==================== block 1
Fig. 1: block 1, cell outlines without signal wires
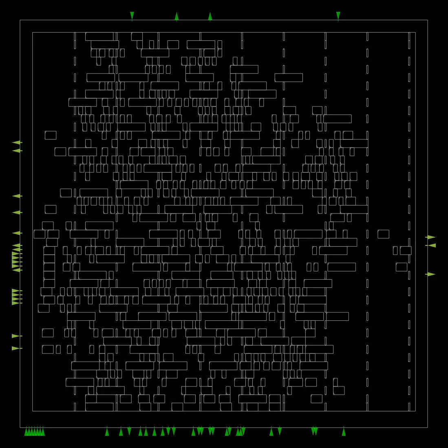

$ cat config.mk
export PLATFORM = sky130hd
export DESIGN_NAME = spawn_bullets
export DESIGN_NICKNAME = d
export VERILOG_FILES = /design/src/rtl/spawn_bullets_pkg.sv /design/src/rtl/spawn_bullets.sv
export SDC_FILE = /design/constraint.sdc
export NUM_CORES = 1
export LEC_CHECK = 0
export ABC_AREA = 1
export CELL_PAD_IN_SITES_DETAIL_PLACEMENT = 1
export CELL_PAD_IN_SITES_GLOBAL_PLACEMENT = 1
export CORE_MARGIN = 4
export CORE_UTILIZATION = 25
export CTS_CLUSTER_DIAMETER = 150
export DETAILED_ROUTE_END_ITERATION = 8
export HOLD_SLACK_MARGIN = 0.12
export PLACE_DENSITY = 0.6
export SETUP_SLACK_MARGIN = 0.5
export SLEW_MARGIN = 10
export SYNTH_ARGS = -nofsm -noshare
export SYNTH_HDL_FRONTEND = slang
export SYNTH_SLANG_ARGS = --single-unit
$ cat constraint.sdc
create_clock -name clk -period 3.4 [get_ports clk]
set_clock_uncertainty 0.05 [all_clocks]
set_input_delay 0.68 -clock clk [delete_from_list [all_inputs] [get_ports clk]]
set_output_delay 0.68 -clock clk [all_outputs]
set_load 0.005 [all_outputs]
$ cat src/rtl/spawn_bullets_pkg.sv
`default_nettype none
// ============================================================================
//  Module      : spawn_bullets_pkg
//  Description : Shared definitions for the bullet RAM layout. It is used by
//                spawn_bullets (producer) and draw_bullets (consumer).
//                Contents: record byte offsets, pool bounds, playfield limits,
//                movement bit positions and the ring direction table.
//  Revision    : 1.0 - initial release
// ============================================================================
package spawn_bullets_pkg;

  // Byte offsets within a 4-byte bullet record
  localparam logic [1:0] OFS_STAT = 2'd0;
  localparam logic [1:0] OFS_MOV  = 2'd1;
  localparam logic [1:0] OFS_X    = 2'd2;
  localparam logic [1:0] OFS_Y    = 2'd3;

  // Default pool bounds (slot numbers) and playfield limits
  localparam int unsigned POOL_E_FIRST_DEF = 0;
  localparam int unsigned POOL_E_LAST_DEF  = 47;
  localparam int unsigned POOL_P_FIRST_DEF = 48;
  localparam int unsigned POOL_P_LAST_DEF  = 63;
  localparam int unsigned X_MAX_DEF        = 159;
  localparam int unsigned Y_MAX_DEF        = 119;

  // Movement nibble bit positions: {+x, -x, +y, -y}
  localparam int unsigned MOV_PX = 3;
  localparam int unsigned MOV_NX = 2;
  localparam int unsigned MOV_PY = 1;
  localparam int unsigned MOV_NY = 0;

  // Status byte of a live record
  localparam logic [7:0] STAT_ACTIVE = 8'h01;

  // Number of bullets in a ring
  localparam logic [3:0] RING_COUNT = 4'd8;

  // Ring direction k, walking clockwise from +x
  function automatic logic [3:0] ring_dir(input logic [2:0] k);
    logic [3:0] d;
    d = 4'b0000;
    case (k)
      3'd0: d = 4'b1000;
      3'd1: d = 4'b1010;
      3'd2: d = 4'b0010;
      3'd3: d = 4'b0110;
      3'd4: d = 4'b0100;
      3'd5: d = 4'b0101;
      3'd6: d = 4'b0001;
      3'd7: d = 4'b1001;
      default: d = 4'b0000;
    endcase
    return d;
  endfunction

endpackage
`default_nettype wire

$ cat src/rtl/spawn_bullets.sv
`default_nettype none
// ============================================================================
//  Module      : spawn_bullets
//  Description : Finds a free record in the enemy or player pool of the
//                bullet RAM and writes one bullet or an 8-direction ring.
//  Ports       : clk, reset (async, active-high)
//                begin_spawn/player/ring/move/org_x/org_y  - request
//                DataOut                                   - RAM read data
//                address/WriteData/RamWrite                - RAM write port
//                done/full/bad_org/spawned                 - request status
//  Revision    : 1.0 - initial release
// ============================================================================
module spawn_bullets
  import spawn_bullets_pkg::*;
#(
  parameter int unsigned POOL_E_FIRST = POOL_E_FIRST_DEF,
  parameter int unsigned POOL_E_LAST  = POOL_E_LAST_DEF,
  parameter int unsigned POOL_P_FIRST = POOL_P_FIRST_DEF,
  parameter int unsigned POOL_P_LAST  = POOL_P_LAST_DEF,
  parameter int unsigned X_MAX        = X_MAX_DEF,
  parameter int unsigned Y_MAX        = Y_MAX_DEF
) (
  input  logic       clk,
  input  logic       reset,
  input  logic       begin_spawn,
  input  logic       player,
  input  logic       ring,
  input  logic [3:0] move,
  input  logic [7:0] org_x,
  input  logic [6:0] org_y,
  input  logic [7:0] DataOut,
  output logic [7:0] address,
  output logic [7:0] WriteData,
  output logic       RamWrite,
  output logic       done,
  output logic       full,
  output logic       bad_org,
  output logic [3:0] spawned
);

  localparam logic [5:0] E_FIRST = 6'(POOL_E_FIRST);
  localparam logic [5:0] E_LAST  = 6'(POOL_E_LAST);
  localparam logic [5:0] P_FIRST = 6'(POOL_P_FIRST);
  localparam logic [5:0] P_LAST  = 6'(POOL_P_LAST);
  localparam logic [6:0] E_SIZE  = 7'(POOL_E_LAST - POOL_E_FIRST + 1);
  localparam logic [6:0] P_SIZE  = 7'(POOL_P_LAST - POOL_P_FIRST + 1);
  localparam logic [7:0] XMAX_C  = 8'(X_MAX);
  localparam logic [6:0] YMAX_C  = 7'(Y_MAX);

  typedef enum logic [3:0] {
    S_IDLE, S_LATCH, S_WAIT, S_CHECK, S_WR_MOV,
    S_WR_X, S_WR_Y, S_WR_STAT, S_NEXT, S_DONE
  } state_t;

  state_t     state_q;
  logic       player_q, ring_q;
  logic [3:0] move_q;
  logic [7:0] x_q;
  logic [6:0] y_q;
  logic [5:0] slot_q, hint_e_q, hint_p_q;
  logic [6:0] checked_q;
  logic [7:0] address_q, wdata_q;
  logic       ramwrite_q, done_q, full_q, bad_org_q;
  logic [3:0] spawned_q;

  logic [5:0] slot_adv;
  logic [6:0] pool_size;
  logic [3:0] mov_sel;
  logic       unused_data;

  // Next slot in the active pool, wrapping from last back to first
  always_comb begin
    slot_adv = slot_q + 6'd1;
    if (player_q) begin
      if (slot_q == P_LAST) slot_adv = P_FIRST;
    end else begin
      if (slot_q == E_LAST) slot_adv = E_FIRST;
    end
  end

  assign pool_size   = player_q ? P_SIZE : E_SIZE;
  // Ring bullets take their direction from the count already written
  assign mov_sel     = ring_q ? ring_dir(spawned_q[2:0]) : move_q;
  assign unused_data = ^DataOut[7:1];

  always_ff @(posedge clk or posedge reset) begin
    if (reset) begin
      state_q    <= S_IDLE;
      player_q   <= 1'b0;
      ring_q     <= 1'b0;
      move_q     <= 4'd0;
      x_q        <= 8'd0;
      y_q        <= 7'd0;
      slot_q     <= 6'd0;
      hint_e_q   <= E_FIRST;
      hint_p_q   <= P_FIRST;
      checked_q  <= 7'd0;
      address_q  <= 8'd0;
      wdata_q    <= 8'd0;
      ramwrite_q <= 1'b0;
      done_q     <= 1'b0;
      full_q     <= 1'b0;
      bad_org_q  <= 1'b0;
      spawned_q  <= 4'd0;
    end else begin
      case (state_q)
        S_IDLE: if (begin_spawn) state_q <= S_LATCH;
        S_LATCH: begin
          player_q  <= player;
          ring_q    <= ring;
          move_q    <= move;
          x_q       <= org_x;
          y_q       <= org_y;
          full_q    <= 1'b0;
          spawned_q <= 4'd0;
          if (org_x > XMAX_C || org_y > YMAX_C) begin
            bad_org_q <= 1'b1;
            done_q    <= 1'b1;
            state_q   <= S_DONE;
          end else begin
            bad_org_q <= 1'b0;
            done_q    <= 1'b0;
            slot_q    <= player ? hint_p_q : hint_e_q;
            address_q <= {(player ? hint_p_q : hint_e_q), OFS_STAT};
            checked_q <= 7'd0;
            state_q   <= S_WAIT;
          end
        end
        S_WAIT: state_q <= S_CHECK;
        S_CHECK: begin
          if (!DataOut[0]) begin
            address_q  <= {slot_q, OFS_MOV};
            wdata_q    <= {4'd0, mov_sel};
            ramwrite_q <= 1'b1;
            state_q    <= S_WR_MOV;
          end else if (checked_q + 7'd1 == pool_size) begin
            full_q  <= 1'b1;
            done_q  <= 1'b1;
            state_q <= S_DONE;
          end else begin
            checked_q <= checked_q + 7'd1;
            slot_q    <= slot_adv;
            address_q <= {slot_adv, OFS_STAT};
            state_q   <= S_WAIT;
          end
        end
        S_WR_MOV: begin
          address_q <= {slot_q, OFS_X};
          wdata_q   <= x_q;
          state_q   <= S_WR_X;
        end
        S_WR_X: begin
          address_q <= {slot_q, OFS_Y};
          wdata_q   <= {1'b0, y_q};
          state_q   <= S_WR_Y;
        end
        // Status goes last so a torn record never looks active
        S_WR_Y: begin
          address_q <= {slot_q, OFS_STAT};
          wdata_q   <= STAT_ACTIVE;
          state_q   <= S_WR_STAT;
        end
        S_WR_STAT: begin
          ramwrite_q <= 1'b0;
          state_q    <= S_NEXT;
        end
        S_NEXT: begin
          spawned_q <= spawned_q + 4'd1;
          if (player_q) hint_p_q <= slot_adv;
          else          hint_e_q <= slot_adv;
          if (ring_q && (spawned_q + 4'd1 < RING_COUNT)) begin
            // The slot just written counts toward the pool scan
            if (checked_q + 7'd1 == pool_size) begin
              full_q  <= 1'b1;
              done_q  <= 1'b1;
              state_q <= S_DONE;
            end else begin
              checked_q <= checked_q + 7'd1;
              slot_q    <= slot_adv;
              address_q <= {slot_adv, OFS_STAT};
              state_q   <= S_WAIT;
            end
          end else begin
            done_q  <= 1'b1;
            state_q <= S_DONE;
          end
        end
        S_DONE: begin
          if (!begin_spawn) begin
            done_q  <= 1'b0;
            state_q <= S_IDLE;
          end
        end
        default: state_q <= S_IDLE;
      endcase
    end
  end

  assign address   = address_q;
  assign WriteData = wdata_q;
  assign RamWrite  = ramwrite_q;
  assign done      = done_q;
  assign full      = full_q;
  assign bad_org   = bad_org_q;
  assign spawned   = spawned_q;

endmodule
`default_nettype wire
==================== block 2
==> config.mk <==
export PLATFORM = sky130hd
export DESIGN_NAME = uart1_tx_serializer
export DESIGN_NICKNAME = d
export VERILOG_FILES = /design/src/rtl/uart1_tx_serializer.sv
export SDC_FILE = /design/constraint.sdc
export NUM_CORES = 1
export LEC_CHECK = 0
export CORE_MARGIN = 2
export CORE_UTILIZATION = 61
export DETAILED_ROUTE_END_ITERATION = 10
export GPL_ROUTABILITY_DRIVEN = 0
export PLACE_DENSITY_LB_ADDON = 0.15
export SLEW_MARGIN = 20
export SYNTH_ARGS = -nofsm -noshare
export SYNTH_HDL_FRONTEND = slang
export SYNTH_SLANG_ARGS = --single-unit
==> constraint.sdc <==
create_clock -name clk -period 5.4 [get_ports clk]
set_input_delay 1.08 -clock clk [delete_from_list [all_inputs] [get_ports clk]]
set_output_delay 1.08 -clock clk [all_outputs]
set_load 0.02 [all_outputs]
==> src/rtl/uart1_tx_serializer.sv <==
// uart1_tx_serializer: drains the UART1 TX FIFO and sends each byte on txd
// as 1 start bit, 8 data bits (LSB first), an optional parity bit and
// STOP_BITS stop bits.
//
// Optional feature macro: UART1_PARITY_EN (adds the PARITY state; PARITY_ODD
// selects the sense). Without it, frames are 8N1/8N2 and PARITY_ODD is unused.
//
// Ports:
//   clk            in   system clock
//   rst            in   synchronous reset, active-high
//   ena            in   transmit enable; gates fetching of new bytes only
//   tx_fifo_ren    out  FIFO read strobe, one cycle per byte
//   tx_fifo_rdata  in   FIFO read data, valid the cycle after tx_fifo_ren
//   tx_fifo_empty  in   FIFO empty flag
//   txd            out  serial output, idle high
//   busy           out  high from FETCH through the last stop-bit clock
//   byte_done      out  one-cycle pulse on the final clock of the last stop bit
module uart1_tx_serializer #(
    parameter int BAUD_DIV   = 434,
    parameter int STOP_BITS  = 1,
    parameter int PARITY_ODD = 0
) (
    input  logic       clk,
    input  logic       rst,
    input  logic       ena,
    output logic       tx_fifo_ren,
    input  logic [7:0] tx_fifo_rdata,
    input  logic       tx_fifo_empty,
    output logic       txd,
    output logic       busy,
    output logic       byte_done
);

    if (BAUD_DIV < 1 || BAUD_DIV > 65535 || (STOP_BITS != 1 && STOP_BITS != 2) ||
        PARITY_ODD < 0 || PARITY_ODD > 1) begin : g_bad_params
        $error("uart1_tx_serializer: illegal parameter value");
    end

    localparam logic [15:0] BAUD_LAST = 16'(BAUD_DIV - 1);
    localparam logic [2:0]  STOP_LAST = 3'(STOP_BITS - 1);

`ifdef UART1_PARITY_EN
    typedef enum logic [2:0] {IDLE, FETCH, LOAD, START, DATA, PARITY, STOP} state_t;
`else
    typedef enum logic [2:0] {IDLE, FETCH, LOAD, START, DATA, STOP} state_t;
`endif

    state_t      state, state_nxt;
    logic [15:0] cnt, cnt_nxt;
    logic [2:0]  bit_cnt, bit_nxt;
    logic [7:0]  shift, shift_nxt;
    logic        txd_nxt, ren_nxt, busy_nxt, done_nxt;
    logic        req, baud_end, last_stop;
`ifdef UART1_PARITY_EN
    logic        par, par_nxt;
`endif

    assign req       = ena && !tx_fifo_empty;
    assign baud_end  = cnt == BAUD_LAST;
    assign last_stop = state == STOP && baud_end && bit_cnt == STOP_LAST;

    always_ff @(posedge clk) begin
        if (rst) begin
            state       <= IDLE;
            cnt         <= '0;
            bit_cnt     <= '0;
            shift       <= '0;
            txd         <= 1'b1;
            tx_fifo_ren <= 1'b0;
            busy        <= 1'b0;
            byte_done   <= 1'b0;
`ifdef UART1_PARITY_EN
            par         <= 1'b0;
`endif
        end else begin
            state       <= state_nxt;
            cnt         <= cnt_nxt;
            bit_cnt     <= bit_nxt;
            shift       <= shift_nxt;
            txd         <= txd_nxt;
            tx_fifo_ren <= ren_nxt;
            busy        <= busy_nxt;
            byte_done   <= done_nxt;
`ifdef UART1_PARITY_EN
            par         <= par_nxt;
`endif
        end
    end

    always_comb begin
        state_nxt = state;
        case (state)
            IDLE:    state_nxt = req ? FETCH : IDLE;
            FETCH:   state_nxt = LOAD;
            LOAD:    state_nxt = START;
            START:   state_nxt = baud_end ? DATA : START;
`ifdef UART1_PARITY_EN
            DATA:    state_nxt = (baud_end && bit_cnt == 3'd7) ? PARITY : DATA;
            PARITY:  state_nxt = baud_end ? STOP : PARITY;
`else
            DATA:    state_nxt = (baud_end && bit_cnt == 3'd7) ? STOP : DATA;
`endif
            STOP:    state_nxt = last_stop ? (req ? FETCH : IDLE) : STOP;
            default: state_nxt = IDLE;
        endcase
    end

    // Outputs are registered, so each one is computed from the values the
    // state, counters and shift register take after this edge.
    always_comb begin
        cnt_nxt   = (state_nxt != state || baud_end || state == IDLE) ? '0 : cnt + 16'd1;
        bit_nxt   = (state_nxt != state) ? '0 :
                    (baud_end && (state == DATA || state == STOP)) ? bit_cnt + 3'd1 : bit_cnt;
        shift_nxt = (state == LOAD) ? tx_fifo_rdata :
                    (state == DATA && baud_end) ? shift >> 1 : shift;
`ifdef UART1_PARITY_EN
        par_nxt   = (state == LOAD) ? (^tx_fifo_rdata) ^ (PARITY_ODD != 0) : par;
        txd_nxt   = (state_nxt == START) ? 1'b0 :
                    (state_nxt == DATA) ? shift_nxt[0] :
                    (state_nxt == PARITY) ? par_nxt : 1'b1;
`else
        txd_nxt   = (state_nxt == START) ? 1'b0 :
                    (state_nxt == DATA) ? shift_nxt[0] : 1'b1;
`endif
        ren_nxt   = state_nxt == FETCH;
        busy_nxt  = state_nxt != IDLE;
        done_nxt  = state_nxt == STOP && cnt_nxt == BAUD_LAST && bit_nxt == STOP_LAST;
    end

endmodule

==================== block 3
**config.mk**
```make
export PLATFORM = sky130hd
export DESIGN_NAME = cap_touch_scanner
export DESIGN_NICKNAME = d
export VERILOG_FILES = /design/src/rtl/cap_sense_pkg.sv /design/src/rtl/cap_channel_timer.sv /design/src/rtl/cap_touch_scanner.sv
export SDC_FILE = /design/constraint.sdc
export NUM_CORES = 1
export LEC_CHECK = 0
export CAP_MARGIN = 10
export CORE_UTILIZATION = 65
export CTS_BUF_LIST = sky130_fd_sc_hd__clkbuf_4
export CTS_CLUSTER_SIZE = 28
export DETAILED_ROUTE_END_ITERATION = 10
export DONT_BUFFER_PORTS = 1
export PLACE_DENSITY = 0.81
export SYNTH_ARGS = -nofsm -noshare
export SYNTH_HDL_FRONTEND = slang
export SYNTH_SLANG_ARGS = --single-unit
```
**constraint.sdc**
```tcl
create_clock -name clock -period 4 [get_ports clock]
set_input_delay 1.2 -clock clock [delete_from_list [all_inputs] [get_ports clock]]
set_output_delay 1.2 -clock clock [all_outputs]
set_load 0.005 [all_outputs]
```
**src/rtl/cap_sense_pkg.sv**
```systemverilog
// Shared types and sizing for the capacitive pad scanner.
// The readings bus is N_SENSORS slices of COUNT_W bits, pad 0 in the low slice.
package cap_sense_pkg;

    typedef enum logic [1:0] {
        DISCHARGE,
        CHARGE,
        LATCH
    } scan_state_t;

    localparam int N_SENSORS = 9;
    localparam int COUNT_W   = 32;

    function automatic int slice_base(input int idx, input int width);
        return idx * width;
    endfunction

endpackage

```
**src/rtl/cap_channel_timer.sv**
```systemverilog
// One pad: 2-flop synchronizer, done flag, saturating rise-time counter
// and the touch threshold compare on the value that would be published.
module cap_channel_timer #(
    parameter int TIMEOUT_CYCLES  = 50000,
    parameter int TOUCH_THRESHOLD = 2000,
    parameter int CNT_W           = $clog2(TIMEOUT_CYCLES + 1)
) (
    input  logic             clock,
    input  logic             reset,
    input  logic             pad_in,
    input  logic             start,
    input  logic             run,
    output logic             done_next,
    output logic [CNT_W-1:0] value,
    output logic             touch
);

    localparam logic [CNT_W-1:0] CNT_MAX = CNT_W'(TIMEOUT_CYCLES);
    localparam logic [CNT_W-1:0] THRESH  = CNT_W'(TOUCH_THRESHOLD);

    logic [1:0]       sync_q;
    logic             done_q;
    logic [CNT_W-1:0] cnt_q;
    logic             pad_s;

    assign pad_s = sync_q[1];

    // The synchronizer is flushed at charge start so every count carries
    // the same +2 offset, even for a pad that never discharged.
    always_ff @(posedge clock) begin
        if (reset || start) begin
            sync_q <= '0;
            done_q <= 1'b0;
            cnt_q  <= '0;
        end else begin
            sync_q <= {sync_q[0], pad_in};
            if (run && !done_q) begin
                if (pad_s) begin
                    done_q <= 1'b1;
                end else if (cnt_q != CNT_MAX) begin
                    cnt_q <= cnt_q + 1'b1;
                end
            end
        end
    end

    assign done_next = done_q | pad_s;
    assign value     = done_q ? cnt_q : CNT_MAX;
    assign touch     = (value >= THRESH);

endmodule

```
**src/rtl/cap_touch_scanner.sv**
```systemverilog
// Discharge / charge / latch scan of the shared RC drive, timing each
// pad's rise and publishing one frame of counts plus touch flags.
module cap_touch_scanner #(
    parameter int N_SENSORS        = cap_sense_pkg::N_SENSORS,
    parameter int COUNT_W          = cap_sense_pkg::COUNT_W,
    parameter int DISCHARGE_CYCLES = 1000,
    parameter int TIMEOUT_CYCLES   = 50000,
    parameter int TOUCH_THRESHOLD  = 2000
) (
    input  logic                         clock,
    input  logic                         reset,
    input  logic [N_SENSORS-1:0]         capacitive_sensors_in,
    output logic                         capacitive_sensors_out,
    output logic [N_SENSORS*COUNT_W-1:0] capacitive_sensor_readings,
    output logic [N_SENSORS-1:0]         touched,
    output logic                         readings_valid
);

    import cap_sense_pkg::*;

    localparam int CNT_W  = $clog2(TIMEOUT_CYCLES + 1);
    localparam int PH_MAX = (DISCHARGE_CYCLES > TIMEOUT_CYCLES) ?
                            DISCHARGE_CYCLES : TIMEOUT_CYCLES;
    localparam int PH_W   = $clog2(PH_MAX + 1);

    localparam logic [PH_W-1:0] DIS_LAST = PH_W'(DISCHARGE_CYCLES - 1);
    localparam logic [PH_W-1:0] CHG_LAST = PH_W'(TIMEOUT_CYCLES - 1);

    scan_state_t          state;
    logic [PH_W-1:0]      phase;
    logic                 start;
    logic                 run;
    logic                 all_done;
    logic [N_SENSORS-1:0] done_next;
    logic [N_SENSORS-1:0] touch_w;
    logic [CNT_W-1:0]     value_w [N_SENSORS];

    assign start    = (state == DISCHARGE) && (phase == DIS_LAST);
    assign run      = (state == CHARGE);
    assign all_done = &done_next;

    for (genvar g = 0; g < N_SENSORS; g++) begin : g_chan
        cap_channel_timer #(
            .TIMEOUT_CYCLES  (TIMEOUT_CYCLES),
            .TOUCH_THRESHOLD (TOUCH_THRESHOLD),
            .CNT_W           (CNT_W)
        ) u_chan (
            .clock     (clock),
            .reset     (reset),
            .pad_in    (capacitive_sensors_in[g]),
            .start     (start),
            .run       (run),
            .done_next (done_next[g]),
            .value     (value_w[g]),
            .touch     (touch_w[g])
        );
    end

    always_ff @(posedge clock) begin
        if (reset) begin
            state                      <= DISCHARGE;
            phase                      <= '0;
            capacitive_sensors_out     <= 1'b0;
            capacitive_sensor_readings <= '0;
            touched                    <= '0;
            readings_valid             <= 1'b0;
        end else begin
            readings_valid <= 1'b0;
            unique case (state)
                DISCHARGE: begin
                    if (phase == DIS_LAST) begin
                        state                  <= CHARGE;
                        phase                  <= '0;
                        capacitive_sensors_out <= 1'b1;
                    end else begin
                        phase <= phase + 1'b1;
                    end
                end
                CHARGE: begin
                    // all-done wins a tie with the timeout; values match
                    if (all_done || phase == CHG_LAST) begin
                        state                  <= LATCH;
                        phase                  <= '0;
                        capacitive_sensors_out <= 1'b0;
                    end else begin
                        phase <= phase + 1'b1;
                    end
                end
                LATCH: begin
                    state          <= DISCHARGE;
                    readings_valid <= 1'b1;
                    touched        <= touch_w;
                    for (int i = 0; i < N_SENSORS; i++) begin
                        capacitive_sensor_readings[slice_base(i, COUNT_W) +: COUNT_W]
                            <= COUNT_W'(value_w[i]);
                    end
                end
                default: begin
                    state                  <= DISCHARGE;
                    phase                  <= '0;
                    capacitive_sensors_out <= 1'b0;
                end
            endcase
        end
    end

endmodule
```
Fig. 2: block 1, port wiring
Drawn at 2 px/um.
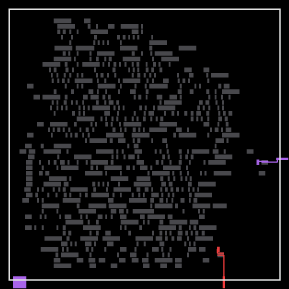
purple -> `DataOut`  # direction input, edge 7 south, 1 east, end cells 1, wire 15.1 um
red -> `reset`  # direction input, edge south, end cells 1, wire 20.2 um

## Picture notes: Fig. 1
Core Area: 15830 um^2
sequential share of cell area: 0.3687
row count: 46
Filler cells: 1933

==> flow_summary_export.csv, block 1 <==
group,metric,value,unit
setup_path,path_buffers,4,
floorplanning,die_w,134.7,um
power,pwr-share-comb,0.425,
synth,ys_sh_aoi,0.1204,
floorplanning,nWellTaps,216,
power,pg_clk,962,uW
setup_path,cp.required,3.58,ns
status,status,"finished clean",
global_routing,grt_most_used_layer,"met2",
synth,top_cell_area_share,0.4493,
global_routing,grtUsageMet2,0.2440,
detailed_routing,m1WireLength,5895,um
cts,ctsResizeCount,0,
hold_path,holdCritStartpoint,"move_q[1]",
cells_and_area,largest_class,"flip-flops and latches",
detailed_routing,wl_per_cell,14.84,um
cts,htreeDepth,3,
floorplanning,die_h,134.7,um
synth,adder_share,0.01248,
detailed_routing,dr_wl_met2,5707,um
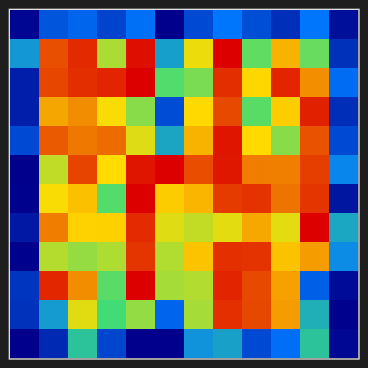
Fig. 3. Cell area per tile (block 2).
Drawn at 6 px/um. The die is cut into 12 by 12 equal tiles; dark blue is low, red is high, 0 to 100% covered.
emptiest ninth of the die = south-west
nearly empty tiles = 6.9%
fullest tile = 100%
densest ninth of the die = center

==> flow_summary_export.csv, block 2 <==
group,metric,value,unit
status,status,"finished clean",
synth,synth-edff-count,0,
floorplanning,die_w,58.05,um
power,p_clk_frac,0.321,
global_routing,grtUsageMet1,0.2949,
cells_and_area,layout.cells.most_common,"nor2_1",
synth,ys_ff,34,
setup_path,path_buffers,0,
synth,syn-num-nets,231,
cells_and_area,num_antenna_cells,0,
global_routing,grt_pass1_vias,1523,
setup_path,worstReg2RegEnd,"byte_done",
synth,yosys.stat.chipArea,1782,um^2
power,pg_comb,56.9,uW
synth,netlist_instances,214,
synth,synthTopLogicFamily,"simple AND/OR/NAND/NOR gates",
synth,synth_warnings,0,
cts,clk_path_buf_depth,2,
detailed_routing,vias_per_cell,6.127,
cts,ctsResizeCount,0,
setup_path,worstRegToRegCells,7,
floorplanning,fp_util,0.6461,
sta,relSlewSlack,0.6182,
power,leakagePower,0.0006796,uW
sta,drv_slew,0,
synth,async_reset_ff_frac,0,
global_routing,overflow,0,
cts,cts_setup_buffers,0,
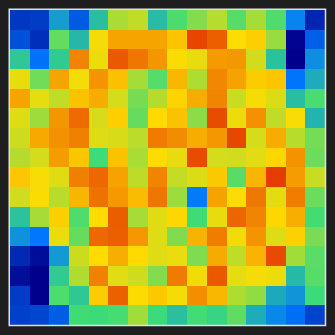
Fig. 4. Cell area per tile (block 3).
Drawn at 2 px/um. The die is cut into 16 by 16 equal tiles; dark blue is low, red is high, 0 to 100% covered.
fullest tile = 93%
tiles over 75% full = 37%
mean over tiles = 64%
emptiest ninth of the die = south-west
nearly empty tiles = 1.6%

==> flow_summary_export.csv, block 3 <==
group,metric,value,unit
power,maxPowerGroup,"registers",
detailed_routing,drt_wl_total,34220,um
global_routing,grtUsageMet1,0.3437,
cells_and_area,nonClockBufferCount,8,
sta,final-setup-viol-count,0,
floorplanning,rows,56,
cts,htreeDepth,3,
cells_and_area,area.growth.synth_to_final,3.644,%
placement,place_congestion,0.9183,
power,p_seq,3440,uW
cells_and_area,seq_cells,344,
synth,xor_share,0.07089,
setup_path,cp.required,4.63,ns
synth,ys_cells,1859,
cells_and_area,comb_area_frac,0.4645,
global_routing,grt_most_used_layer,"met2",
cts,clk_path_buf_depth,3,
status,status,"finished clean",
power,p_total,6400,uW
global_routing,grtUsageMet2,0.4501,
synth,simple_gate_area_frac,0.2617,
setup_path,regToRegSetupSlack,1.28,ns
power,p_clk_frac,0.449,
cts,clkSinkCount,344,
power,power_per_cell_area,393.5,nW/um^2

==================== block 4
$ cat src/rtl/seg7_pkg.sv
// Shared constants and helpers for the seven-segment scan controller.
package seg7_pkg;

  localparam int SEG_W = 7;
  localparam logic [SEG_W-1:0] SEG_OFF = 7'h7F;
  localparam int MAX_DIGITS = 8;

  // Active-low one-hot anode pattern; bits at or above n stay high.
  function automatic logic [MAX_DIGITS-1:0] an_onehot_n(input logic [2:0] idx, input int n);
    logic [MAX_DIGITS-1:0] r;
    r = '1;
    for (int i = 0; i < MAX_DIGITS; i++) begin
      if ((i < n) && (idx == 3'(i))) r[i] = 1'b0;
    end
    return r;
  endfunction

endpackage

$ cat src/rtl/seg7_scan_ctrl_hex_to_7seg.sv
// Hex nibble to active-low segment pattern, bit 0 = segment a, bit 6 = segment g.
module hex_to_7seg
  import seg7_pkg::*;
(
  input  logic [3:0]       hex,
  output logic [SEG_W-1:0] seg
);

  always_comb begin
    seg = SEG_OFF;
    case (hex)
      4'h0: seg = 7'h40;
      4'h1: seg = 7'h79;
      4'h2: seg = 7'h24;
      4'h3: seg = 7'h30;
      4'h4: seg = 7'h19;
      4'h5: seg = 7'h12;
      4'h6: seg = 7'h02;
      4'h7: seg = 7'h78;
      4'h8: seg = 7'h00;
      4'h9: seg = 7'h10;
      4'hA: seg = 7'h08;
      4'hB: seg = 7'h03;
      4'hC: seg = 7'h46;
      4'hD: seg = 7'h21;
      4'hE: seg = 7'h06;
      4'hF: seg = 7'h0E;
      default: seg = SEG_OFF;
    endcase
  end

endmodule

$ cat src/rtl/seg7_scan_ctrl.sv
// Multiplexed seven-segment scan controller with frame-synchronous data commit and PWM.
// Define SEG7_LZB_EN to enable leading-zero blanking.
module seg7_scan_ctrl
  import seg7_pkg::*;
#(
  parameter int NUM_DIGITS = 4,
  parameter int DIV_W      = 16,
  parameter int BRIGHT_W   = 4
) (
  input  logic                    clk,
  input  logic                    rst_n,
  input  logic                    enable,
  input  logic [BRIGHT_W-1:0]     brightness,
  input  logic                    load_valid,
  output logic                    load_ready,
  input  logic [4*NUM_DIGITS-1:0] load_data,
  input  logic [NUM_DIGITS-1:0]   load_dp,
  output logic [NUM_DIGITS-1:0]   an,
  output logic [SEG_W-1:0]        seg,
  output logic                    dp,
  output logic                    frame_tick
);

  localparam int IDX_W = $clog2(NUM_DIGITS);

  logic [DIV_W-1:0]        pre;
  logic [IDX_W-1:0]        idx;
  logic [4*NUM_DIGITS-1:0] disp_data, pend_data;
  logic [NUM_DIGITS-1:0]   disp_dp, pend_dp;
  logic                    pend_full;
  logic                    slot_end, boundary, accept, lit;
  logic [3:0]              nibble;
  logic [SEG_W-1:0]        seg_hex;
  logic [NUM_DIGITS-1:0]   lead_zero;
  logic [MAX_DIGITS-1:0]   an_full;

  assign load_ready = ~pend_full;
  assign accept     = load_valid && load_ready;
  assign slot_end   = enable && (pre == '1);
  assign boundary   = slot_end && (idx == IDX_W'(NUM_DIGITS - 1));

  always_ff @(posedge clk or negedge rst_n) begin
    if (!rst_n) begin
      pre        <= '0;
      idx        <= '0;
      frame_tick <= 1'b0;
    end else begin
      frame_tick <= boundary;
      if (!enable) begin
        pre <= '0;
        idx <= '0;
      end else begin
        pre <= pre + 1'b1;
        if (boundary)      idx <= '0;
        else if (slot_end) idx <= idx + 1'b1;
      end
    end
  end

  // A disabled display has no frame to protect, so pending data commits immediately.
  always_ff @(posedge clk or negedge rst_n) begin
    if (!rst_n) begin
      disp_data <= '0;
      disp_dp   <= '0;
      pend_data <= '0;
      pend_dp   <= '0;
      pend_full <= 1'b0;
    end else if (accept && boundary) begin
      disp_data <= load_data;
      disp_dp   <= load_dp;
    end else if (accept) begin
      pend_data <= load_data;
      pend_dp   <= load_dp;
      pend_full <= 1'b1;
    end else if (pend_full && (boundary || !enable)) begin
      disp_data <= pend_data;
      disp_dp   <= pend_dp;
      pend_full <= 1'b0;
    end
  end

  assign nibble = disp_data[{idx, 2'b00} +: 4];

  hex_to_7seg u_dec (
    .hex (nibble),
    .seg (seg_hex)
  );

`ifdef SEG7_LZB_EN
  always_comb begin
    logic run;
    lead_zero = '0;
    run       = 1'b1;
    for (int i = NUM_DIGITS - 1; i >= 1; i--) begin
      run          = run && (disp_data[4*i +: 4] == 4'h0);
      lead_zero[i] = run;
    end
  end
`else
  assign lead_zero = '0;
`endif

  assign lit     = enable && (pre[DIV_W-1 -: BRIGHT_W] <= brightness);
  assign an_full = an_onehot_n(3'(idx), NUM_DIGITS);

  always_ff @(posedge clk or negedge rst_n) begin
    if (!rst_n) begin
      an  <= '1;
      seg <= SEG_OFF;
      dp  <= 1'b1;
    end else if (lit) begin
      an  <= an_full[NUM_DIGITS-1:0];
      seg <= lead_zero[idx] ? SEG_OFF : seg_hex;
      dp  <= ~disp_dp[idx];
    end else begin
      an  <= '1;
      seg <= SEG_OFF;
      dp  <= 1'b1;
    end
  end

endmodule

$ cat config.mk
export PLATFORM = sky130hd
export DESIGN_NAME = seg7_scan_ctrl
export DESIGN_NICKNAME = d
export VERILOG_FILES = /design/src/rtl/seg7_pkg.sv /design/src/rtl/seg7_scan_ctrl_hex_to_7seg.sv /design/src/rtl/seg7_scan_ctrl.sv
export SDC_FILE = /design/constraint.sdc
export NUM_CORES = 1
export LEC_CHECK = 0
export ABC_AREA = 1
export ABC_CLOCK_PERIOD_IN_PS = 2700
export CORE_MARGIN = 3
export CORE_UTILIZATION = 60
export DETAILED_ROUTE_END_ITERATION = 10
export PLACE_DENSITY_LB_ADDON = 0.3
export SETUP_SLACK_MARGIN = 0.1
export SLEW_MARGIN = 10
export SYNTH_ARGS = -nofsm -noshare
export SYNTH_HDL_FRONTEND = slang
export SYNTH_SLANG_ARGS = --single-unit
$ cat constraint.sdc
create_clock -name clk -period 2.7 [get_ports clk]
set_input_delay 0.27 -clock clk [delete_from_list [all_inputs] [get_ports clk]]
set_output_delay 0.27 -clock clk [all_outputs]
set_load 0.05 [all_outputs]
==================== block 5
===== config.mk =====
export PLATFORM = sky130hd
export DESIGN_NAME = issue_scheduler_flat
export DESIGN_NICKNAME = d
export VERILOG_FILES = /design/src/rtl/issue_scheduler_pkg.sv /design/src/rtl/issue_scheduler_if.sv /design/src/rtl/issue_scheduler_iq_oldest_select.sv /design/src/rtl/issue_scheduler.sv /design/src/flat_wrapper.sv
export SDC_FILE = /design/constraint.sdc
export NUM_CORES = 2
export LEC_CHECK = 0
export CAP_MARGIN = 20
export CORE_MARGIN = 5
export CORE_UTILIZATION = 51
export CTS_CLUSTER_DIAMETER = 100
export DETAILED_ROUTE_END_ITERATION = 16
export HOLD_SLACK_MARGIN = 0.12
export PLACE_DENSITY = 0.69
export REMOVE_ABC_BUFFERS = 1
export SLEW_MARGIN = 0
export SYNTH_ARGS = -nofsm -noshare
export SYNTH_HDL_FRONTEND = slang
export SYNTH_SLANG_ARGS = --single-unit

===== constraint.sdc =====
create_clock -name clk -period 67.1 [get_ports clk]
set_clock_uncertainty 0.2 [all_clocks]
set_input_delay 6.71 -clock clk [delete_from_list [all_inputs] [get_ports clk]]
set_output_delay 6.71 -clock clk [all_outputs]
set_load 0.03 [all_outputs]

===== src/rtl/issue_scheduler_pkg.sv =====
// Shared types for the out-of-order issue queue.
//   disp_packet_t : renamed instruction as produced by dispatch/rename
//   iq_entry_t    : one issue-queue slot (valid, per-source readiness, packet)
//   PREG_W        : physical register index width used by all backend blocks
package issue_scheduler_pkg;

    localparam int PREG_W = 6;
    localparam int AREG_W = 5;
    localparam int ROB_W  = 5;

    typedef struct packed {
        logic [6:0]        opcode;
        logic [AREG_W-1:0] dst_areg;
        logic [PREG_W-1:0] dst_preg;
        logic [PREG_W-1:0] src1_preg;
        logic [PREG_W-1:0] src2_preg;
        logic [ROB_W-1:0]  rob_entry_idx;
        logic [31:0]       imm_val;
        logic              instr_valid;
        logic [31:0]       pc;
        logic              alu_en;
        logic              br_taken;
    } disp_packet_t;

    typedef struct packed {
        logic         valid;
        logic         src1_rdy;
        logic         src2_rdy;
        disp_packet_t pkt;
    } iq_entry_t;

    // An entry may be selected once it holds an instruction and both operands are available.
    function automatic logic entry_ready(input iq_entry_t e);
        return e.valid & e.src1_rdy & e.src2_rdy;
    endfunction

endpackage


===== src/rtl/issue_scheduler_if.sv =====
// Dispatch-side handshake and issue-side (scheduler -> register_read) bus.
//   master modport : the issue queue (accepts dispatch, drives issue)
//   slave modport  : the surrounding pipeline (drives dispatch, consumes issue)
interface issue_scheduler_if;
    import issue_scheduler_pkg::*;

    logic         disp_valid;
    logic         disp_ready;
    disp_packet_t disp_pkt;
    logic         disp_src1_rdy;
    logic         disp_src2_rdy;
    logic         fire_valid;
    disp_packet_t sched_pkt;

    modport master (
        input  disp_valid, disp_pkt, disp_src1_rdy, disp_src2_rdy,
        output disp_ready, fire_valid, sched_pkt
    );

    modport slave (
        output disp_valid, disp_pkt, disp_src1_rdy, disp_src2_rdy,
        input  disp_ready, fire_valid, sched_pkt
    );
endinterface


===== src/rtl/issue_scheduler_iq_oldest_select.sv =====
// Oldest-first select for the compacting issue queue (iq_oldest_select).
// Slot 0 is the oldest, so the lowest requesting index wins.
//   req       in  DEPTH      per-slot request (entry valid and fully ready)
//   grant     out DEPTH      one-hot grant
//   grant_idx out log2 DEPTH index of the granted slot (0 when none)
//   any_grant out 1          some slot was granted
module issue_scheduler_iq_oldest_select #(
    parameter int DEPTH = 8,
    parameter int IW    = $clog2(DEPTH)
) (
    input  logic [DEPTH-1:0] req,
    output logic [DEPTH-1:0] grant,
    output logic [IW-1:0]    grant_idx,
    output logic             any_grant
);
    logic found_s;

    // Priority chain from slot 0 upward: a slot is granted only if no older slot requested.
    always_comb begin
        grant     = {DEPTH{1'b0}};
        grant_idx = {IW{1'b0}};
        found_s   = 1'b0;
        for (int i = 0; i < DEPTH; i++) begin
            grant[i]  = req[i] & ~found_s;
            grant_idx = grant[i] ? IW'(i) : grant_idx;
            found_s   = found_s | req[i];
        end
        any_grant = found_s;
    end
endmodule


===== src/rtl/issue_scheduler.sv =====
// Single-issue, compacting out-of-order issue queue.
// Entries wait for both sources via writeback tag broadcast plus the internal
// wakeup of the instruction selected this cycle; the oldest ready entry issues
// through a registered output stage.
//   clk, rst   : clock, asynchronous active-high reset
//   flush      : synchronous clear of the whole queue, kills same-cycle issue
//   sif        : dispatch handshake in, fire_valid/sched_pkt out
//   wb_valid   : per-port writeback broadcast valid
//   wb_preg    : per-port writeback destination preg (port p at [p*PREG_W +: PREG_W])
//   occupancy  : registered count of valid entries
module issue_scheduler
    import issue_scheduler_pkg::*;
#(
    parameter int DEPTH    = 8,
    parameter int WB_PORTS = 2
) (
    input  logic                         clk,
    input  logic                         rst,
    input  logic                         flush,
    issue_scheduler_if.master            sif,
    input  logic [WB_PORTS-1:0]          wb_valid,
    input  logic [WB_PORTS*PREG_W-1:0]   wb_preg,
    output logic [$clog2(DEPTH+1)-1:0]   occupancy
);
    localparam int CW   = $clog2(DEPTH+1);
    localparam int IW   = $clog2(DEPTH);
    localparam int NTAG = WB_PORTS + 1;   // writeback ports plus the internal wakeup tag

    iq_entry_t             entries_r [DEPTH];
    iq_entry_t             woken_s   [DEPTH];
    iq_entry_t             entries_s [DEPTH];
    iq_entry_t             new_entry_s;
    logic [CW-1:0]         count_r;
    logic [CW-1:0]         count_s;
    logic                  disp_ready_r;
    logic                  fire_valid_r;
    disp_packet_t          sched_pkt_r;
    logic [DEPTH-1:0]      req_s;
    logic [DEPTH-1:0]      grant_s;
    logic [IW-1:0]         grant_idx_s;
    logic                  any_grant_s;
    logic                  issue_s;
    logic                  disp_fire_s;
    logic [IW-1:0]         slot_s;
    logic [NTAG-1:0]       tag_valid_s;
    logic [NTAG*PREG_W-1:0] tag_preg_s;

    function automatic logic tag_hit(input logic [PREG_W-1:0] preg,
                                     input logic [NTAG-1:0] tv,
                                     input logic [NTAG*PREG_W-1:0] tp);
        logic h;
        h = 1'b0;
        for (int t = 0; t < NTAG; t++) begin
            h = h | (tv[t] & (tp[t*PREG_W +: PREG_W] == preg));
        end
        return h;
    endfunction

    // Request vector: selection always works on registered readiness.
    always_comb begin
        for (int i = 0; i < DEPTH; i++) begin
            req_s[i] = entry_ready(entries_r[i]);
        end
    end

    issue_scheduler_iq_oldest_select #(.DEPTH(DEPTH), .IW(IW)) u_select (
        .req       (req_s),
        .grant     (grant_s),
        .grant_idx (grant_idx_s),
        .any_grant (any_grant_s)
    );

    assign issue_s     = any_grant_s & ~flush;
    assign disp_fire_s = sif.disp_valid & disp_ready_r & ~flush;
    // New entry lands just above the survivors; an issue this cycle frees one slot below.
    assign slot_s      = IW'(count_r - CW'(issue_s));

    // Wakeup tags: external writebacks plus the selected ALU instruction's destination,
    // which lets a dependent issue back-to-back using register_read forwarding.
    always_comb begin
        for (int p = 0; p < WB_PORTS; p++) begin
            tag_valid_s[p]                   = wb_valid[p];
            tag_preg_s[p*PREG_W +: PREG_W]   = wb_preg[p*PREG_W +: PREG_W];
        end
        tag_valid_s[WB_PORTS] = issue_s & entries_r[grant_idx_s].pkt.alu_en
                                        & entries_r[grant_idx_s].pkt.instr_valid;
        tag_preg_s[WB_PORTS*PREG_W +: PREG_W] = entries_r[grant_idx_s].pkt.dst_preg;
    end

    // Next queue image: wake, compact above the issued slot, then append the dispatch.
    always_comb begin
        for (int i = 0; i < DEPTH; i++) begin
            woken_s[i]          = entries_r[i];
            woken_s[i].src1_rdy = entries_r[i].src1_rdy
                                | tag_hit(entries_r[i].pkt.src1_preg, tag_valid_s, tag_preg_s);
            woken_s[i].src2_rdy = entries_r[i].src2_rdy
                                | tag_hit(entries_r[i].pkt.src2_preg, tag_valid_s, tag_preg_s);
        end

        new_entry_s.valid    = 1'b1;
        new_entry_s.pkt      = sif.disp_pkt;
        new_entry_s.src1_rdy = sif.disp_src1_rdy | (sif.disp_pkt.src1_preg == PREG_W'(0))
                             | tag_hit(sif.disp_pkt.src1_preg, tag_valid_s, tag_preg_s);
        new_entry_s.src2_rdy = sif.disp_src2_rdy | (sif.disp_pkt.src2_preg == PREG_W'(0))
                             | tag_hit(sif.disp_pkt.src2_preg, tag_valid_s, tag_preg_s);

        for (int i = 0; i < DEPTH - 1; i++) begin
            if (issue_s && (i >= int'(grant_idx_s))) begin
                entries_s[i] = woken_s[i+1];
            end else begin
                entries_s[i] = woken_s[i];
            end
        end
        // The top slot always empties on an issue since every index is at or below it.
        entries_s[DEPTH-1] = issue_s ? iq_entry_t'('0) : woken_s[DEPTH-1];

        for (int i = 0; i < DEPTH; i++) begin
            if (disp_fire_s && (slot_s == IW'(i))) begin
                entries_s[i] = new_entry_s;
            end else begin
                entries_s[i] = entries_s[i];
            end
        end

        count_s = count_r + CW'(disp_fire_s) - CW'(issue_s);
    end

    // Queue state, count, dispatch credit and the registered issue stage.
    always_ff @(posedge clk or posedge rst) begin
        if (rst) begin
            for (int i = 0; i < DEPTH; i++) begin
                entries_r[i] <= '0;
            end
            count_r      <= '0;
            disp_ready_r <= 1'b1;
            fire_valid_r <= 1'b0;
            sched_pkt_r  <= '0;
        end else if (flush) begin
            for (int i = 0; i < DEPTH; i++) begin
                entries_r[i] <= '0;
            end
            count_r      <= '0;
            disp_ready_r <= 1'b1;
            fire_valid_r <= 1'b0;
        end else begin
            entries_r    <= entries_s;
            count_r      <= count_s;
            disp_ready_r <= (count_s != CW'(DEPTH));
            fire_valid_r <= issue_s;
            if (issue_s) begin
                sched_pkt_r <= entries_r[grant_idx_s].pkt;
            end else begin
                sched_pkt_r <= sched_pkt_r;
            end
        end
    end

    assign sif.disp_ready = disp_ready_r;
    assign sif.fire_valid = fire_valid_r;
    assign sif.sched_pkt  = sched_pkt_r;
    assign occupancy      = count_r;

endmodule


===== src/flat_wrapper.sv =====
// flat-port wrapper written by rule: the top's interface ports become plain ports
module issue_scheduler_flat import issue_scheduler_pkg::*;
#(
    parameter int DEPTH    = 8,
    parameter int WB_PORTS = 2
)
  (clk, rst, flush, wb_valid, wb_preg, occupancy, sif_disp_valid, sif_disp_pkt, sif_disp_src1_rdy, sif_disp_src2_rdy, sif_disp_ready, sif_fire_valid, sif_sched_pkt);
  issue_scheduler_if sif_i ();
  input  logic clk;
  input  logic rst;
  input  logic flush;
  input  logic [WB_PORTS-1:0] wb_valid;
  input  logic [WB_PORTS*PREG_W-1:0] wb_preg;
  output logic [$clog2(DEPTH+1)-1:0] occupancy;
  input wire logic [$bits(sif_i.disp_valid)-1:0] sif_disp_valid;
  input wire logic [$bits(sif_i.disp_pkt)-1:0] sif_disp_pkt;
  input wire logic [$bits(sif_i.disp_src1_rdy)-1:0] sif_disp_src1_rdy;
  input wire logic [$bits(sif_i.disp_src2_rdy)-1:0] sif_disp_src2_rdy;
  output wire logic [$bits(sif_i.disp_ready)-1:0] sif_disp_ready;
  output wire logic [$bits(sif_i.fire_valid)-1:0] sif_fire_valid;
  output wire logic [$bits(sif_i.sched_pkt)-1:0] sif_sched_pkt;
  assign sif_i.disp_valid = sif_disp_valid;
  assign sif_i.disp_pkt = sif_disp_pkt;
  assign sif_i.disp_src1_rdy = sif_disp_src1_rdy;
  assign sif_i.disp_src2_rdy = sif_disp_src2_rdy;
  assign sif_disp_ready = sif_i.disp_ready;
  assign sif_fire_valid = sif_i.fire_valid;
  assign sif_sched_pkt = sif_i.sched_pkt;
  issue_scheduler #(.DEPTH(DEPTH), .WB_PORTS(WB_PORTS)) u_core (.clk(clk), .rst(rst), .flush(flush), .sif(sif_i), .wb_valid(wb_valid), .wb_preg(wb_preg), .occupancy(occupancy));
endmodule

==================== block 6
==> src/rtl/glyph_text_streamer.sv <==
`default_nettype none
// +----------------------------------------------------------------------------+
// | Module  : glyph_text_streamer                                              |
// | Brief   : Renders a glyph string from an external row ROM as a serial      |
// |           1-bit pixel raster (row-major over the whole string), 1x or 2x.  |
// | Option  : GLYPH_INVERT_EN adds a per-character invert bit (char_inv_i).    |
// | Rev     : 1.0  initial release                                             |
// +----------------------------------------------------------------------------+
module glyph_text_streamer #(
    parameter int glyph_w_p    = 32,
    parameter int glyph_h_p    = 64,
    parameter int num_glyphs_p = 8,
    parameter int num_chars_p  = 8,
    parameter int code_w_p     = 4
) (
    input  logic                                          clk_i,
    input  logic                                          reset_i,
    input  logic                                          char_we_i,
    input  logic [$clog2(num_chars_p)-1:0]                char_idx_i,
    input  logic [code_w_p-1:0]                           char_code_i,
`ifdef GLYPH_INVERT_EN
    input  logic                                          char_inv_i,
`endif
    input  logic                                          start_i,
    input  logic                                          scale_i,
    output logic                                          busy_o,
    output logic [$clog2(num_glyphs_p*glyph_h_p)-1:0]     rom_addr_o,
    input  logic [glyph_w_p-1:0]                          rom_data_i,
    output logic                                          pix_v_o,
    output logic                                          pix_o,
    output logic                                          pix_first_o,
    output logic                                          pix_eol_o,
    input  logic                                          ready_i,
    output logic                                          done_o
);

    localparam int IDX_W  = $clog2(num_chars_p);
    localparam int ADDR_W = $clog2(num_glyphs_p * glyph_h_p);
    localparam int ROW_W  = $clog2(glyph_h_p);
    localparam int BIT_W  = $clog2(glyph_w_p);

    localparam logic [IDX_W-1:0] LAST_CHAR = IDX_W'(num_chars_p - 1);
    localparam logic [ROW_W-1:0] LAST_ROW  = ROW_W'(glyph_h_p - 1);
    localparam logic [BIT_W-1:0] LAST_BIT  = BIT_W'(glyph_w_p - 1);

    typedef enum logic [1:0] {
        S_IDLE = 2'd0,
        S_LOAD = 2'd1,
        S_EMIT = 2'd2,
        S_DONE = 2'd3
    } state_e;

    state_e                 state_q;
    logic [code_w_p-1:0]    buf_q [num_chars_p];
    logic                   scale_q;
    logic [IDX_W-1:0]       char_q;
    logic [ROW_W-1:0]       row_q;
    logic [BIT_W-1:0]       bit_q;
    logic                   line_rep_q;
    logic                   pix_rep_q;
    logic [glyph_w_p-1:0]   shift_q;
    logic                   busy_q;
    logic                   pix_v_q;
    logic                   pix_q;
    logic                   pix_first_q;
    logic                   pix_eol_q;
    logic                   done_q;
    logic [ADDR_W-1:0]      rom_addr_q;

    logic                   idx_ok;
    logic                   inv_cur;
    logic [code_w_p-1:0]    code_cur;
    logic [code_w_p-1:0]    start_code;
    logic [glyph_w_p-1:0]   load_data;
    logic [glyph_w_p-1:0]   shift_d;
    logic [IDX_W-1:0]       char_d;
    logic [ROW_W-1:0]       row_d;
    logic [BIT_W-1:0]       bit_d;

    function automatic logic code_ok(input logic [code_w_p-1:0] code);
        return int'(code) < num_glyphs_p;
    endfunction

    // Codes with no glyph park the ROM address at 0 and render blank.
    function automatic logic [ADDR_W-1:0] row_addr(input logic [code_w_p-1:0] code,
                                                   input logic [ROW_W-1:0]    row);
        if (!code_ok(code)) begin
            return '0;
        end
        return ADDR_W'(int'(code) * glyph_h_p + int'(row));
    endfunction

    generate
        if ((1 << IDX_W) == num_chars_p) begin : g_idx_full
            assign idx_ok = 1'b1;
        end else begin : g_idx_part
            assign idx_ok = (int'(char_idx_i) < num_chars_p);
        end
    endgenerate

    always_ff @(posedge clk_i or posedge reset_i) begin
        if (reset_i) begin
            for (int i = 0; i < num_chars_p; i++) begin
                buf_q[i] <= '0;
            end
        end else if (state_q == S_IDLE && char_we_i && idx_ok) begin
            buf_q[char_idx_i] <= char_code_i;
        end
    end

`ifdef GLYPH_INVERT_EN
    logic inv_q [num_chars_p];

    always_ff @(posedge clk_i or posedge reset_i) begin
        if (reset_i) begin
            for (int i = 0; i < num_chars_p; i++) begin
                inv_q[i] <= 1'b0;
            end
        end else if (state_q == S_IDLE && char_we_i && idx_ok) begin
            inv_q[char_idx_i] <= char_inv_i;
        end
    end

    assign inv_cur = inv_q[char_q];
`else
    assign inv_cur = 1'b0;
`endif

    assign code_cur   = buf_q[char_q];
    // A write to slot 0 in the same cycle as start must steer the first fetch.
    assign start_code = (char_we_i && idx_ok && char_idx_i == '0) ? char_code_i : buf_q[0];
    assign load_data  = code_ok(code_cur) ? rom_data_i : '0;
    assign shift_d    = shift_q << 1;
    assign char_d     = char_q + IDX_W'(1);
    assign row_d      = row_q + ROW_W'(1);
    assign bit_d      = bit_q + BIT_W'(1);

    always_ff @(posedge clk_i or posedge reset_i) begin
        if (reset_i) begin
            state_q     <= S_IDLE;
            scale_q     <= 1'b0;
            char_q      <= '0;
            row_q       <= '0;
            bit_q       <= '0;
            line_rep_q  <= 1'b0;
            pix_rep_q   <= 1'b0;
            shift_q     <= '0;
            busy_q      <= 1'b0;
            pix_v_q     <= 1'b0;
            pix_q       <= 1'b0;
            pix_first_q <= 1'b0;
            pix_eol_q   <= 1'b0;
            done_q      <= 1'b0;
            rom_addr_q  <= '0;
        end else begin
            case (state_q)
                S_IDLE: begin
                    done_q <= 1'b0;
                    if (start_i) begin
                        scale_q    <= scale_i;
                        char_q     <= '0;
                        row_q      <= '0;
                        bit_q      <= '0;
                        line_rep_q <= 1'b0;
                        pix_rep_q  <= 1'b0;
                        busy_q     <= 1'b1;
                        rom_addr_q <= row_addr(start_code, '0);
                        state_q    <= S_LOAD;
                    end
                end
                S_LOAD: begin
                    shift_q     <= load_data;
                    pix_v_q     <= 1'b1;
                    pix_q       <= load_data[glyph_w_p-1] ^ inv_cur;
                    pix_first_q <= (row_q == '0) && (char_q == '0) && !line_rep_q;
                    pix_eol_q   <= (char_q == LAST_CHAR) && (LAST_BIT == '0) && !scale_q;
                    bit_q       <= '0;
                    pix_rep_q   <= 1'b0;
                    state_q     <= S_EMIT;
                end
                S_EMIT: begin
                    if (ready_i) begin
                        pix_first_q <= 1'b0;
                        if (scale_q && !pix_rep_q) begin
                            pix_rep_q <= 1'b1;
                            pix_eol_q <= (char_q == LAST_CHAR) && (bit_q == LAST_BIT);
                        end else begin
                            pix_rep_q <= 1'b0;
                            if (bit_q != LAST_BIT) begin
                                bit_q     <= bit_d;
                                shift_q   <= shift_d;
                                pix_q     <= shift_d[glyph_w_p-1] ^ inv_cur;
                                pix_eol_q <= (char_q == LAST_CHAR) && (bit_d == LAST_BIT) && !scale_q;
                            end else begin
                                pix_v_q   <= 1'b0;
                                pix_q     <= 1'b0;
                                pix_eol_q <= 1'b0;
                                bit_q     <= '0;
                                if (char_q != LAST_CHAR) begin
                                    char_q     <= char_d;
                                    rom_addr_q <= row_addr(buf_q[char_d], row_q);
                                    state_q    <= S_LOAD;
                                end else begin
                                    char_q <= '0;
                                    if (scale_q && !line_rep_q) begin
                                        line_rep_q <= 1'b1;
                                        rom_addr_q <= row_addr(buf_q[0], row_q);
                                        state_q    <= S_LOAD;
                                    end else begin
                                        line_rep_q <= 1'b0;
                                        if (row_q != LAST_ROW) begin
                                            row_q      <= row_d;
                                            rom_addr_q <= row_addr(buf_q[0], row_d);
                                            state_q    <= S_LOAD;
                                        end else begin
                                            rom_addr_q <= '0;
                                            done_q     <= 1'b1;
                                            state_q    <= S_DONE;
                                        end
                                    end
                                end
                            end
                        end
                    end
                end
                S_DONE: begin
                    done_q  <= 1'b0;
                    busy_q  <= 1'b0;
                    state_q <= S_IDLE;
                end
                default: begin
                    state_q <= S_IDLE;
                end
            endcase
        end
    end

    assign busy_o      = busy_q;
    assign rom_addr_o  = rom_addr_q;
    assign pix_v_o     = pix_v_q;
    assign pix_o       = pix_q;
    assign pix_first_o = pix_first_q;
    assign pix_eol_o   = pix_eol_q;
    assign done_o      = done_q;

endmodule
`default_nettype wire

==> config.mk <==
export PLATFORM = sky130hd
export DESIGN_NAME = glyph_text_streamer
export DESIGN_NICKNAME = d
export VERILOG_FILES = /design/src/rtl/glyph_text_streamer.sv
export SDC_FILE = /design/constraint.sdc
export NUM_CORES = 1
export LEC_CHECK = 0
export ABC_AREA = 1
export ABC_CLOCK_PERIOD_IN_PS = 6650
export CAP_MARGIN = 20
export CORE_ASPECT_RATIO = 1.2
export CORE_MARGIN = 2
export CORE_UTILIZATION = 37
export DETAILED_ROUTE_END_ITERATION = 10
export GPL_ROUTABILITY_DRIVEN = 0
export PLACE_DENSITY = 0.66
export SLEW_MARGIN = 20
export SYNTH_ARGS = -nofsm -noshare
export SYNTH_HDL_FRONTEND = slang
export SYNTH_SLANG_ARGS = --single-unit
==> constraint.sdc <==
create_clock -name clk_i -period 6.65 [get_ports clk_i]
set_input_delay 1.33 -clock clk_i [delete_from_list [all_inputs] [get_ports clk_i]]
set_output_delay 1.33 -clock clk_i [all_outputs]
set_load 0.005 [all_outputs]
Fig. 5: block 4, cell outlines without signal wires
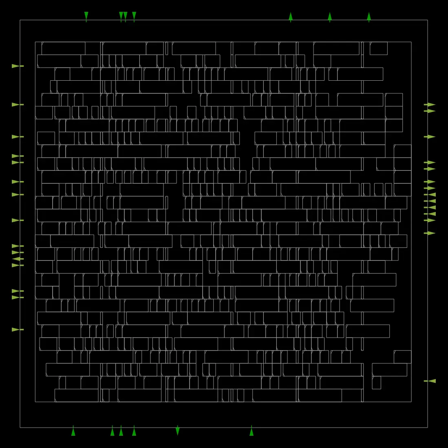
Core Area: 6061 um^2
Well Taps: 75
Non-Filler Instances: 591
Flops: 72
row count: 28

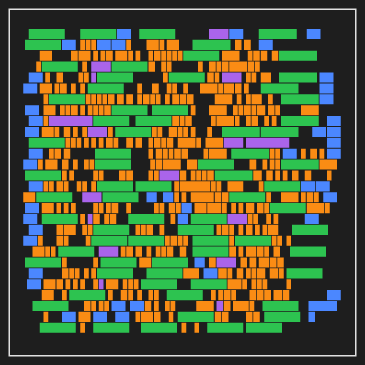
Fig. 6. Cell classes on the final placement (block 4).
Drawn at 4 px/um.
orange -> combinational and other logic  # cells 380
green -> flops  # cells 72
blue -> other buffers and delay cells  # cells 48
purple -> clock drivers and dummy loads  # cells 16

==> flow_summary_export.csv, block 4 <==
group,metric,value,unit
status,status,"finished clean",
global_routing,grt_pass1_vias,3137,
setup_path,critPathTopFamily,"simple AND/OR/NAND/NOR gates",
synth,synth_cell_type_count,32,
setup_path,cp.required,2.98,ns
cells_and_area,area_share_clock_buf_inv,0.04767,
setup_path,start_kind,"register",
sta,period_used_share,0.8089,
floorplanning,die_h,86.25,um
synth,xor_share,0,
sta,rsz0062_at_grt,"false",
power,maxPowerGroup,"registers",
placement,portBuffers,41,
synth,topCellsByArea,"dfrtp_1, nand2_1, dfstp_2",
sta,fmax,457.8,MHz
global_routing,grtUsageMet1,0.3044,
cells_and_area,comb_cells,329,
synth,mux_share,0,
global_routing,overflow,0,
cells_and_area,reg_top3,"disp_data x16, pend_data x16, pre x16",
setup_path,critPathCapture,"disp_data[11]",
synth,synth-edff-count,0,
power,pg_comb,809,uW
synth,synth.most_common_cell,"nand2_1",
setup_path,slowest_stage,"dfrtp_1",
power,swShare,0.3190,
setup_path,cpMostUsedCell,"nand2_1",
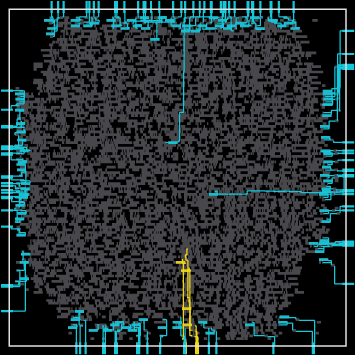
Fig. 7. Port wiring (block 5).
Drawn at 1 px/um.
yellow -> `occupancy`  # direction output, edge south, end cells 4, wire 312 um
cyan -> `sif_sched_pkt`  # direction output, edge 37 north, 24 east, 22 west, 19 south, end cells 102, wire 3340 um

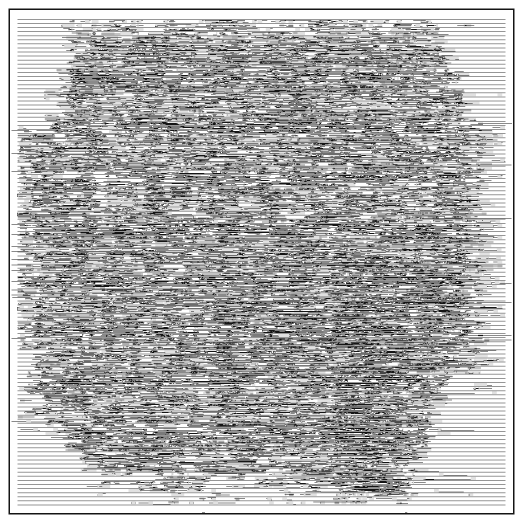
Fig. 8. Met1 routing (block 5).
Drawn at 1.5 px/um. Supply wires on this layer in gray.
wire length on this layer = 78.4 mm
main direction = horizontal

==> flow_summary_export.csv, block 5 <==
group,metric,value,unit
status,status,"finished clean",
global_routing,antenna_found_initial,19,
synth,yosys.stat.chipArea,53990,um^2
synth,synth_area,53990,um^2
hold_path,min_path_cells,2,
cells_and_area,combGateArea,27210,um^2
cells_and_area,fin_nets,6376,
cells_and_area,bufAreaShareNonClock,0.05421,
setup_path,path_max_fanout,93,
power,p_clk_frac,0.403,
detailed_routing,drc,0,
power,power_frac_seq,0.417,
global_routing,overflow,0,
setup_path,critPathCapture,"u_core.entries_r[532]",
power,p_total,1553,uW
detailed_routing,dr_total_vias,52920,
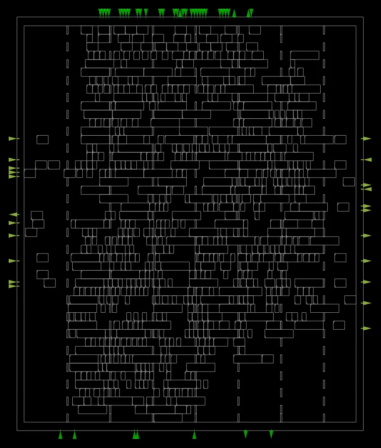
Fig. 9. Cell outlines without signal wires (block 6).
sequential share of cell area: 0.3933
final core occ: 0.4505
Core Area: 13700 um^2
Well Taps: 171

==> flow_summary_export.csv, block 6 <==
group,metric,value,unit
status,status,"finished clean",
synth,synth-edff-count,0,
synth,ys_ff,97,
sta,drv_slew,0,
cells_and_area,instances_no_fill,893,
cts,cts_tree,"done",
global_routing,grt_util_met3,0.02548,
floorplanning,die_w,111.8,um
synth,netlist_instances,673,
synth,synth_area,5164,um^2
synth,mux_share,0,
setup_path,worstReg2RegEnd,"rom_addr_o[8]",
setup_path,cp.required,6.92,ns
global_routing,grtUsageMet1,0.2196,
setup_path,slowest_stage,"dfrtp_1",
synth,xor_share,0.01018,
power,leakagePower,0.002848,uW
global_routing,antenna_found_initial,0,
cts,ctsHoldBuffers,0,
sta,final-setup-viol-count,0,
power,ir_drop,0.2015,mV

==> notes/layouts.md <==
Pictures saved along the way, in no particular order.

Cell area per tile.
shot_01.png
Drawn at 4 px/um. The die is cut into 9 by 9 equal tiles; dark blue is low, red is high, 0 to 100% covered.
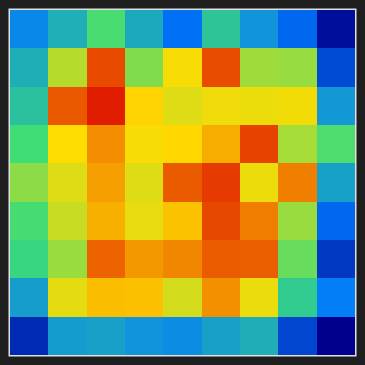
shot_02.png
Drawn at 1 px/um. The die is cut into 34 by 34 equal tiles; dark blue is low, red is high, 0 to 100% covered.
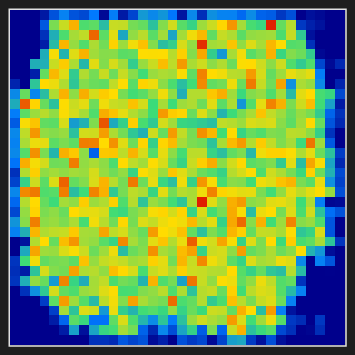
shot_03.png
Drawn at 3 px/um. The die is cut into 11 by 13 equal tiles; dark blue is low, red is high, 0 to 100% covered.
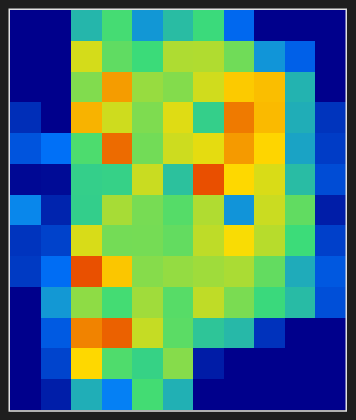
Block 4 is shot_01.png.
Block 6 is shot_03.png.
Block 5 is shot_02.png.


==================== block 7
--- src/rtl/weight_pingpong_loader.sv ---
// Ping-pong weight loader: fetches a tile of kernel words into a shadow bank and
// exchanges it with the active bank on swap. Define WEIGHT_TAP_REVERSE_EN to take tap 0 from the word MSBs.
module weight_pingpong_loader #(
    parameter int Tn           = 4,
    parameter int Tm           = 8,
    parameter int KERNEL_SIZE  = 5,
    parameter int KERNEL_WIDTH = 2,
    parameter int MEM_AW       = 9,
    parameter int MEM_LAT      = 2,
    parameter int CNT_W        = 10,
    parameter int WORD_W       = KERNEL_SIZE * KERNEL_SIZE * KERNEL_WIDTH,
    parameter int NENT         = Tn * Tm
) (
    input  logic                     clk,
    input  logic                     rst,
    input  logic                     load_start,
    input  logic [MEM_AW-1:0]        load_base_addr,
    input  logic [CNT_W-1:0]         load_words,
    output logic                     load_ready,
    output logic                     load_busy,
    output logic                     load_done,
    input  logic                     swap,
    output logic                     weight_valid,
    output logic                     mem_en,
    output logic [MEM_AW-1:0]        mem_addr,
    input  logic [WORD_W-1:0]        mem_dout,
    output logic [NENT*WORD_W-1:0]   weight_wire
);

    localparam int K2 = KERNEL_SIZE * KERNEL_SIZE;
    localparam int IW = (NENT > 1) ? $clog2(NENT) : 1;
    localparam int CW = $clog2(NENT + 1);
    localparam logic [CNT_W-1:0] NENT_WORDS = CNT_W'(NENT);

    typedef enum logic [1:0] {
        IDLE  = 2'd0,
        READ  = 2'd1,
        DRAIN = 2'd2,
        DONE  = 2'd3
    } state_t;

    state_t              state_r, state_n;
    logic [CW-1:0]       cnt_r, cnt_n;
    logic [IW-1:0]       idx_r, idx_n;
    logic                mem_en_r, mem_en_n;
    logic [MEM_AW-1:0]   mem_addr_r, mem_addr_n;
    logic                shadow_full_r, shadow_full_n;
    logic                weight_valid_r, weight_valid_n;
    logic                load_ready_r, load_busy_r, load_done_r;

    // Read-return tracking: one stage per cycle of memory latency.
    logic [MEM_LAT-1:0]  pipe_vld_r;
    logic [MEM_LAT-1:0]  pipe_last_r;
    logic [IW-1:0]       pipe_idx_r [MEM_LAT];

    logic [WORD_W-1:0]   active_bank_r [NENT];
    logic [WORD_W-1:0]   shadow_bank_r [NENT];

    logic                accept_s;
    logic                do_swap_s;
    logic                last_issue_s;
    logic                cap_vld_s;
    logic                cap_last_s;
    logic [IW-1:0]       cap_idx_s;
    logic [CW-1:0]       n_eff_s;

    assign accept_s     = load_start & load_ready_r;
    assign do_swap_s    = swap & shadow_full_r;
    assign n_eff_s      = (load_words > NENT_WORDS) ? CW'(NENT) : CW'(load_words);
    assign last_issue_s = (CW'(idx_r) == (cnt_r - CW'(1)));
    assign cap_vld_s    = pipe_vld_r[MEM_LAT-1];
    assign cap_last_s   = pipe_last_r[MEM_LAT-1];
    assign cap_idx_s    = pipe_idx_r[MEM_LAT-1];

    // Next-state, address sequencing and bank-status decisions.
    always_comb begin
        state_n        = state_r;
        cnt_n          = cnt_r;
        idx_n          = idx_r;
        mem_en_n       = mem_en_r;
        mem_addr_n     = mem_addr_r;
        shadow_full_n  = shadow_full_r;
        weight_valid_n = weight_valid_r;

        case (state_r)
            IDLE: begin
                if (accept_s) begin
                    cnt_n      = n_eff_s;
                    idx_n      = '0;
                    mem_addr_n = load_base_addr;
                    if (n_eff_s == '0) begin
                        state_n  = DONE;
                        mem_en_n = 1'b0;
                    end else begin
                        state_n  = READ;
                        mem_en_n = 1'b1;
                    end
                end else begin
                    state_n = IDLE;
                end
            end
            READ: begin
                if (last_issue_s) begin
                    state_n  = DRAIN;
                    mem_en_n = 1'b0;
                end else begin
                    idx_n      = idx_r + IW'(1);
                    mem_addr_n = mem_addr_r + MEM_AW'(1);
                end
            end
            DRAIN: begin
                if (cap_vld_s && cap_last_s) begin
                    state_n = DONE;
                end else begin
                    state_n = DRAIN;
                end
            end
            DONE: begin
                state_n = IDLE;
            end
            default: begin
                state_n  = IDLE;
                mem_en_n = 1'b0;
            end
        endcase

        // A swap can never coincide with DONE having effect: shadow_full is still clear there.
        if (state_r == DONE) begin
            shadow_full_n = 1'b1;
        end else if (do_swap_s) begin
            shadow_full_n  = 1'b0;
            weight_valid_n = 1'b1;
        end else begin
            shadow_full_n = shadow_full_r;
        end
    end

    // Control state and registered status outputs.
    always_ff @(posedge clk) begin
        if (rst) begin
            state_r        <= IDLE;
            cnt_r          <= '0;
            idx_r          <= '0;
            mem_en_r       <= 1'b0;
            mem_addr_r     <= '0;
            shadow_full_r  <= 1'b0;
            weight_valid_r <= 1'b0;
            load_ready_r   <= 1'b1;
            load_busy_r    <= 1'b0;
            load_done_r    <= 1'b0;
        end else begin
            state_r        <= state_n;
            cnt_r          <= cnt_n;
            idx_r          <= idx_n;
            mem_en_r       <= mem_en_n;
            mem_addr_r     <= mem_addr_n;
            shadow_full_r  <= shadow_full_n;
            weight_valid_r <= weight_valid_n;
            load_ready_r   <= (state_n == IDLE) & ~shadow_full_n;
            load_busy_r    <= (state_n != IDLE);
            load_done_r    <= (state_n == DONE);
        end
    end

    // Delay line pairing each issued address with its returning data word.
    always_ff @(posedge clk) begin
        if (rst) begin
            pipe_vld_r  <= '0;
            pipe_last_r <= '0;
            for (int s = 0; s < MEM_LAT; s++) begin
                pipe_idx_r[s] <= '0;
            end
        end else begin
            pipe_vld_r[0]  <= mem_en_r;
            pipe_last_r[0] <= mem_en_r & last_issue_s;
            pipe_idx_r[0]  <= idx_r;
            for (int s = 1; s < MEM_LAT; s++) begin
                pipe_vld_r[s]  <= pipe_vld_r[s-1];
                pipe_last_r[s] <= pipe_last_r[s-1];
                pipe_idx_r[s]  <= pipe_idx_r[s-1];
            end
        end
    end

    // Bank storage: shadow fill from memory, full exchange on an accepted swap.
    always_ff @(posedge clk) begin
        if (rst) begin
            for (int e = 0; e < NENT; e++) begin
                active_bank_r[e] <= '0;
                shadow_bank_r[e] <= '0;
            end
        end else if (do_swap_s) begin
            for (int e = 0; e < NENT; e++) begin
                active_bank_r[e] <= shadow_bank_r[e];
                shadow_bank_r[e] <= active_bank_r[e];
            end
        end else if (cap_vld_s) begin
            shadow_bank_r[cap_idx_s] <= mem_dout;
        end
    end

    function automatic logic [WORD_W-1:0] tap_order(input logic [WORD_W-1:0] word);
        logic [WORD_W-1:0] taps;
        taps = '0;
        for (int k = 0; k < K2; k++) begin
`ifdef WEIGHT_TAP_REVERSE_EN
            taps[k*KERNEL_WIDTH +: KERNEL_WIDTH] = word[(K2-1-k)*KERNEL_WIDTH +: KERNEL_WIDTH];
`else
            taps[k*KERNEL_WIDTH +: KERNEL_WIDTH] = word[k*KERNEL_WIDTH +: KERNEL_WIDTH];
`endif
        end
        return taps;
    endfunction

    // Tap reordering is pure wiring on top of the registered active bank.
    for (genvar e = 0; e < NENT; e++) begin : g_wire
        assign weight_wire[e*WORD_W +: WORD_W] = tap_order(active_bank_r[e]);
    end

    assign load_ready   = load_ready_r;
    assign load_busy    = load_busy_r;
    assign load_done    = load_done_r;
    assign weight_valid = weight_valid_r;
    assign mem_en       = mem_en_r;
    assign mem_addr     = mem_addr_r;

endmodule
--- config.mk ---
export PLATFORM = sky130hd
export DESIGN_NAME = weight_pingpong_loader
export DESIGN_NICKNAME = d
export VERILOG_FILES = /design/src/rtl/weight_pingpong_loader.sv
export SDC_FILE = /design/constraint.sdc
export NUM_CORES = 2
export LEC_CHECK = 0
export CORE_AREA = 2 2 649 651
export CTS_BUF_LIST = sky130_fd_sc_hd__clkbuf_4 sky130_fd_sc_hd__clkbuf_8
export DETAILED_ROUTE_END_ITERATION = 12
export DIE_AREA = 0 0 651 653
export PLACE_DENSITY = 0.46
export SLEW_MARGIN = 20
export SYNTH_ARGS = -nofsm -noshare
export SYNTH_HDL_FRONTEND = slang
export SYNTH_SLANG_ARGS = --single-unit
--- constraint.sdc ---
create_clock -name clk -period 86.7 [get_ports clk]
set_input_delay 21.675 -clock clk [delete_from_list [all_inputs] [get_ports clk]]
set_output_delay 21.675 -clock clk [all_outputs]
set_load 0.1 [all_outputs]
==================== block 8
`src/rtl/l2dr_req_arbiter.sv`:
```
// Merges L2 and L2TLB requests onto the single directory request channel
// (round-robin, nid[0] tags the source) and routes directory snacks by nid[0].
`timescale 1ns/1ps
module l2dr_req_arbiter #(
  parameter logic RR_INIT = 1'b0,
  parameter int   REQ_W   = 49,
  parameter int   SNACK_W = 32
) (
  input  logic               clk,
  input  logic               reset,
  input  logic               l2todr_req_l2_valid,
  output logic               l2todr_req_l2_retry,
  input  logic [REQ_W-1:0]   l2todr_req_l2,
  input  logic               l2todr_req_tlb_valid,
  output logic               l2todr_req_tlb_retry,
  input  logic [REQ_W-1:0]   l2todr_req_tlb,
  output logic               l2todr_req_valid,
  input  logic               l2todr_req_retry,
  output logic [REQ_W-1:0]   l2todr_req,
  input  logic               drtol2_snack_valid,
  output logic               drtol2_snack_retry,
  input  logic [SNACK_W-1:0] drtol2_snack,
  output logic               drtol2_snack_l2_valid,
  input  logic               drtol2_snack_l2_retry,
  output logic [SNACK_W-1:0] drtol2_snack_l2,
  output logic               drtol2_snack_tlb_valid,
  input  logic               drtol2_snack_tlb_retry,
  output logic [SNACK_W-1:0] drtol2_snack_tlb
);

  localparam logic [1:0] QFULL = 2'd2;

  typedef enum logic {ST_OPEN = 1'b0, ST_LOCKED = 1'b1} sel_state_e;

  // ---------------- QL2 ----------------
  logic [REQ_W-1:0] ql2_mem_q [2];
  logic [1:0]       ql2_cnt_q, ql2_cnt_d;
  logic             ql2_wp_q, ql2_rp_q, ql2_retry_q;
  logic             ql2_enq_s, ql2_pop_s, ql2_ne_s;
  logic [REQ_W-1:0] ql2_wdata_s;

  // ---------------- QTLB ---------------
  logic [REQ_W-1:0] qtlb_mem_q [2];
  logic [1:0]       qtlb_cnt_q, qtlb_cnt_d;
  logic             qtlb_wp_q, qtlb_rp_q, qtlb_retry_q;
  logic             qtlb_enq_s, qtlb_pop_s, qtlb_ne_s;
  logic [REQ_W-1:0] qtlb_wdata_s;

  // ---------------- snack queue --------
  logic [SNACK_W-1:0] sq_mem_q [2];
  logic [1:0]         sq_cnt_q, sq_cnt_d;
  logic               sq_wp_q, sq_rp_q, sq_retry_q;
  logic               sq_enq_s, sq_pop_s, sq_ne_s;
  logic [SNACK_W-1:0] sq_head_s;

  // ---------------- selection ----------
  sel_state_e state_q, state_d;
  logic       sel_q, sel_d, last_q, last_d, sel_s;
  logic       req_valid_s, req_xfer_s;

  // Retry is a flop, so accepting is only a function of registered state.
  assign ql2_enq_s  = l2todr_req_l2_valid  & ~ql2_retry_q;
  assign qtlb_enq_s = l2todr_req_tlb_valid & ~qtlb_retry_q;
  assign sq_enq_s   = drtol2_snack_valid   & ~sq_retry_q;

  assign ql2_ne_s  = (ql2_cnt_q  != 2'd0);
  assign qtlb_ne_s = (qtlb_cnt_q != 2'd0);
  assign sq_ne_s   = (sq_cnt_q   != 2'd0);

  // Source tag overwrite on the way in.
  always_comb begin
    ql2_wdata_s     = l2todr_req_l2;
    ql2_wdata_s[0]  = 1'b0;
    qtlb_wdata_s    = l2todr_req_tlb;
    qtlb_wdata_s[0] = 1'b1;
  end

  // Next-state occupancy for the three queues.
  always_comb begin
    case ({ql2_enq_s, ql2_pop_s})
      2'b10:   ql2_cnt_d = ql2_cnt_q + 2'd1;
      2'b01:   ql2_cnt_d = ql2_cnt_q - 2'd1;
      default: ql2_cnt_d = ql2_cnt_q;
    endcase
    case ({qtlb_enq_s, qtlb_pop_s})
      2'b10:   qtlb_cnt_d = qtlb_cnt_q + 2'd1;
      2'b01:   qtlb_cnt_d = qtlb_cnt_q - 2'd1;
      default: qtlb_cnt_d = qtlb_cnt_q;
    endcase
    case ({sq_enq_s, sq_pop_s})
      2'b10:   sq_cnt_d = sq_cnt_q + 2'd1;
      2'b01:   sq_cnt_d = sq_cnt_q - 2'd1;
      default: sq_cnt_d = sq_cnt_q;
    endcase
  end

  // QL2 storage, pointers, count and registered retry.
  always_ff @(posedge clk or negedge reset) begin
    if (!reset) begin
      ql2_mem_q[0] <= {REQ_W{1'b0}};
      ql2_mem_q[1] <= {REQ_W{1'b0}};
      ql2_cnt_q    <= 2'd0;
      ql2_wp_q     <= 1'b0;
      ql2_rp_q     <= 1'b0;
      ql2_retry_q  <= 1'b1;
    end else begin
      if (ql2_enq_s) begin
        ql2_mem_q[ql2_wp_q] <= ql2_wdata_s;
        ql2_wp_q            <= ~ql2_wp_q;
      end
      if (ql2_pop_s) begin
        ql2_rp_q <= ~ql2_rp_q;
      end
      ql2_cnt_q   <= ql2_cnt_d;
      ql2_retry_q <= (ql2_cnt_d == QFULL);
    end
  end

  // QTLB storage, pointers, count and registered retry.
  always_ff @(posedge clk or negedge reset) begin
    if (!reset) begin
      qtlb_mem_q[0] <= {REQ_W{1'b0}};
      qtlb_mem_q[1] <= {REQ_W{1'b0}};
      qtlb_cnt_q    <= 2'd0;
      qtlb_wp_q     <= 1'b0;
      qtlb_rp_q     <= 1'b0;
      qtlb_retry_q  <= 1'b1;
    end else begin
      if (qtlb_enq_s) begin
        qtlb_mem_q[qtlb_wp_q] <= qtlb_wdata_s;
        qtlb_wp_q             <= ~qtlb_wp_q;
      end
      if (qtlb_pop_s) begin
        qtlb_rp_q <= ~qtlb_rp_q;
      end
      qtlb_cnt_q   <= qtlb_cnt_d;
      qtlb_retry_q <= (qtlb_cnt_d == QFULL);
    end
  end

  // Selection: round-robin while OPEN, frozen once the directory retries.
  always_comb begin
    state_d = state_q;
    sel_d   = sel_q;
    last_d  = last_q;
    sel_s   = 1'b0;
    case (state_q)
      ST_OPEN: begin
        if (ql2_ne_s && qtlb_ne_s) begin
          sel_s = ~last_q;
        end else if (qtlb_ne_s) begin
          sel_s = 1'b1;
        end else begin
          sel_s = 1'b0;
        end
        if (req_valid_s && l2todr_req_retry) begin
          state_d = ST_LOCKED;
          sel_d   = sel_s;
        end else if (req_xfer_s) begin
          last_d = sel_s;
        end else begin
          last_d = last_q;
        end
      end
      ST_LOCKED: begin
        sel_s = sel_q;
        if (req_xfer_s) begin
          state_d = ST_OPEN;
          last_d  = sel_q;
        end else begin
          state_d = ST_LOCKED;
        end
      end
      default: begin
        state_d = ST_OPEN;
        sel_s   = 1'b0;
      end
    endcase
  end

  // Selection state register.
  always_ff @(posedge clk or negedge reset) begin
    if (!reset) begin
      state_q <= ST_OPEN;
      sel_q   <= 1'b0;
      last_q  <= RR_INIT;
    end else begin
      state_q <= state_d;
      sel_q   <= sel_d;
      last_q  <= last_d;
    end
  end

  assign req_valid_s = ql2_ne_s | qtlb_ne_s;
  assign req_xfer_s  = req_valid_s & ~l2todr_req_retry;
  assign ql2_pop_s   = req_xfer_s & ~sel_s;
  assign qtlb_pop_s  = req_xfer_s &  sel_s;

  assign l2todr_req_valid     = req_valid_s;
  assign l2todr_req           = sel_s ? qtlb_mem_q[qtlb_rp_q] : ql2_mem_q[ql2_rp_q];
  assign l2todr_req_l2_retry  = ql2_retry_q;
  assign l2todr_req_tlb_retry = qtlb_retry_q;

  // Snack queue storage, pointers, count and registered retry.
  always_ff @(posedge clk or negedge reset) begin
    if (!reset) begin
      sq_mem_q[0] <= {SNACK_W{1'b0}};
      sq_mem_q[1] <= {SNACK_W{1'b0}};
      sq_cnt_q    <= 2'd0;
      sq_wp_q     <= 1'b0;
      sq_rp_q     <= 1'b0;
      sq_retry_q  <= 1'b1;
    end else begin
      if (sq_enq_s) begin
        sq_mem_q[sq_wp_q] <= drtol2_snack;
        sq_wp_q           <= ~sq_wp_q;
      end
      if (sq_pop_s) begin
        sq_rp_q <= ~sq_rp_q;
      end
      sq_cnt_q   <= sq_cnt_d;
      sq_retry_q <= (sq_cnt_d == QFULL);
    end
  end

  // Head-of-line routing: only the head's target ever sees valid.
  assign sq_head_s              = sq_mem_q[sq_rp_q];
  assign drtol2_snack_l2_valid  = sq_ne_s & ~sq_head_s[0];
  assign drtol2_snack_tlb_valid = sq_ne_s &  sq_head_s[0];
  assign drtol2_snack_l2        = sq_head_s;
  assign drtol2_snack_tlb       = sq_head_s;
  assign drtol2_snack_retry     = sq_retry_q;
  assign sq_pop_s = (drtol2_snack_l2_valid  & ~drtol2_snack_l2_retry) |
                    (drtol2_snack_tlb_valid & ~drtol2_snack_tlb_retry);

endmodule

```
`config.mk`:
```
export PLATFORM = sky130hd
export DESIGN_NAME = l2dr_req_arbiter
export DESIGN_NICKNAME = d
export VERILOG_FILES = /design/src/rtl/l2dr_req_arbiter.sv
export SDC_FILE = /design/constraint.sdc
export NUM_CORES = 1
export LEC_CHECK = 0
export CORE_MARGIN = 10
export CORE_UTILIZATION = 40
export CTS_BUF_LIST = sky130_fd_sc_hd__clkbuf_4 sky130_fd_sc_hd__clkbuf_8
export CTS_CLUSTER_DIAMETER = 30
export DETAILED_ROUTE_END_ITERATION = 10
export SYNTH_ARGS = -nofsm -noshare
export SYNTH_HDL_FRONTEND = slang
export SYNTH_SLANG_ARGS = --single-unit
```
`constraint.sdc`:
```
create_clock -name clk -period 3.1 [get_ports clk]
set_input_delay 0.465 -clock clk [delete_from_list [all_inputs] [get_ports clk]]
set_output_delay 0.465 -clock clk [all_outputs]
set_load 0.1 [all_outputs]
```
Fig. 10: block 7, port wiring
Drawn at 1 px/um.
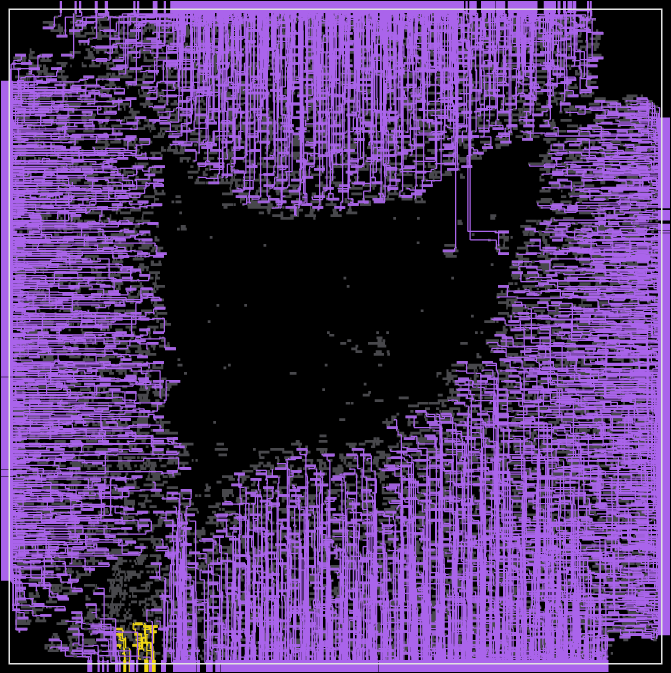
yellow -> `mem_addr`  # direction output, edge south, end cells 9, wire 436 um
purple -> `weight_wire`  # direction output, edge 456 south, 407 north, 373 east, 364 west, end cells 1600, wire 179 mm

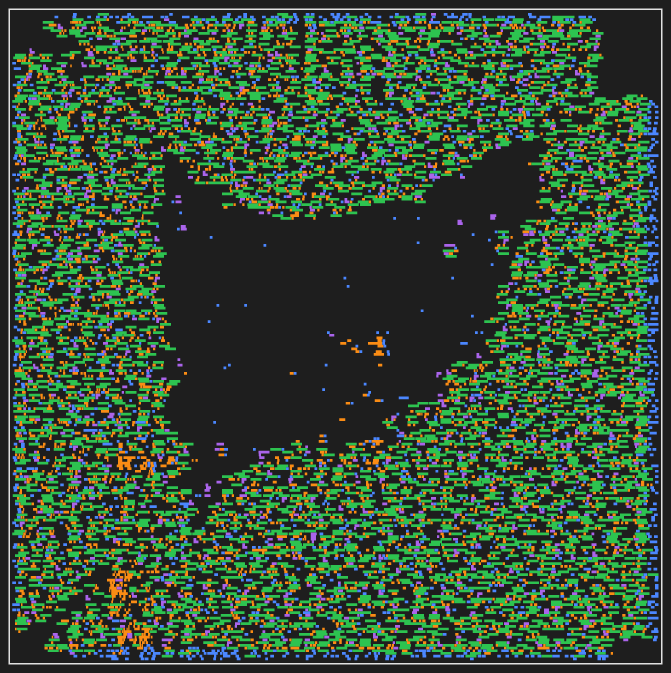
Fig. 11. Cell classes on the final placement (block 7).
Drawn at 1 px/um.
green -> flops  # cells 3242
blue -> other buffers and delay cells  # cells 1856
purple -> clock drivers and dummy loads  # cells 1026
orange -> combinational and other logic  # cells 4702

==> flow_summary_export.csv, block 7 <==
group,metric,value,unit
status,status,"finished clean",
synth,common_cells,"edfxtp_1, a22o_1, and2_1",
cells_and_area,area.growth.synth_to_final,25.75,%
setup_path,worstReg2RegEnd,"shadow_bank_r[5][17]",
placement,place_area,152100,um^2
setup_path,crit_cells,11,
cells_and_area,bufAreaShareNonClock,0.1056,
detailed_routing,wl_per_cell,33.10,um
placement,place_congestion,0.8235,
sta,relSlewSlack,0.1814,
floorplanning,die_w,651,um
job,maxCapViolations,0,
floorplanning,core_area,418400,um^2
sta,fin_crit,28.86,ns
cts,htreeDepth,6,
global_routing,grt_pass1_vias,79480,
global_routing,grt_usage,0.2443,
synth,synthFlopType,"edfxtp_1",
cells_and_area,largest_class,"flip-flops and latches",
floorplanning,die_h,653,um
cells_and_area,area_share_clock_buf_inv,0.07015,
sta,hold_ws,0.4334,ns
synth,synth_area,130000,um^2
synth,top_cell_area_share,0.7393,
setup_path,cp-end-kind,"register",
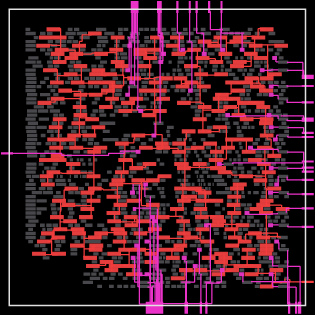
Fig. 12. Port wiring (block 8).
Drawn at 1.5 px/um.
magenta -> `l2todr_req`  # direction output, edge 20 south, 15 east, 13 north, 1 west, end cells 49, wire 2030 um
red -> `reset`  # direction input, edge east, end cells 276, wire 2190 um

==> flow_summary_export.csv, block 8 <==
group,metric,value,unit
cells_and_area,comb_cells,537,
synth,top_cell_area_share,0.5480,
cts,clkLatencyLatePin,0.58,ns
placement,place_area,16580,um^2
cells_and_area,drive_above_1_share,0.5053,
cells_and_area,largest-register,"qtlb_mem_q",
synth,synth_area,12470,um^2
cts,ctsHoldBuffers,1,
detailed_routing,ant_nets,0,
global_routing,grt_max_degree,80,
setup_path,cp.arrival,2.44,ns
global_routing,grt_pass1_wl,50370,um
status,status,"finished clean",
detailed_routing,drc,0,
setup_path,slowest_stage,"dfrtp_1",
placement,dpl_worst_slack,0.7645,ns
floorplanning,rows,64,
cells_and_area,n_all_inverters,1,
sta,period_used_share,0.9370,
setup_path,cpMostUsedCell,"buf_12",
setup_path,regToRegSetupSlack,0.80,ns
synth,topCellsByArea,"dfrtp_1, mux2_2, mux2i_1",
global_routing,grtUsageMet2,0.2503,
synth,synthTopLogicFamily,"multiplexers",
detailed_routing,top_layer,"met5",
cts,cts_setup_buffers,0,

==> notes/layouts.md <==
Pictures saved along the way, in no particular order.

Met1 routing.
panel A
Drawn at 1 px/um. Supply wires on this layer in gray.
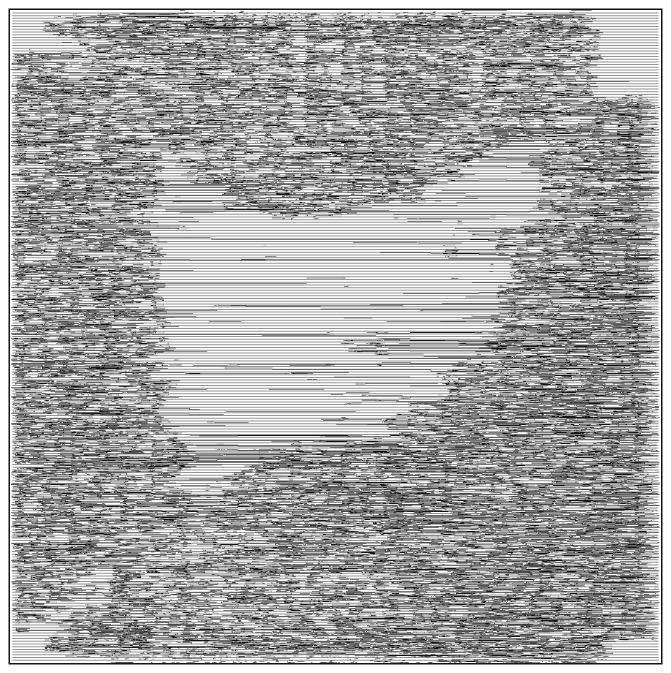
panel B
Drawn at 2 px/um. Supply wires on this layer in gray.
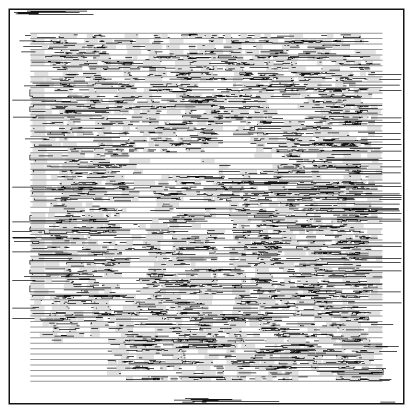
Of these, largest die: panel A
Panel B comes from block 8.
Panel A comes from block 7.

Key to panel A:
main direction = horizontal
nets with wire on the layer = 9962


==================== block 9
Fig. 13: block 9, met1 routing
Drawn at 6 px/um. Supply wires on this layer in gray.
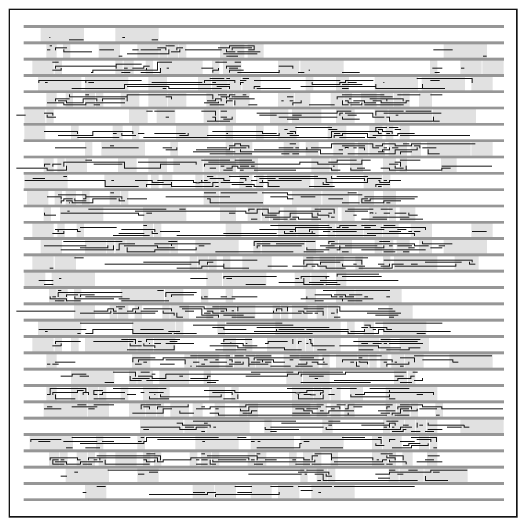

### src/rtl/uart_tx.sv
// uart_tx: configurable UART transmitter. It sends one frame per accepted
// word: a start bit, 5 to 8 data bits, an optional parity bit and one or
// two stop bits.
//
// Ports:
//   clk, rst        - rising-edge clock; synchronous active-high reset
//   cfg_clk_div     - bit period is cfg_clk_div+1 clk cycles
//   cfg_has_parity  - insert a parity bit after the data bits
//   cfg_odd_parity  - 1 = odd parity, 0 = even parity
//   cfg_extend_stop - 1 = two stop bits, 0 = one stop bit
//   cfg_lsb_first   - 1 = LSB first, 0 = MSB first
//   cfg_word        - 00/01/10/11 = 5/6/7/8 data bits
//   tx_data         - word to send; only the low n bits are used
//   tx_valid        - transmit request; taken only when tx_ready is high
//   tx_ready        - high in IDLE, when a word can be accepted
//   uart_tx_busy    - high while a frame is on the line
//   uart_tx_done_it - one-cycle pulse in the first IDLE cycle after a frame
//   ms_utx          - registered serial line, high when idle
module uart_tx #(
    parameter int unsigned DIV_W = 9
) (
    input  logic             clk,
    input  logic             rst,
    input  logic [DIV_W-1:0] cfg_clk_div,
    input  logic             cfg_has_parity,
    input  logic             cfg_odd_parity,
    input  logic             cfg_extend_stop,
    input  logic             cfg_lsb_first,
    input  logic [1:0]       cfg_word,
    input  logic [7:0]       tx_data,
    input  logic             tx_valid,
    output logic             tx_ready,
    output logic             uart_tx_busy,
    output logic             uart_tx_done_it,
    output logic             ms_utx
);

    localparam int unsigned BIT_W  = 3;
    localparam int unsigned DATA_W = 8;

    typedef enum logic [2:0] {
        IDLE   = 3'd0,
        START  = 3'd1,
        DATA   = 3'd2,
        PARITY = 3'd3,
        STOP   = 3'd4
    } state_t;

    state_t             state_q, state_d;
    logic [DIV_W-1:0]   cnt_q, cnt_d;
    logic [BIT_W-1:0]   bit_q, bit_d;
    logic [DATA_W-1:0]  data_q, data_d;
    logic [DIV_W-1:0]   div_q, div_d;
    logic               par_en_q, par_en_d;
    logic               odd_q, odd_d;
    logic               ext_q, ext_d;
    logic               lsb_q, lsb_d;
    logic [1:0]         word_q, word_d;
    logic               line_d;
    logic               done_d;

    logic               bit_end;
    logic [BIT_W-1:0]   last_idx;
    logic [DATA_W-1:0]  word_mask;
    logic               par_bit;
    logic [BIT_W-1:0]   sel_idx;

    // End of the current bit period; the counter is reloaded at each boundary.
    assign bit_end   = (cnt_q == '0);
    // Index of the highest data bit: 4..7 for 5..8 data bits.
    assign last_idx  = BIT_W'(3'd4 + BIT_W'(word_q));
    // Excludes data bits above the configured word length from parity.
    assign word_mask = DATA_W'(8'hFF >> (2'd3 - word_q));
    assign par_bit   = (^(data_q & word_mask)) ^ odd_q;

    // Next-state, counters, latched frame config and next line level.
    always_comb begin
        state_d  = state_q;
        cnt_d    = cnt_q;
        bit_d    = bit_q;
        data_d   = data_q;
        div_d    = div_q;
        par_en_d = par_en_q;
        odd_d    = odd_q;
        ext_d    = ext_q;
        lsb_d    = lsb_q;
        word_d   = word_q;
        done_d   = 1'b0;
        line_d   = 1'b1;
        sel_idx  = '0;

        case (state_q)
            IDLE: begin
                if (tx_valid) begin
                    state_d  = START;
                    cnt_d    = cfg_clk_div;
                    bit_d    = '0;
                    data_d   = tx_data;
                    div_d    = cfg_clk_div;
                    par_en_d = cfg_has_parity;
                    odd_d    = cfg_odd_parity;
                    ext_d    = cfg_extend_stop;
                    lsb_d    = cfg_lsb_first;
                    word_d   = cfg_word;
                end
            end
            START: begin
                if (bit_end) begin
                    state_d = DATA;
                    cnt_d   = div_q;
                    bit_d   = '0;
                end else begin
                    cnt_d = cnt_q - DIV_W'(1);
                end
            end
            DATA: begin
                if (bit_end) begin
                    cnt_d = div_q;
                    if (bit_q == last_idx) begin
                        state_d = par_en_q ? PARITY : STOP;
                        bit_d   = '0;
                    end else begin
                        bit_d = bit_q + BIT_W'(1);
                    end
                end else begin
                    cnt_d = cnt_q - DIV_W'(1);
                end
            end
            PARITY: begin
                if (bit_end) begin
                    state_d = STOP;
                    cnt_d   = div_q;
                    bit_d   = '0;
                end else begin
                    cnt_d = cnt_q - DIV_W'(1);
                end
            end
            STOP: begin
                if (bit_end) begin
                    // bit_q counts stop bits already sent.
                    if (ext_q && (bit_q == '0)) begin
                        cnt_d = div_q;
                        bit_d = BIT_W'(1);
                    end else begin
                        state_d = IDLE;
                        cnt_d   = '0;
                        bit_d   = '0;
                        done_d  = 1'b1;
                    end
                end else begin
                    cnt_d = cnt_q - DIV_W'(1);
                end
            end
            default: begin
                state_d = IDLE;
                cnt_d   = '0;
                bit_d   = '0;
            end
        endcase

        // Line level for the cycle after this edge, from the latched frame config.
        sel_idx = lsb_q ? bit_d : BIT_W'(last_idx - bit_d);
        case (state_d)
            START:   line_d = 1'b0;
            DATA:    line_d = data_q[sel_idx];
            PARITY:  line_d = par_bit;
            default: line_d = 1'b1;
        endcase
    end

    // State, counters, latched config and registered outputs.
    always_ff @(posedge clk) begin
        if (rst) begin
            state_q         <= IDLE;
            cnt_q           <= '0;
            bit_q           <= '0;
            data_q          <= '0;
            div_q           <= '0;
            par_en_q        <= 1'b0;
            odd_q           <= 1'b0;
            ext_q           <= 1'b0;
            lsb_q           <= 1'b0;
            word_q          <= '0;
            ms_utx          <= 1'b1;
            tx_ready        <= 1'b1;
            uart_tx_busy    <= 1'b0;
            uart_tx_done_it <= 1'b0;
        end else begin
            state_q         <= state_d;
            cnt_q           <= cnt_d;
            bit_q           <= bit_d;
            data_q          <= data_d;
            div_q           <= div_d;
            par_en_q        <= par_en_d;
            odd_q           <= odd_d;
            ext_q           <= ext_d;
            lsb_q           <= lsb_d;
            word_q          <= word_d;
            ms_utx          <= line_d;
            tx_ready        <= (state_d == IDLE);
            uart_tx_busy    <= (state_d != IDLE);
            uart_tx_done_it <= done_d;
        end
    end

endmodule

### config.mk
export PLATFORM = sky130hd
export DESIGN_NAME = uart_tx
export DESIGN_NICKNAME = d
export VERILOG_FILES = /design/src/rtl/uart_tx.sv
export SDC_FILE = /design/constraint.sdc
export NUM_CORES = 1
export LEC_CHECK = 0
export ABC_AREA = 0
export CAP_MARGIN = 20
export CELL_PAD_IN_SITES_DETAIL_PLACEMENT = 0
export CELL_PAD_IN_SITES_GLOBAL_PLACEMENT = 1
export CORE_MARGIN = 2
export CORE_UTILIZATION = 41
export DETAILED_ROUTE_END_ITERATION = 6
export PLACE_DENSITY_LB_ADDON = 0.1
export SLEW_MARGIN = 20
export SYNTH_ARGS = -nofsm -noshare
export SYNTH_HDL_FRONTEND = slang
export SYNTH_SLANG_ARGS = --single-unit
### constraint.sdc
create_clock -name clk -period 5.3 [get_ports clk]
set_clock_uncertainty 0.15 [all_clocks]
set_input_delay 1.59 -clock clk [delete_from_list [all_inputs] [get_ports clk]]
set_output_delay 1.59 -clock clk [all_outputs]
set_load 0.005 [all_outputs]
==================== block 10
### src/rtl/uart_rx_fifo.sv
// UART receiver: oversampled frame decode feeding a show-ahead receive queue.
// Define UART_RX_FIFO_EN for a DEPTH-entry FIFO; otherwise one holding register.
module uart_rx_fifo #(
   parameter int unsigned CLK_HZ = 50_000_000,
   parameter int unsigned OVS    = 16,
   parameter int unsigned DEPTH  = 16
) (
   input  logic                       clk,
   input  logic                       reset,
   input  logic                       rx,
   input  logic                       eight,
   input  logic                       pen,
   input  logic                       ohel,
   input  logic [3:0]                 baud,
   input  logic                       rx_ready,
   input  logic                       clr_ovf,
   output logic                       rx_valid,
   output logic [7:0]                 rx_data,
   output logic                       rx_perr,
   output logic                       rx_ferr,
   output logic                       rx_ovf,
   output logic [$clog2(DEPTH+1)-1:0] rx_count,
   output logic                       rx_busy
);

   localparam logic [2:0] S_IDLE  = 3'd0;
   localparam logic [2:0] S_START = 3'd1;
   localparam logic [2:0] S_DATA  = 3'd2;
   localparam logic [2:0] S_PAR   = 3'd3;
   localparam logic [2:0] S_STOP  = 3'd4;

   function automatic int unsigned div_of(input int unsigned rate);
      int unsigned d;
      d = CLK_HZ / (OVS * rate);
      return (d == 0) ? 1 : d;
   endfunction

   localparam int unsigned DIV_MAX = div_of(300);
   localparam int DW = (DIV_MAX > 1) ? $clog2(DIV_MAX) : 1;
   localparam int SW = $clog2(OVS);
   localparam int CW = $clog2(DEPTH + 1);
`ifdef UART_RX_FIFO_EN
   localparam int unsigned FD = DEPTH;
`else
   localparam int unsigned FD = 1;
`endif

   logic          rx_s1_q, rx_s1_d;
   logic          rx_s2_q, rx_s2_d;
   logic          rx_prev_q, rx_prev_d;
   logic [1:0]    flush_q, flush_d;
   logic          armed_q, armed_d;
   logic [2:0]    state_q, state_d;
   logic [DW-1:0] tick_q, tick_d;
   logic [SW-1:0] samp_q, samp_d;
   logic [2:0]    bit_q, bit_d;
   logic [7:0]    data_q, data_d;
   logic          perr_q, perr_d;
   logic          eight_q, eight_d;
   logic          pen_q, pen_d;
   logic          ohel_q, ohel_d;
   logic [3:0]    baud_q, baud_d;
   logic [CW-1:0] count_q, count_d;
   logic          ovf_q, ovf_d;

   logic [DW-1:0] div_m1;
   logic          tick;
   logic          samp_hit;
   logic          sample;
   logic          start_det;
   logic          push;
   logic [9:0]    entry;
   logic [9:0]    head;
   logic          valid;
   logic          pop;
   logic          full;
   logic          accept;
   logic          ovf_set;

   // Synchroniser, edge history and arming; the reset-loaded sync
   // values are not real line samples, so arming waits for a flush.
   always_comb begin
      rx_s1_d   = rx;
      rx_s2_d   = rx_s1_q;
      rx_prev_d = rx_s2_q;
      flush_d   = {flush_q[0], 1'b1};
      armed_d   = armed_q | (flush_q[1] & rx_s2_q);
   end

   assign start_det = (state_q == S_IDLE) & armed_q
                    & rx_prev_q & ~rx_s2_q;

   // Oversample divisor for the rate latched at start detect.
   always_comb begin
      case (baud_q)
         4'd0:    div_m1 = DW'(div_of(300) - 1);
         4'd1:    div_m1 = DW'(div_of(1200) - 1);
         4'd2:    div_m1 = DW'(div_of(2400) - 1);
         4'd3:    div_m1 = DW'(div_of(4800) - 1);
         4'd4:    div_m1 = DW'(div_of(9600) - 1);
         4'd5:    div_m1 = DW'(div_of(19200) - 1);
         4'd6:    div_m1 = DW'(div_of(38400) - 1);
         4'd7:    div_m1 = DW'(div_of(57600) - 1);
         4'd8:    div_m1 = DW'(div_of(115200) - 1);
         4'd9:    div_m1 = DW'(div_of(230400) - 1);
         4'd10:   div_m1 = DW'(div_of(460800) - 1);
         default: div_m1 = DW'(div_of(921600) - 1);
      endcase
   end

   assign tick     = (tick_q == div_m1);
   assign samp_hit = (state_q == S_START)
                   ? (samp_q == SW'(OVS / 2 - 1))
                   : (samp_q == SW'(OVS - 1));
   assign sample   = (state_q != S_IDLE) & tick & samp_hit;
   assign entry    = {~rx_s2_q, perr_q, data_q};

   // Frame FSM: half-bit start check, then one sample per bit.
   always_comb begin
      state_d = state_q;
      tick_d  = tick_q;
      samp_d  = samp_q;
      bit_d   = bit_q;
      data_d  = data_q;
      perr_d  = perr_q;
      eight_d = eight_q;
      pen_d   = pen_q;
      ohel_d  = ohel_q;
      baud_d  = baud_q;
      push    = 1'b0;
      if (start_det) begin
         state_d = S_START;
         tick_d  = '0;
         samp_d  = '0;
         bit_d   = '0;
         data_d  = '0;
         perr_d  = 1'b0;
         eight_d = eight;
         pen_d   = pen;
         ohel_d  = ohel;
         baud_d  = baud;
      end else if (state_q != S_IDLE) begin
         tick_d = tick ? '0 : tick_q + DW'(1);
         if (tick) begin
            samp_d = samp_hit ? '0 : samp_q + SW'(1);
         end
         if (sample) begin
            case (state_q)
               S_START: begin
                  state_d = rx_s2_q ? S_IDLE : S_DATA;
               end
               S_DATA: begin
                  data_d[bit_q] = rx_s2_q;
                  if (bit_q == (eight_q ? 3'd7 : 3'd6)) begin
                     bit_d   = '0;
                     state_d = pen_q ? S_PAR : S_STOP;
                  end else begin
                     bit_d = bit_q + 3'd1;
                  end
               end
               S_PAR: begin
                  perr_d  = ((^data_q) ^ rx_s2_q) != ohel_q;
                  state_d = S_STOP;
               end
               S_STOP: begin
                  push    = 1'b1;
                  state_d = S_IDLE;
               end
               default: state_d = S_IDLE;
            endcase
         end
      end
   end

   assign valid   = (count_q != '0);
   assign pop     = valid & rx_ready;
   assign full    = (count_q == CW'(FD));
   assign accept  = push & (~full | pop);
   assign ovf_set = push & full & ~pop;

   // Occupancy and sticky overflow; a new overflow beats a clear.
   always_comb begin
      count_d = count_q;
      case ({accept, pop})
         2'b10:   count_d = count_q + CW'(1);
         2'b01:   count_d = count_q - CW'(1);
         default: count_d = count_q;
      endcase
      ovf_d = ovf_set | (ovf_q & ~clr_ovf);
   end

`ifdef UART_RX_FIFO_EN
   localparam int AW = $clog2(DEPTH);

   logic [9:0]    mem_q [DEPTH];
   logic [AW-1:0] wr_q, wr_d;
   logic [AW-1:0] rd_q, rd_d;

   // Circular pointers; DEPTH is a power of two so they wrap naturally.
   always_comb begin
      wr_d = accept ? wr_q + AW'(1) : wr_q;
      rd_d = pop ? rd_q + AW'(1) : rd_q;
      head = mem_q[rd_q];
   end

   // Entry storage needs no reset; occupancy guards the head.
   always_ff @(posedge clk) begin
      if (accept) begin
         mem_q[wr_q] <= entry;
      end
   end

   // Pointer registers.
   always_ff @(posedge clk) begin
      if (reset) begin
         wr_q <= '0;
         rd_q <= '0;
      end else begin
         wr_q <= wr_d;
         rd_q <= rd_d;
      end
   end
`else
   logic [9:0] hold_q, hold_d;

   // Single holding register; an overflowing frame leaves it untouched.
   always_comb begin
      hold_d = accept ? entry : hold_q;
      head   = hold_q;
   end

   // Holding register state.
   always_ff @(posedge clk) begin
      if (reset) begin
         hold_q <= '0;
      end else begin
         hold_q <= hold_d;
      end
   end
`endif

   // Receiver and queue control state.
   always_ff @(posedge clk) begin
      if (reset) begin
         rx_s1_q   <= 1'b1;
         rx_s2_q   <= 1'b1;
         rx_prev_q <= 1'b1;
         flush_q   <= '0;
         armed_q   <= 1'b0;
         state_q   <= S_IDLE;
         tick_q    <= '0;
         samp_q    <= '0;
         bit_q     <= '0;
         data_q    <= '0;
         perr_q    <= 1'b0;
         eight_q   <= 1'b1;
         pen_q     <= 1'b0;
         ohel_q    <= 1'b0;
         baud_q    <= '0;
         count_q   <= '0;
         ovf_q     <= 1'b0;
      end else begin
         rx_s1_q   <= rx_s1_d;
         rx_s2_q   <= rx_s2_d;
         rx_prev_q <= rx_prev_d;
         flush_q   <= flush_d;
         armed_q   <= armed_d;
         state_q   <= state_d;
         tick_q    <= tick_d;
         samp_q    <= samp_d;
         bit_q     <= bit_d;
         data_q    <= data_d;
         perr_q    <= perr_d;
         eight_q   <= eight_d;
         pen_q     <= pen_d;
         ohel_q    <= ohel_d;
         baud_q    <= baud_d;
         count_q   <= count_d;
         ovf_q     <= ovf_d;
      end
   end

   assign rx_valid = valid;
   assign rx_data  = valid ? head[7:0] : 8'h00;
   assign rx_perr  = valid & head[8];
   assign rx_ferr  = valid & head[9];
   assign rx_ovf   = ovf_q;
   assign rx_count = count_q;
   assign rx_busy  = (state_q != S_IDLE);

endmodule

### config.mk
export PLATFORM = sky130hd
export DESIGN_NAME = uart_rx_fifo
export DESIGN_NICKNAME = d
export VERILOG_FILES = /design/src/rtl/uart_rx_fifo.sv
export SDC_FILE = /design/constraint.sdc
export NUM_CORES = 1
export LEC_CHECK = 0
export CAP_MARGIN = 20
export CORE_MARGIN = 8
export CORE_UTILIZATION = 55
export DETAILED_ROUTE_END_ITERATION = 6
export GPL_ROUTABILITY_DRIVEN = 0
export PLACE_DENSITY = 0.83
export SKIP_LAST_GASP = 1
export SLEW_MARGIN = 20
export SYNTH_ARGS = -nofsm -noshare
export SYNTH_HDL_FRONTEND = slang
export SYNTH_SLANG_ARGS = --single-unit
### constraint.sdc
create_clock -name clk -period 3.4 [get_ports clk]
set_input_delay 0.68 -clock clk [delete_from_list [all_inputs] [get_ports clk]]
set_output_delay 0.68 -clock clk [all_outputs]
set_load 0.02 [all_outputs]
==================== block 11
File: src/rtl/fetch_stage_pkg.sv
// Shared definitions for the fetch stage and the control unit: instruction
// geometry, opcode field position, bubble word and opcode encodings.
package fetch_stage_pkg;

  localparam int INSTR_W = 16;
  localparam int OPC_HI  = 15;
  localparam int OPC_LO  = 13;
  localparam int OPC_W   = OPC_HI - OPC_LO + 1;

  // Bubble word; decodes as an R-type writing r0, which is harmless.
  localparam logic [INSTR_W-1:0] NOP_INSTR = 16'h0000;

  // Opcode encodings shared with the control unit.
  typedef enum logic [OPC_W-1:0] {
    OP_RTYPE = 3'b000,
    OP_ADDI  = 3'b001,
    OP_LW    = 3'b100,
    OP_SW    = 3'b101,
    OP_BEQ   = 3'b110,
    OP_JMP   = 3'b111
  } opcode_e;

endpackage

File: src/rtl/fetch_stage_instr_rom.sv
// Instruction ROM with an asynchronous (combinational) read port, so the
// only fetch latency comes from the IF/ID register downstream.
module instr_rom #(
  parameter int ADDR_W    = 8,
  parameter int INSTR_W   = 16,
  parameter     INIT_FILE = "instr.hex"
) (
  input  logic [ADDR_W-1:0]  addr,
  output logic [INSTR_W-1:0] data
);

  logic [INSTR_W-1:0] mem [0:(1 << ADDR_W) - 1];

  // Combinational read of the word at the current fetch address.
  assign data = mem[addr];

endmodule

File: src/rtl/fetch_stage.sv
// Instruction-fetch stage: PC register, next-PC selection, IF/ID register
// and a saturating count of instructions delivered to decode.
module fetch_stage #(
  parameter int ADDR_W    = 8,
  parameter int INSTR_W   = fetch_stage_pkg::INSTR_W,
  parameter     INIT_FILE = "instr.hex"
) (
  input  logic               clk,
  input  logic               rst,
  input  logic               Stall,
  input  logic               BranchTaken,
  input  logic [ADDR_W-1:0]  BranchTarget,
  output logic [ADDR_W-1:0]  PC,
  output logic [INSTR_W-1:0] IfId_Instr,
  output logic [ADDR_W-1:0]  IfId_PCNext,
  output logic               IfId_Valid,
  output logic [2:0]         OpCode,
  output logic [15:0]        FetchCount
);

  import fetch_stage_pkg::*;

  logic [INSTR_W-1:0] romData;
  logic [ADDR_W-1:0]  pcPlus1;

  // Count of delivered instructions, sticking at all-ones.
  function automatic logic [15:0] satInc(input logic [15:0] c);
    return (c == 16'hFFFF) ? c : c + 16'd1;
  endfunction

  instr_rom #(
    .ADDR_W   (ADDR_W),
    .INSTR_W  (INSTR_W),
    .INIT_FILE(INIT_FILE)
  ) u_rom (
    .addr(PC),
    .data(romData)
  );

  // Sequential PC wraps naturally at the address width.
  assign pcPlus1 = PC + ADDR_W'(1);

  // PC, IF/ID register and counter; priority rst > branch > stall > advance.
  always_ff @(posedge clk) begin
    if (rst) begin
      PC          <= '0;
      IfId_Instr  <= NOP_INSTR;
      IfId_PCNext <= '0;
      IfId_Valid  <= 1'b0;
      FetchCount  <= '0;
    end else if (BranchTaken) begin
      // Redirect and squash whatever was being fetched.
      PC          <= BranchTarget;
      IfId_Instr  <= NOP_INSTR;
      IfId_PCNext <= '0;
      IfId_Valid  <= 1'b0;
    end else if (!Stall) begin
      PC          <= pcPlus1;
      IfId_Instr  <= romData;
      IfId_PCNext <= pcPlus1;
      IfId_Valid  <= 1'b1;
      FetchCount  <= satInc(FetchCount);
    end
  end

  // Opcode is a register slice, so it only changes at clock edges.
  assign OpCode = IfId_Instr[INSTR_W-1 -: OPC_W];

endmodule

File: config.mk
export PLATFORM = sky130hd
export DESIGN_NAME = fetch_stage
export DESIGN_NICKNAME = d
export VERILOG_FILES = /design/src/rtl/fetch_stage_pkg.sv /design/src/rtl/fetch_stage_instr_rom.sv /design/src/rtl/fetch_stage.sv
export SDC_FILE = /design/constraint.sdc
export NUM_CORES = 1
export LEC_CHECK = 0
export CAP_MARGIN = 20
export CORE_ASPECT_RATIO = 0.5
export CORE_MARGIN = 2
export CORE_UTILIZATION = 40
export CTS_CLUSTER_SIZE = 24
export DETAILED_ROUTE_END_ITERATION = 10
export DONT_BUFFER_PORTS = 1
export GPL_TIMING_DRIVEN = 0
export SYNTH_ARGS = -nofsm -noshare
export SYNTH_HDL_FRONTEND = slang
export SYNTH_SLANG_ARGS = --single-unit
File: constraint.sdc
create_clock -name clk -period 2.8 [get_ports clk]
set_input_delay 0.56 -clock clk [delete_from_list [all_inputs] [get_ports clk]]
set_output_delay 0.56 -clock clk [all_outputs]
set_load 0.02 [all_outputs]
Fig. 14: block 9, cell area per tile
Drawn at 4 px/um. The die is cut into 8 by 8 equal tiles; dark blue is low, red is high, 0 to 100% covered.
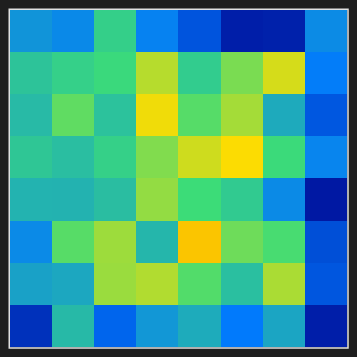
densest ninth of the die = center
mean over tiles = 42%
tiles over 75% full = 1.6%
fullest tile = 78%

## Picture notes: Fig. 13
share of all routed wire = 49%
wire length on this layer = 3630 um
nets with wire on the layer = 362
main direction = horizontal

==> flow_summary_export.csv, block 9 <==
group,metric,value,unit
detailed_routing,dr.first_iter.drc_count,161,
sta,worst_pin_slew,0.8544,ns
detailed_routing,dr_wl_met2,3270,um
synth,ys_cells,346,
global_routing,overflow,0,
sta,fin_crit,4.747,ns
setup_path,path_buffers,2,
power,power_per_cell_area,328.0,nW/um^2
cts,cts_root_buffer,"clkbuf_8",
cells_and_area,fin_nets,397,
setup_path,slowest_stage,"fa_1",
hold_path,hp-class,"reg -> reg",
setup_path,crit_chain,"clkdlybuf4s50_1 > buf_4 > a21o_1 > o21ai_1 > o21ai_0 > or2_2 > fa_1 > nor3b_1 > a31oi_1 > o31ai_1 > a311oi_1 > or4b_1 > nand3b_1 > a31oi_1",
status,status,"finished clean",
placement,dpl.hpwl,5282,um
global_routing,antenna_found_initial,0,
global_routing,grt_max_degree,41,
sta,relSlewSlack,0.4290,
cells_and_area,reg_top3,"cnt_q x9, div_q x9, data_q x8",
hold_path,min_path_cells,2,
synth,mux_share,0.02128,
cts,clk_pin_slew,0.08,ns
detailed_routing,drc,0,
cts,ctsHoldBuffers,0,
placement,dpl_worst_slack,0.2720,ns
global_routing,grtUsageMet2,0.3283,
power,ir_drop,0.1337,mV
sta,fin_ws,0.5528,ns
global_routing,grt_usage,0.2161,
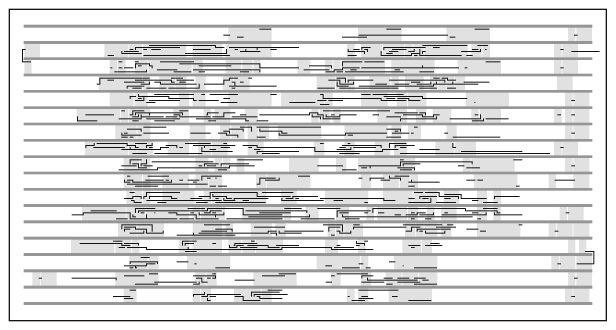
Fig. 15. Met1 routing (block 11).
Drawn at 6 px/um. Supply wires on this layer in gray.
share of all routed wire = 45%
main direction = horizontal
wire length on this layer = 1810 um
nets with wire on the layer = 227

==> flow_summary_export.csv, block 11 <==
group,metric,value,unit
status,status,"finished clean",
power,leakagePower,0.0008174,uW
synth,xor_share,0.03859,
cells_and_area,largest_class,"combinational gates",
sta,drv_slew,0,
power,pg_clk,401,uW
global_routing,grtUsageMet2,0.2872,
power,ir_drop,0.1532,mV
synth,synth.most_common_cell,"dfxtp_1",
cts,clk_pin_slew,0.07,ns
setup_path,crit_path_max_incr_delay,0.52,ns
synth,synth_area_per_cell,8.405,um^2
floorplanning,dieArea,5127,um^2
hold_path,min_to,"PC[3]",
detailed_routing,dr.first_iter.drc_count,24,
synth,topCellsByArea,"dfxtp_1, buf_4, a21oi_1",
placement,portBuffers,0,
detailed_routing,drt_wl_total,4064,um
synth,adder_share,0.01378,
cts,ctsResizeCount,0,
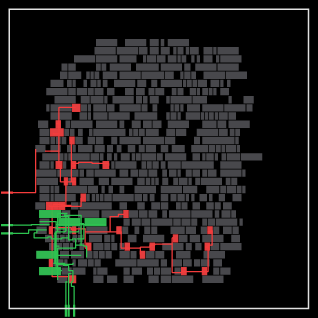
Fig. 16. Port wiring (block 10).
Drawn at 3 px/um.
green -> `rx_count`  # direction output, edge 3 south, 2 west, end cells 5, wire 242 um
red -> `reset`  # direction input, edge west, end cells 29, wire 266 um

==> flow_summary_export.csv, block 10 <==
group,metric,value,unit
sta,relSlewSlack,0.5879,
hold_path,hp-class,"reg -> reg",
cells_and_area,num_antenna_cells,0,
setup_path,worstRegToRegCells,10,
power,power_per_cell_area,477.3,nW/um^2
sta,period_used_share,0.8621,
power,swShare,0.2358,
synth,ys_sh_aoi,0.1407,
cells_and_area,largest_class,"combinational gates",
cells_and_area,drive_above_1_share,0.07792,
power,p_total,2097,uW
sta,rsz0062_at_grt,"false",
cells_and_area,nonClockBufferCount,34,
synth,synth.most_common_cell,"dfxtp_1",
floorplanning,die_w,99.27,um
synth,adder_share,0.03609,
cts,cts_buffers,9,
setup_path,start_kind,"register",
cts,cts_tree,"done",
cells_and_area,seq_cells,75,
power,power_frac_seq,0.438,
status,status,"finished clean",
global_routing,grtUsageMet2,0.2980,

==================== block 12
Fig. 17: block 12, cell outlines without signal wires
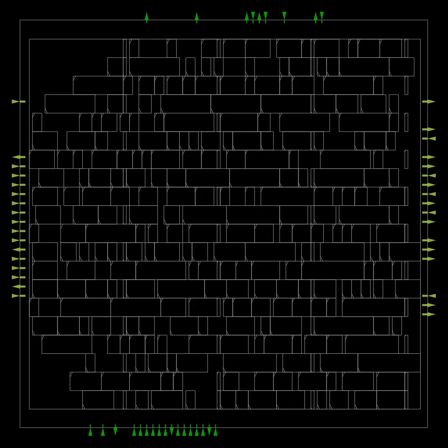

## src/rtl/fila_ctrl.sv

```systemverilog
// fila_ctrl: round-robin req/ack arbiter (P0 -> P1 -> C) for the fila port; ack 1 cycle after grant, 1 op per 3 cycles.
// Producers stall while full, consumer while empty; define FILA_CTRL_STATS_EN for enq/deq counters and a sticky stall flag.
module fila_ctrl #(
  parameter int WIDTH = 8,
  parameter int DEPTH = 8
) (
  input  logic             clk_10KHz,
  input  logic             reset,
  input  logic             p0_req,
  input  logic [WIDTH-1:0] p0_data,
  output logic             p0_ack,
  input  logic             p1_req,
  input  logic [WIDTH-1:0] p1_data,
  output logic             p1_ack,
  input  logic             c_req,
  output logic [WIDTH-1:0] c_data,
  output logic             c_ack,
  output logic [WIDTH-1:0] q_data_in,
  output logic             q_enqueue,
  output logic             q_dequeue,
  input  logic [WIDTH-1:0] q_data_out,
  input  logic [7:0]       q_len,
  output logic             full,
  output logic             empty
`ifdef FILA_CTRL_STATS_EN
  ,
  output logic [15:0]      enq_count,
  output logic [15:0]      deq_count,
  output logic             stall_seen
`endif
);

  typedef enum logic [1:0] {IDLE, ENQ, DEQ, SETTLE} state_t;
  typedef enum logic [1:0] {SEL_P0, SEL_P1, SEL_C} sel_t;

  localparam logic [7:0] DEPTH_L = 8'(DEPTH);

  state_t           state_q, state_d;
  sel_t             ptr_q, ptr_d;
  sel_t             pick;
  logic [WIDTH-1:0] hold_q, hold_d;
  logic [WIDTH-1:0] c_data_q, c_data_d;
  logic             who_q, who_d;
  logic             full_q, empty_q;
  logic             prod_ok, cons_ok;
  logic [2:0]       elig;

  assign prod_ok = (q_len < DEPTH_L);
  assign cons_ok = (q_len != 8'd0);
  assign elig    = {c_req & cons_ok, p1_req & prod_ok, p0_req & prod_ok};

  // Priority search starting at the pointer; the last candidate is only reached when it is the sole eligible one.
  always_comb begin
    pick = SEL_P0;
    case (ptr_q)
      SEL_P1:  pick = elig[1] ? SEL_P1 : (elig[2] ? SEL_C  : SEL_P0);
      SEL_C:   pick = elig[2] ? SEL_C  : (elig[0] ? SEL_P0 : SEL_P1);
      default: pick = elig[0] ? SEL_P0 : (elig[1] ? SEL_P1 : SEL_C);
    endcase
  end

  always_comb begin
    state_d  = state_q;
    ptr_d    = ptr_q;
    hold_d   = hold_q;
    who_d    = who_q;
    c_data_d = c_data_q;
    case (state_q)
      IDLE: begin
        if (|elig) begin
          case (pick)
            SEL_P0:  ptr_d = SEL_P1;
            SEL_P1:  ptr_d = SEL_C;
            default: ptr_d = SEL_P0;
          endcase
          case (pick)
            SEL_P0: begin
              hold_d  = p0_data;
              who_d   = 1'b0;
              state_d = ENQ;
            end
            SEL_P1: begin
              hold_d  = p1_data;
              who_d   = 1'b1;
              state_d = ENQ;
            end
            default: begin
              // Head is captured at grant so c_data is already valid while c_ack is high.
              c_data_d = q_data_out;
              state_d  = DEQ;
            end
          endcase
        end
      end
      ENQ:     state_d = SETTLE;
      DEQ:     state_d = SETTLE;
      default: state_d = IDLE;
    endcase
  end

  always_ff @(posedge clk_10KHz) begin
    if (reset) begin
      state_q  <= IDLE;
      ptr_q    <= SEL_P0;
      hold_q   <= '0;
      who_q    <= 1'b0;
      c_data_q <= '0;
      full_q   <= 1'b0;
      empty_q  <= 1'b1;
    end else begin
      state_q  <= state_d;
      ptr_q    <= ptr_d;
      hold_q   <= hold_d;
      who_q    <= who_d;
      c_data_q <= c_data_d;
      full_q   <= (q_len == DEPTH_L);
      empty_q  <= (q_len == 8'd0);
    end
  end

  assign q_enqueue = (state_q == ENQ);
  assign q_dequeue = (state_q == DEQ);
  assign q_data_in = hold_q;
  assign p0_ack    = q_enqueue & ~who_q;
  assign p1_ack    = q_enqueue & who_q;
  assign c_ack     = q_dequeue;
  assign c_data    = c_data_q;
  assign full      = full_q;
  assign empty     = empty_q;

`ifdef FILA_CTRL_STATS_EN
  logic [15:0] enq_cnt_q, deq_cnt_q;
  logic        stall_q;

  always_ff @(posedge clk_10KHz) begin
    if (reset) begin
      enq_cnt_q <= '0;
      deq_cnt_q <= '0;
      stall_q   <= 1'b0;
    end else begin
      if (q_enqueue && enq_cnt_q != 16'hFFFF) enq_cnt_q <= enq_cnt_q + 16'd1;
      if (q_dequeue && deq_cnt_q != 16'hFFFF) deq_cnt_q <= deq_cnt_q + 16'd1;
      if (((p0_req | p1_req) & ~prod_ok) | (c_req & ~cons_ok)) stall_q <= 1'b1;
    end
  end

  assign enq_count  = enq_cnt_q;
  assign deq_count  = deq_cnt_q;
  assign stall_seen = stall_q;
`endif

endmodule

```

## config.mk

```make
export PLATFORM = sky130hd
export DESIGN_NAME = fila_ctrl
export DESIGN_NICKNAME = d
export VERILOG_FILES = /design/src/rtl/fila_ctrl.sv
export SDC_FILE = /design/constraint.sdc
export NUM_CORES = 1
export LEC_CHECK = 0
export ABC_AREA = 1
export CAP_MARGIN = 10
export CORE_UTILIZATION = 40
export DETAILED_ROUTE_END_ITERATION = 8
export PLACE_DENSITY = 0.77
export RECOVER_POWER = 100
export SETUP_SLACK_MARGIN = 0.4
export SKIP_CTS_REPAIR_TIMING = 1
export SLEW_MARGIN = 40
export SYNTH_ARGS = -nofsm -noshare
export SYNTH_HDL_FRONTEND = slang
export SYNTH_SLANG_ARGS = --single-unit
```

## constraint.sdc

```tcl
create_clock -name clk_10KHz -period 2 [get_ports clk_10KHz]
set_input_delay 0.6 -clock clk_10KHz [delete_from_list [all_inputs] [get_ports clk_10KHz]]
set_output_delay 0.6 -clock clk_10KHz [all_outputs]
set_load 0.02 [all_outputs]
```

==================== block 13
### config.mk
export PLATFORM = sky130hd
export DESIGN_NAME = intr_ctrl_flat
export DESIGN_NICKNAME = d
export VERILOG_FILES = /design/src/rtl/intr_pkg.sv /design/src/rtl/intr_ctrl_if.sv /design/src/rtl/intr_ctrl_prio_enc.sv /design/src/rtl/intr_ctrl.sv /design/src/flat_wrapper.sv
export SDC_FILE = /design/constraint.sdc
export NUM_CORES = 1
export LEC_CHECK = 0
export CAP_MARGIN = 15
export CORE_ASPECT_RATIO = 0.8
export CORE_MARGIN = 3
export CORE_UTILIZATION = 40
export CTS_CLUSTER_DIAMETER = 150
export DETAILED_ROUTE_END_ITERATION = 16
export PLACE_DENSITY = 0.71
export SYNTH_ARGS = -nofsm -noshare
export SYNTH_HDL_FRONTEND = slang
export SYNTH_SLANG_ARGS = --single-unit
### constraint.sdc
create_clock -name clk -period 3.7 [get_ports clk]
set_input_delay 0.37 -clock clk [delete_from_list [all_inputs] [get_ports clk]]
set_output_delay 0.37 -clock clk [all_outputs]
set_load 0.01 [all_outputs]
### src/rtl/intr_pkg.sv
// Shared defaults and the channel-vector helper for the interrupt controller.
package intr_pkg;

    localparam int DEF_NCH        = 4;
    localparam int DEF_PCW        = 10;
    localparam int DEF_DEPTH      = 4;
    localparam int DEF_VEC_BASE   = 'h3C0;
    localparam int DEF_VEC_STRIDE = 16;

    // Untruncated vector address; callers cut it down to their PC width.
    function automatic int unsigned chan_vector(input int unsigned base,
                                                input int unsigned stride,
                                                input int unsigned ch);
        return base + ch * stride;
    endfunction

endpackage

### src/rtl/intr_ctrl_if.sv
// Signal bundle between the CPU core (master) and the interrupt controller (slave).
interface intr_ctrl_if #(
    parameter int NCH = intr_pkg::DEF_NCH,
    parameter int PCW = intr_pkg::DEF_PCW
);
    logic [NCH-1:0] irq;
    logic           gie;
    logic           mask_we;
    logic [NCH-1:0] mask_wd;
    logic [PCW-1:0] pc_ret;
    logic           reti;
    logic           take;
    logic [PCW-1:0] vector;
    logic [PCW-1:0] ret_pc;
    logic [NCH-1:0] in_service;
    logic           stk_full;
    logic           stk_err;

    modport master (
        output irq, gie, mask_we, mask_wd, pc_ret, reti,
        input  take, vector, ret_pc, in_service, stk_full, stk_err
    );

    modport slave (
        input  irq, gie, mask_we, mask_wd, pc_ret, reti,
        output take, vector, ret_pc, in_service, stk_full, stk_err
    );
endinterface

### src/rtl/intr_ctrl_prio_enc.sv
// Fixed-priority encoder: the lowest-numbered set request wins.
module prio_enc #(
    parameter int N  = 4,
    parameter int IW = (N > 1) ? $clog2(N) : 1
) (
    input  logic [N-1:0]  req_i,
    output logic [N-1:0]  onehot_o,
    output logic          valid_o,
    output logic [IW-1:0] idx_o
);

    always_comb begin
        onehot_o = '0;
        idx_o    = '0;
        for (int i = N - 1; i >= 0; i--) begin
            if (req_i[i]) begin
                onehot_o    = '0;
                onehot_o[i] = 1'b1;
                idx_o       = IW'(i);
            end
        end
    end

    assign valid_o = |req_i;

endmodule

### src/rtl/intr_ctrl.sv
// Nested fixed-priority interrupt controller with a return-address stack.
// Define INTR_EDGE_EN for edge-captured requests; level mode otherwise.
module intr_ctrl
    import intr_pkg::*;
#(
    parameter int             NCH        = DEF_NCH,
    parameter int             PCW        = DEF_PCW,
    parameter int             DEPTH      = DEF_DEPTH,
    parameter logic [PCW-1:0] VEC_BASE   = PCW'(DEF_VEC_BASE),
    parameter int             VEC_STRIDE = DEF_VEC_STRIDE
) (
    input logic        clk,
    input logic        reset,
    intr_ctrl_if.slave bus
);

    localparam int SPW = $clog2(DEPTH + 1);
    localparam int IW  = $clog2(NCH);

    logic [NCH-1:0] pending_q, pending_d;
    logic [NCH-1:0] mask_q;
    logic [NCH-1:0] in_service_q, in_service_d;
    logic [SPW-1:0] sp_q, sp_d;
    logic           stk_err_q, stk_err_d;
    logic [PCW-1:0] stk_q [DEPTH];

    logic [NCH-1:0] eligible;
    logic [NCH-1:0] el_onehot, is_onehot;
    logic           el_valid, is_valid;
    logic [IW-1:0]  el_idx, is_idx;
    logic           stk_full;
    logic           take;
    logic [PCW-1:0] ret_pc;

    assign eligible = pending_q & mask_q & ~in_service_q;

    prio_enc #(.N(NCH), .IW(IW)) u_enc_el (
        .req_i    (eligible),
        .onehot_o (el_onehot),
        .valid_o  (el_valid),
        .idx_o    (el_idx)
    );

    prio_enc #(.N(NCH), .IW(IW)) u_enc_is (
        .req_i    (in_service_q),
        .onehot_o (is_onehot),
        .valid_o  (is_valid),
        .idx_o    (is_idx)
    );

    assign stk_full = (sp_q == SPW'(DEPTH));

    // reti always wins over a coinciding request; the request retries next cycle.
    assign take = reset && bus.gie && el_valid && (!is_valid || (el_idx < is_idx))
                  && !stk_full && !bus.reti;

`ifdef INTR_EDGE_EN
    logic [NCH-1:0] irq_prev_q;
    // A fresh edge in the take cycle re-arms the bit it would have cleared.
    assign pending_d = (pending_q & ~(take ? el_onehot : '0)) | (bus.irq & ~irq_prev_q);
`else
    assign pending_d = bus.irq;
`endif

    always_comb begin
        in_service_d = in_service_q;
        sp_d         = sp_q;
        stk_err_d    = stk_err_q;
        if (take) begin
            in_service_d = in_service_q | el_onehot;
            sp_d         = sp_q + SPW'(1);
        end else if (bus.reti) begin
            if (sp_q != '0) begin
                in_service_d = in_service_q & ~is_onehot;
                sp_d         = sp_q - SPW'(1);
            end else begin
                stk_err_d = 1'b1;
            end
        end
    end

    always_ff @(posedge clk) begin
        if (!reset) begin
            pending_q    <= '0;
            mask_q       <= '0;
            in_service_q <= '0;
            sp_q         <= '0;
            stk_err_q    <= 1'b0;
`ifdef INTR_EDGE_EN
            irq_prev_q   <= '0;
`endif
        end else begin
            pending_q    <= pending_d;
            in_service_q <= in_service_d;
            sp_q         <= sp_d;
            stk_err_q    <= stk_err_d;
            if (bus.mask_we) begin
                mask_q <= bus.mask_wd;
            end
`ifdef INTR_EDGE_EN
            irq_prev_q   <= bus.irq;
`endif
        end
    end

    // Stack contents need no reset: a cleared pointer hides every stale entry.
    always_ff @(posedge clk) begin
        for (int i = 0; i < DEPTH; i++) begin
            if (take && (sp_q == SPW'(i))) begin
                stk_q[i] <= bus.pc_ret;
            end
        end
    end

    always_comb begin
        ret_pc = '0;
        for (int i = 0; i < DEPTH; i++) begin
            if (sp_q == SPW'(i + 1)) begin
                ret_pc = stk_q[i];
            end
        end
    end

    assign bus.take       = take;
    assign bus.vector     = take ? PCW'(chan_vector(32'(VEC_BASE), 32'(VEC_STRIDE), 32'(el_idx)))
                                 : '0;
    assign bus.ret_pc     = ret_pc;
    assign bus.in_service = in_service_q;
    assign bus.stk_full   = stk_full;
    assign bus.stk_err    = stk_err_q;

endmodule

### src/flat_wrapper.sv
// flat-port wrapper written by rule: the top's interface ports become plain ports
module intr_ctrl_flat import intr_pkg::*;
#(
    parameter int             NCH        = DEF_NCH,
    parameter int             PCW        = DEF_PCW,
    parameter int             DEPTH      = DEF_DEPTH,
    parameter logic [PCW-1:0] VEC_BASE   = PCW'(DEF_VEC_BASE),
    parameter int             VEC_STRIDE = DEF_VEC_STRIDE
)
  (clk, reset, bus_irq, bus_gie, bus_mask_we, bus_mask_wd, bus_pc_ret, bus_reti, bus_take, bus_vector, bus_ret_pc, bus_in_service, bus_stk_full, bus_stk_err);
  intr_ctrl_if #(.NCH(NCH), .PCW(PCW)) bus_i ();
  input logic clk;
  input logic reset;
  input wire logic [$bits(bus_i.irq)-1:0] bus_irq;
  input wire logic [$bits(bus_i.gie)-1:0] bus_gie;
  input wire logic [$bits(bus_i.mask_we)-1:0] bus_mask_we;
  input wire logic [$bits(bus_i.mask_wd)-1:0] bus_mask_wd;
  input wire logic [$bits(bus_i.pc_ret)-1:0] bus_pc_ret;
  input wire logic [$bits(bus_i.reti)-1:0] bus_reti;
  output wire logic [$bits(bus_i.take)-1:0] bus_take;
  output wire logic [$bits(bus_i.vector)-1:0] bus_vector;
  output wire logic [$bits(bus_i.ret_pc)-1:0] bus_ret_pc;
  output wire logic [$bits(bus_i.in_service)-1:0] bus_in_service;
  output wire logic [$bits(bus_i.stk_full)-1:0] bus_stk_full;
  output wire logic [$bits(bus_i.stk_err)-1:0] bus_stk_err;
  assign bus_i.irq = bus_irq;
  assign bus_i.gie = bus_gie;
  assign bus_i.mask_we = bus_mask_we;
  assign bus_i.mask_wd = bus_mask_wd;
  assign bus_i.pc_ret = bus_pc_ret;
  assign bus_i.reti = bus_reti;
  assign bus_take = bus_i.take;
  assign bus_vector = bus_i.vector;
  assign bus_ret_pc = bus_i.ret_pc;
  assign bus_in_service = bus_i.in_service;
  assign bus_stk_full = bus_i.stk_full;
  assign bus_stk_err = bus_i.stk_err;
  intr_ctrl #(.NCH(NCH), .PCW(PCW), .DEPTH(DEPTH), .VEC_BASE(VEC_BASE), .VEC_STRIDE(VEC_STRIDE)) u_core (.clk(clk), .reset(reset), .bus(bus_i));
endmodule
Fig. 18: block 12, met1 routing
Drawn at 8 px/um. Supply wires on this layer in gray.
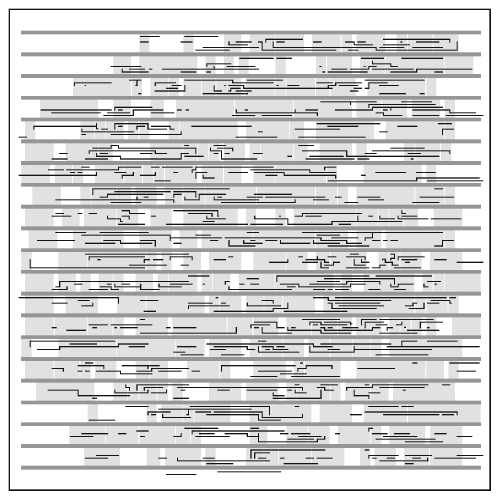
nets with wire on the layer = 276
longest straight run = 17.5 um
main direction = horizontal

About Fig. 17:
row count: 20
Core Area: 3128 um^2

==> flow_summary_export.csv, block 12 <==
group,metric,value,unit
hold_path,min_to,"c_data[3]",
setup_path,slowest_stage,"dfxtp_2",
placement,portBuffers,59,
setup_path,crit_path_max_incr_delay,0.38,ns
placement,place_congestion,0.8524,
power,ir_drop,0.3266,mV
power,p_seq,614,uW
cells_and_area,seq_cells,23,
sta,rsz0062_at_grt,"true",
cts,clk_pin_slew,0.14,ns
power,pg_clk,226,uW
global_routing,grtUsageMet2,0.3603,
sta,tns,0,ns
setup_path,cpMostUsedCell,"inv_1",
detailed_routing,dr.first_iter.drc_count,64,
synth,async_reset_ff_frac,0,
synth,simple_gate_area_frac,0.2693,
cells_and_area,flop_area,466.7,um^2
status,status,"finished clean",
detailed_routing,m1WireLength,1938,um
detailed_routing,top_layer,"met4",
placement,dpl_worst_slack,-0.4875,ns
global_routing,grtUsageMet1,0.2215,
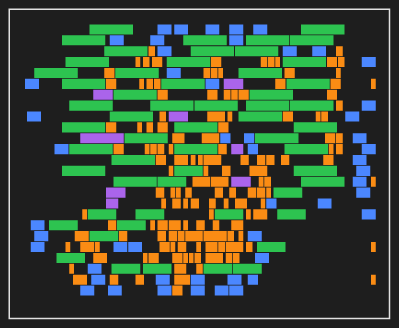
Fig. 19. Cell classes on the final placement (block 13).
Drawn at 4 px/um.
blue -> other buffers and delay cells  # cells 50
orange -> combinational and other logic  # cells 142
green -> flops  # cells 56
purple -> clock drivers and dummy loads  # cells 8

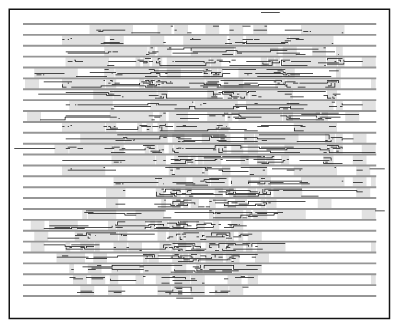
Fig. 20. Met1 routing (block 13).
Drawn at 4 px/um. Supply wires on this layer in gray.
main direction = horizontal
longest straight run = 26.7 um
share of all routed wire = 48%
nets with wire on the layer = 250
wire length on this layer = 2510 um

==> flow_summary_export.csv, block 13 <==
group,metric,value,unit
floorplanning,rows,25,
status,status,"finished clean",
cells_and_area,drive_above_1_share,0.06641,
synth,ys_cells,215,
cells_and_area,nonClockBufferCount,50,
sta,rsz0062_at_grt,"false",
global_routing,grt_max_degree,22,
setup_path,cp-end-kind,"primary output",
synth,synth-edff-count,40,
floorplanning,fp_util,0.4190,
job,maxCapViolations,0,
power,p_total,1710,uW
synth,topCellsByArea,"edfxtp_1, dfxtp_1, a22oi_1",
cells_and_area,flop_area,1521,um^2
cells_and_area,combGateArea,860.8,um^2
cells_and_area,clock_buffers,5,
cells_and_area,largest-register,"u_core.stk_q",
cts,ctsHoldBuffers,0,
cells_and_area,layout.cells.most_common,"clkdlybuf4s50_1",
setup_path,slowest_stage,"clkdlybuf4s50_1",
sta,skew,0.01203,ns
sta,period_used_share,0.9271,
setup_path,worstRegToRegCells,8,
global_routing,grtUsageMet1,0.2175,
synth,yosys.stat.chipArea,2516,um^2
synth,synth.most_common_cell,"edfxtp_1",
cts,clkLatencyLatePin,0.32,ns
sta,hold_ws,0.4932,ns
hold_path,min_path_cells,2,

==> gallery <==
Port wiring.
(a)
Drawn at 3 px/um.
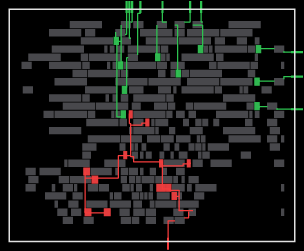
(b)
Drawn at 4 px/um.
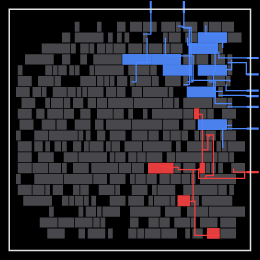
block 13 -> (a)
block 12 -> (b)
The one with the largest die is (a).

Key to (b):
blue -> `c_data`  # direction output, edge 6 east, 2 north, end cells 8, wire 187 um
red -> `reset`  # direction input, edge east, end cells 6, wire 92.7 um


==================== block 14
Fig. 21: block 14, cell classes on the final placement
Drawn at 3 px/um.
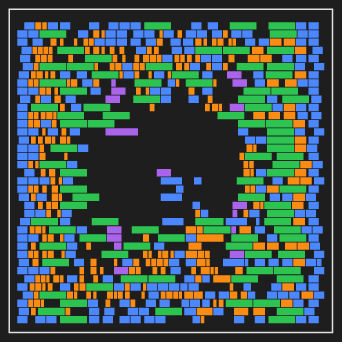

--- src/rtl/alu_regfile_arbiter_if.sv ---
// Bundle of the request, response and datapath-control signals around the
// shared ALU/register-file arbiter. The slave modport is the arbiter side.
interface alu_regfile_arbiter_if #(
  parameter int DATA_WIDTH = 32,
  parameter int ADR_WIDTH  = 5,
  parameter int ALU_CTRL   = 3
);
  logic [1:0]              req_valid;
  logic [1:0]              req_ready;
  logic [2*ADR_WIDTH-1:0]  req_rs1;
  logic [2*ADR_WIDTH-1:0]  req_rs2;
  logic [2*ADR_WIDTH-1:0]  req_rd;
  logic [2*ALU_CTRL-1:0]   req_ctrl;
  logic [2*DATA_WIDTH-1:0] req_imm;
  logic [1:0]              req_alusrc;
  logic [1:0]              req_wen;

  logic [ADR_WIDTH-1:0]    dp_r1;
  logic [ADR_WIDTH-1:0]    dp_r2;
  logic [ADR_WIDTH-1:0]    dp_r3;
  logic [ALU_CTRL-1:0]     dp_aluctrl;
  logic [DATA_WIDTH-1:0]   dp_immop;
  logic                    dp_alusrc;
  logic                    dp_regwrite;
  logic [DATA_WIDTH-1:0]   dp_aluout;
  logic                    dp_zero;

  logic                    resp_valid;
  logic                    resp_ready;
  logic                    resp_id;
  logic [DATA_WIDTH-1:0]   resp_data;
  logic                    resp_zero;

  modport slave (
    input  req_valid, req_rs1, req_rs2, req_rd, req_ctrl, req_imm, req_alusrc, req_wen,
    output req_ready,
    output dp_r1, dp_r2, dp_r3, dp_aluctrl, dp_immop, dp_alusrc, dp_regwrite,
    input  dp_aluout, dp_zero,
    output resp_valid, resp_id, resp_data, resp_zero,
    input  resp_ready
  );

  modport master (
    output req_valid, req_rs1, req_rs2, req_rd, req_ctrl, req_imm, req_alusrc, req_wen,
    input  req_ready,
    input  dp_r1, dp_r2, dp_r3, dp_aluctrl, dp_immop, dp_alusrc, dp_regwrite,
    output dp_aluout, dp_zero,
    input  resp_valid, resp_id, resp_data, resp_zero,
    output resp_ready
  );
endinterface

--- src/rtl/alu_regfile_arbiter.sv ---
// Round-robin arbiter sharing one ALU/register-file datapath between two
// requesters; one operation in flight, result returned over a response channel.
module alu_regfile_arbiter #(
  parameter int DATA_WIDTH = 32,
  parameter int ADR_WIDTH  = 5,
  parameter int ALU_CTRL   = 3
) (
  input  logic                 clk,
  input  logic                 rst_n,
  alu_regfile_arbiter_if.slave bus,
  output logic                 busy
);

  typedef enum logic [1:0] {IDLE, EXEC, RESP} state_t;

  state_t                r_state;
  state_t                w_nextState;
  logic                  r_lastGrant;
  logic                  w_grant;
  logic                  w_accept;
  logic [1:0]            w_reqReady;

  logic [ADR_WIDTH-1:0]  r_r1;
  logic [ADR_WIDTH-1:0]  r_r2;
  logic [ADR_WIDTH-1:0]  r_r3;
  logic [ALU_CTRL-1:0]   r_aluCtrl;
  logic [DATA_WIDTH-1:0] r_immOp;
  logic                  r_aluSrc;
  logic                  r_regWrite;

  logic                  r_respValid;
  logic                  r_respId;
  logic [DATA_WIDTH-1:0] r_respData;
  logic                  r_respZero;

  logic [ADR_WIDTH-1:0]  w_selRs1;
  logic [ADR_WIDTH-1:0]  w_selRs2;
  logic [ADR_WIDTH-1:0]  w_selRd;
  logic [ALU_CTRL-1:0]   w_selCtrl;
  logic [DATA_WIDTH-1:0] w_selImm;
  logic                  w_selAluSrc;
  logic                  w_selWen;

  // Lone requester wins; on a tie the one not served last time wins.
  always_comb begin
    w_grant = ~r_lastGrant;
    case (bus.req_valid)
      2'b01:   w_grant = 1'b0;
      2'b10:   w_grant = 1'b1;
      default: w_grant = ~r_lastGrant;
    endcase
  end

  assign w_selRs1    = w_grant ? bus.req_rs1[2*ADR_WIDTH-1:ADR_WIDTH]    : bus.req_rs1[ADR_WIDTH-1:0];
  assign w_selRs2    = w_grant ? bus.req_rs2[2*ADR_WIDTH-1:ADR_WIDTH]    : bus.req_rs2[ADR_WIDTH-1:0];
  assign w_selRd     = w_grant ? bus.req_rd[2*ADR_WIDTH-1:ADR_WIDTH]     : bus.req_rd[ADR_WIDTH-1:0];
  assign w_selCtrl   = w_grant ? bus.req_ctrl[2*ALU_CTRL-1:ALU_CTRL]     : bus.req_ctrl[ALU_CTRL-1:0];
  assign w_selImm    = w_grant ? bus.req_imm[2*DATA_WIDTH-1:DATA_WIDTH]  : bus.req_imm[DATA_WIDTH-1:0];
  assign w_selAluSrc = w_grant ? bus.req_alusrc[1] : bus.req_alusrc[0];
  assign w_selWen    = w_grant ? bus.req_wen[1]    : bus.req_wen[0];

  assign w_accept = (r_state == IDLE) && bus.req_valid[w_grant];

  always_ff @(posedge clk or negedge rst_n) begin
    if (!rst_n) begin
      r_state <= IDLE;
    end else begin
      r_state <= w_nextState;
    end
  end

  always_comb begin
    w_nextState = r_state;
    w_reqReady  = 2'b00;
    case (r_state)
      IDLE: begin
        w_reqReady[w_grant] = 1'b1;
        if (bus.req_valid[w_grant]) begin
          w_nextState = EXEC;
        end
      end
      EXEC: w_nextState = RESP;
      RESP: begin
        if (bus.resp_ready) begin
          w_nextState = IDLE;
        end
      end
      default: w_nextState = IDLE;
    endcase
  end

  // Operation fields are sampled only at the accept edge; write enable lives for the EXEC cycle only.
  always_ff @(posedge clk or negedge rst_n) begin
    if (!rst_n) begin
      r_r1        <= '0;
      r_r2        <= '0;
      r_r3        <= '0;
      r_aluCtrl   <= '0;
      r_immOp     <= '0;
      r_aluSrc    <= 1'b0;
      r_regWrite  <= 1'b0;
      r_lastGrant <= 1'b1;
      r_respValid <= 1'b0;
      r_respId    <= 1'b0;
      r_respData  <= '0;
      r_respZero  <= 1'b0;
    end else begin
      case (r_state)
        IDLE: begin
          if (w_accept) begin
            r_r1        <= w_selRs1;
            r_r2        <= w_selRs2;
            r_r3        <= w_selRd;
            r_aluCtrl   <= w_selCtrl;
            r_immOp     <= w_selImm;
            r_aluSrc    <= w_selAluSrc;
            r_regWrite  <= w_selWen;
            r_lastGrant <= w_grant;
          end
        end
        EXEC: begin
          r_respData  <= bus.dp_aluout;
          r_respZero  <= bus.dp_zero;
          r_respId    <= r_lastGrant;
          r_respValid <= 1'b1;
          r_regWrite  <= 1'b0;
        end
        RESP: begin
          if (bus.resp_ready) begin
            r_respValid <= 1'b0;
          end
        end
        default: begin
          r_regWrite  <= 1'b0;
          r_respValid <= 1'b0;
        end
      endcase
    end
  end

  assign bus.req_ready   = w_reqReady;
  assign bus.dp_r1       = r_r1;
  assign bus.dp_r2       = r_r2;
  assign bus.dp_r3       = r_r3;
  assign bus.dp_aluctrl  = r_aluCtrl;
  assign bus.dp_immop    = r_immOp;
  assign bus.dp_alusrc   = r_aluSrc;
  assign bus.dp_regwrite = r_regWrite;
  assign bus.resp_valid  = r_respValid;
  assign bus.resp_id     = r_respId;
  assign bus.resp_data   = r_respData;
  assign bus.resp_zero   = r_respZero;
  assign busy            = (r_state != IDLE);

endmodule

--- src/flat_wrapper.sv ---
// flat-port wrapper written by rule: the top's interface ports become plain ports
module alu_regfile_arbiter_flat 
#(
  parameter int DATA_WIDTH = 32,
  parameter int ADR_WIDTH  = 5,
  parameter int ALU_CTRL   = 3
)
  (clk, rst_n, busy, bus_req_valid, bus_req_rs1, bus_req_rs2, bus_req_rd, bus_req_ctrl, bus_req_imm, bus_req_alusrc, bus_req_wen, bus_req_ready, bus_dp_r1, bus_dp_r2, bus_dp_r3, bus_dp_aluctrl, bus_dp_immop, bus_dp_alusrc, bus_dp_regwrite, bus_dp_aluout, bus_dp_zero, bus_resp_valid, bus_resp_id, bus_resp_data, bus_resp_zero, bus_resp_ready);
  alu_regfile_arbiter_if #(.DATA_WIDTH(DATA_WIDTH), .ADR_WIDTH(ADR_WIDTH), .ALU_CTRL(ALU_CTRL)) bus_i ();
  input  logic clk;
  input  logic rst_n;
  output logic busy;
  input wire logic [$bits(bus_i.req_valid)-1:0] bus_req_valid;
  input wire logic [$bits(bus_i.req_rs1)-1:0] bus_req_rs1;
  input wire logic [$bits(bus_i.req_rs2)-1:0] bus_req_rs2;
  input wire logic [$bits(bus_i.req_rd)-1:0] bus_req_rd;
  input wire logic [$bits(bus_i.req_ctrl)-1:0] bus_req_ctrl;
  input wire logic [$bits(bus_i.req_imm)-1:0] bus_req_imm;
  input wire logic [$bits(bus_i.req_alusrc)-1:0] bus_req_alusrc;
  input wire logic [$bits(bus_i.req_wen)-1:0] bus_req_wen;
  output wire logic [$bits(bus_i.req_ready)-1:0] bus_req_ready;
  output wire logic [$bits(bus_i.dp_r1)-1:0] bus_dp_r1;
  output wire logic [$bits(bus_i.dp_r2)-1:0] bus_dp_r2;
  output wire logic [$bits(bus_i.dp_r3)-1:0] bus_dp_r3;
  output wire logic [$bits(bus_i.dp_aluctrl)-1:0] bus_dp_aluctrl;
  output wire logic [$bits(bus_i.dp_immop)-1:0] bus_dp_immop;
  output wire logic [$bits(bus_i.dp_alusrc)-1:0] bus_dp_alusrc;
  output wire logic [$bits(bus_i.dp_regwrite)-1:0] bus_dp_regwrite;
  input wire logic [$bits(bus_i.dp_aluout)-1:0] bus_dp_aluout;
  input wire logic [$bits(bus_i.dp_zero)-1:0] bus_dp_zero;
  output wire logic [$bits(bus_i.resp_valid)-1:0] bus_resp_valid;
  output wire logic [$bits(bus_i.resp_id)-1:0] bus_resp_id;
  output wire logic [$bits(bus_i.resp_data)-1:0] bus_resp_data;
  output wire logic [$bits(bus_i.resp_zero)-1:0] bus_resp_zero;
  input wire logic [$bits(bus_i.resp_ready)-1:0] bus_resp_ready;
  assign bus_i.req_valid = bus_req_valid;
  assign bus_i.req_rs1 = bus_req_rs1;
  assign bus_i.req_rs2 = bus_req_rs2;
  assign bus_i.req_rd = bus_req_rd;
  assign bus_i.req_ctrl = bus_req_ctrl;
  assign bus_i.req_imm = bus_req_imm;
  assign bus_i.req_alusrc = bus_req_alusrc;
  assign bus_i.req_wen = bus_req_wen;
  assign bus_req_ready = bus_i.req_ready;
  assign bus_dp_r1 = bus_i.dp_r1;
  assign bus_dp_r2 = bus_i.dp_r2;
  assign bus_dp_r3 = bus_i.dp_r3;
  assign bus_dp_aluctrl = bus_i.dp_aluctrl;
  assign bus_dp_immop = bus_i.dp_immop;
  assign bus_dp_alusrc = bus_i.dp_alusrc;
  assign bus_dp_regwrite = bus_i.dp_regwrite;
  assign bus_i.dp_aluout = bus_dp_aluout;
  assign bus_i.dp_zero = bus_dp_zero;
  assign bus_resp_valid = bus_i.resp_valid;
  assign bus_resp_id = bus_i.resp_id;
  assign bus_resp_data = bus_i.resp_data;
  assign bus_resp_zero = bus_i.resp_zero;
  assign bus_i.resp_ready = bus_resp_ready;
  alu_regfile_arbiter #(.DATA_WIDTH(DATA_WIDTH), .ADR_WIDTH(ADR_WIDTH), .ALU_CTRL(ALU_CTRL)) u_core (.clk(clk), .rst_n(rst_n), .bus(bus_i), .busy(busy));
endmodule
--- config.mk ---
export PLATFORM = sky130hd
export DESIGN_NAME = alu_regfile_arbiter_flat
export DESIGN_NICKNAME = d
export VERILOG_FILES = /design/src/rtl/alu_regfile_arbiter_if.sv /design/src/rtl/alu_regfile_arbiter.sv /design/src/flat_wrapper.sv
export SDC_FILE = /design/constraint.sdc
export NUM_CORES = 1
export LEC_CHECK = 0
export CORE_MARGIN = 2
export CORE_UTILIZATION = 38
export DETAILED_ROUTE_END_ITERATION = 16
export PLACE_DENSITY = 0.91
export RECOVER_POWER = 25
export REMOVE_ABC_BUFFERS = 1
export SLEW_MARGIN = 10
export SYNTH_ARGS = -nofsm -noshare
export SYNTH_HDL_FRONTEND = slang
export SYNTH_SLANG_ARGS = --single-unit
--- constraint.sdc ---
create_clock -name clk -period 2.2 [get_ports clk]
set_clock_uncertainty 0.1 [all_clocks]
set_input_delay 0.33 -clock clk [delete_from_list [all_inputs] [get_ports clk]]
set_output_delay 0.33 -clock clk [all_outputs]
set_load 0.03 [all_outputs]
==================== block 15
==> src/rtl/sd_cmd_seq.sv <==
// sd_cmd_seq: SPI-mode SD-card command sequencer.
// Powers the card up, runs CMD0 / CMD8 / CMD55+ACMD41 initialisation, then
// serves single-block reads (CMD17), streaming the 512 data bytes out.
// Ports:
//   clk, reset (sync, active-low)
//   rd_req / rd_addr      block read request and SDHC block address
//   ready / init_done     idle-and-usable / sticky init-complete flag
//   error / err_code      sticky error and its cause (1..5)
//   rd_data / rd_valid / rd_last   block data stream
//   spi_start / spi_tx    byte request to the SPI master
//   spi_rx / spi_done / spi_busy   byte result and status from the SPI master
//   sd_cs                 card chip-select, active-low, held across a command
module sd_cmd_seq #(
  parameter int unsigned INIT_BYTES    = 10,
  parameter int unsigned RESP_TIMEOUT  = 8,
  parameter int unsigned TOKEN_TIMEOUT = 1024,
  parameter int unsigned INIT_RETRIES  = 1000
) (
  input  logic        clk,
  input  logic        reset,
  input  logic        rd_req,
  input  logic [31:0] rd_addr,
  output logic        ready,
  output logic        init_done,
  output logic        error,
  output logic [2:0]  err_code,
  output logic [7:0]  rd_data,
  output logic        rd_valid,
  output logic        rd_last,
  output logic        spi_start,
  output logic [7:0]  spi_tx,
  input  logic [7:0]  spi_rx,
  input  logic        spi_done,
  input  logic        spi_busy,
  output logic        sd_cs
);

  localparam int unsigned CNT_MAX_RI = (RESP_TIMEOUT > INIT_BYTES) ? RESP_TIMEOUT : INIT_BYTES;
  localparam int unsigned CNT_MAX    = (TOKEN_TIMEOUT > CNT_MAX_RI) ? TOKEN_TIMEOUT : CNT_MAX_RI;
  localparam int unsigned CNT_W      = $clog2(CNT_MAX + 1) < 3 ? 3 : $clog2(CNT_MAX + 1);
  localparam int unsigned RTY_W      = $clog2(INIT_RETRIES + 1);
  localparam int unsigned DCNT_W     = 10;

  typedef enum logic [3:0] {
    ST_PWRUP, ST_CMD, ST_FRAME, ST_R1, ST_R7, ST_GAP,
    ST_IDLE, ST_TOKEN, ST_DATA, ST_CRC, ST_ERROR
  } state_t;

  typedef enum logic [2:0] {C_CMD0, C_CMD8, C_CMD55, C_CMD41, C_CMD17} cmd_t;

  state_t              state;
  cmd_t                cmd_sel;
  logic                want;      // a byte is queued in spi_tx, start not yet issued
  logic                xfer;      // a byte is in flight in the SPI master
  logic                gap_idle;  // after the post-command 0xFF, go idle instead of next command
  logic [CNT_W-1:0]    cnt;
  logic [CNT_W-1:0]    cnt_nxt;
  logic [RTY_W-1:0]    rty_cnt;
  logic [RTY_W-1:0]    rty_nxt;
  logic [DCNT_W-1:0]   data_cnt;
  logic [31:0]         addr_q;
  logic                done_ev;

  logic [5:0]          cmd_idx;
  logic [31:0]         cmd_arg;
  logic [7:0]          cmd_crc;

  assign cnt_nxt = cnt + CNT_W'(1);
  assign rty_nxt = rty_cnt + RTY_W'(1);
  assign done_ev = xfer & spi_done;

  // Frame fields of the selected command.
  always_comb begin
    cmd_idx = 6'd0;
    cmd_arg = 32'h0000_0000;
    cmd_crc = 8'h01;
    case (cmd_sel)
      C_CMD0:  cmd_crc = 8'h95;
      C_CMD8:  begin cmd_idx = 6'd8;  cmd_arg = 32'h0000_01AA; cmd_crc = 8'h87; end
      C_CMD55: cmd_idx = 6'd55;
      C_CMD41: begin cmd_idx = 6'd41; cmd_arg = 32'h4000_0000; end
      C_CMD17: begin cmd_idx = 6'd17; cmd_arg = addr_q; end
      default: ;
    endcase
  end

  function automatic logic [7:0] frame_byte(input logic [2:0] k, input logic [5:0] idx,
                                            input logic [31:0] arg, input logic [7:0] crc);
    case (k)
      3'd0:    frame_byte = {2'b01, idx};
      3'd1:    frame_byte = arg[31:24];
      3'd2:    frame_byte = arg[23:16];
      3'd3:    frame_byte = arg[15:8];
      3'd4:    frame_byte = arg[7:0];
      3'd5:    frame_byte = crc;
      default: frame_byte = 8'hFF;
    endcase
  endfunction

  // Error code for a bad or missing R1, by command.
  function automatic logic [2:0] r1_err(input cmd_t c);
    case (c)
      C_CMD0:  r1_err = 3'd1;
      C_CMD8:  r1_err = 3'd2;
      C_CMD17: r1_err = 3'd4;
      default: r1_err = 3'd3;
    endcase
  endfunction

  // Sequencer: one byte at a time; every decision is taken on spi_done and the
  // resulting start is issued from 'want' on a later cycle.
  always_ff @(posedge clk) begin
    if (!reset) begin
      state     <= ST_PWRUP;
      cmd_sel   <= C_CMD0;
      want      <= 1'b1;
      xfer      <= 1'b0;
      gap_idle  <= 1'b0;
      cnt       <= '0;
      rty_cnt   <= '0;
      data_cnt  <= '0;
      addr_q    <= 32'h0;
      ready     <= 1'b0;
      init_done <= 1'b0;
      error     <= 1'b0;
      err_code  <= 3'd0;
      rd_data   <= 8'h00;
      rd_valid  <= 1'b0;
      rd_last   <= 1'b0;
      spi_start <= 1'b0;
      spi_tx    <= 8'hFF;
      sd_cs     <= 1'b1;
    end else begin
      spi_start <= 1'b0;
      rd_valid  <= 1'b0;
      rd_last   <= 1'b0;

      if (want && !xfer && !spi_busy) begin
        spi_start <= 1'b1;
        xfer      <= 1'b1;
        want      <= 1'b0;
      end
      if (done_ev) xfer <= 1'b0;

      case (state)
        ST_PWRUP: if (done_ev) begin
          if (cnt_nxt == CNT_W'(INIT_BYTES)) begin
            state   <= ST_CMD;
            cmd_sel <= C_CMD0;
          end else begin
            cnt  <= cnt_nxt;
            want <= 1'b1;
          end
        end

        // Drop chip-select and queue the first frame byte.
        ST_CMD: begin
          sd_cs  <= 1'b0;
          spi_tx <= frame_byte(3'd0, cmd_idx, cmd_arg, cmd_crc);
          want   <= 1'b1;
          cnt    <= '0;
          state  <= ST_FRAME;
        end

        ST_FRAME: if (done_ev) begin
          want <= 1'b1;
          if (cnt_nxt == CNT_W'(6)) begin
            spi_tx <= 8'hFF;
            cnt    <= '0;
            state  <= ST_R1;
          end else begin
            spi_tx <= frame_byte(cnt_nxt[2:0], cmd_idx, cmd_arg, cmd_crc);
            cnt    <= cnt_nxt;
          end
        end

        // Poll for R1; a valid response on the last allowed poll still counts.
        ST_R1: if (done_ev) begin
          if (!spi_rx[7]) begin
            case (cmd_sel)
              C_CMD0: if (spi_rx == 8'h01) begin
                sd_cs <= 1'b1; spi_tx <= 8'hFF; want <= 1'b1;
                state <= ST_GAP; gap_idle <= 1'b0; cmd_sel <= C_CMD8;
              end else begin
                state <= ST_ERROR; error <= 1'b1; err_code <= 3'd1; sd_cs <= 1'b1;
              end
              C_CMD8: if (spi_rx == 8'h01) begin
                spi_tx <= 8'hFF; want <= 1'b1; cnt <= '0; state <= ST_R7;
              end else begin
                state <= ST_ERROR; error <= 1'b1; err_code <= 3'd2; sd_cs <= 1'b1;
              end
              C_CMD55: if (spi_rx[7:1] == 7'd0) begin
                sd_cs <= 1'b1; spi_tx <= 8'hFF; want <= 1'b1;
                state <= ST_GAP; gap_idle <= 1'b0; cmd_sel <= C_CMD41;
              end else begin
                state <= ST_ERROR; error <= 1'b1; err_code <= 3'd3; sd_cs <= 1'b1;
              end
              C_CMD41: if (spi_rx == 8'h00) begin
                init_done <= 1'b1;
                sd_cs <= 1'b1; spi_tx <= 8'hFF; want <= 1'b1;
                state <= ST_GAP; gap_idle <= 1'b1;
              end else if (spi_rx == 8'h01 && rty_nxt != RTY_W'(INIT_RETRIES)) begin
                rty_cnt <= rty_nxt;
                sd_cs <= 1'b1; spi_tx <= 8'hFF; want <= 1'b1;
                state <= ST_GAP; gap_idle <= 1'b0; cmd_sel <= C_CMD55;
              end else begin
                state <= ST_ERROR; error <= 1'b1; err_code <= 3'd3; sd_cs <= 1'b1;
              end
              default: if (spi_rx == 8'h00) begin
                spi_tx <= 8'hFF; want <= 1'b1; cnt <= '0; state <= ST_TOKEN;
              end else begin
                state <= ST_ERROR; error <= 1'b1; err_code <= 3'd4; sd_cs <= 1'b1;
              end
            endcase
          end else if (cnt_nxt == CNT_W'(RESP_TIMEOUT)) begin
            state <= ST_ERROR; error <= 1'b1; err_code <= r1_err(cmd_sel); sd_cs <= 1'b1;
          end else begin
            cnt  <= cnt_nxt;
            want <= 1'b1;
          end
        end

        // Trailing 4 bytes of R7; only the check pattern in the last one matters.
        ST_R7: if (done_ev) begin
          if (cnt_nxt == CNT_W'(4)) begin
            if (spi_rx == 8'hAA) begin
              sd_cs <= 1'b1; spi_tx <= 8'hFF; want <= 1'b1;
              state <= ST_GAP; gap_idle <= 1'b0; cmd_sel <= C_CMD55;
            end else begin
              state <= ST_ERROR; error <= 1'b1; err_code <= 3'd2; sd_cs <= 1'b1;
            end
          end else begin
            cnt  <= cnt_nxt;
            want <= 1'b1;
          end
        end

        ST_GAP: if (done_ev) begin
          if (gap_idle) begin
            state <= ST_IDLE;
            ready <= 1'b1;
          end else begin
            state <= ST_CMD;
          end
        end

        ST_IDLE: if (ready && rd_req) begin
          ready   <= 1'b0;
          addr_q  <= rd_addr;
          cmd_sel <= C_CMD17;
          state   <= ST_CMD;
        end

        ST_TOKEN: if (done_ev) begin
          if (spi_rx == 8'hFE) begin
            spi_tx   <= 8'hFF;
            want     <= 1'b1;
            data_cnt <= '0;
            state    <= ST_DATA;
          end else if (spi_rx != 8'hFF || cnt_nxt == CNT_W'(TOKEN_TIMEOUT)) begin
            state <= ST_ERROR; error <= 1'b1; err_code <= 3'd5; sd_cs <= 1'b1;
          end else begin
            cnt  <= cnt_nxt;
            want <= 1'b1;
          end
        end

        ST_DATA: if (done_ev) begin
          rd_data  <= spi_rx;
          rd_valid <= 1'b1;
          rd_last  <= (data_cnt == DCNT_W'(511));
          spi_tx   <= 8'hFF;
          want     <= 1'b1;
          if (data_cnt == DCNT_W'(511)) begin
            cnt   <= '0;
            state <= ST_CRC;
          end else begin
            data_cnt <= data_cnt + DCNT_W'(1);
          end
        end

        ST_CRC: if (done_ev) begin
          if (cnt_nxt == CNT_W'(2)) begin
            sd_cs <= 1'b1; spi_tx <= 8'hFF; want <= 1'b1;
            state <= ST_GAP; gap_idle <= 1'b1;
          end else begin
            cnt  <= cnt_nxt;
            want <= 1'b1;
          end
        end

        // Parked until reset: no bytes queued, card deselected.
        ST_ERROR: begin
          want  <= 1'b0;
          sd_cs <= 1'b1;
          error <= 1'b1;
        end

        default: state <= ST_ERROR;
      endcase
    end
  end

endmodule

==> config.mk <==
export PLATFORM = sky130hd
export DESIGN_NAME = sd_cmd_seq
export DESIGN_NICKNAME = d
export VERILOG_FILES = /design/src/rtl/sd_cmd_seq.sv
export SDC_FILE = /design/constraint.sdc
export NUM_CORES = 1
export LEC_CHECK = 0
export CAP_MARGIN = 20
export CORE_MARGIN = 3
export CORE_UTILIZATION = 61
export DETAILED_ROUTE_END_ITERATION = 8
export GPL_TIMING_DRIVEN = 0
export PLACE_DENSITY = 0.92
export SETUP_SLACK_MARGIN = 0.3
export SKIP_CTS_REPAIR_TIMING = 1
export SLEW_MARGIN = 25
export SYNTH_ARGS = -nofsm -noshare
export SYNTH_HDL_FRONTEND = slang
export SYNTH_SLANG_ARGS = --single-unit
export TNS_END_PERCENT = 20
==> constraint.sdc <==
create_clock -name clk -period 4.2 [get_ports clk]
set_input_delay 0.63 -clock clk [delete_from_list [all_inputs] [get_ports clk]]
set_output_delay 0.63 -clock clk [all_outputs]
set_load 0.005 [all_outputs]
==================== block 16
<file path="src/rtl/stack.sv">
// Circular register-file LIFO with a downward-growing top index.
// Define STACK_STATUS_EN to add the count/empty/full occupancy outputs.
module stack #(
  parameter int StackDepth      = 4,
  parameter int DataWidth       = 32,
  parameter int StackDepthWidth = $clog2(StackDepth)
) (
  input  logic                       clk,
  input  logic                       reset,
  input  logic                       push,
  input  logic                       pop,
  input  logic [DataWidth-1:0]       data_in,
  output logic [DataWidth-1:0]       data_out,
`ifdef STACK_STATUS_EN
  output logic [StackDepthWidth:0]   count,
  output logic                       empty,
  output logic                       full,
`endif
  output logic [StackDepthWidth-1:0] index_out
);

  localparam logic [StackDepthWidth-1:0] TopIdx =
    StackDepthWidth'(StackDepth - 1);

  logic [DataWidth-1:0]       mem [StackDepth];
  logic [StackDepthWidth-1:0] index;
  logic [StackDepthWidth-1:0] index_dn;
  logic [StackDepthWidth-1:0] index_up;

  assign index_dn  = index - 1'b1;
  assign index_up  = index + 1'b1;
  assign data_out  = mem[index];
  assign index_out = index;

  always_ff @(posedge clk) begin
    if (!reset) begin
      index <= TopIdx;
      for (int i = 0; i < StackDepth; i++) begin
        mem[i] <= '0;
      end
    end else begin
      unique case ({push, pop})
        2'b10: begin
          index         <= index_dn;
          mem[index_dn] <= data_in;
        end
        2'b01: index <= index_up;
        // Simultaneous push and pop replaces the top in place.
        2'b11: mem[index] <= data_in;
        default: ;
      endcase
    end
  end

`ifdef STACK_STATUS_EN
  localparam logic [StackDepthWidth:0] FullCnt =
    (StackDepthWidth + 1)'(StackDepth);

  logic [StackDepthWidth:0] cnt_q;

  always_ff @(posedge clk) begin
    if (!reset) begin
      cnt_q <= '0;
    end else begin
      unique case ({push, pop})
        2'b10: if (cnt_q != FullCnt) cnt_q <= cnt_q + 1'b1;
        2'b01: if (cnt_q != '0) cnt_q <= cnt_q - 1'b1;
        default: ;
      endcase
    end
  end

  assign count = cnt_q;
  assign empty = (cnt_q == '0);
  assign full  = (cnt_q == FullCnt);
`endif

endmodule

</file>
<file path="config.mk">
export PLATFORM = sky130hd
export DESIGN_NAME = stack
export DESIGN_NICKNAME = d
export VERILOG_FILES = /design/src/rtl/stack.sv
export SDC_FILE = /design/constraint.sdc
export NUM_CORES = 1
export LEC_CHECK = 0
export ABC_AREA = 1
export CAP_MARGIN = 10
export CORE_MARGIN = 3
export CORE_UTILIZATION = 50
export DETAILED_ROUTE_END_ITERATION = 7
export PLACE_DENSITY_LB_ADDON = 0.25
export REMOVE_ABC_BUFFERS = 1
export SLEW_MARGIN = 20
export SYNTH_ARGS = -nofsm -noshare
export SYNTH_HDL_FRONTEND = slang
export SYNTH_SLANG_ARGS = --single-unit
</file>
<file path="constraint.sdc">
create_clock -name clk -period 2.4 [get_ports clk]
set_input_delay 0.36 -clock clk [delete_from_list [all_inputs] [get_ports clk]]
set_output_delay 0.36 -clock clk [all_outputs]
set_load 0.1 [all_outputs]
</file>

==> layout pictures side by side <==
Cell outlines without signal wires.
Plate I
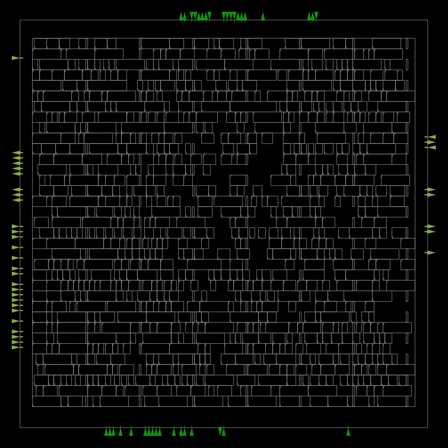
Plate II
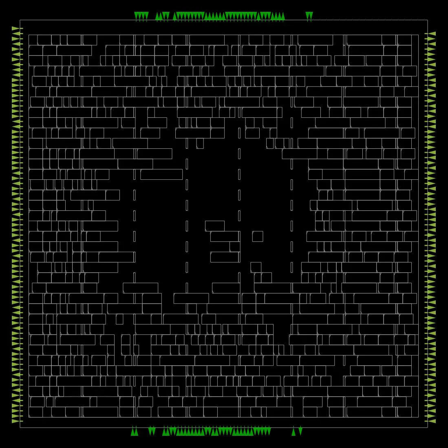
Plate III
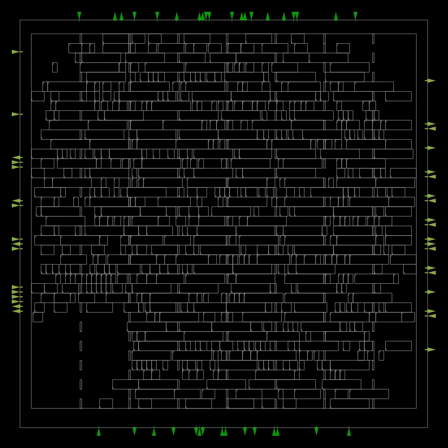
The one with the most cells is Plate I.
The one with the most sequential cells is Plate III.
For block 16, see Plate III.
For block 15, see Plate I.
For block 14, see Plate II.

Fig. 22: block 15, met1 routing
Drawn at 4 px/um. Supply wires on this layer in gray.
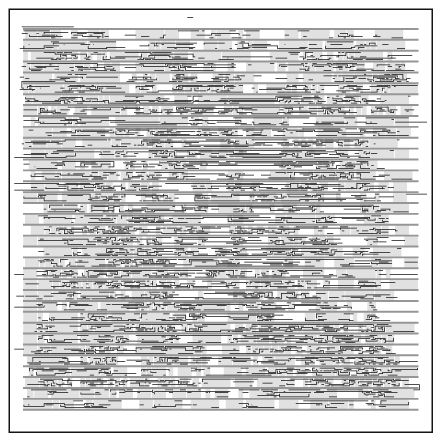
longest straight run = 47.4 um
main direction = horizontal
share of all routed wire = 40%
wire length on this layer = 7750 um

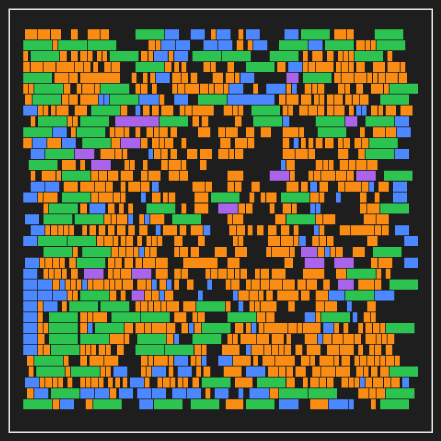
Fig. 23. Cell classes on the final placement (block 15).
Drawn at 4 px/um.
green -> flops  # cells 99
orange -> combinational and other logic  # cells 641
purple -> clock drivers and dummy loads  # cells 16
blue -> other buffers and delay cells  # cells 127

==> flow_summary_export.csv, block 15 <==
group,metric,value,unit
placement,dpl.hpwl,14300,um
status,status,"finished clean",
job,warning_count,30,
power,power_frac_seq,0.541,
synth,synth-edff-count,0,
setup_path,worstReg2RegEnd,"spi_tx[0]",
synth,async_reset_ff_frac,0,
setup_path,crit_type,"in -> reg",
placement,dpl_worst_slack,0.4327,ns
cells_and_area,comb_area_frac,0.5117,
floorplanning,io_pins,71,
power,pg_comb,129,uW
detailed_routing,top_layer,"met4",
synth,synth_area_per_cell,7.539,um^2
global_routing,grtUsageMet1,0.4520,
cells_and_area,area_share_clock_buf_inv,0.03057,
cts,clk_path_buf_depth,2,
sta,fin_ws,0.6189,ns
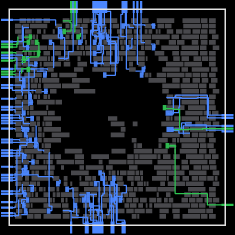
Fig. 24. Port wiring (block 14).
Drawn at 2 px/um.
green -> `bus_req_rs2`  # direction input, edge 6 west, 2 north, 2 east, end cells 10, wire 206 um
blue -> `bus_req_imm`  # direction input, edge 31 west, 16 north, 13 south, 4 east, end cells 64, wire 1490 um

Notes on Fig. 21 above:
blue -> other buffers and delay cells  # cells 250
orange -> combinational and other logic  # cells 265
green -> flops  # cells 90
purple -> clock drivers and dummy loads  # cells 16

==> flow_summary_export.csv, block 14 <==
group,metric,value,unit
job,maxCapViolations,0,
setup_path,crit_path_max_incr_delay,0.48,ns
cells_and_area,comb_cells,263,
synth,xor_share,0,
global_routing,antenna_found_initial,0,
status,status,"finished clean",
power,leakagePower,0.002703,uW
setup_path,worstReg2RegEnd,"u_core.bus.resp_data[1]",
power,power_per_cell_area,1479,nW/um^2
power,pg_clk,1140,uW
cells_and_area,clock_buffers,11,
cells_and_area,comb_area_frac,0.2394,
placement,placed_cells,740,
global_routing,grt_pass1_vias,3968,
power,maxPowerGroup,"combinational logic",
power,p_clk_frac,0.114,
sta,rsz0062_at_grt,"false",
placement,portBuffers,231,
synth,top_area_cell,"dfrtp_1",
placement,dpl_worst_slack,-0.08235,ns
global_routing,grtUsageMet2,0.3969,
cells_and_area,fin_nets,761,
cts,clk_pin_slew,0.08,ns
detailed_routing,dr.first_iter.drc_count,204,
detailed_routing,drt_wl_total,12740,um
power,pwr-share-comb,0.587,
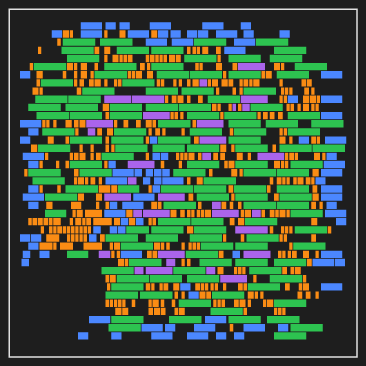
Fig. 25. Cell classes on the final placement (block 16).
Drawn at 3 px/um.
green -> flops  # cells 132
orange -> combinational and other logic  # cells 399
blue -> other buffers and delay cells  # cells 95
purple -> clock drivers and dummy loads  # cells 32

==> flow_summary_export.csv, block 16 <==
group,metric,value,unit
status,status,"finished clean",
sta,fin_crit,2.276,ns
floorplanning,fp_util,0.5178,
synth,synth.most_common_cell,"edfxtp_1",
cts,clkLatencyLatePin,0.41,ns
setup_path,regToRegSetupSlack,0.64,ns
cells_and_area,bufAreaShareNonClock,0.1640,
sta,tns,0,ns
floorplanning,dieArea,13330,um^2
setup_path,path_buffers,3,
synth,top_area_cell,"edfxtp_1",
detailed_routing,first_pass_iters,5,
global_routing,grt_pass1_vias,4361,
floorplanning,die_w,115.4,um
setup_path,start_kind,"register",
placement,dpl_worst_slack,0.003834,ns
power,p_int,4962,uW
sta,hold_ws,0.6269,ns
synth,ys_cells,563,
power,pwr-share-comb,0.290,
hold_path,min_to,"index_out[1]",
placement,dpl.hpwl,8409,um
cells_and_area,largest_class,"flip-flops and latches",
setup_path,crit_cells,5,
setup_path,cp.required,2.04,ns

==================== block 17
Fig. 26: block 17, port wiring
Drawn at 2 px/um.
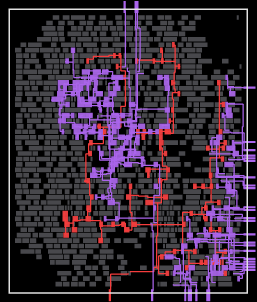

$ cat config.mk
export PLATFORM = sky130hd
export DESIGN_NAME = plab3_mem_wben_merge_buffer
export DESIGN_NICKNAME = d
export VERILOG_FILES = /design/src/rtl/plab3_mem_wben_merge_buffer.sv
export SDC_FILE = /design/constraint.sdc
export NUM_CORES = 1
export LEC_CHECK = 0
export CAP_MARGIN = 20
export CORE_ASPECT_RATIO = 1.2
export CORE_MARGIN = 2
export CORE_UTILIZATION = 50
export DETAILED_ROUTE_END_ITERATION = 16
export PLACE_DENSITY = 0.86
export SLEW_MARGIN = 20
export SYNTH_ARGS = -nofsm -noshare
export SYNTH_HDL_FRONTEND = slang
export SYNTH_SLANG_ARGS = --single-unit
$ cat constraint.sdc
create_clock -name clk -period 4.9 [get_ports clk]
set_clock_uncertainty 0.05 [all_clocks]
set_input_delay 0.735 -clock clk [delete_from_list [all_inputs] [get_ports clk]]
set_output_delay 0.735 -clock clk [all_outputs]
set_load 0.02 [all_outputs]
$ cat src/rtl/plab3_mem_wben_merge_buffer.sv
// Write-combining buffer: merges partial stores to one line and security domain
// into a single line-wide write with per-byte enables, draining on change, full or flush.
module plab3_mem_wben_merge_buffer #(
    parameter int unsigned p_line_nbytes = 16,
    parameter int unsigned p_addr_nbits  = 32
) (
    input  logic                         clk,
    input  logic                         reset,
    input  logic                         in_val,
    output logic                         in_rdy,
    input  logic [p_addr_nbits-1:0]      in_addr,
    input  logic [31:0]                  in_data,
    input  logic [1:0]                   in_len,
    input  logic                         in_sd,
    input  logic                         flush,
    output logic                         out_val,
    input  logic                         out_rdy,
    output logic [p_addr_nbits-1:0]      out_addr,
    output logic [8*p_line_nbytes-1:0]   out_data,
    output logic [p_line_nbytes-1:0]     out_wben,
    output logic                         out_sd,
    output logic                         busy
);

    localparam int unsigned c_off_nbits  = $clog2(p_line_nbytes);
    localparam int unsigned c_tag_nbits  = p_addr_nbits - c_off_nbits;
    localparam int unsigned c_data_nbits = 8 * p_line_nbytes;

    typedef enum logic [1:0] {StEmpty, StMerge, StDrain} state_e;

    state_e                    state_q, state_d;
    logic [c_tag_nbits-1:0]    tag_q, tag_d;
    logic                      sd_q, sd_d;
    logic [p_line_nbytes-1:0]  wben_q, wben_d;
    logic [c_data_nbits-1:0]   data_q, data_d;

    logic [c_off_nbits-1:0]    req_off;
    logic [c_tag_nbits-1:0]    req_tag;
    logic [2:0]                req_n;
    logic [3:0]                len_mask;
    logic [31:0]               data_m;
    logic [p_line_nbytes-1:0]  req_mask;
    logic [c_data_nbits-1:0]   req_data;
    logic [c_data_nbits-1:0]   req_bmask;
    logic [c_off_nbits+1:0]    req_end;
    logic                      req_cross;
    logic                      match;
    logic [p_line_nbytes-1:0]  merge_wben;
    logic [c_data_nbits-1:0]   merge_data;

    assign req_off = in_addr[c_off_nbits-1:0];
    assign req_tag = in_addr[p_addr_nbits-1:c_off_nbits];
    assign req_n   = (in_len == 2'd0) ? 3'd4 : {1'b0, in_len};

    always_comb begin
        unique case (in_len)
            2'd1:    len_mask = 4'b0001;
            2'd2:    len_mask = 4'b0011;
            2'd3:    len_mask = 4'b0111;
            default: len_mask = 4'b1111;
        endcase
    end

    // Bytes past the end of the line are shifted out and never written.
    assign data_m   = in_data & {{8{len_mask[3]}}, {8{len_mask[2]}},
                                 {8{len_mask[1]}}, {8{len_mask[0]}}};
    assign req_mask = p_line_nbytes'(len_mask) << req_off;
    assign req_data = c_data_nbits'(data_m) << {req_off, 3'b000};

    assign req_end   = (c_off_nbits + 2)'(req_off) + (c_off_nbits + 2)'(req_n);
    assign req_cross = req_end > (c_off_nbits + 2)'(p_line_nbytes);

    always_comb begin
        req_bmask = '0;
        for (int k = 0; k < p_line_nbytes; k++) begin
            req_bmask[8*k +: 8] = {8{req_mask[k]}};
        end
    end

    assign match      = (tag_q == req_tag) && (sd_q == in_sd);
    assign merge_wben = wben_q | req_mask;
    assign merge_data = (data_q & ~req_bmask) | req_data;

    always_comb begin
        unique case (state_q)
            StEmpty: in_rdy = 1'b1;
            StMerge: in_rdy = in_val && match && !flush;
            default: in_rdy = 1'b0;
        endcase
    end

    always_comb begin
        state_d = state_q;
        tag_d   = tag_q;
        sd_d    = sd_q;
        wben_d  = wben_q;
        data_d  = data_q;
        unique case (state_q)
            StEmpty: begin
                if (in_val) begin
                    tag_d   = req_tag;
                    sd_d    = in_sd;
                    wben_d  = req_mask;
                    data_d  = req_data;
                    state_d = (&req_mask) ? StDrain : StMerge;
                end
            end
            StMerge: begin
                // Flush wins over a same-cycle matching store; a mismatch drains and
                // leaves the store pending for the next empty cycle.
                if (flush) begin
                    state_d = StDrain;
                end else if (in_val && match) begin
                    wben_d = merge_wben;
                    data_d = merge_data;
                    if (&merge_wben) begin
                        state_d = StDrain;
                    end
                end else if (in_val) begin
                    state_d = StDrain;
                end
            end
            StDrain: begin
                if (out_rdy) begin
                    state_d = StEmpty;
                    wben_d  = '0;
                    data_d  = '0;
                end
            end
            default: state_d = StEmpty;
        endcase
    end

    always_ff @(posedge clk) begin
        if (reset) begin
            state_q <= StEmpty;
            tag_q   <= '0;
            sd_q    <= 1'b0;
            wben_q  <= '0;
            data_q  <= '0;
        end else begin
            if (in_val && in_rdy) begin
                assert (!req_cross);
            end
            state_q <= state_d;
            tag_q   <= tag_d;
            sd_q    <= sd_d;
            wben_q  <= wben_d;
            data_q  <= data_d;
        end
    end

    assign out_val  = (state_q == StDrain);
    assign busy     = (state_q != StEmpty);
    assign out_addr = {tag_q, {c_off_nbits{1'b0}}};
    assign out_data = data_q;
    assign out_wben = wben_q;
    assign out_sd   = sd_q;

endmodule

==================== block 18
==> config.mk <==
export PLATFORM = sky130hd
export DESIGN_NAME = filter_core_mc_flat
export DESIGN_NICKNAME = d
export VERILOG_FILES = /design/src/rtl/filter_pkg.sv /design/src/rtl/filter_core_mc_if.sv /design/src/rtl/sync_n.sv /design/src/rtl/filter_core_mc.sv /design/src/flat_wrapper.sv
export SDC_FILE = /design/constraint.sdc
export NUM_CORES = 1
export LEC_CHECK = 0
export CAP_MARGIN = 40
export CORE_ASPECT_RATIO = 0.7
export CORE_MARGIN = 2
export CORE_UTILIZATION = 45
export CTS_CLUSTER_DIAMETER = 100
export DETAILED_ROUTE_END_ITERATION = 7
export GPL_ROUTABILITY_DRIVEN = 0
export RECOVER_POWER = 100
export REMOVE_ABC_BUFFERS = 1
export SLEW_MARGIN = 10
export SYNTH_ARGS = -nofsm -noshare
export SYNTH_HDL_FRONTEND = slang
export SYNTH_HIERARCHICAL = 1
export SYNTH_SLANG_ARGS = --single-unit
==> constraint.sdc <==
create_clock -name clk -period 4.2 [get_ports clk]
set_input_delay 1.05 -clock clk [delete_from_list [all_inputs] [get_ports clk]]
set_output_delay 1.05 -clock clk [all_outputs]
set_load 0.03 [all_outputs]
==> src/rtl/filter_pkg.sv <==
// filter_pkg: FSM states, production low-pass coefficient ROM and width helpers
// shared by filter_core_mc.
package filter_pkg;

   typedef enum logic [1:0] {IDLE, MAC, HOLD} state_t;

   localparam int MAX_TAPS = 64;

   localparam logic signed [15:0] LP_COEFS [MAX_TAPS] = '{
      16'sd0,    -16'sd2,   -16'sd5,   -16'sd9,   -16'sd12,  -16'sd13,  -16'sd10,  16'sd0,
      16'sd18,   16'sd43,   16'sd72,   16'sd101,  16'sd124,  16'sd134,  16'sd124,  16'sd87,
      16'sd17,   -16'sd86,  -16'sd218, -16'sd367, -16'sd514, -16'sd634, -16'sd698, -16'sd678,
      -16'sd548, -16'sd290, 16'sd107,  16'sd641,  16'sd1290, 16'sd2018, 16'sd2770, 16'sd3485,
      16'sd3485, 16'sd2770, 16'sd2018, 16'sd1290, 16'sd641,  16'sd107,  -16'sd290, -16'sd548,
      -16'sd678, -16'sd698, -16'sd634, -16'sd514, -16'sd367, -16'sd218, -16'sd86,  16'sd17,
      16'sd87,   16'sd124,  16'sd134,  16'sd124,  16'sd101,  16'sd72,   16'sd43,   16'sd18,
      16'sd0,    -16'sd10,  -16'sd13,  -16'sd12,  -16'sd9,   -16'sd5,   -16'sd2,   16'sd0
   };

   function automatic int acc_w(input int coef_w, input int taps);
      return coef_w + $clog2(taps) + 1;
   endfunction

   function automatic int ch_w(input int n);
      return n > 1 ? $clog2(n) : 1;
   endfunction

endpackage

==> src/rtl/filter_core_mc_if.sv <==
// filter_core_mc_if: channel-tagged result stream, valid/ready handshake plus
// the end-of-frame pulse.
interface filter_core_mc_if #(
   parameter int CHW   = 2,
   parameter int OUT_W = 32
);
   logic                    out_valid;
   logic                    out_ready;
   logic [CHW-1:0]          out_ch;
   logic signed [OUT_W-1:0] filtered;
   logic                    done;

   modport master(output out_valid, out_ch, filtered, done, input out_ready);
   modport slave (input out_valid, out_ch, filtered, done, output out_ready);
endinterface

==> src/rtl/sync_n.sv <==
// sync_n: W-bit two-flop synchronizer for asynchronous inputs.
module sync_n #(
   parameter int W = 1
) (
   input  logic         clk,
   input  logic         reset,
   input  logic [W-1:0] d,
   output logic [W-1:0] q
);
   logic [W-1:0] m_q;

   always_ff @(posedge clk)
      if (reset) {q, m_q} <= '0;
      else {q, m_q} <= {m_q, d};
endmodule

==> src/rtl/filter_core_mc.sv <==
// filter_core_mc: multi-channel decimating barcode FIR sharing one MAC engine.
// Define FILTER_OVERRUN_EN to get a sticky flag for dropped frames.
module filter_core_mc
   import filter_pkg::*;
#(
   parameter int N_CH     = 4,
   parameter int TAPS     = 32,
   parameter int DECIM    = 8,
   parameter int COEF_W   = 16,
   parameter int OUT_W    = 32,
   parameter int COEF_SET = 0
) (
   input  logic             clk,
   input  logic             reset,
   input  logic [N_CH-1:0]  signal,
   input  logic             sample,
   filter_core_mc_if.master out_if,
   output logic             overrun
);
   localparam int ACC_W = acc_w(COEF_W, TAPS);
   localparam int CHW   = ch_w(N_CH);
   localparam int TW    = $clog2(TAPS);
   localparam int DW    = DECIM > 1 ? $clog2(DECIM) : 1;

   logic [N_CH-1:0]          s;
   logic [TAPS-1:0]          hist_q [N_CH];
   logic [TAPS-1:0]          hist_d [N_CH];
   logic [TAPS-1:0]          snap_q [N_CH];
   logic [DW-1:0]            dcnt_q;
   logic [CHW-1:0]           ch_q;
   logic [TW-1:0]            tap_q;
   logic signed [ACC_W-1:0]  acc_q, acc_d;
   logic signed [COEF_W-1:0] coef [TAPS];
   logic signed [COEF_W-1:0] term;
   logic                     epoch;
   state_t                   state_q;

   sync_n #(.W(N_CH)) u_sync (.clk(clk), .reset(reset), .d(signal), .q(s));

   for (genvar k = 0; k < TAPS; k++) begin : g_coef
      assign coef[k] = COEF_SET == 1 ? COEF_W'(k + 1) : COEF_W'(LP_COEFS[k]);
   end

   always_comb
      for (int c = 0; c < N_CH; c++) hist_d[c] = {hist_q[c][TAPS-2:0], s[c]};

   assign epoch = sample && dcnt_q == DW'(DECIM - 1);
   assign term  = snap_q[ch_q][tap_q] ? coef[tap_q] : '0;
   assign acc_d = acc_q + ACC_W'(term);

   always_ff @(posedge clk) begin
      if (reset) begin
         hist_q           <= '{default: '0};
         snap_q           <= '{default: '0};
         dcnt_q           <= '0;
         ch_q             <= '0;
         tap_q            <= '0;
         acc_q            <= '0;
         state_q          <= IDLE;
         out_if.out_valid <= 1'b0;
         out_if.out_ch    <= '0;
         out_if.filtered  <= '0;
         out_if.done      <= 1'b0;
      end else begin
         out_if.done <= 1'b0;
         if (sample) begin
            hist_q <= hist_d;
            dcnt_q <= dcnt_q == DW'(DECIM - 1) ? '0 : dcnt_q + 1'b1;
         end
         // epochs seen outside IDLE are dropped: no snapshot, no output
         case (state_q)
            IDLE: if (epoch) begin
               snap_q  <= hist_d;
               ch_q    <= '0;
               tap_q   <= '0;
               acc_q   <= '0;
               state_q <= MAC;
            end
            MAC: if (tap_q == TW'(TAPS - 1)) begin
               out_if.filtered  <= OUT_W'(acc_d);
               out_if.out_ch    <= ch_q;
               out_if.out_valid <= 1'b1;
               state_q          <= HOLD;
            end else begin
               acc_q <= acc_d;
               tap_q <= tap_q + 1'b1;
            end
            HOLD: if (out_if.out_ready) begin
               out_if.out_valid <= 1'b0;
               if (ch_q == CHW'(N_CH - 1)) begin
                  out_if.done <= 1'b1;
                  state_q     <= IDLE;
               end else begin
                  ch_q    <= ch_q + 1'b1;
                  tap_q   <= '0;
                  acc_q   <= '0;
                  state_q <= MAC;
               end
            end
            default: state_q <= IDLE;
         endcase
      end
   end

`ifdef FILTER_OVERRUN_EN
   always_ff @(posedge clk)
      overrun <= reset ? 1'b0 : overrun | (epoch && state_q != IDLE);
`else
   assign overrun = 1'b0;
`endif

endmodule

==> src/flat_wrapper.sv <==
// flat-port wrapper written by rule: the top's interface ports become plain ports
module filter_core_mc_flat import filter_pkg::*;
#(
   parameter int N_CH     = 4,
   parameter int TAPS     = 32,
   parameter int DECIM    = 8,
   parameter int COEF_W   = 16,
   parameter int OUT_W    = 32,
   parameter int COEF_SET = 0
)
  (clk, reset, signal, sample, overrun, out_if_out_valid, out_if_out_ch, out_if_filtered, out_if_done, out_if_out_ready);
  filter_core_mc_if #(.CHW(1), .OUT_W(OUT_W)) out_if_i ();
  input  logic clk;
  input  logic reset;
  input  logic [N_CH-1:0] signal;
  input  logic sample;
  output logic overrun;
  output wire logic [$bits(out_if_i.out_valid)-1:0] out_if_out_valid;
  output wire logic [$bits(out_if_i.out_ch)-1:0] out_if_out_ch;
  output wire logic [$bits(out_if_i.filtered)-1:0] out_if_filtered;
  output wire logic [$bits(out_if_i.done)-1:0] out_if_done;
  input wire logic [$bits(out_if_i.out_ready)-1:0] out_if_out_ready;
  assign out_if_out_valid = out_if_i.out_valid;
  assign out_if_out_ch = out_if_i.out_ch;
  assign out_if_filtered = out_if_i.filtered;
  assign out_if_done = out_if_i.done;
  assign out_if_i.out_ready = out_if_out_ready;
  filter_core_mc #(.N_CH(N_CH), .TAPS(TAPS), .DECIM(DECIM), .COEF_W(COEF_W), .OUT_W(OUT_W), .COEF_SET(COEF_SET)) u_core (.clk(clk), .reset(reset), .signal(signal), .sample(sample), .out_if(out_if_i), .overrun(overrun));
endmodule
==================== block 19
$ cat config.mk
export PLATFORM = sky130hd
export DESIGN_NAME = mem_access_ctrl
export DESIGN_NICKNAME = d
export VERILOG_FILES = /design/src/rtl/mem_access_ctrl.sv
export SDC_FILE = /design/constraint.sdc
export NUM_CORES = 1
export LEC_CHECK = 0
export CAP_MARGIN = 10
export CORE_UTILIZATION = 45
export DETAILED_ROUTE_END_ITERATION = 16
export PLACE_DENSITY = 0.79
export SETUP_SLACK_MARGIN = 0.3
export SYNTH_ARGS = -nofsm -noshare
export SYNTH_HDL_FRONTEND = slang
export SYNTH_SLANG_ARGS = --single-unit
$ cat constraint.sdc
create_clock -name clk_i -period 2.5 [get_ports clk_i]
set_clock_uncertainty 0.2 [all_clocks]
set_input_delay 0.5 -clock clk_i [delete_from_list [all_inputs] [get_ports clk_i]]
set_output_delay 0.5 -clock clk_i [all_outputs]
set_load 0.01 [all_outputs]
$ cat src/rtl/mem_access_ctrl.sv
// MEM-stage data-memory access controller: load/store handshake with a variable-latency
// memory, sub-word store lane steering, load alignment/extension, and pipeline stall.
module mem_access_ctrl #(
    parameter int unsigned TIMEOUT = 255
) (
    input  logic        clk_i,
    input  logic        rst_i,
    input  logic        memread_i,
    input  logic        memwrite_i,
    input  logic [31:0] addr_i,
    input  logic [31:0] wdata_i,
    input  logic [1:0]  size_i,
    input  logic        unsigned_i,
    output logic        mem_req_o,
    output logic        mem_we_o,
    output logic [31:0] mem_addr_o,
    output logic [3:0]  mem_be_o,
    output logic [31:0] mem_wdata_o,
    input  logic        mem_ack_i,
    input  logic [31:0] mem_rdata_i,
    output logic [31:0] data_o,
    output logic        stall_o,
    output logic        misalign_o,
    output logic        bus_err_o
);

    typedef enum logic [1:0] {
        ST_IDLE = 2'b00,
        ST_BUSY = 2'b01,
        ST_DONE = 2'b10
    } state_t;

    localparam bit          TO_EN   = (TIMEOUT != 0);
    localparam logic [15:0] TO_LAST = TO_EN ? 16'(TIMEOUT - 1) : 16'd0;

    function automatic logic access_illegal(input logic rd, input logic wr,
                                            input logic [1:0] size, input logic [1:0] lo);
        logic bad;
        case (size)
            2'b00:   bad = 1'b0;
            2'b01:   bad = lo[0];
            2'b10:   bad = (lo != 2'b00);
            default: bad = 1'b1;
        endcase
        return bad | (rd & wr);
    endfunction

    function automatic logic [3:0] store_be(input logic [1:0] size, input logic [1:0] lo);
        logic [3:0] be;
        case (size)
            2'b00:   be = 4'b0001 << lo;
            2'b01:   be = 4'b0011 << lo;
            2'b10:   be = 4'b1111;
            default: be = 4'b0000;
        endcase
        return be;
    endfunction

    function automatic logic [31:0] store_data(input logic [1:0] size, input logic [31:0] wd);
        logic [31:0] d;
        case (size)
            2'b00:   d = {4{wd[7:0]}};
            2'b01:   d = {2{wd[15:0]}};
            default: d = wd;
        endcase
        return d;
    endfunction

    function automatic logic [31:0] format_load(input logic [31:0] rd, input logic [1:0] lo,
                                                input logic [1:0] size, input logic uns);
        logic [7:0]  b;
        logic [15:0] h;
        logic [31:0] d;
        case (lo)
            2'b00:   b = rd[7:0];
            2'b01:   b = rd[15:8];
            2'b10:   b = rd[23:16];
            default: b = rd[31:24];
        endcase
        h = lo[1] ? rd[31:16] : rd[15:0];
        case (size)
            2'b00:   d = {{24{~uns & b[7]}}, b};
            2'b01:   d = {{16{~uns & h[15]}}, h};
            default: d = rd;
        endcase
        return d;
    endfunction

    state_t      state_q;
    logic [31:0] addr_q;
    logic [1:0]  lo_q;
    logic        we_q;
    logic [3:0]  be_q;
    logic [31:0] wdata_q;
    logic [1:0]  size_q;
    logic        uns_q;
    logic [15:0] cnt_q;
    logic [31:0] data_q;
    logic        bus_err_q;

    logic        access_s;
    logic        illegal_s;
    logic        accept_s;
    logic        timeout_s;
    logic [31:0] load_d;

    assign access_s  = memread_i | memwrite_i;
    assign illegal_s = access_s & access_illegal(memread_i, memwrite_i, size_i, addr_i[1:0]);
    assign accept_s  = (state_q == ST_IDLE) & access_s & ~illegal_s;
    assign timeout_s = TO_EN & (cnt_q == TO_LAST);
    assign load_d    = we_q ? 32'd0 : format_load(mem_rdata_i, lo_q, size_q, uns_q);

    // Stall and misalign are combinational so the pipeline freezes in the same cycle the access appears
    always_comb begin
        stall_o    = 1'b0;
        misalign_o = 1'b0;
        if (rst_i) begin
            stall_o    = accept_s | (state_q == ST_BUSY);
            misalign_o = illegal_s;
        end else begin
            stall_o    = 1'b0;
            misalign_o = 1'b0;
        end
    end

    assign mem_req_o   = (state_q == ST_BUSY);
    assign mem_we_o    = (state_q == ST_BUSY) & we_q;
    assign mem_addr_o  = addr_q;
    assign mem_be_o    = be_q;
    assign mem_wdata_o = wdata_q;
    assign data_o      = data_q;
    assign bus_err_o   = bus_err_q;

    // Access FSM; data_q is only non-zero while in DONE
    always_ff @(posedge clk_i or negedge rst_i) begin
        if (!rst_i) begin
            state_q   <= ST_IDLE;
            addr_q    <= 32'd0;
            lo_q      <= 2'b00;
            we_q      <= 1'b0;
            be_q      <= 4'b0000;
            wdata_q   <= 32'd0;
            size_q    <= 2'b00;
            uns_q     <= 1'b0;
            cnt_q     <= 16'd0;
            data_q    <= 32'd0;
            bus_err_q <= 1'b0;
        end else begin
            case (state_q)
                ST_IDLE: begin
                    bus_err_q <= 1'b0;
                    data_q    <= 32'd0;
                    if (accept_s) begin
                        state_q <= ST_BUSY;
                        addr_q  <= {addr_i[31:2], 2'b00};
                        lo_q    <= addr_i[1:0];
                        we_q    <= memwrite_i;
                        be_q    <= memwrite_i ? store_be(size_i, addr_i[1:0]) : 4'b1111;
                        wdata_q <= memwrite_i ? store_data(size_i, wdata_i) : 32'd0;
                        size_q  <= size_i;
                        uns_q   <= unsigned_i;
                        cnt_q   <= 16'd0;
                    end else begin
                        state_q <= ST_IDLE;
                    end
                end
                ST_BUSY: begin
                    cnt_q <= cnt_q + 16'd1;
                    if (mem_ack_i) begin
                        state_q   <= ST_DONE;
                        data_q    <= load_d;
                        bus_err_q <= 1'b0;
                    end else if (timeout_s) begin
                        state_q   <= ST_DONE;
                        data_q    <= 32'd0;
                        bus_err_q <= 1'b1;
                    end else begin
                        state_q   <= ST_BUSY;
                    end
                end
                ST_DONE: begin
                    state_q   <= ST_IDLE;
                    data_q    <= 32'd0;
                    bus_err_q <= 1'b0;
                end
                default: begin
                    state_q   <= ST_IDLE;
                    data_q    <= 32'd0;
                    bus_err_q <= 1'b0;
                end
            endcase
        end
    end

endmodule

==================== block 20
==> config.mk <==
export PLATFORM = sky130hd
export DESIGN_NAME = basic_uart_rx
export DESIGN_NICKNAME = d
export VERILOG_FILES = /design/src/rtl/basic_uart_rx.sv
export SDC_FILE = /design/constraint.sdc
export NUM_CORES = 1
export LEC_CHECK = 0
export CORE_ASPECT_RATIO = 2
export CORE_MARGIN = 2
export CORE_UTILIZATION = 49
export DETAILED_ROUTE_END_ITERATION = 12
export GPL_TIMING_DRIVEN = 0
export PLACE_DENSITY_LB_ADDON = 0.2
export REMOVE_ABC_BUFFERS = 1
export SETUP_SLACK_MARGIN = 0.1
export SYNTH_ARGS = -nofsm -noshare
export SYNTH_HDL_FRONTEND = slang
export SYNTH_SLANG_ARGS = --single-unit
==> constraint.sdc <==
create_clock -name iClk -period 1.8 [get_ports iClk]
set_input_delay 0.36 -clock iClk [delete_from_list [all_inputs] [get_ports iClk]]
set_output_delay 0.36 -clock iClk [all_outputs]
set_load 0.02 [all_outputs]
==> src/rtl/basic_uart_rx.sv <==
// rtl/basic_uart_rx.sv - 8N1 UART receiver with mid-bit sampling and per-frame strobes
// Optional even parity stage enabled by defining UART_RX_PARITY_EN.
module basic_uart_rx #(
    parameter int SYSCLK    = 50000000,
    parameter int BAUD_RATE = 115200,
    parameter int BAUD_DIV  = SYSCLK / BAUD_RATE,
    parameter int N         = 9
) (
    input  logic       iClk,
    input  logic       iRst_n,
    input  logic       iUart_rx,
    output logic [7:0] oData,
    output logic       oValid,
    output logic       oFrame_err,
    output logic       oParity_err,
    output logic       oBusy
);

    localparam logic [N-1:0] HALF_TICK = N'((BAUD_DIV >> 1) - 1);
    localparam logic [N-1:0] FULL_TICK = N'(BAUD_DIV - 1);

    typedef enum logic [2:0] {
        S_IDLE   = 3'd0,
        S_START  = 3'd1,
        S_DATA   = 3'd2,
        S_PARITY = 3'd3,
        S_STOP   = 3'd4,
        S_BREAK  = 3'd5
    } state_t;

    state_t       state_q, state_d;
    logic         rx_meta_q, rx_s_q;
    logic [N-1:0] cnt_q, cnt_d;
    logic [2:0]   bit_idx_q, bit_idx_d;
    logic [7:0]   shift_q, shift_d;
    logic [7:0]   data_q, data_d;
    logic         valid_q, valid_d;
    logic         ferr_q, ferr_d;
    logic         half_tick, full_tick, stop_sample;
`ifdef UART_RX_PARITY_EN
    logic         par_q, par_d;
    logic         perr_q, perr_d;
`endif

    assign half_tick   = (cnt_q == HALF_TICK);
    assign full_tick   = (cnt_q == FULL_TICK);
    assign stop_sample = (state_q == S_STOP) && full_tick;

    always_ff @(posedge iClk or negedge iRst_n) begin
        if (!iRst_n) begin
            rx_meta_q <= 1'b1;
            rx_s_q    <= 1'b1;
            state_q   <= S_IDLE;
            cnt_q     <= '0;
            bit_idx_q <= '0;
            shift_q   <= '0;
            data_q    <= '0;
            valid_q   <= 1'b0;
            ferr_q    <= 1'b0;
`ifdef UART_RX_PARITY_EN
            par_q     <= 1'b0;
            perr_q    <= 1'b0;
`endif
        end else begin
            rx_meta_q <= iUart_rx;
            rx_s_q    <= rx_meta_q;
            state_q   <= state_d;
            cnt_q     <= cnt_d;
            bit_idx_q <= bit_idx_d;
            shift_q   <= shift_d;
            data_q    <= data_d;
            valid_q   <= valid_d;
            ferr_q    <= ferr_d;
`ifdef UART_RX_PARITY_EN
            par_q     <= par_d;
            perr_q    <= perr_d;
`endif
        end
    end

    always_comb begin
        state_d = state_q;
        case (state_q)
            S_IDLE:  if (!rx_s_q) state_d = S_START;
            S_START: if (half_tick) state_d = rx_s_q ? S_IDLE : S_DATA;
            S_DATA: begin
                if (full_tick && bit_idx_q == 3'd7) begin
`ifdef UART_RX_PARITY_EN
                    state_d = S_PARITY;
`else
                    state_d = S_STOP;
`endif
                end
            end
`ifdef UART_RX_PARITY_EN
            S_PARITY: if (full_tick) state_d = S_STOP;
`endif
            S_STOP:  if (full_tick) state_d = rx_s_q ? S_IDLE : S_BREAK;
            // A held-low line parks here so it cannot be mistaken for new start bits
            S_BREAK: if (rx_s_q) state_d = S_IDLE;
            default: state_d = S_IDLE;
        endcase

        if (state_d != state_q || state_q == S_IDLE || (state_q == S_DATA && full_tick))
            cnt_d = '0;
        else
            cnt_d = cnt_q + 1'b1;

        bit_idx_d = bit_idx_q;
        shift_d   = shift_q;
        if (state_q == S_START) begin
            bit_idx_d = '0;
        end else if (state_q == S_DATA && full_tick) begin
            bit_idx_d = bit_idx_q + 1'b1;
            shift_d   = {rx_s_q, shift_q[7:1]};
        end
    end

    always_comb begin
        ferr_d = stop_sample && !rx_s_q;
`ifdef UART_RX_PARITY_EN
        par_d = par_q;
        if (state_q == S_START)
            par_d = 1'b0;
        else if ((state_q == S_DATA || state_q == S_PARITY) && full_tick)
            par_d = par_q ^ rx_s_q;
        valid_d = stop_sample && rx_s_q && !par_q;
        perr_d  = stop_sample && rx_s_q && par_q;
`else
        valid_d = stop_sample && rx_s_q;
`endif
        data_d = valid_d ? shift_q : data_q;
    end

    assign oData      = data_q;
    assign oValid     = valid_q;
    assign oFrame_err = ferr_q;
    assign oBusy      = (state_q != S_IDLE);
`ifdef UART_RX_PARITY_EN
    assign oParity_err = perr_q;
`else
    assign oParity_err = 1'b0;
`endif

endmodule

Fig. 27: block 20, met1 routing
Drawn at 8 px/um. Supply wires on this layer in gray.
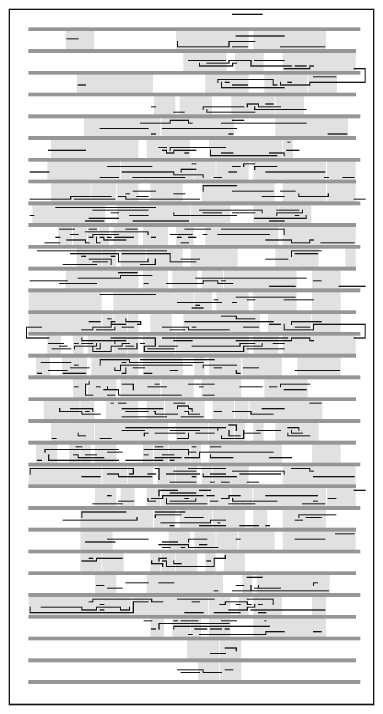
longest straight run = 16.1 um
wire length on this layer = 1390 um

==> flow_summary_export.csv, block 20 <==
group,metric,value,unit
floorplanning,nWellTaps,32,
power,power_per_cell_area,684.0,nW/um^2
global_routing,grt_max_degree,36,
cts,htreeDepth,2,
cells_and_area,fin_nets,186,
synth,synth.most_common_cell,"dfrtp_1",
status,violations,"setup timing",
floorplanning,rows,30,
sta,final-setup-viol-count,23,
synth,common_cells,"dfrtp_1, nand2_1, mux2_2, mux2_4, nor3_1",
power,p_clk_frac,0.464,
sta,period_used_share,1.048,
cells_and_area,n_all_inverters,5,
cts,cts_buffers,5,
floorplanning,io_pins,15,
setup_path,start_kind,"register",
cells_and_area,area.growth.synth_to_final,32.91,%
sta,fmax,530.3,MHz
cells_and_area,comb_area_frac,0.3947,
status,status,"complete, but fails checks",
cts,clkSinkCount,35,
detailed_routing,dr.first_iter.drc_count,25,
synth,synthTopLogicFamily,"simple AND/OR/NAND/NOR gates",
setup_path,slowest_stage,"or4_4",
power,ir_drop,0.7968,mV
sta,fin_ws,-0.08588,ns
power,p_int,1208,uW
synth,adder_share,0.03731,
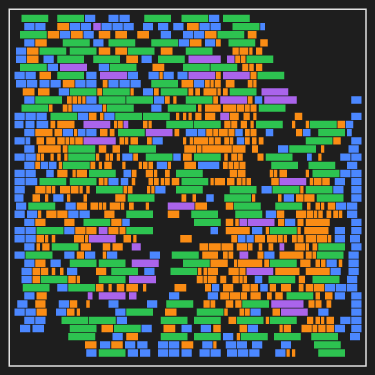
Fig. 28. Cell classes on the final placement (block 19).
Drawn at 3 px/um.
green -> flops  # cells 123
purple -> clock drivers and dummy loads  # cells 32
orange -> combinational and other logic  # cells 406
blue -> other buffers and delay cells  # cells 230

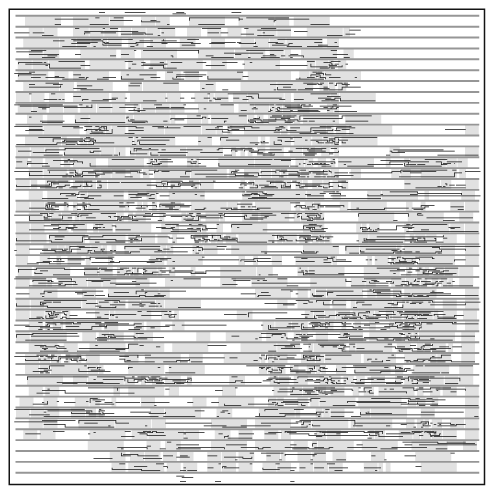
Fig. 29. Met1 routing (block 19).
Drawn at 4 px/um. Supply wires on this layer in gray.
nets with wire on the layer = 748
main direction = horizontal

==> flow_summary_export.csv, block 19 <==
group,metric,value,unit
power,ir_drop,0.5978,mV
placement,place_congestion,0.8893,
placement,portBuffers,206,
detailed_routing,first_pass_iters,6,
detailed_routing,wl_met3,1616,um
detailed_routing,wl_per_cell,18.32,um
power,p_clk_frac,0.313,
sta,relSlewSlack,0.3722,
power,maxPowerGroup,"registers",
status,status,"finished clean",
global_routing,grtUsageMet1,0.3190,
sta,final-setup-viol-count,0,
global_routing,grtUsageMet2,0.4412,
placement,dpl_worst_slack,-0.4696,ns
cells_and_area,clock_buffers,17,
cts,clk_path_buf_depth,2,
cells_and_area,largest_class,"flip-flops and latches",
cells_and_area,nFillCells,1026,
synth,synth_area,6098,um^2
detailed_routing,drt_wl_total,17710,um
setup_path,cp.required,1.80,ns
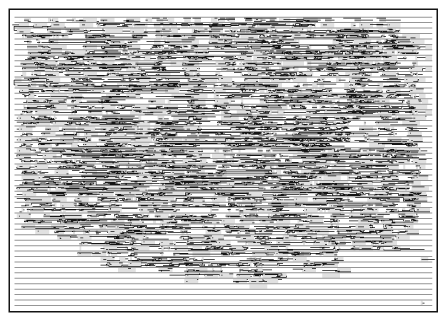
Fig. 30. Met1 routing (block 18).
Drawn at 2 px/um. Supply wires on this layer in gray.
main direction = horizontal
longest straight run = 81.9 um

==> flow_summary_export.csv, block 18 <==
group,metric,value,unit
status,status,"complete, but fails checks",
synth,synth.most_common_cell,"nand2_1",
power,swShare,0.2087,
synth,simple_gate_area_frac,0.1706,
sta,final-setup-viol-count,2,
detailed_routing,first_pass_iters,5,
sta,fin_ws,-0.04588,ns
global_routing,grt_most_used_layer,"met1",
synth,synth_cell_type_count,58,
setup_path,critPathCapture,"u_core/acc_q[20]",
floorplanning,io_pins,44,
power,p_clk_frac,0.482,
setup_path,rr_startpoint,"u_core/ch_q[0]",
sta,final-hold-violation-count,0,
job,warning_count,41,
floorplanning,core_area,30110,um^2
power,power_frac_seq,0.497,
placement,place_area,15110,um^2
status,violations,"setup timing",
power,p_total,6107,uW
cells_and_area,layout.cells.most_common,"nand2_1",
setup_path,crit_path_max_incr_delay,0.38,ns
synth,common_cells,"nand2_1, dfxtp_1, nor2_1",
cts,clk_pin_slew,0.07,ns
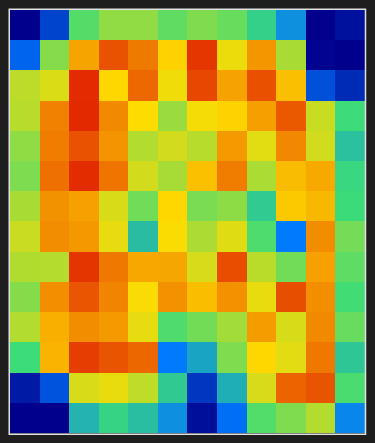
Fig. 31. Cell area per tile (block 17).
Drawn at 3 px/um. The die is cut into 12 by 14 equal tiles; dark blue is low, red is high, 0 to 100% covered.
fullest tile = 95%
nearly empty tiles = 3.6%
mean over tiles = 64%
tiles over 75% full = 39%

## Picture notes: Fig. 26
red -> `reset`  # direction input, edge south, end cells 82, wire 758 um
purple -> `in_addr`  # direction input, edge 22 east, 7 south, 3 north, end cells 174, wire 2050 um

==> flow_summary_export.csv, block 17 <==
group,metric,value,unit
sta,worst_pin_slew,0.9831,ns
status,status,"finished clean",
sta,fin_crit,3.861,ns
setup_path,critPathTopFamily,"simple AND/OR/NAND/NOR gates",
setup_path,regToRegSetupSlack,1.86,ns
synth,synth_area_per_cell,9.174,um^2
power,swShare,0.3809,
placement,place_congestion,1.037,
placement,place_area,10390,um^2
global_routing,antenna_found_initial,0,
placement,dpl.hpwl,19640,um
setup_path,critPathLaunch,"in_addr[24]",
sta,tns,0,ns
setup_path,crit_type,"in -> out",
cts,clkSinkCount,175,
cells_and_area,n_all_inverters,13,
global_routing,grtUsageMet2,0.5145,
detailed_routing,wl_met3,2582,um
cells_and_area,seq_share,0.3201,
cells_and_area,fin_nets,1153,
detailed_routing,dr_wl_met2,12660,um
cells_and_area,bufAreaShareNonClock,0.2323,

==> layout pictures side by side <==
Cell outlines without signal wires.
picture 1
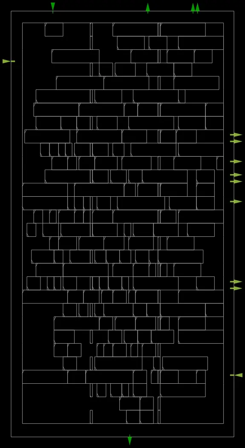
picture 2
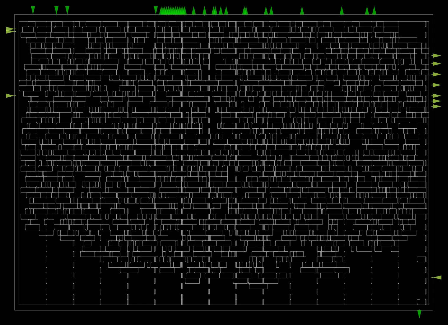
picture 3
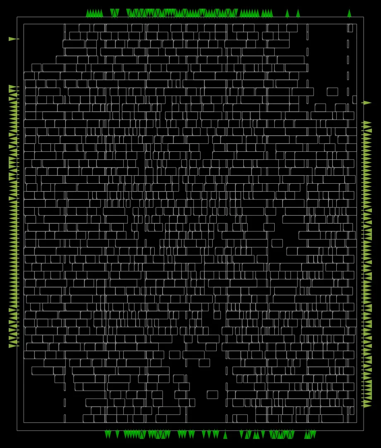
picture 4
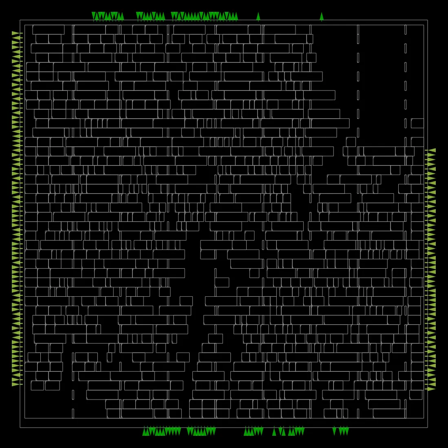
- lowest utilization: picture 2
| from | picture |
|---|---|
| block 18 | picture 2 |
| block 17 | picture 3 |
| block 20 | picture 1 |
| block 19 | picture 4 |



==> gallery <==
Port wiring.
image #1
Drawn at 2 px/um.
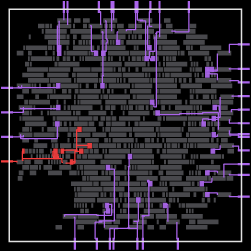
image #2
Drawn at 4 px/um.
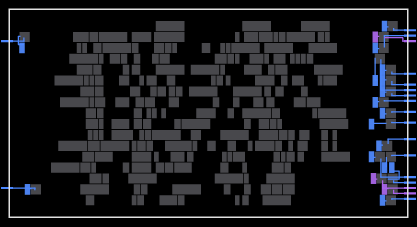
image #3
Drawn at 3 px/um.
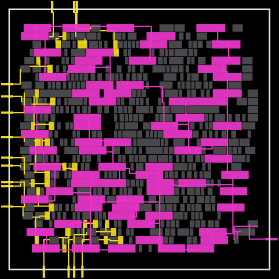
image #4
Drawn at 2 px/um.
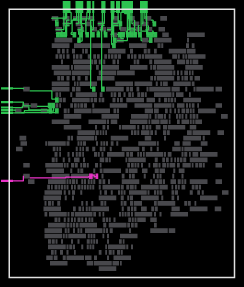
image #5
Drawn at 1 px/um.
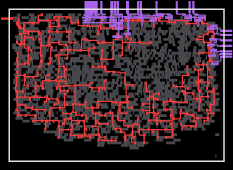
image #6
Drawn at 3 px/um.
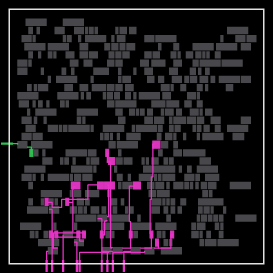
- image #4 = block 6
- image #2 = block 11
- image #6 = block 9
- image #5 = block 18
- image #1 = block 16
- image #3 = block 4
The one with the fewest cells is image #2.
The one with the largest die is image #5.


==> screenshots <==
Cell classes on the final placement.
panel A
Drawn at 6 px/um.
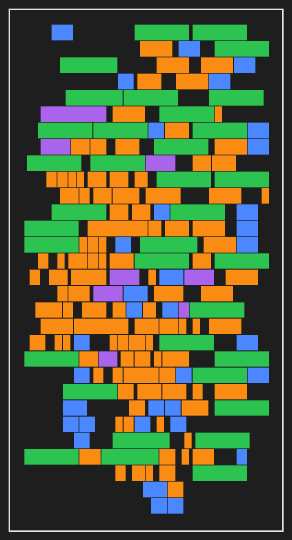
panel B
Drawn at 6 px/um.
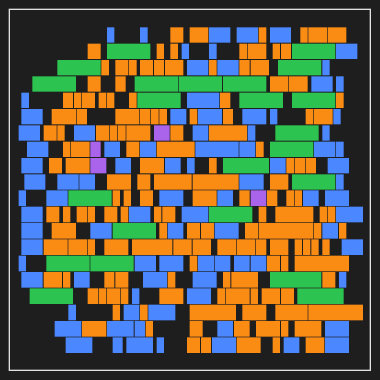
panel C
Drawn at 2 px/um.
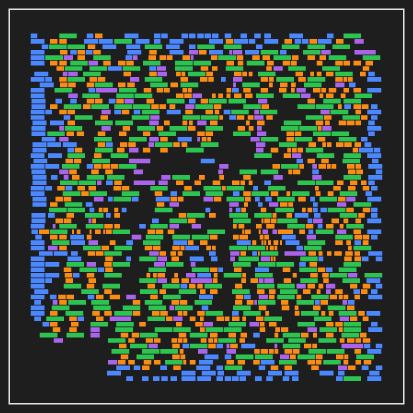
panel D
Drawn at 2 px/um.
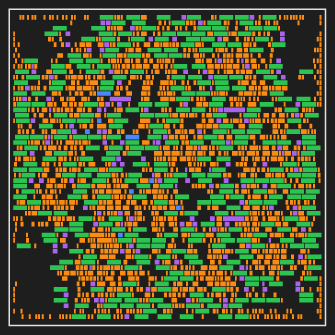
panel E
Drawn at 3 px/um.
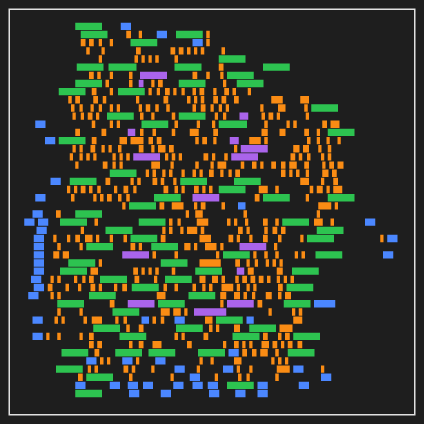
panel F
Drawn at 1 px/um.
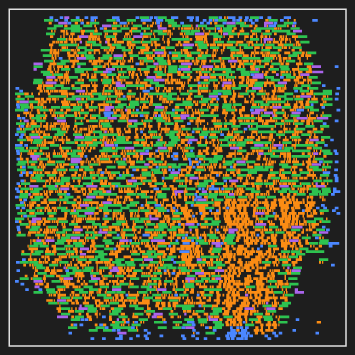
For block 1, see panel E.
For block 8, see panel C.
For block 3, see panel D.
For block 5, see panel F.
For block 12, see panel B.
For block 20, see panel A.
Of these, lowest utilization: panel E
Of these, largest die: panel F

No activity file was given, so power comes from the tool's default toggle rates.
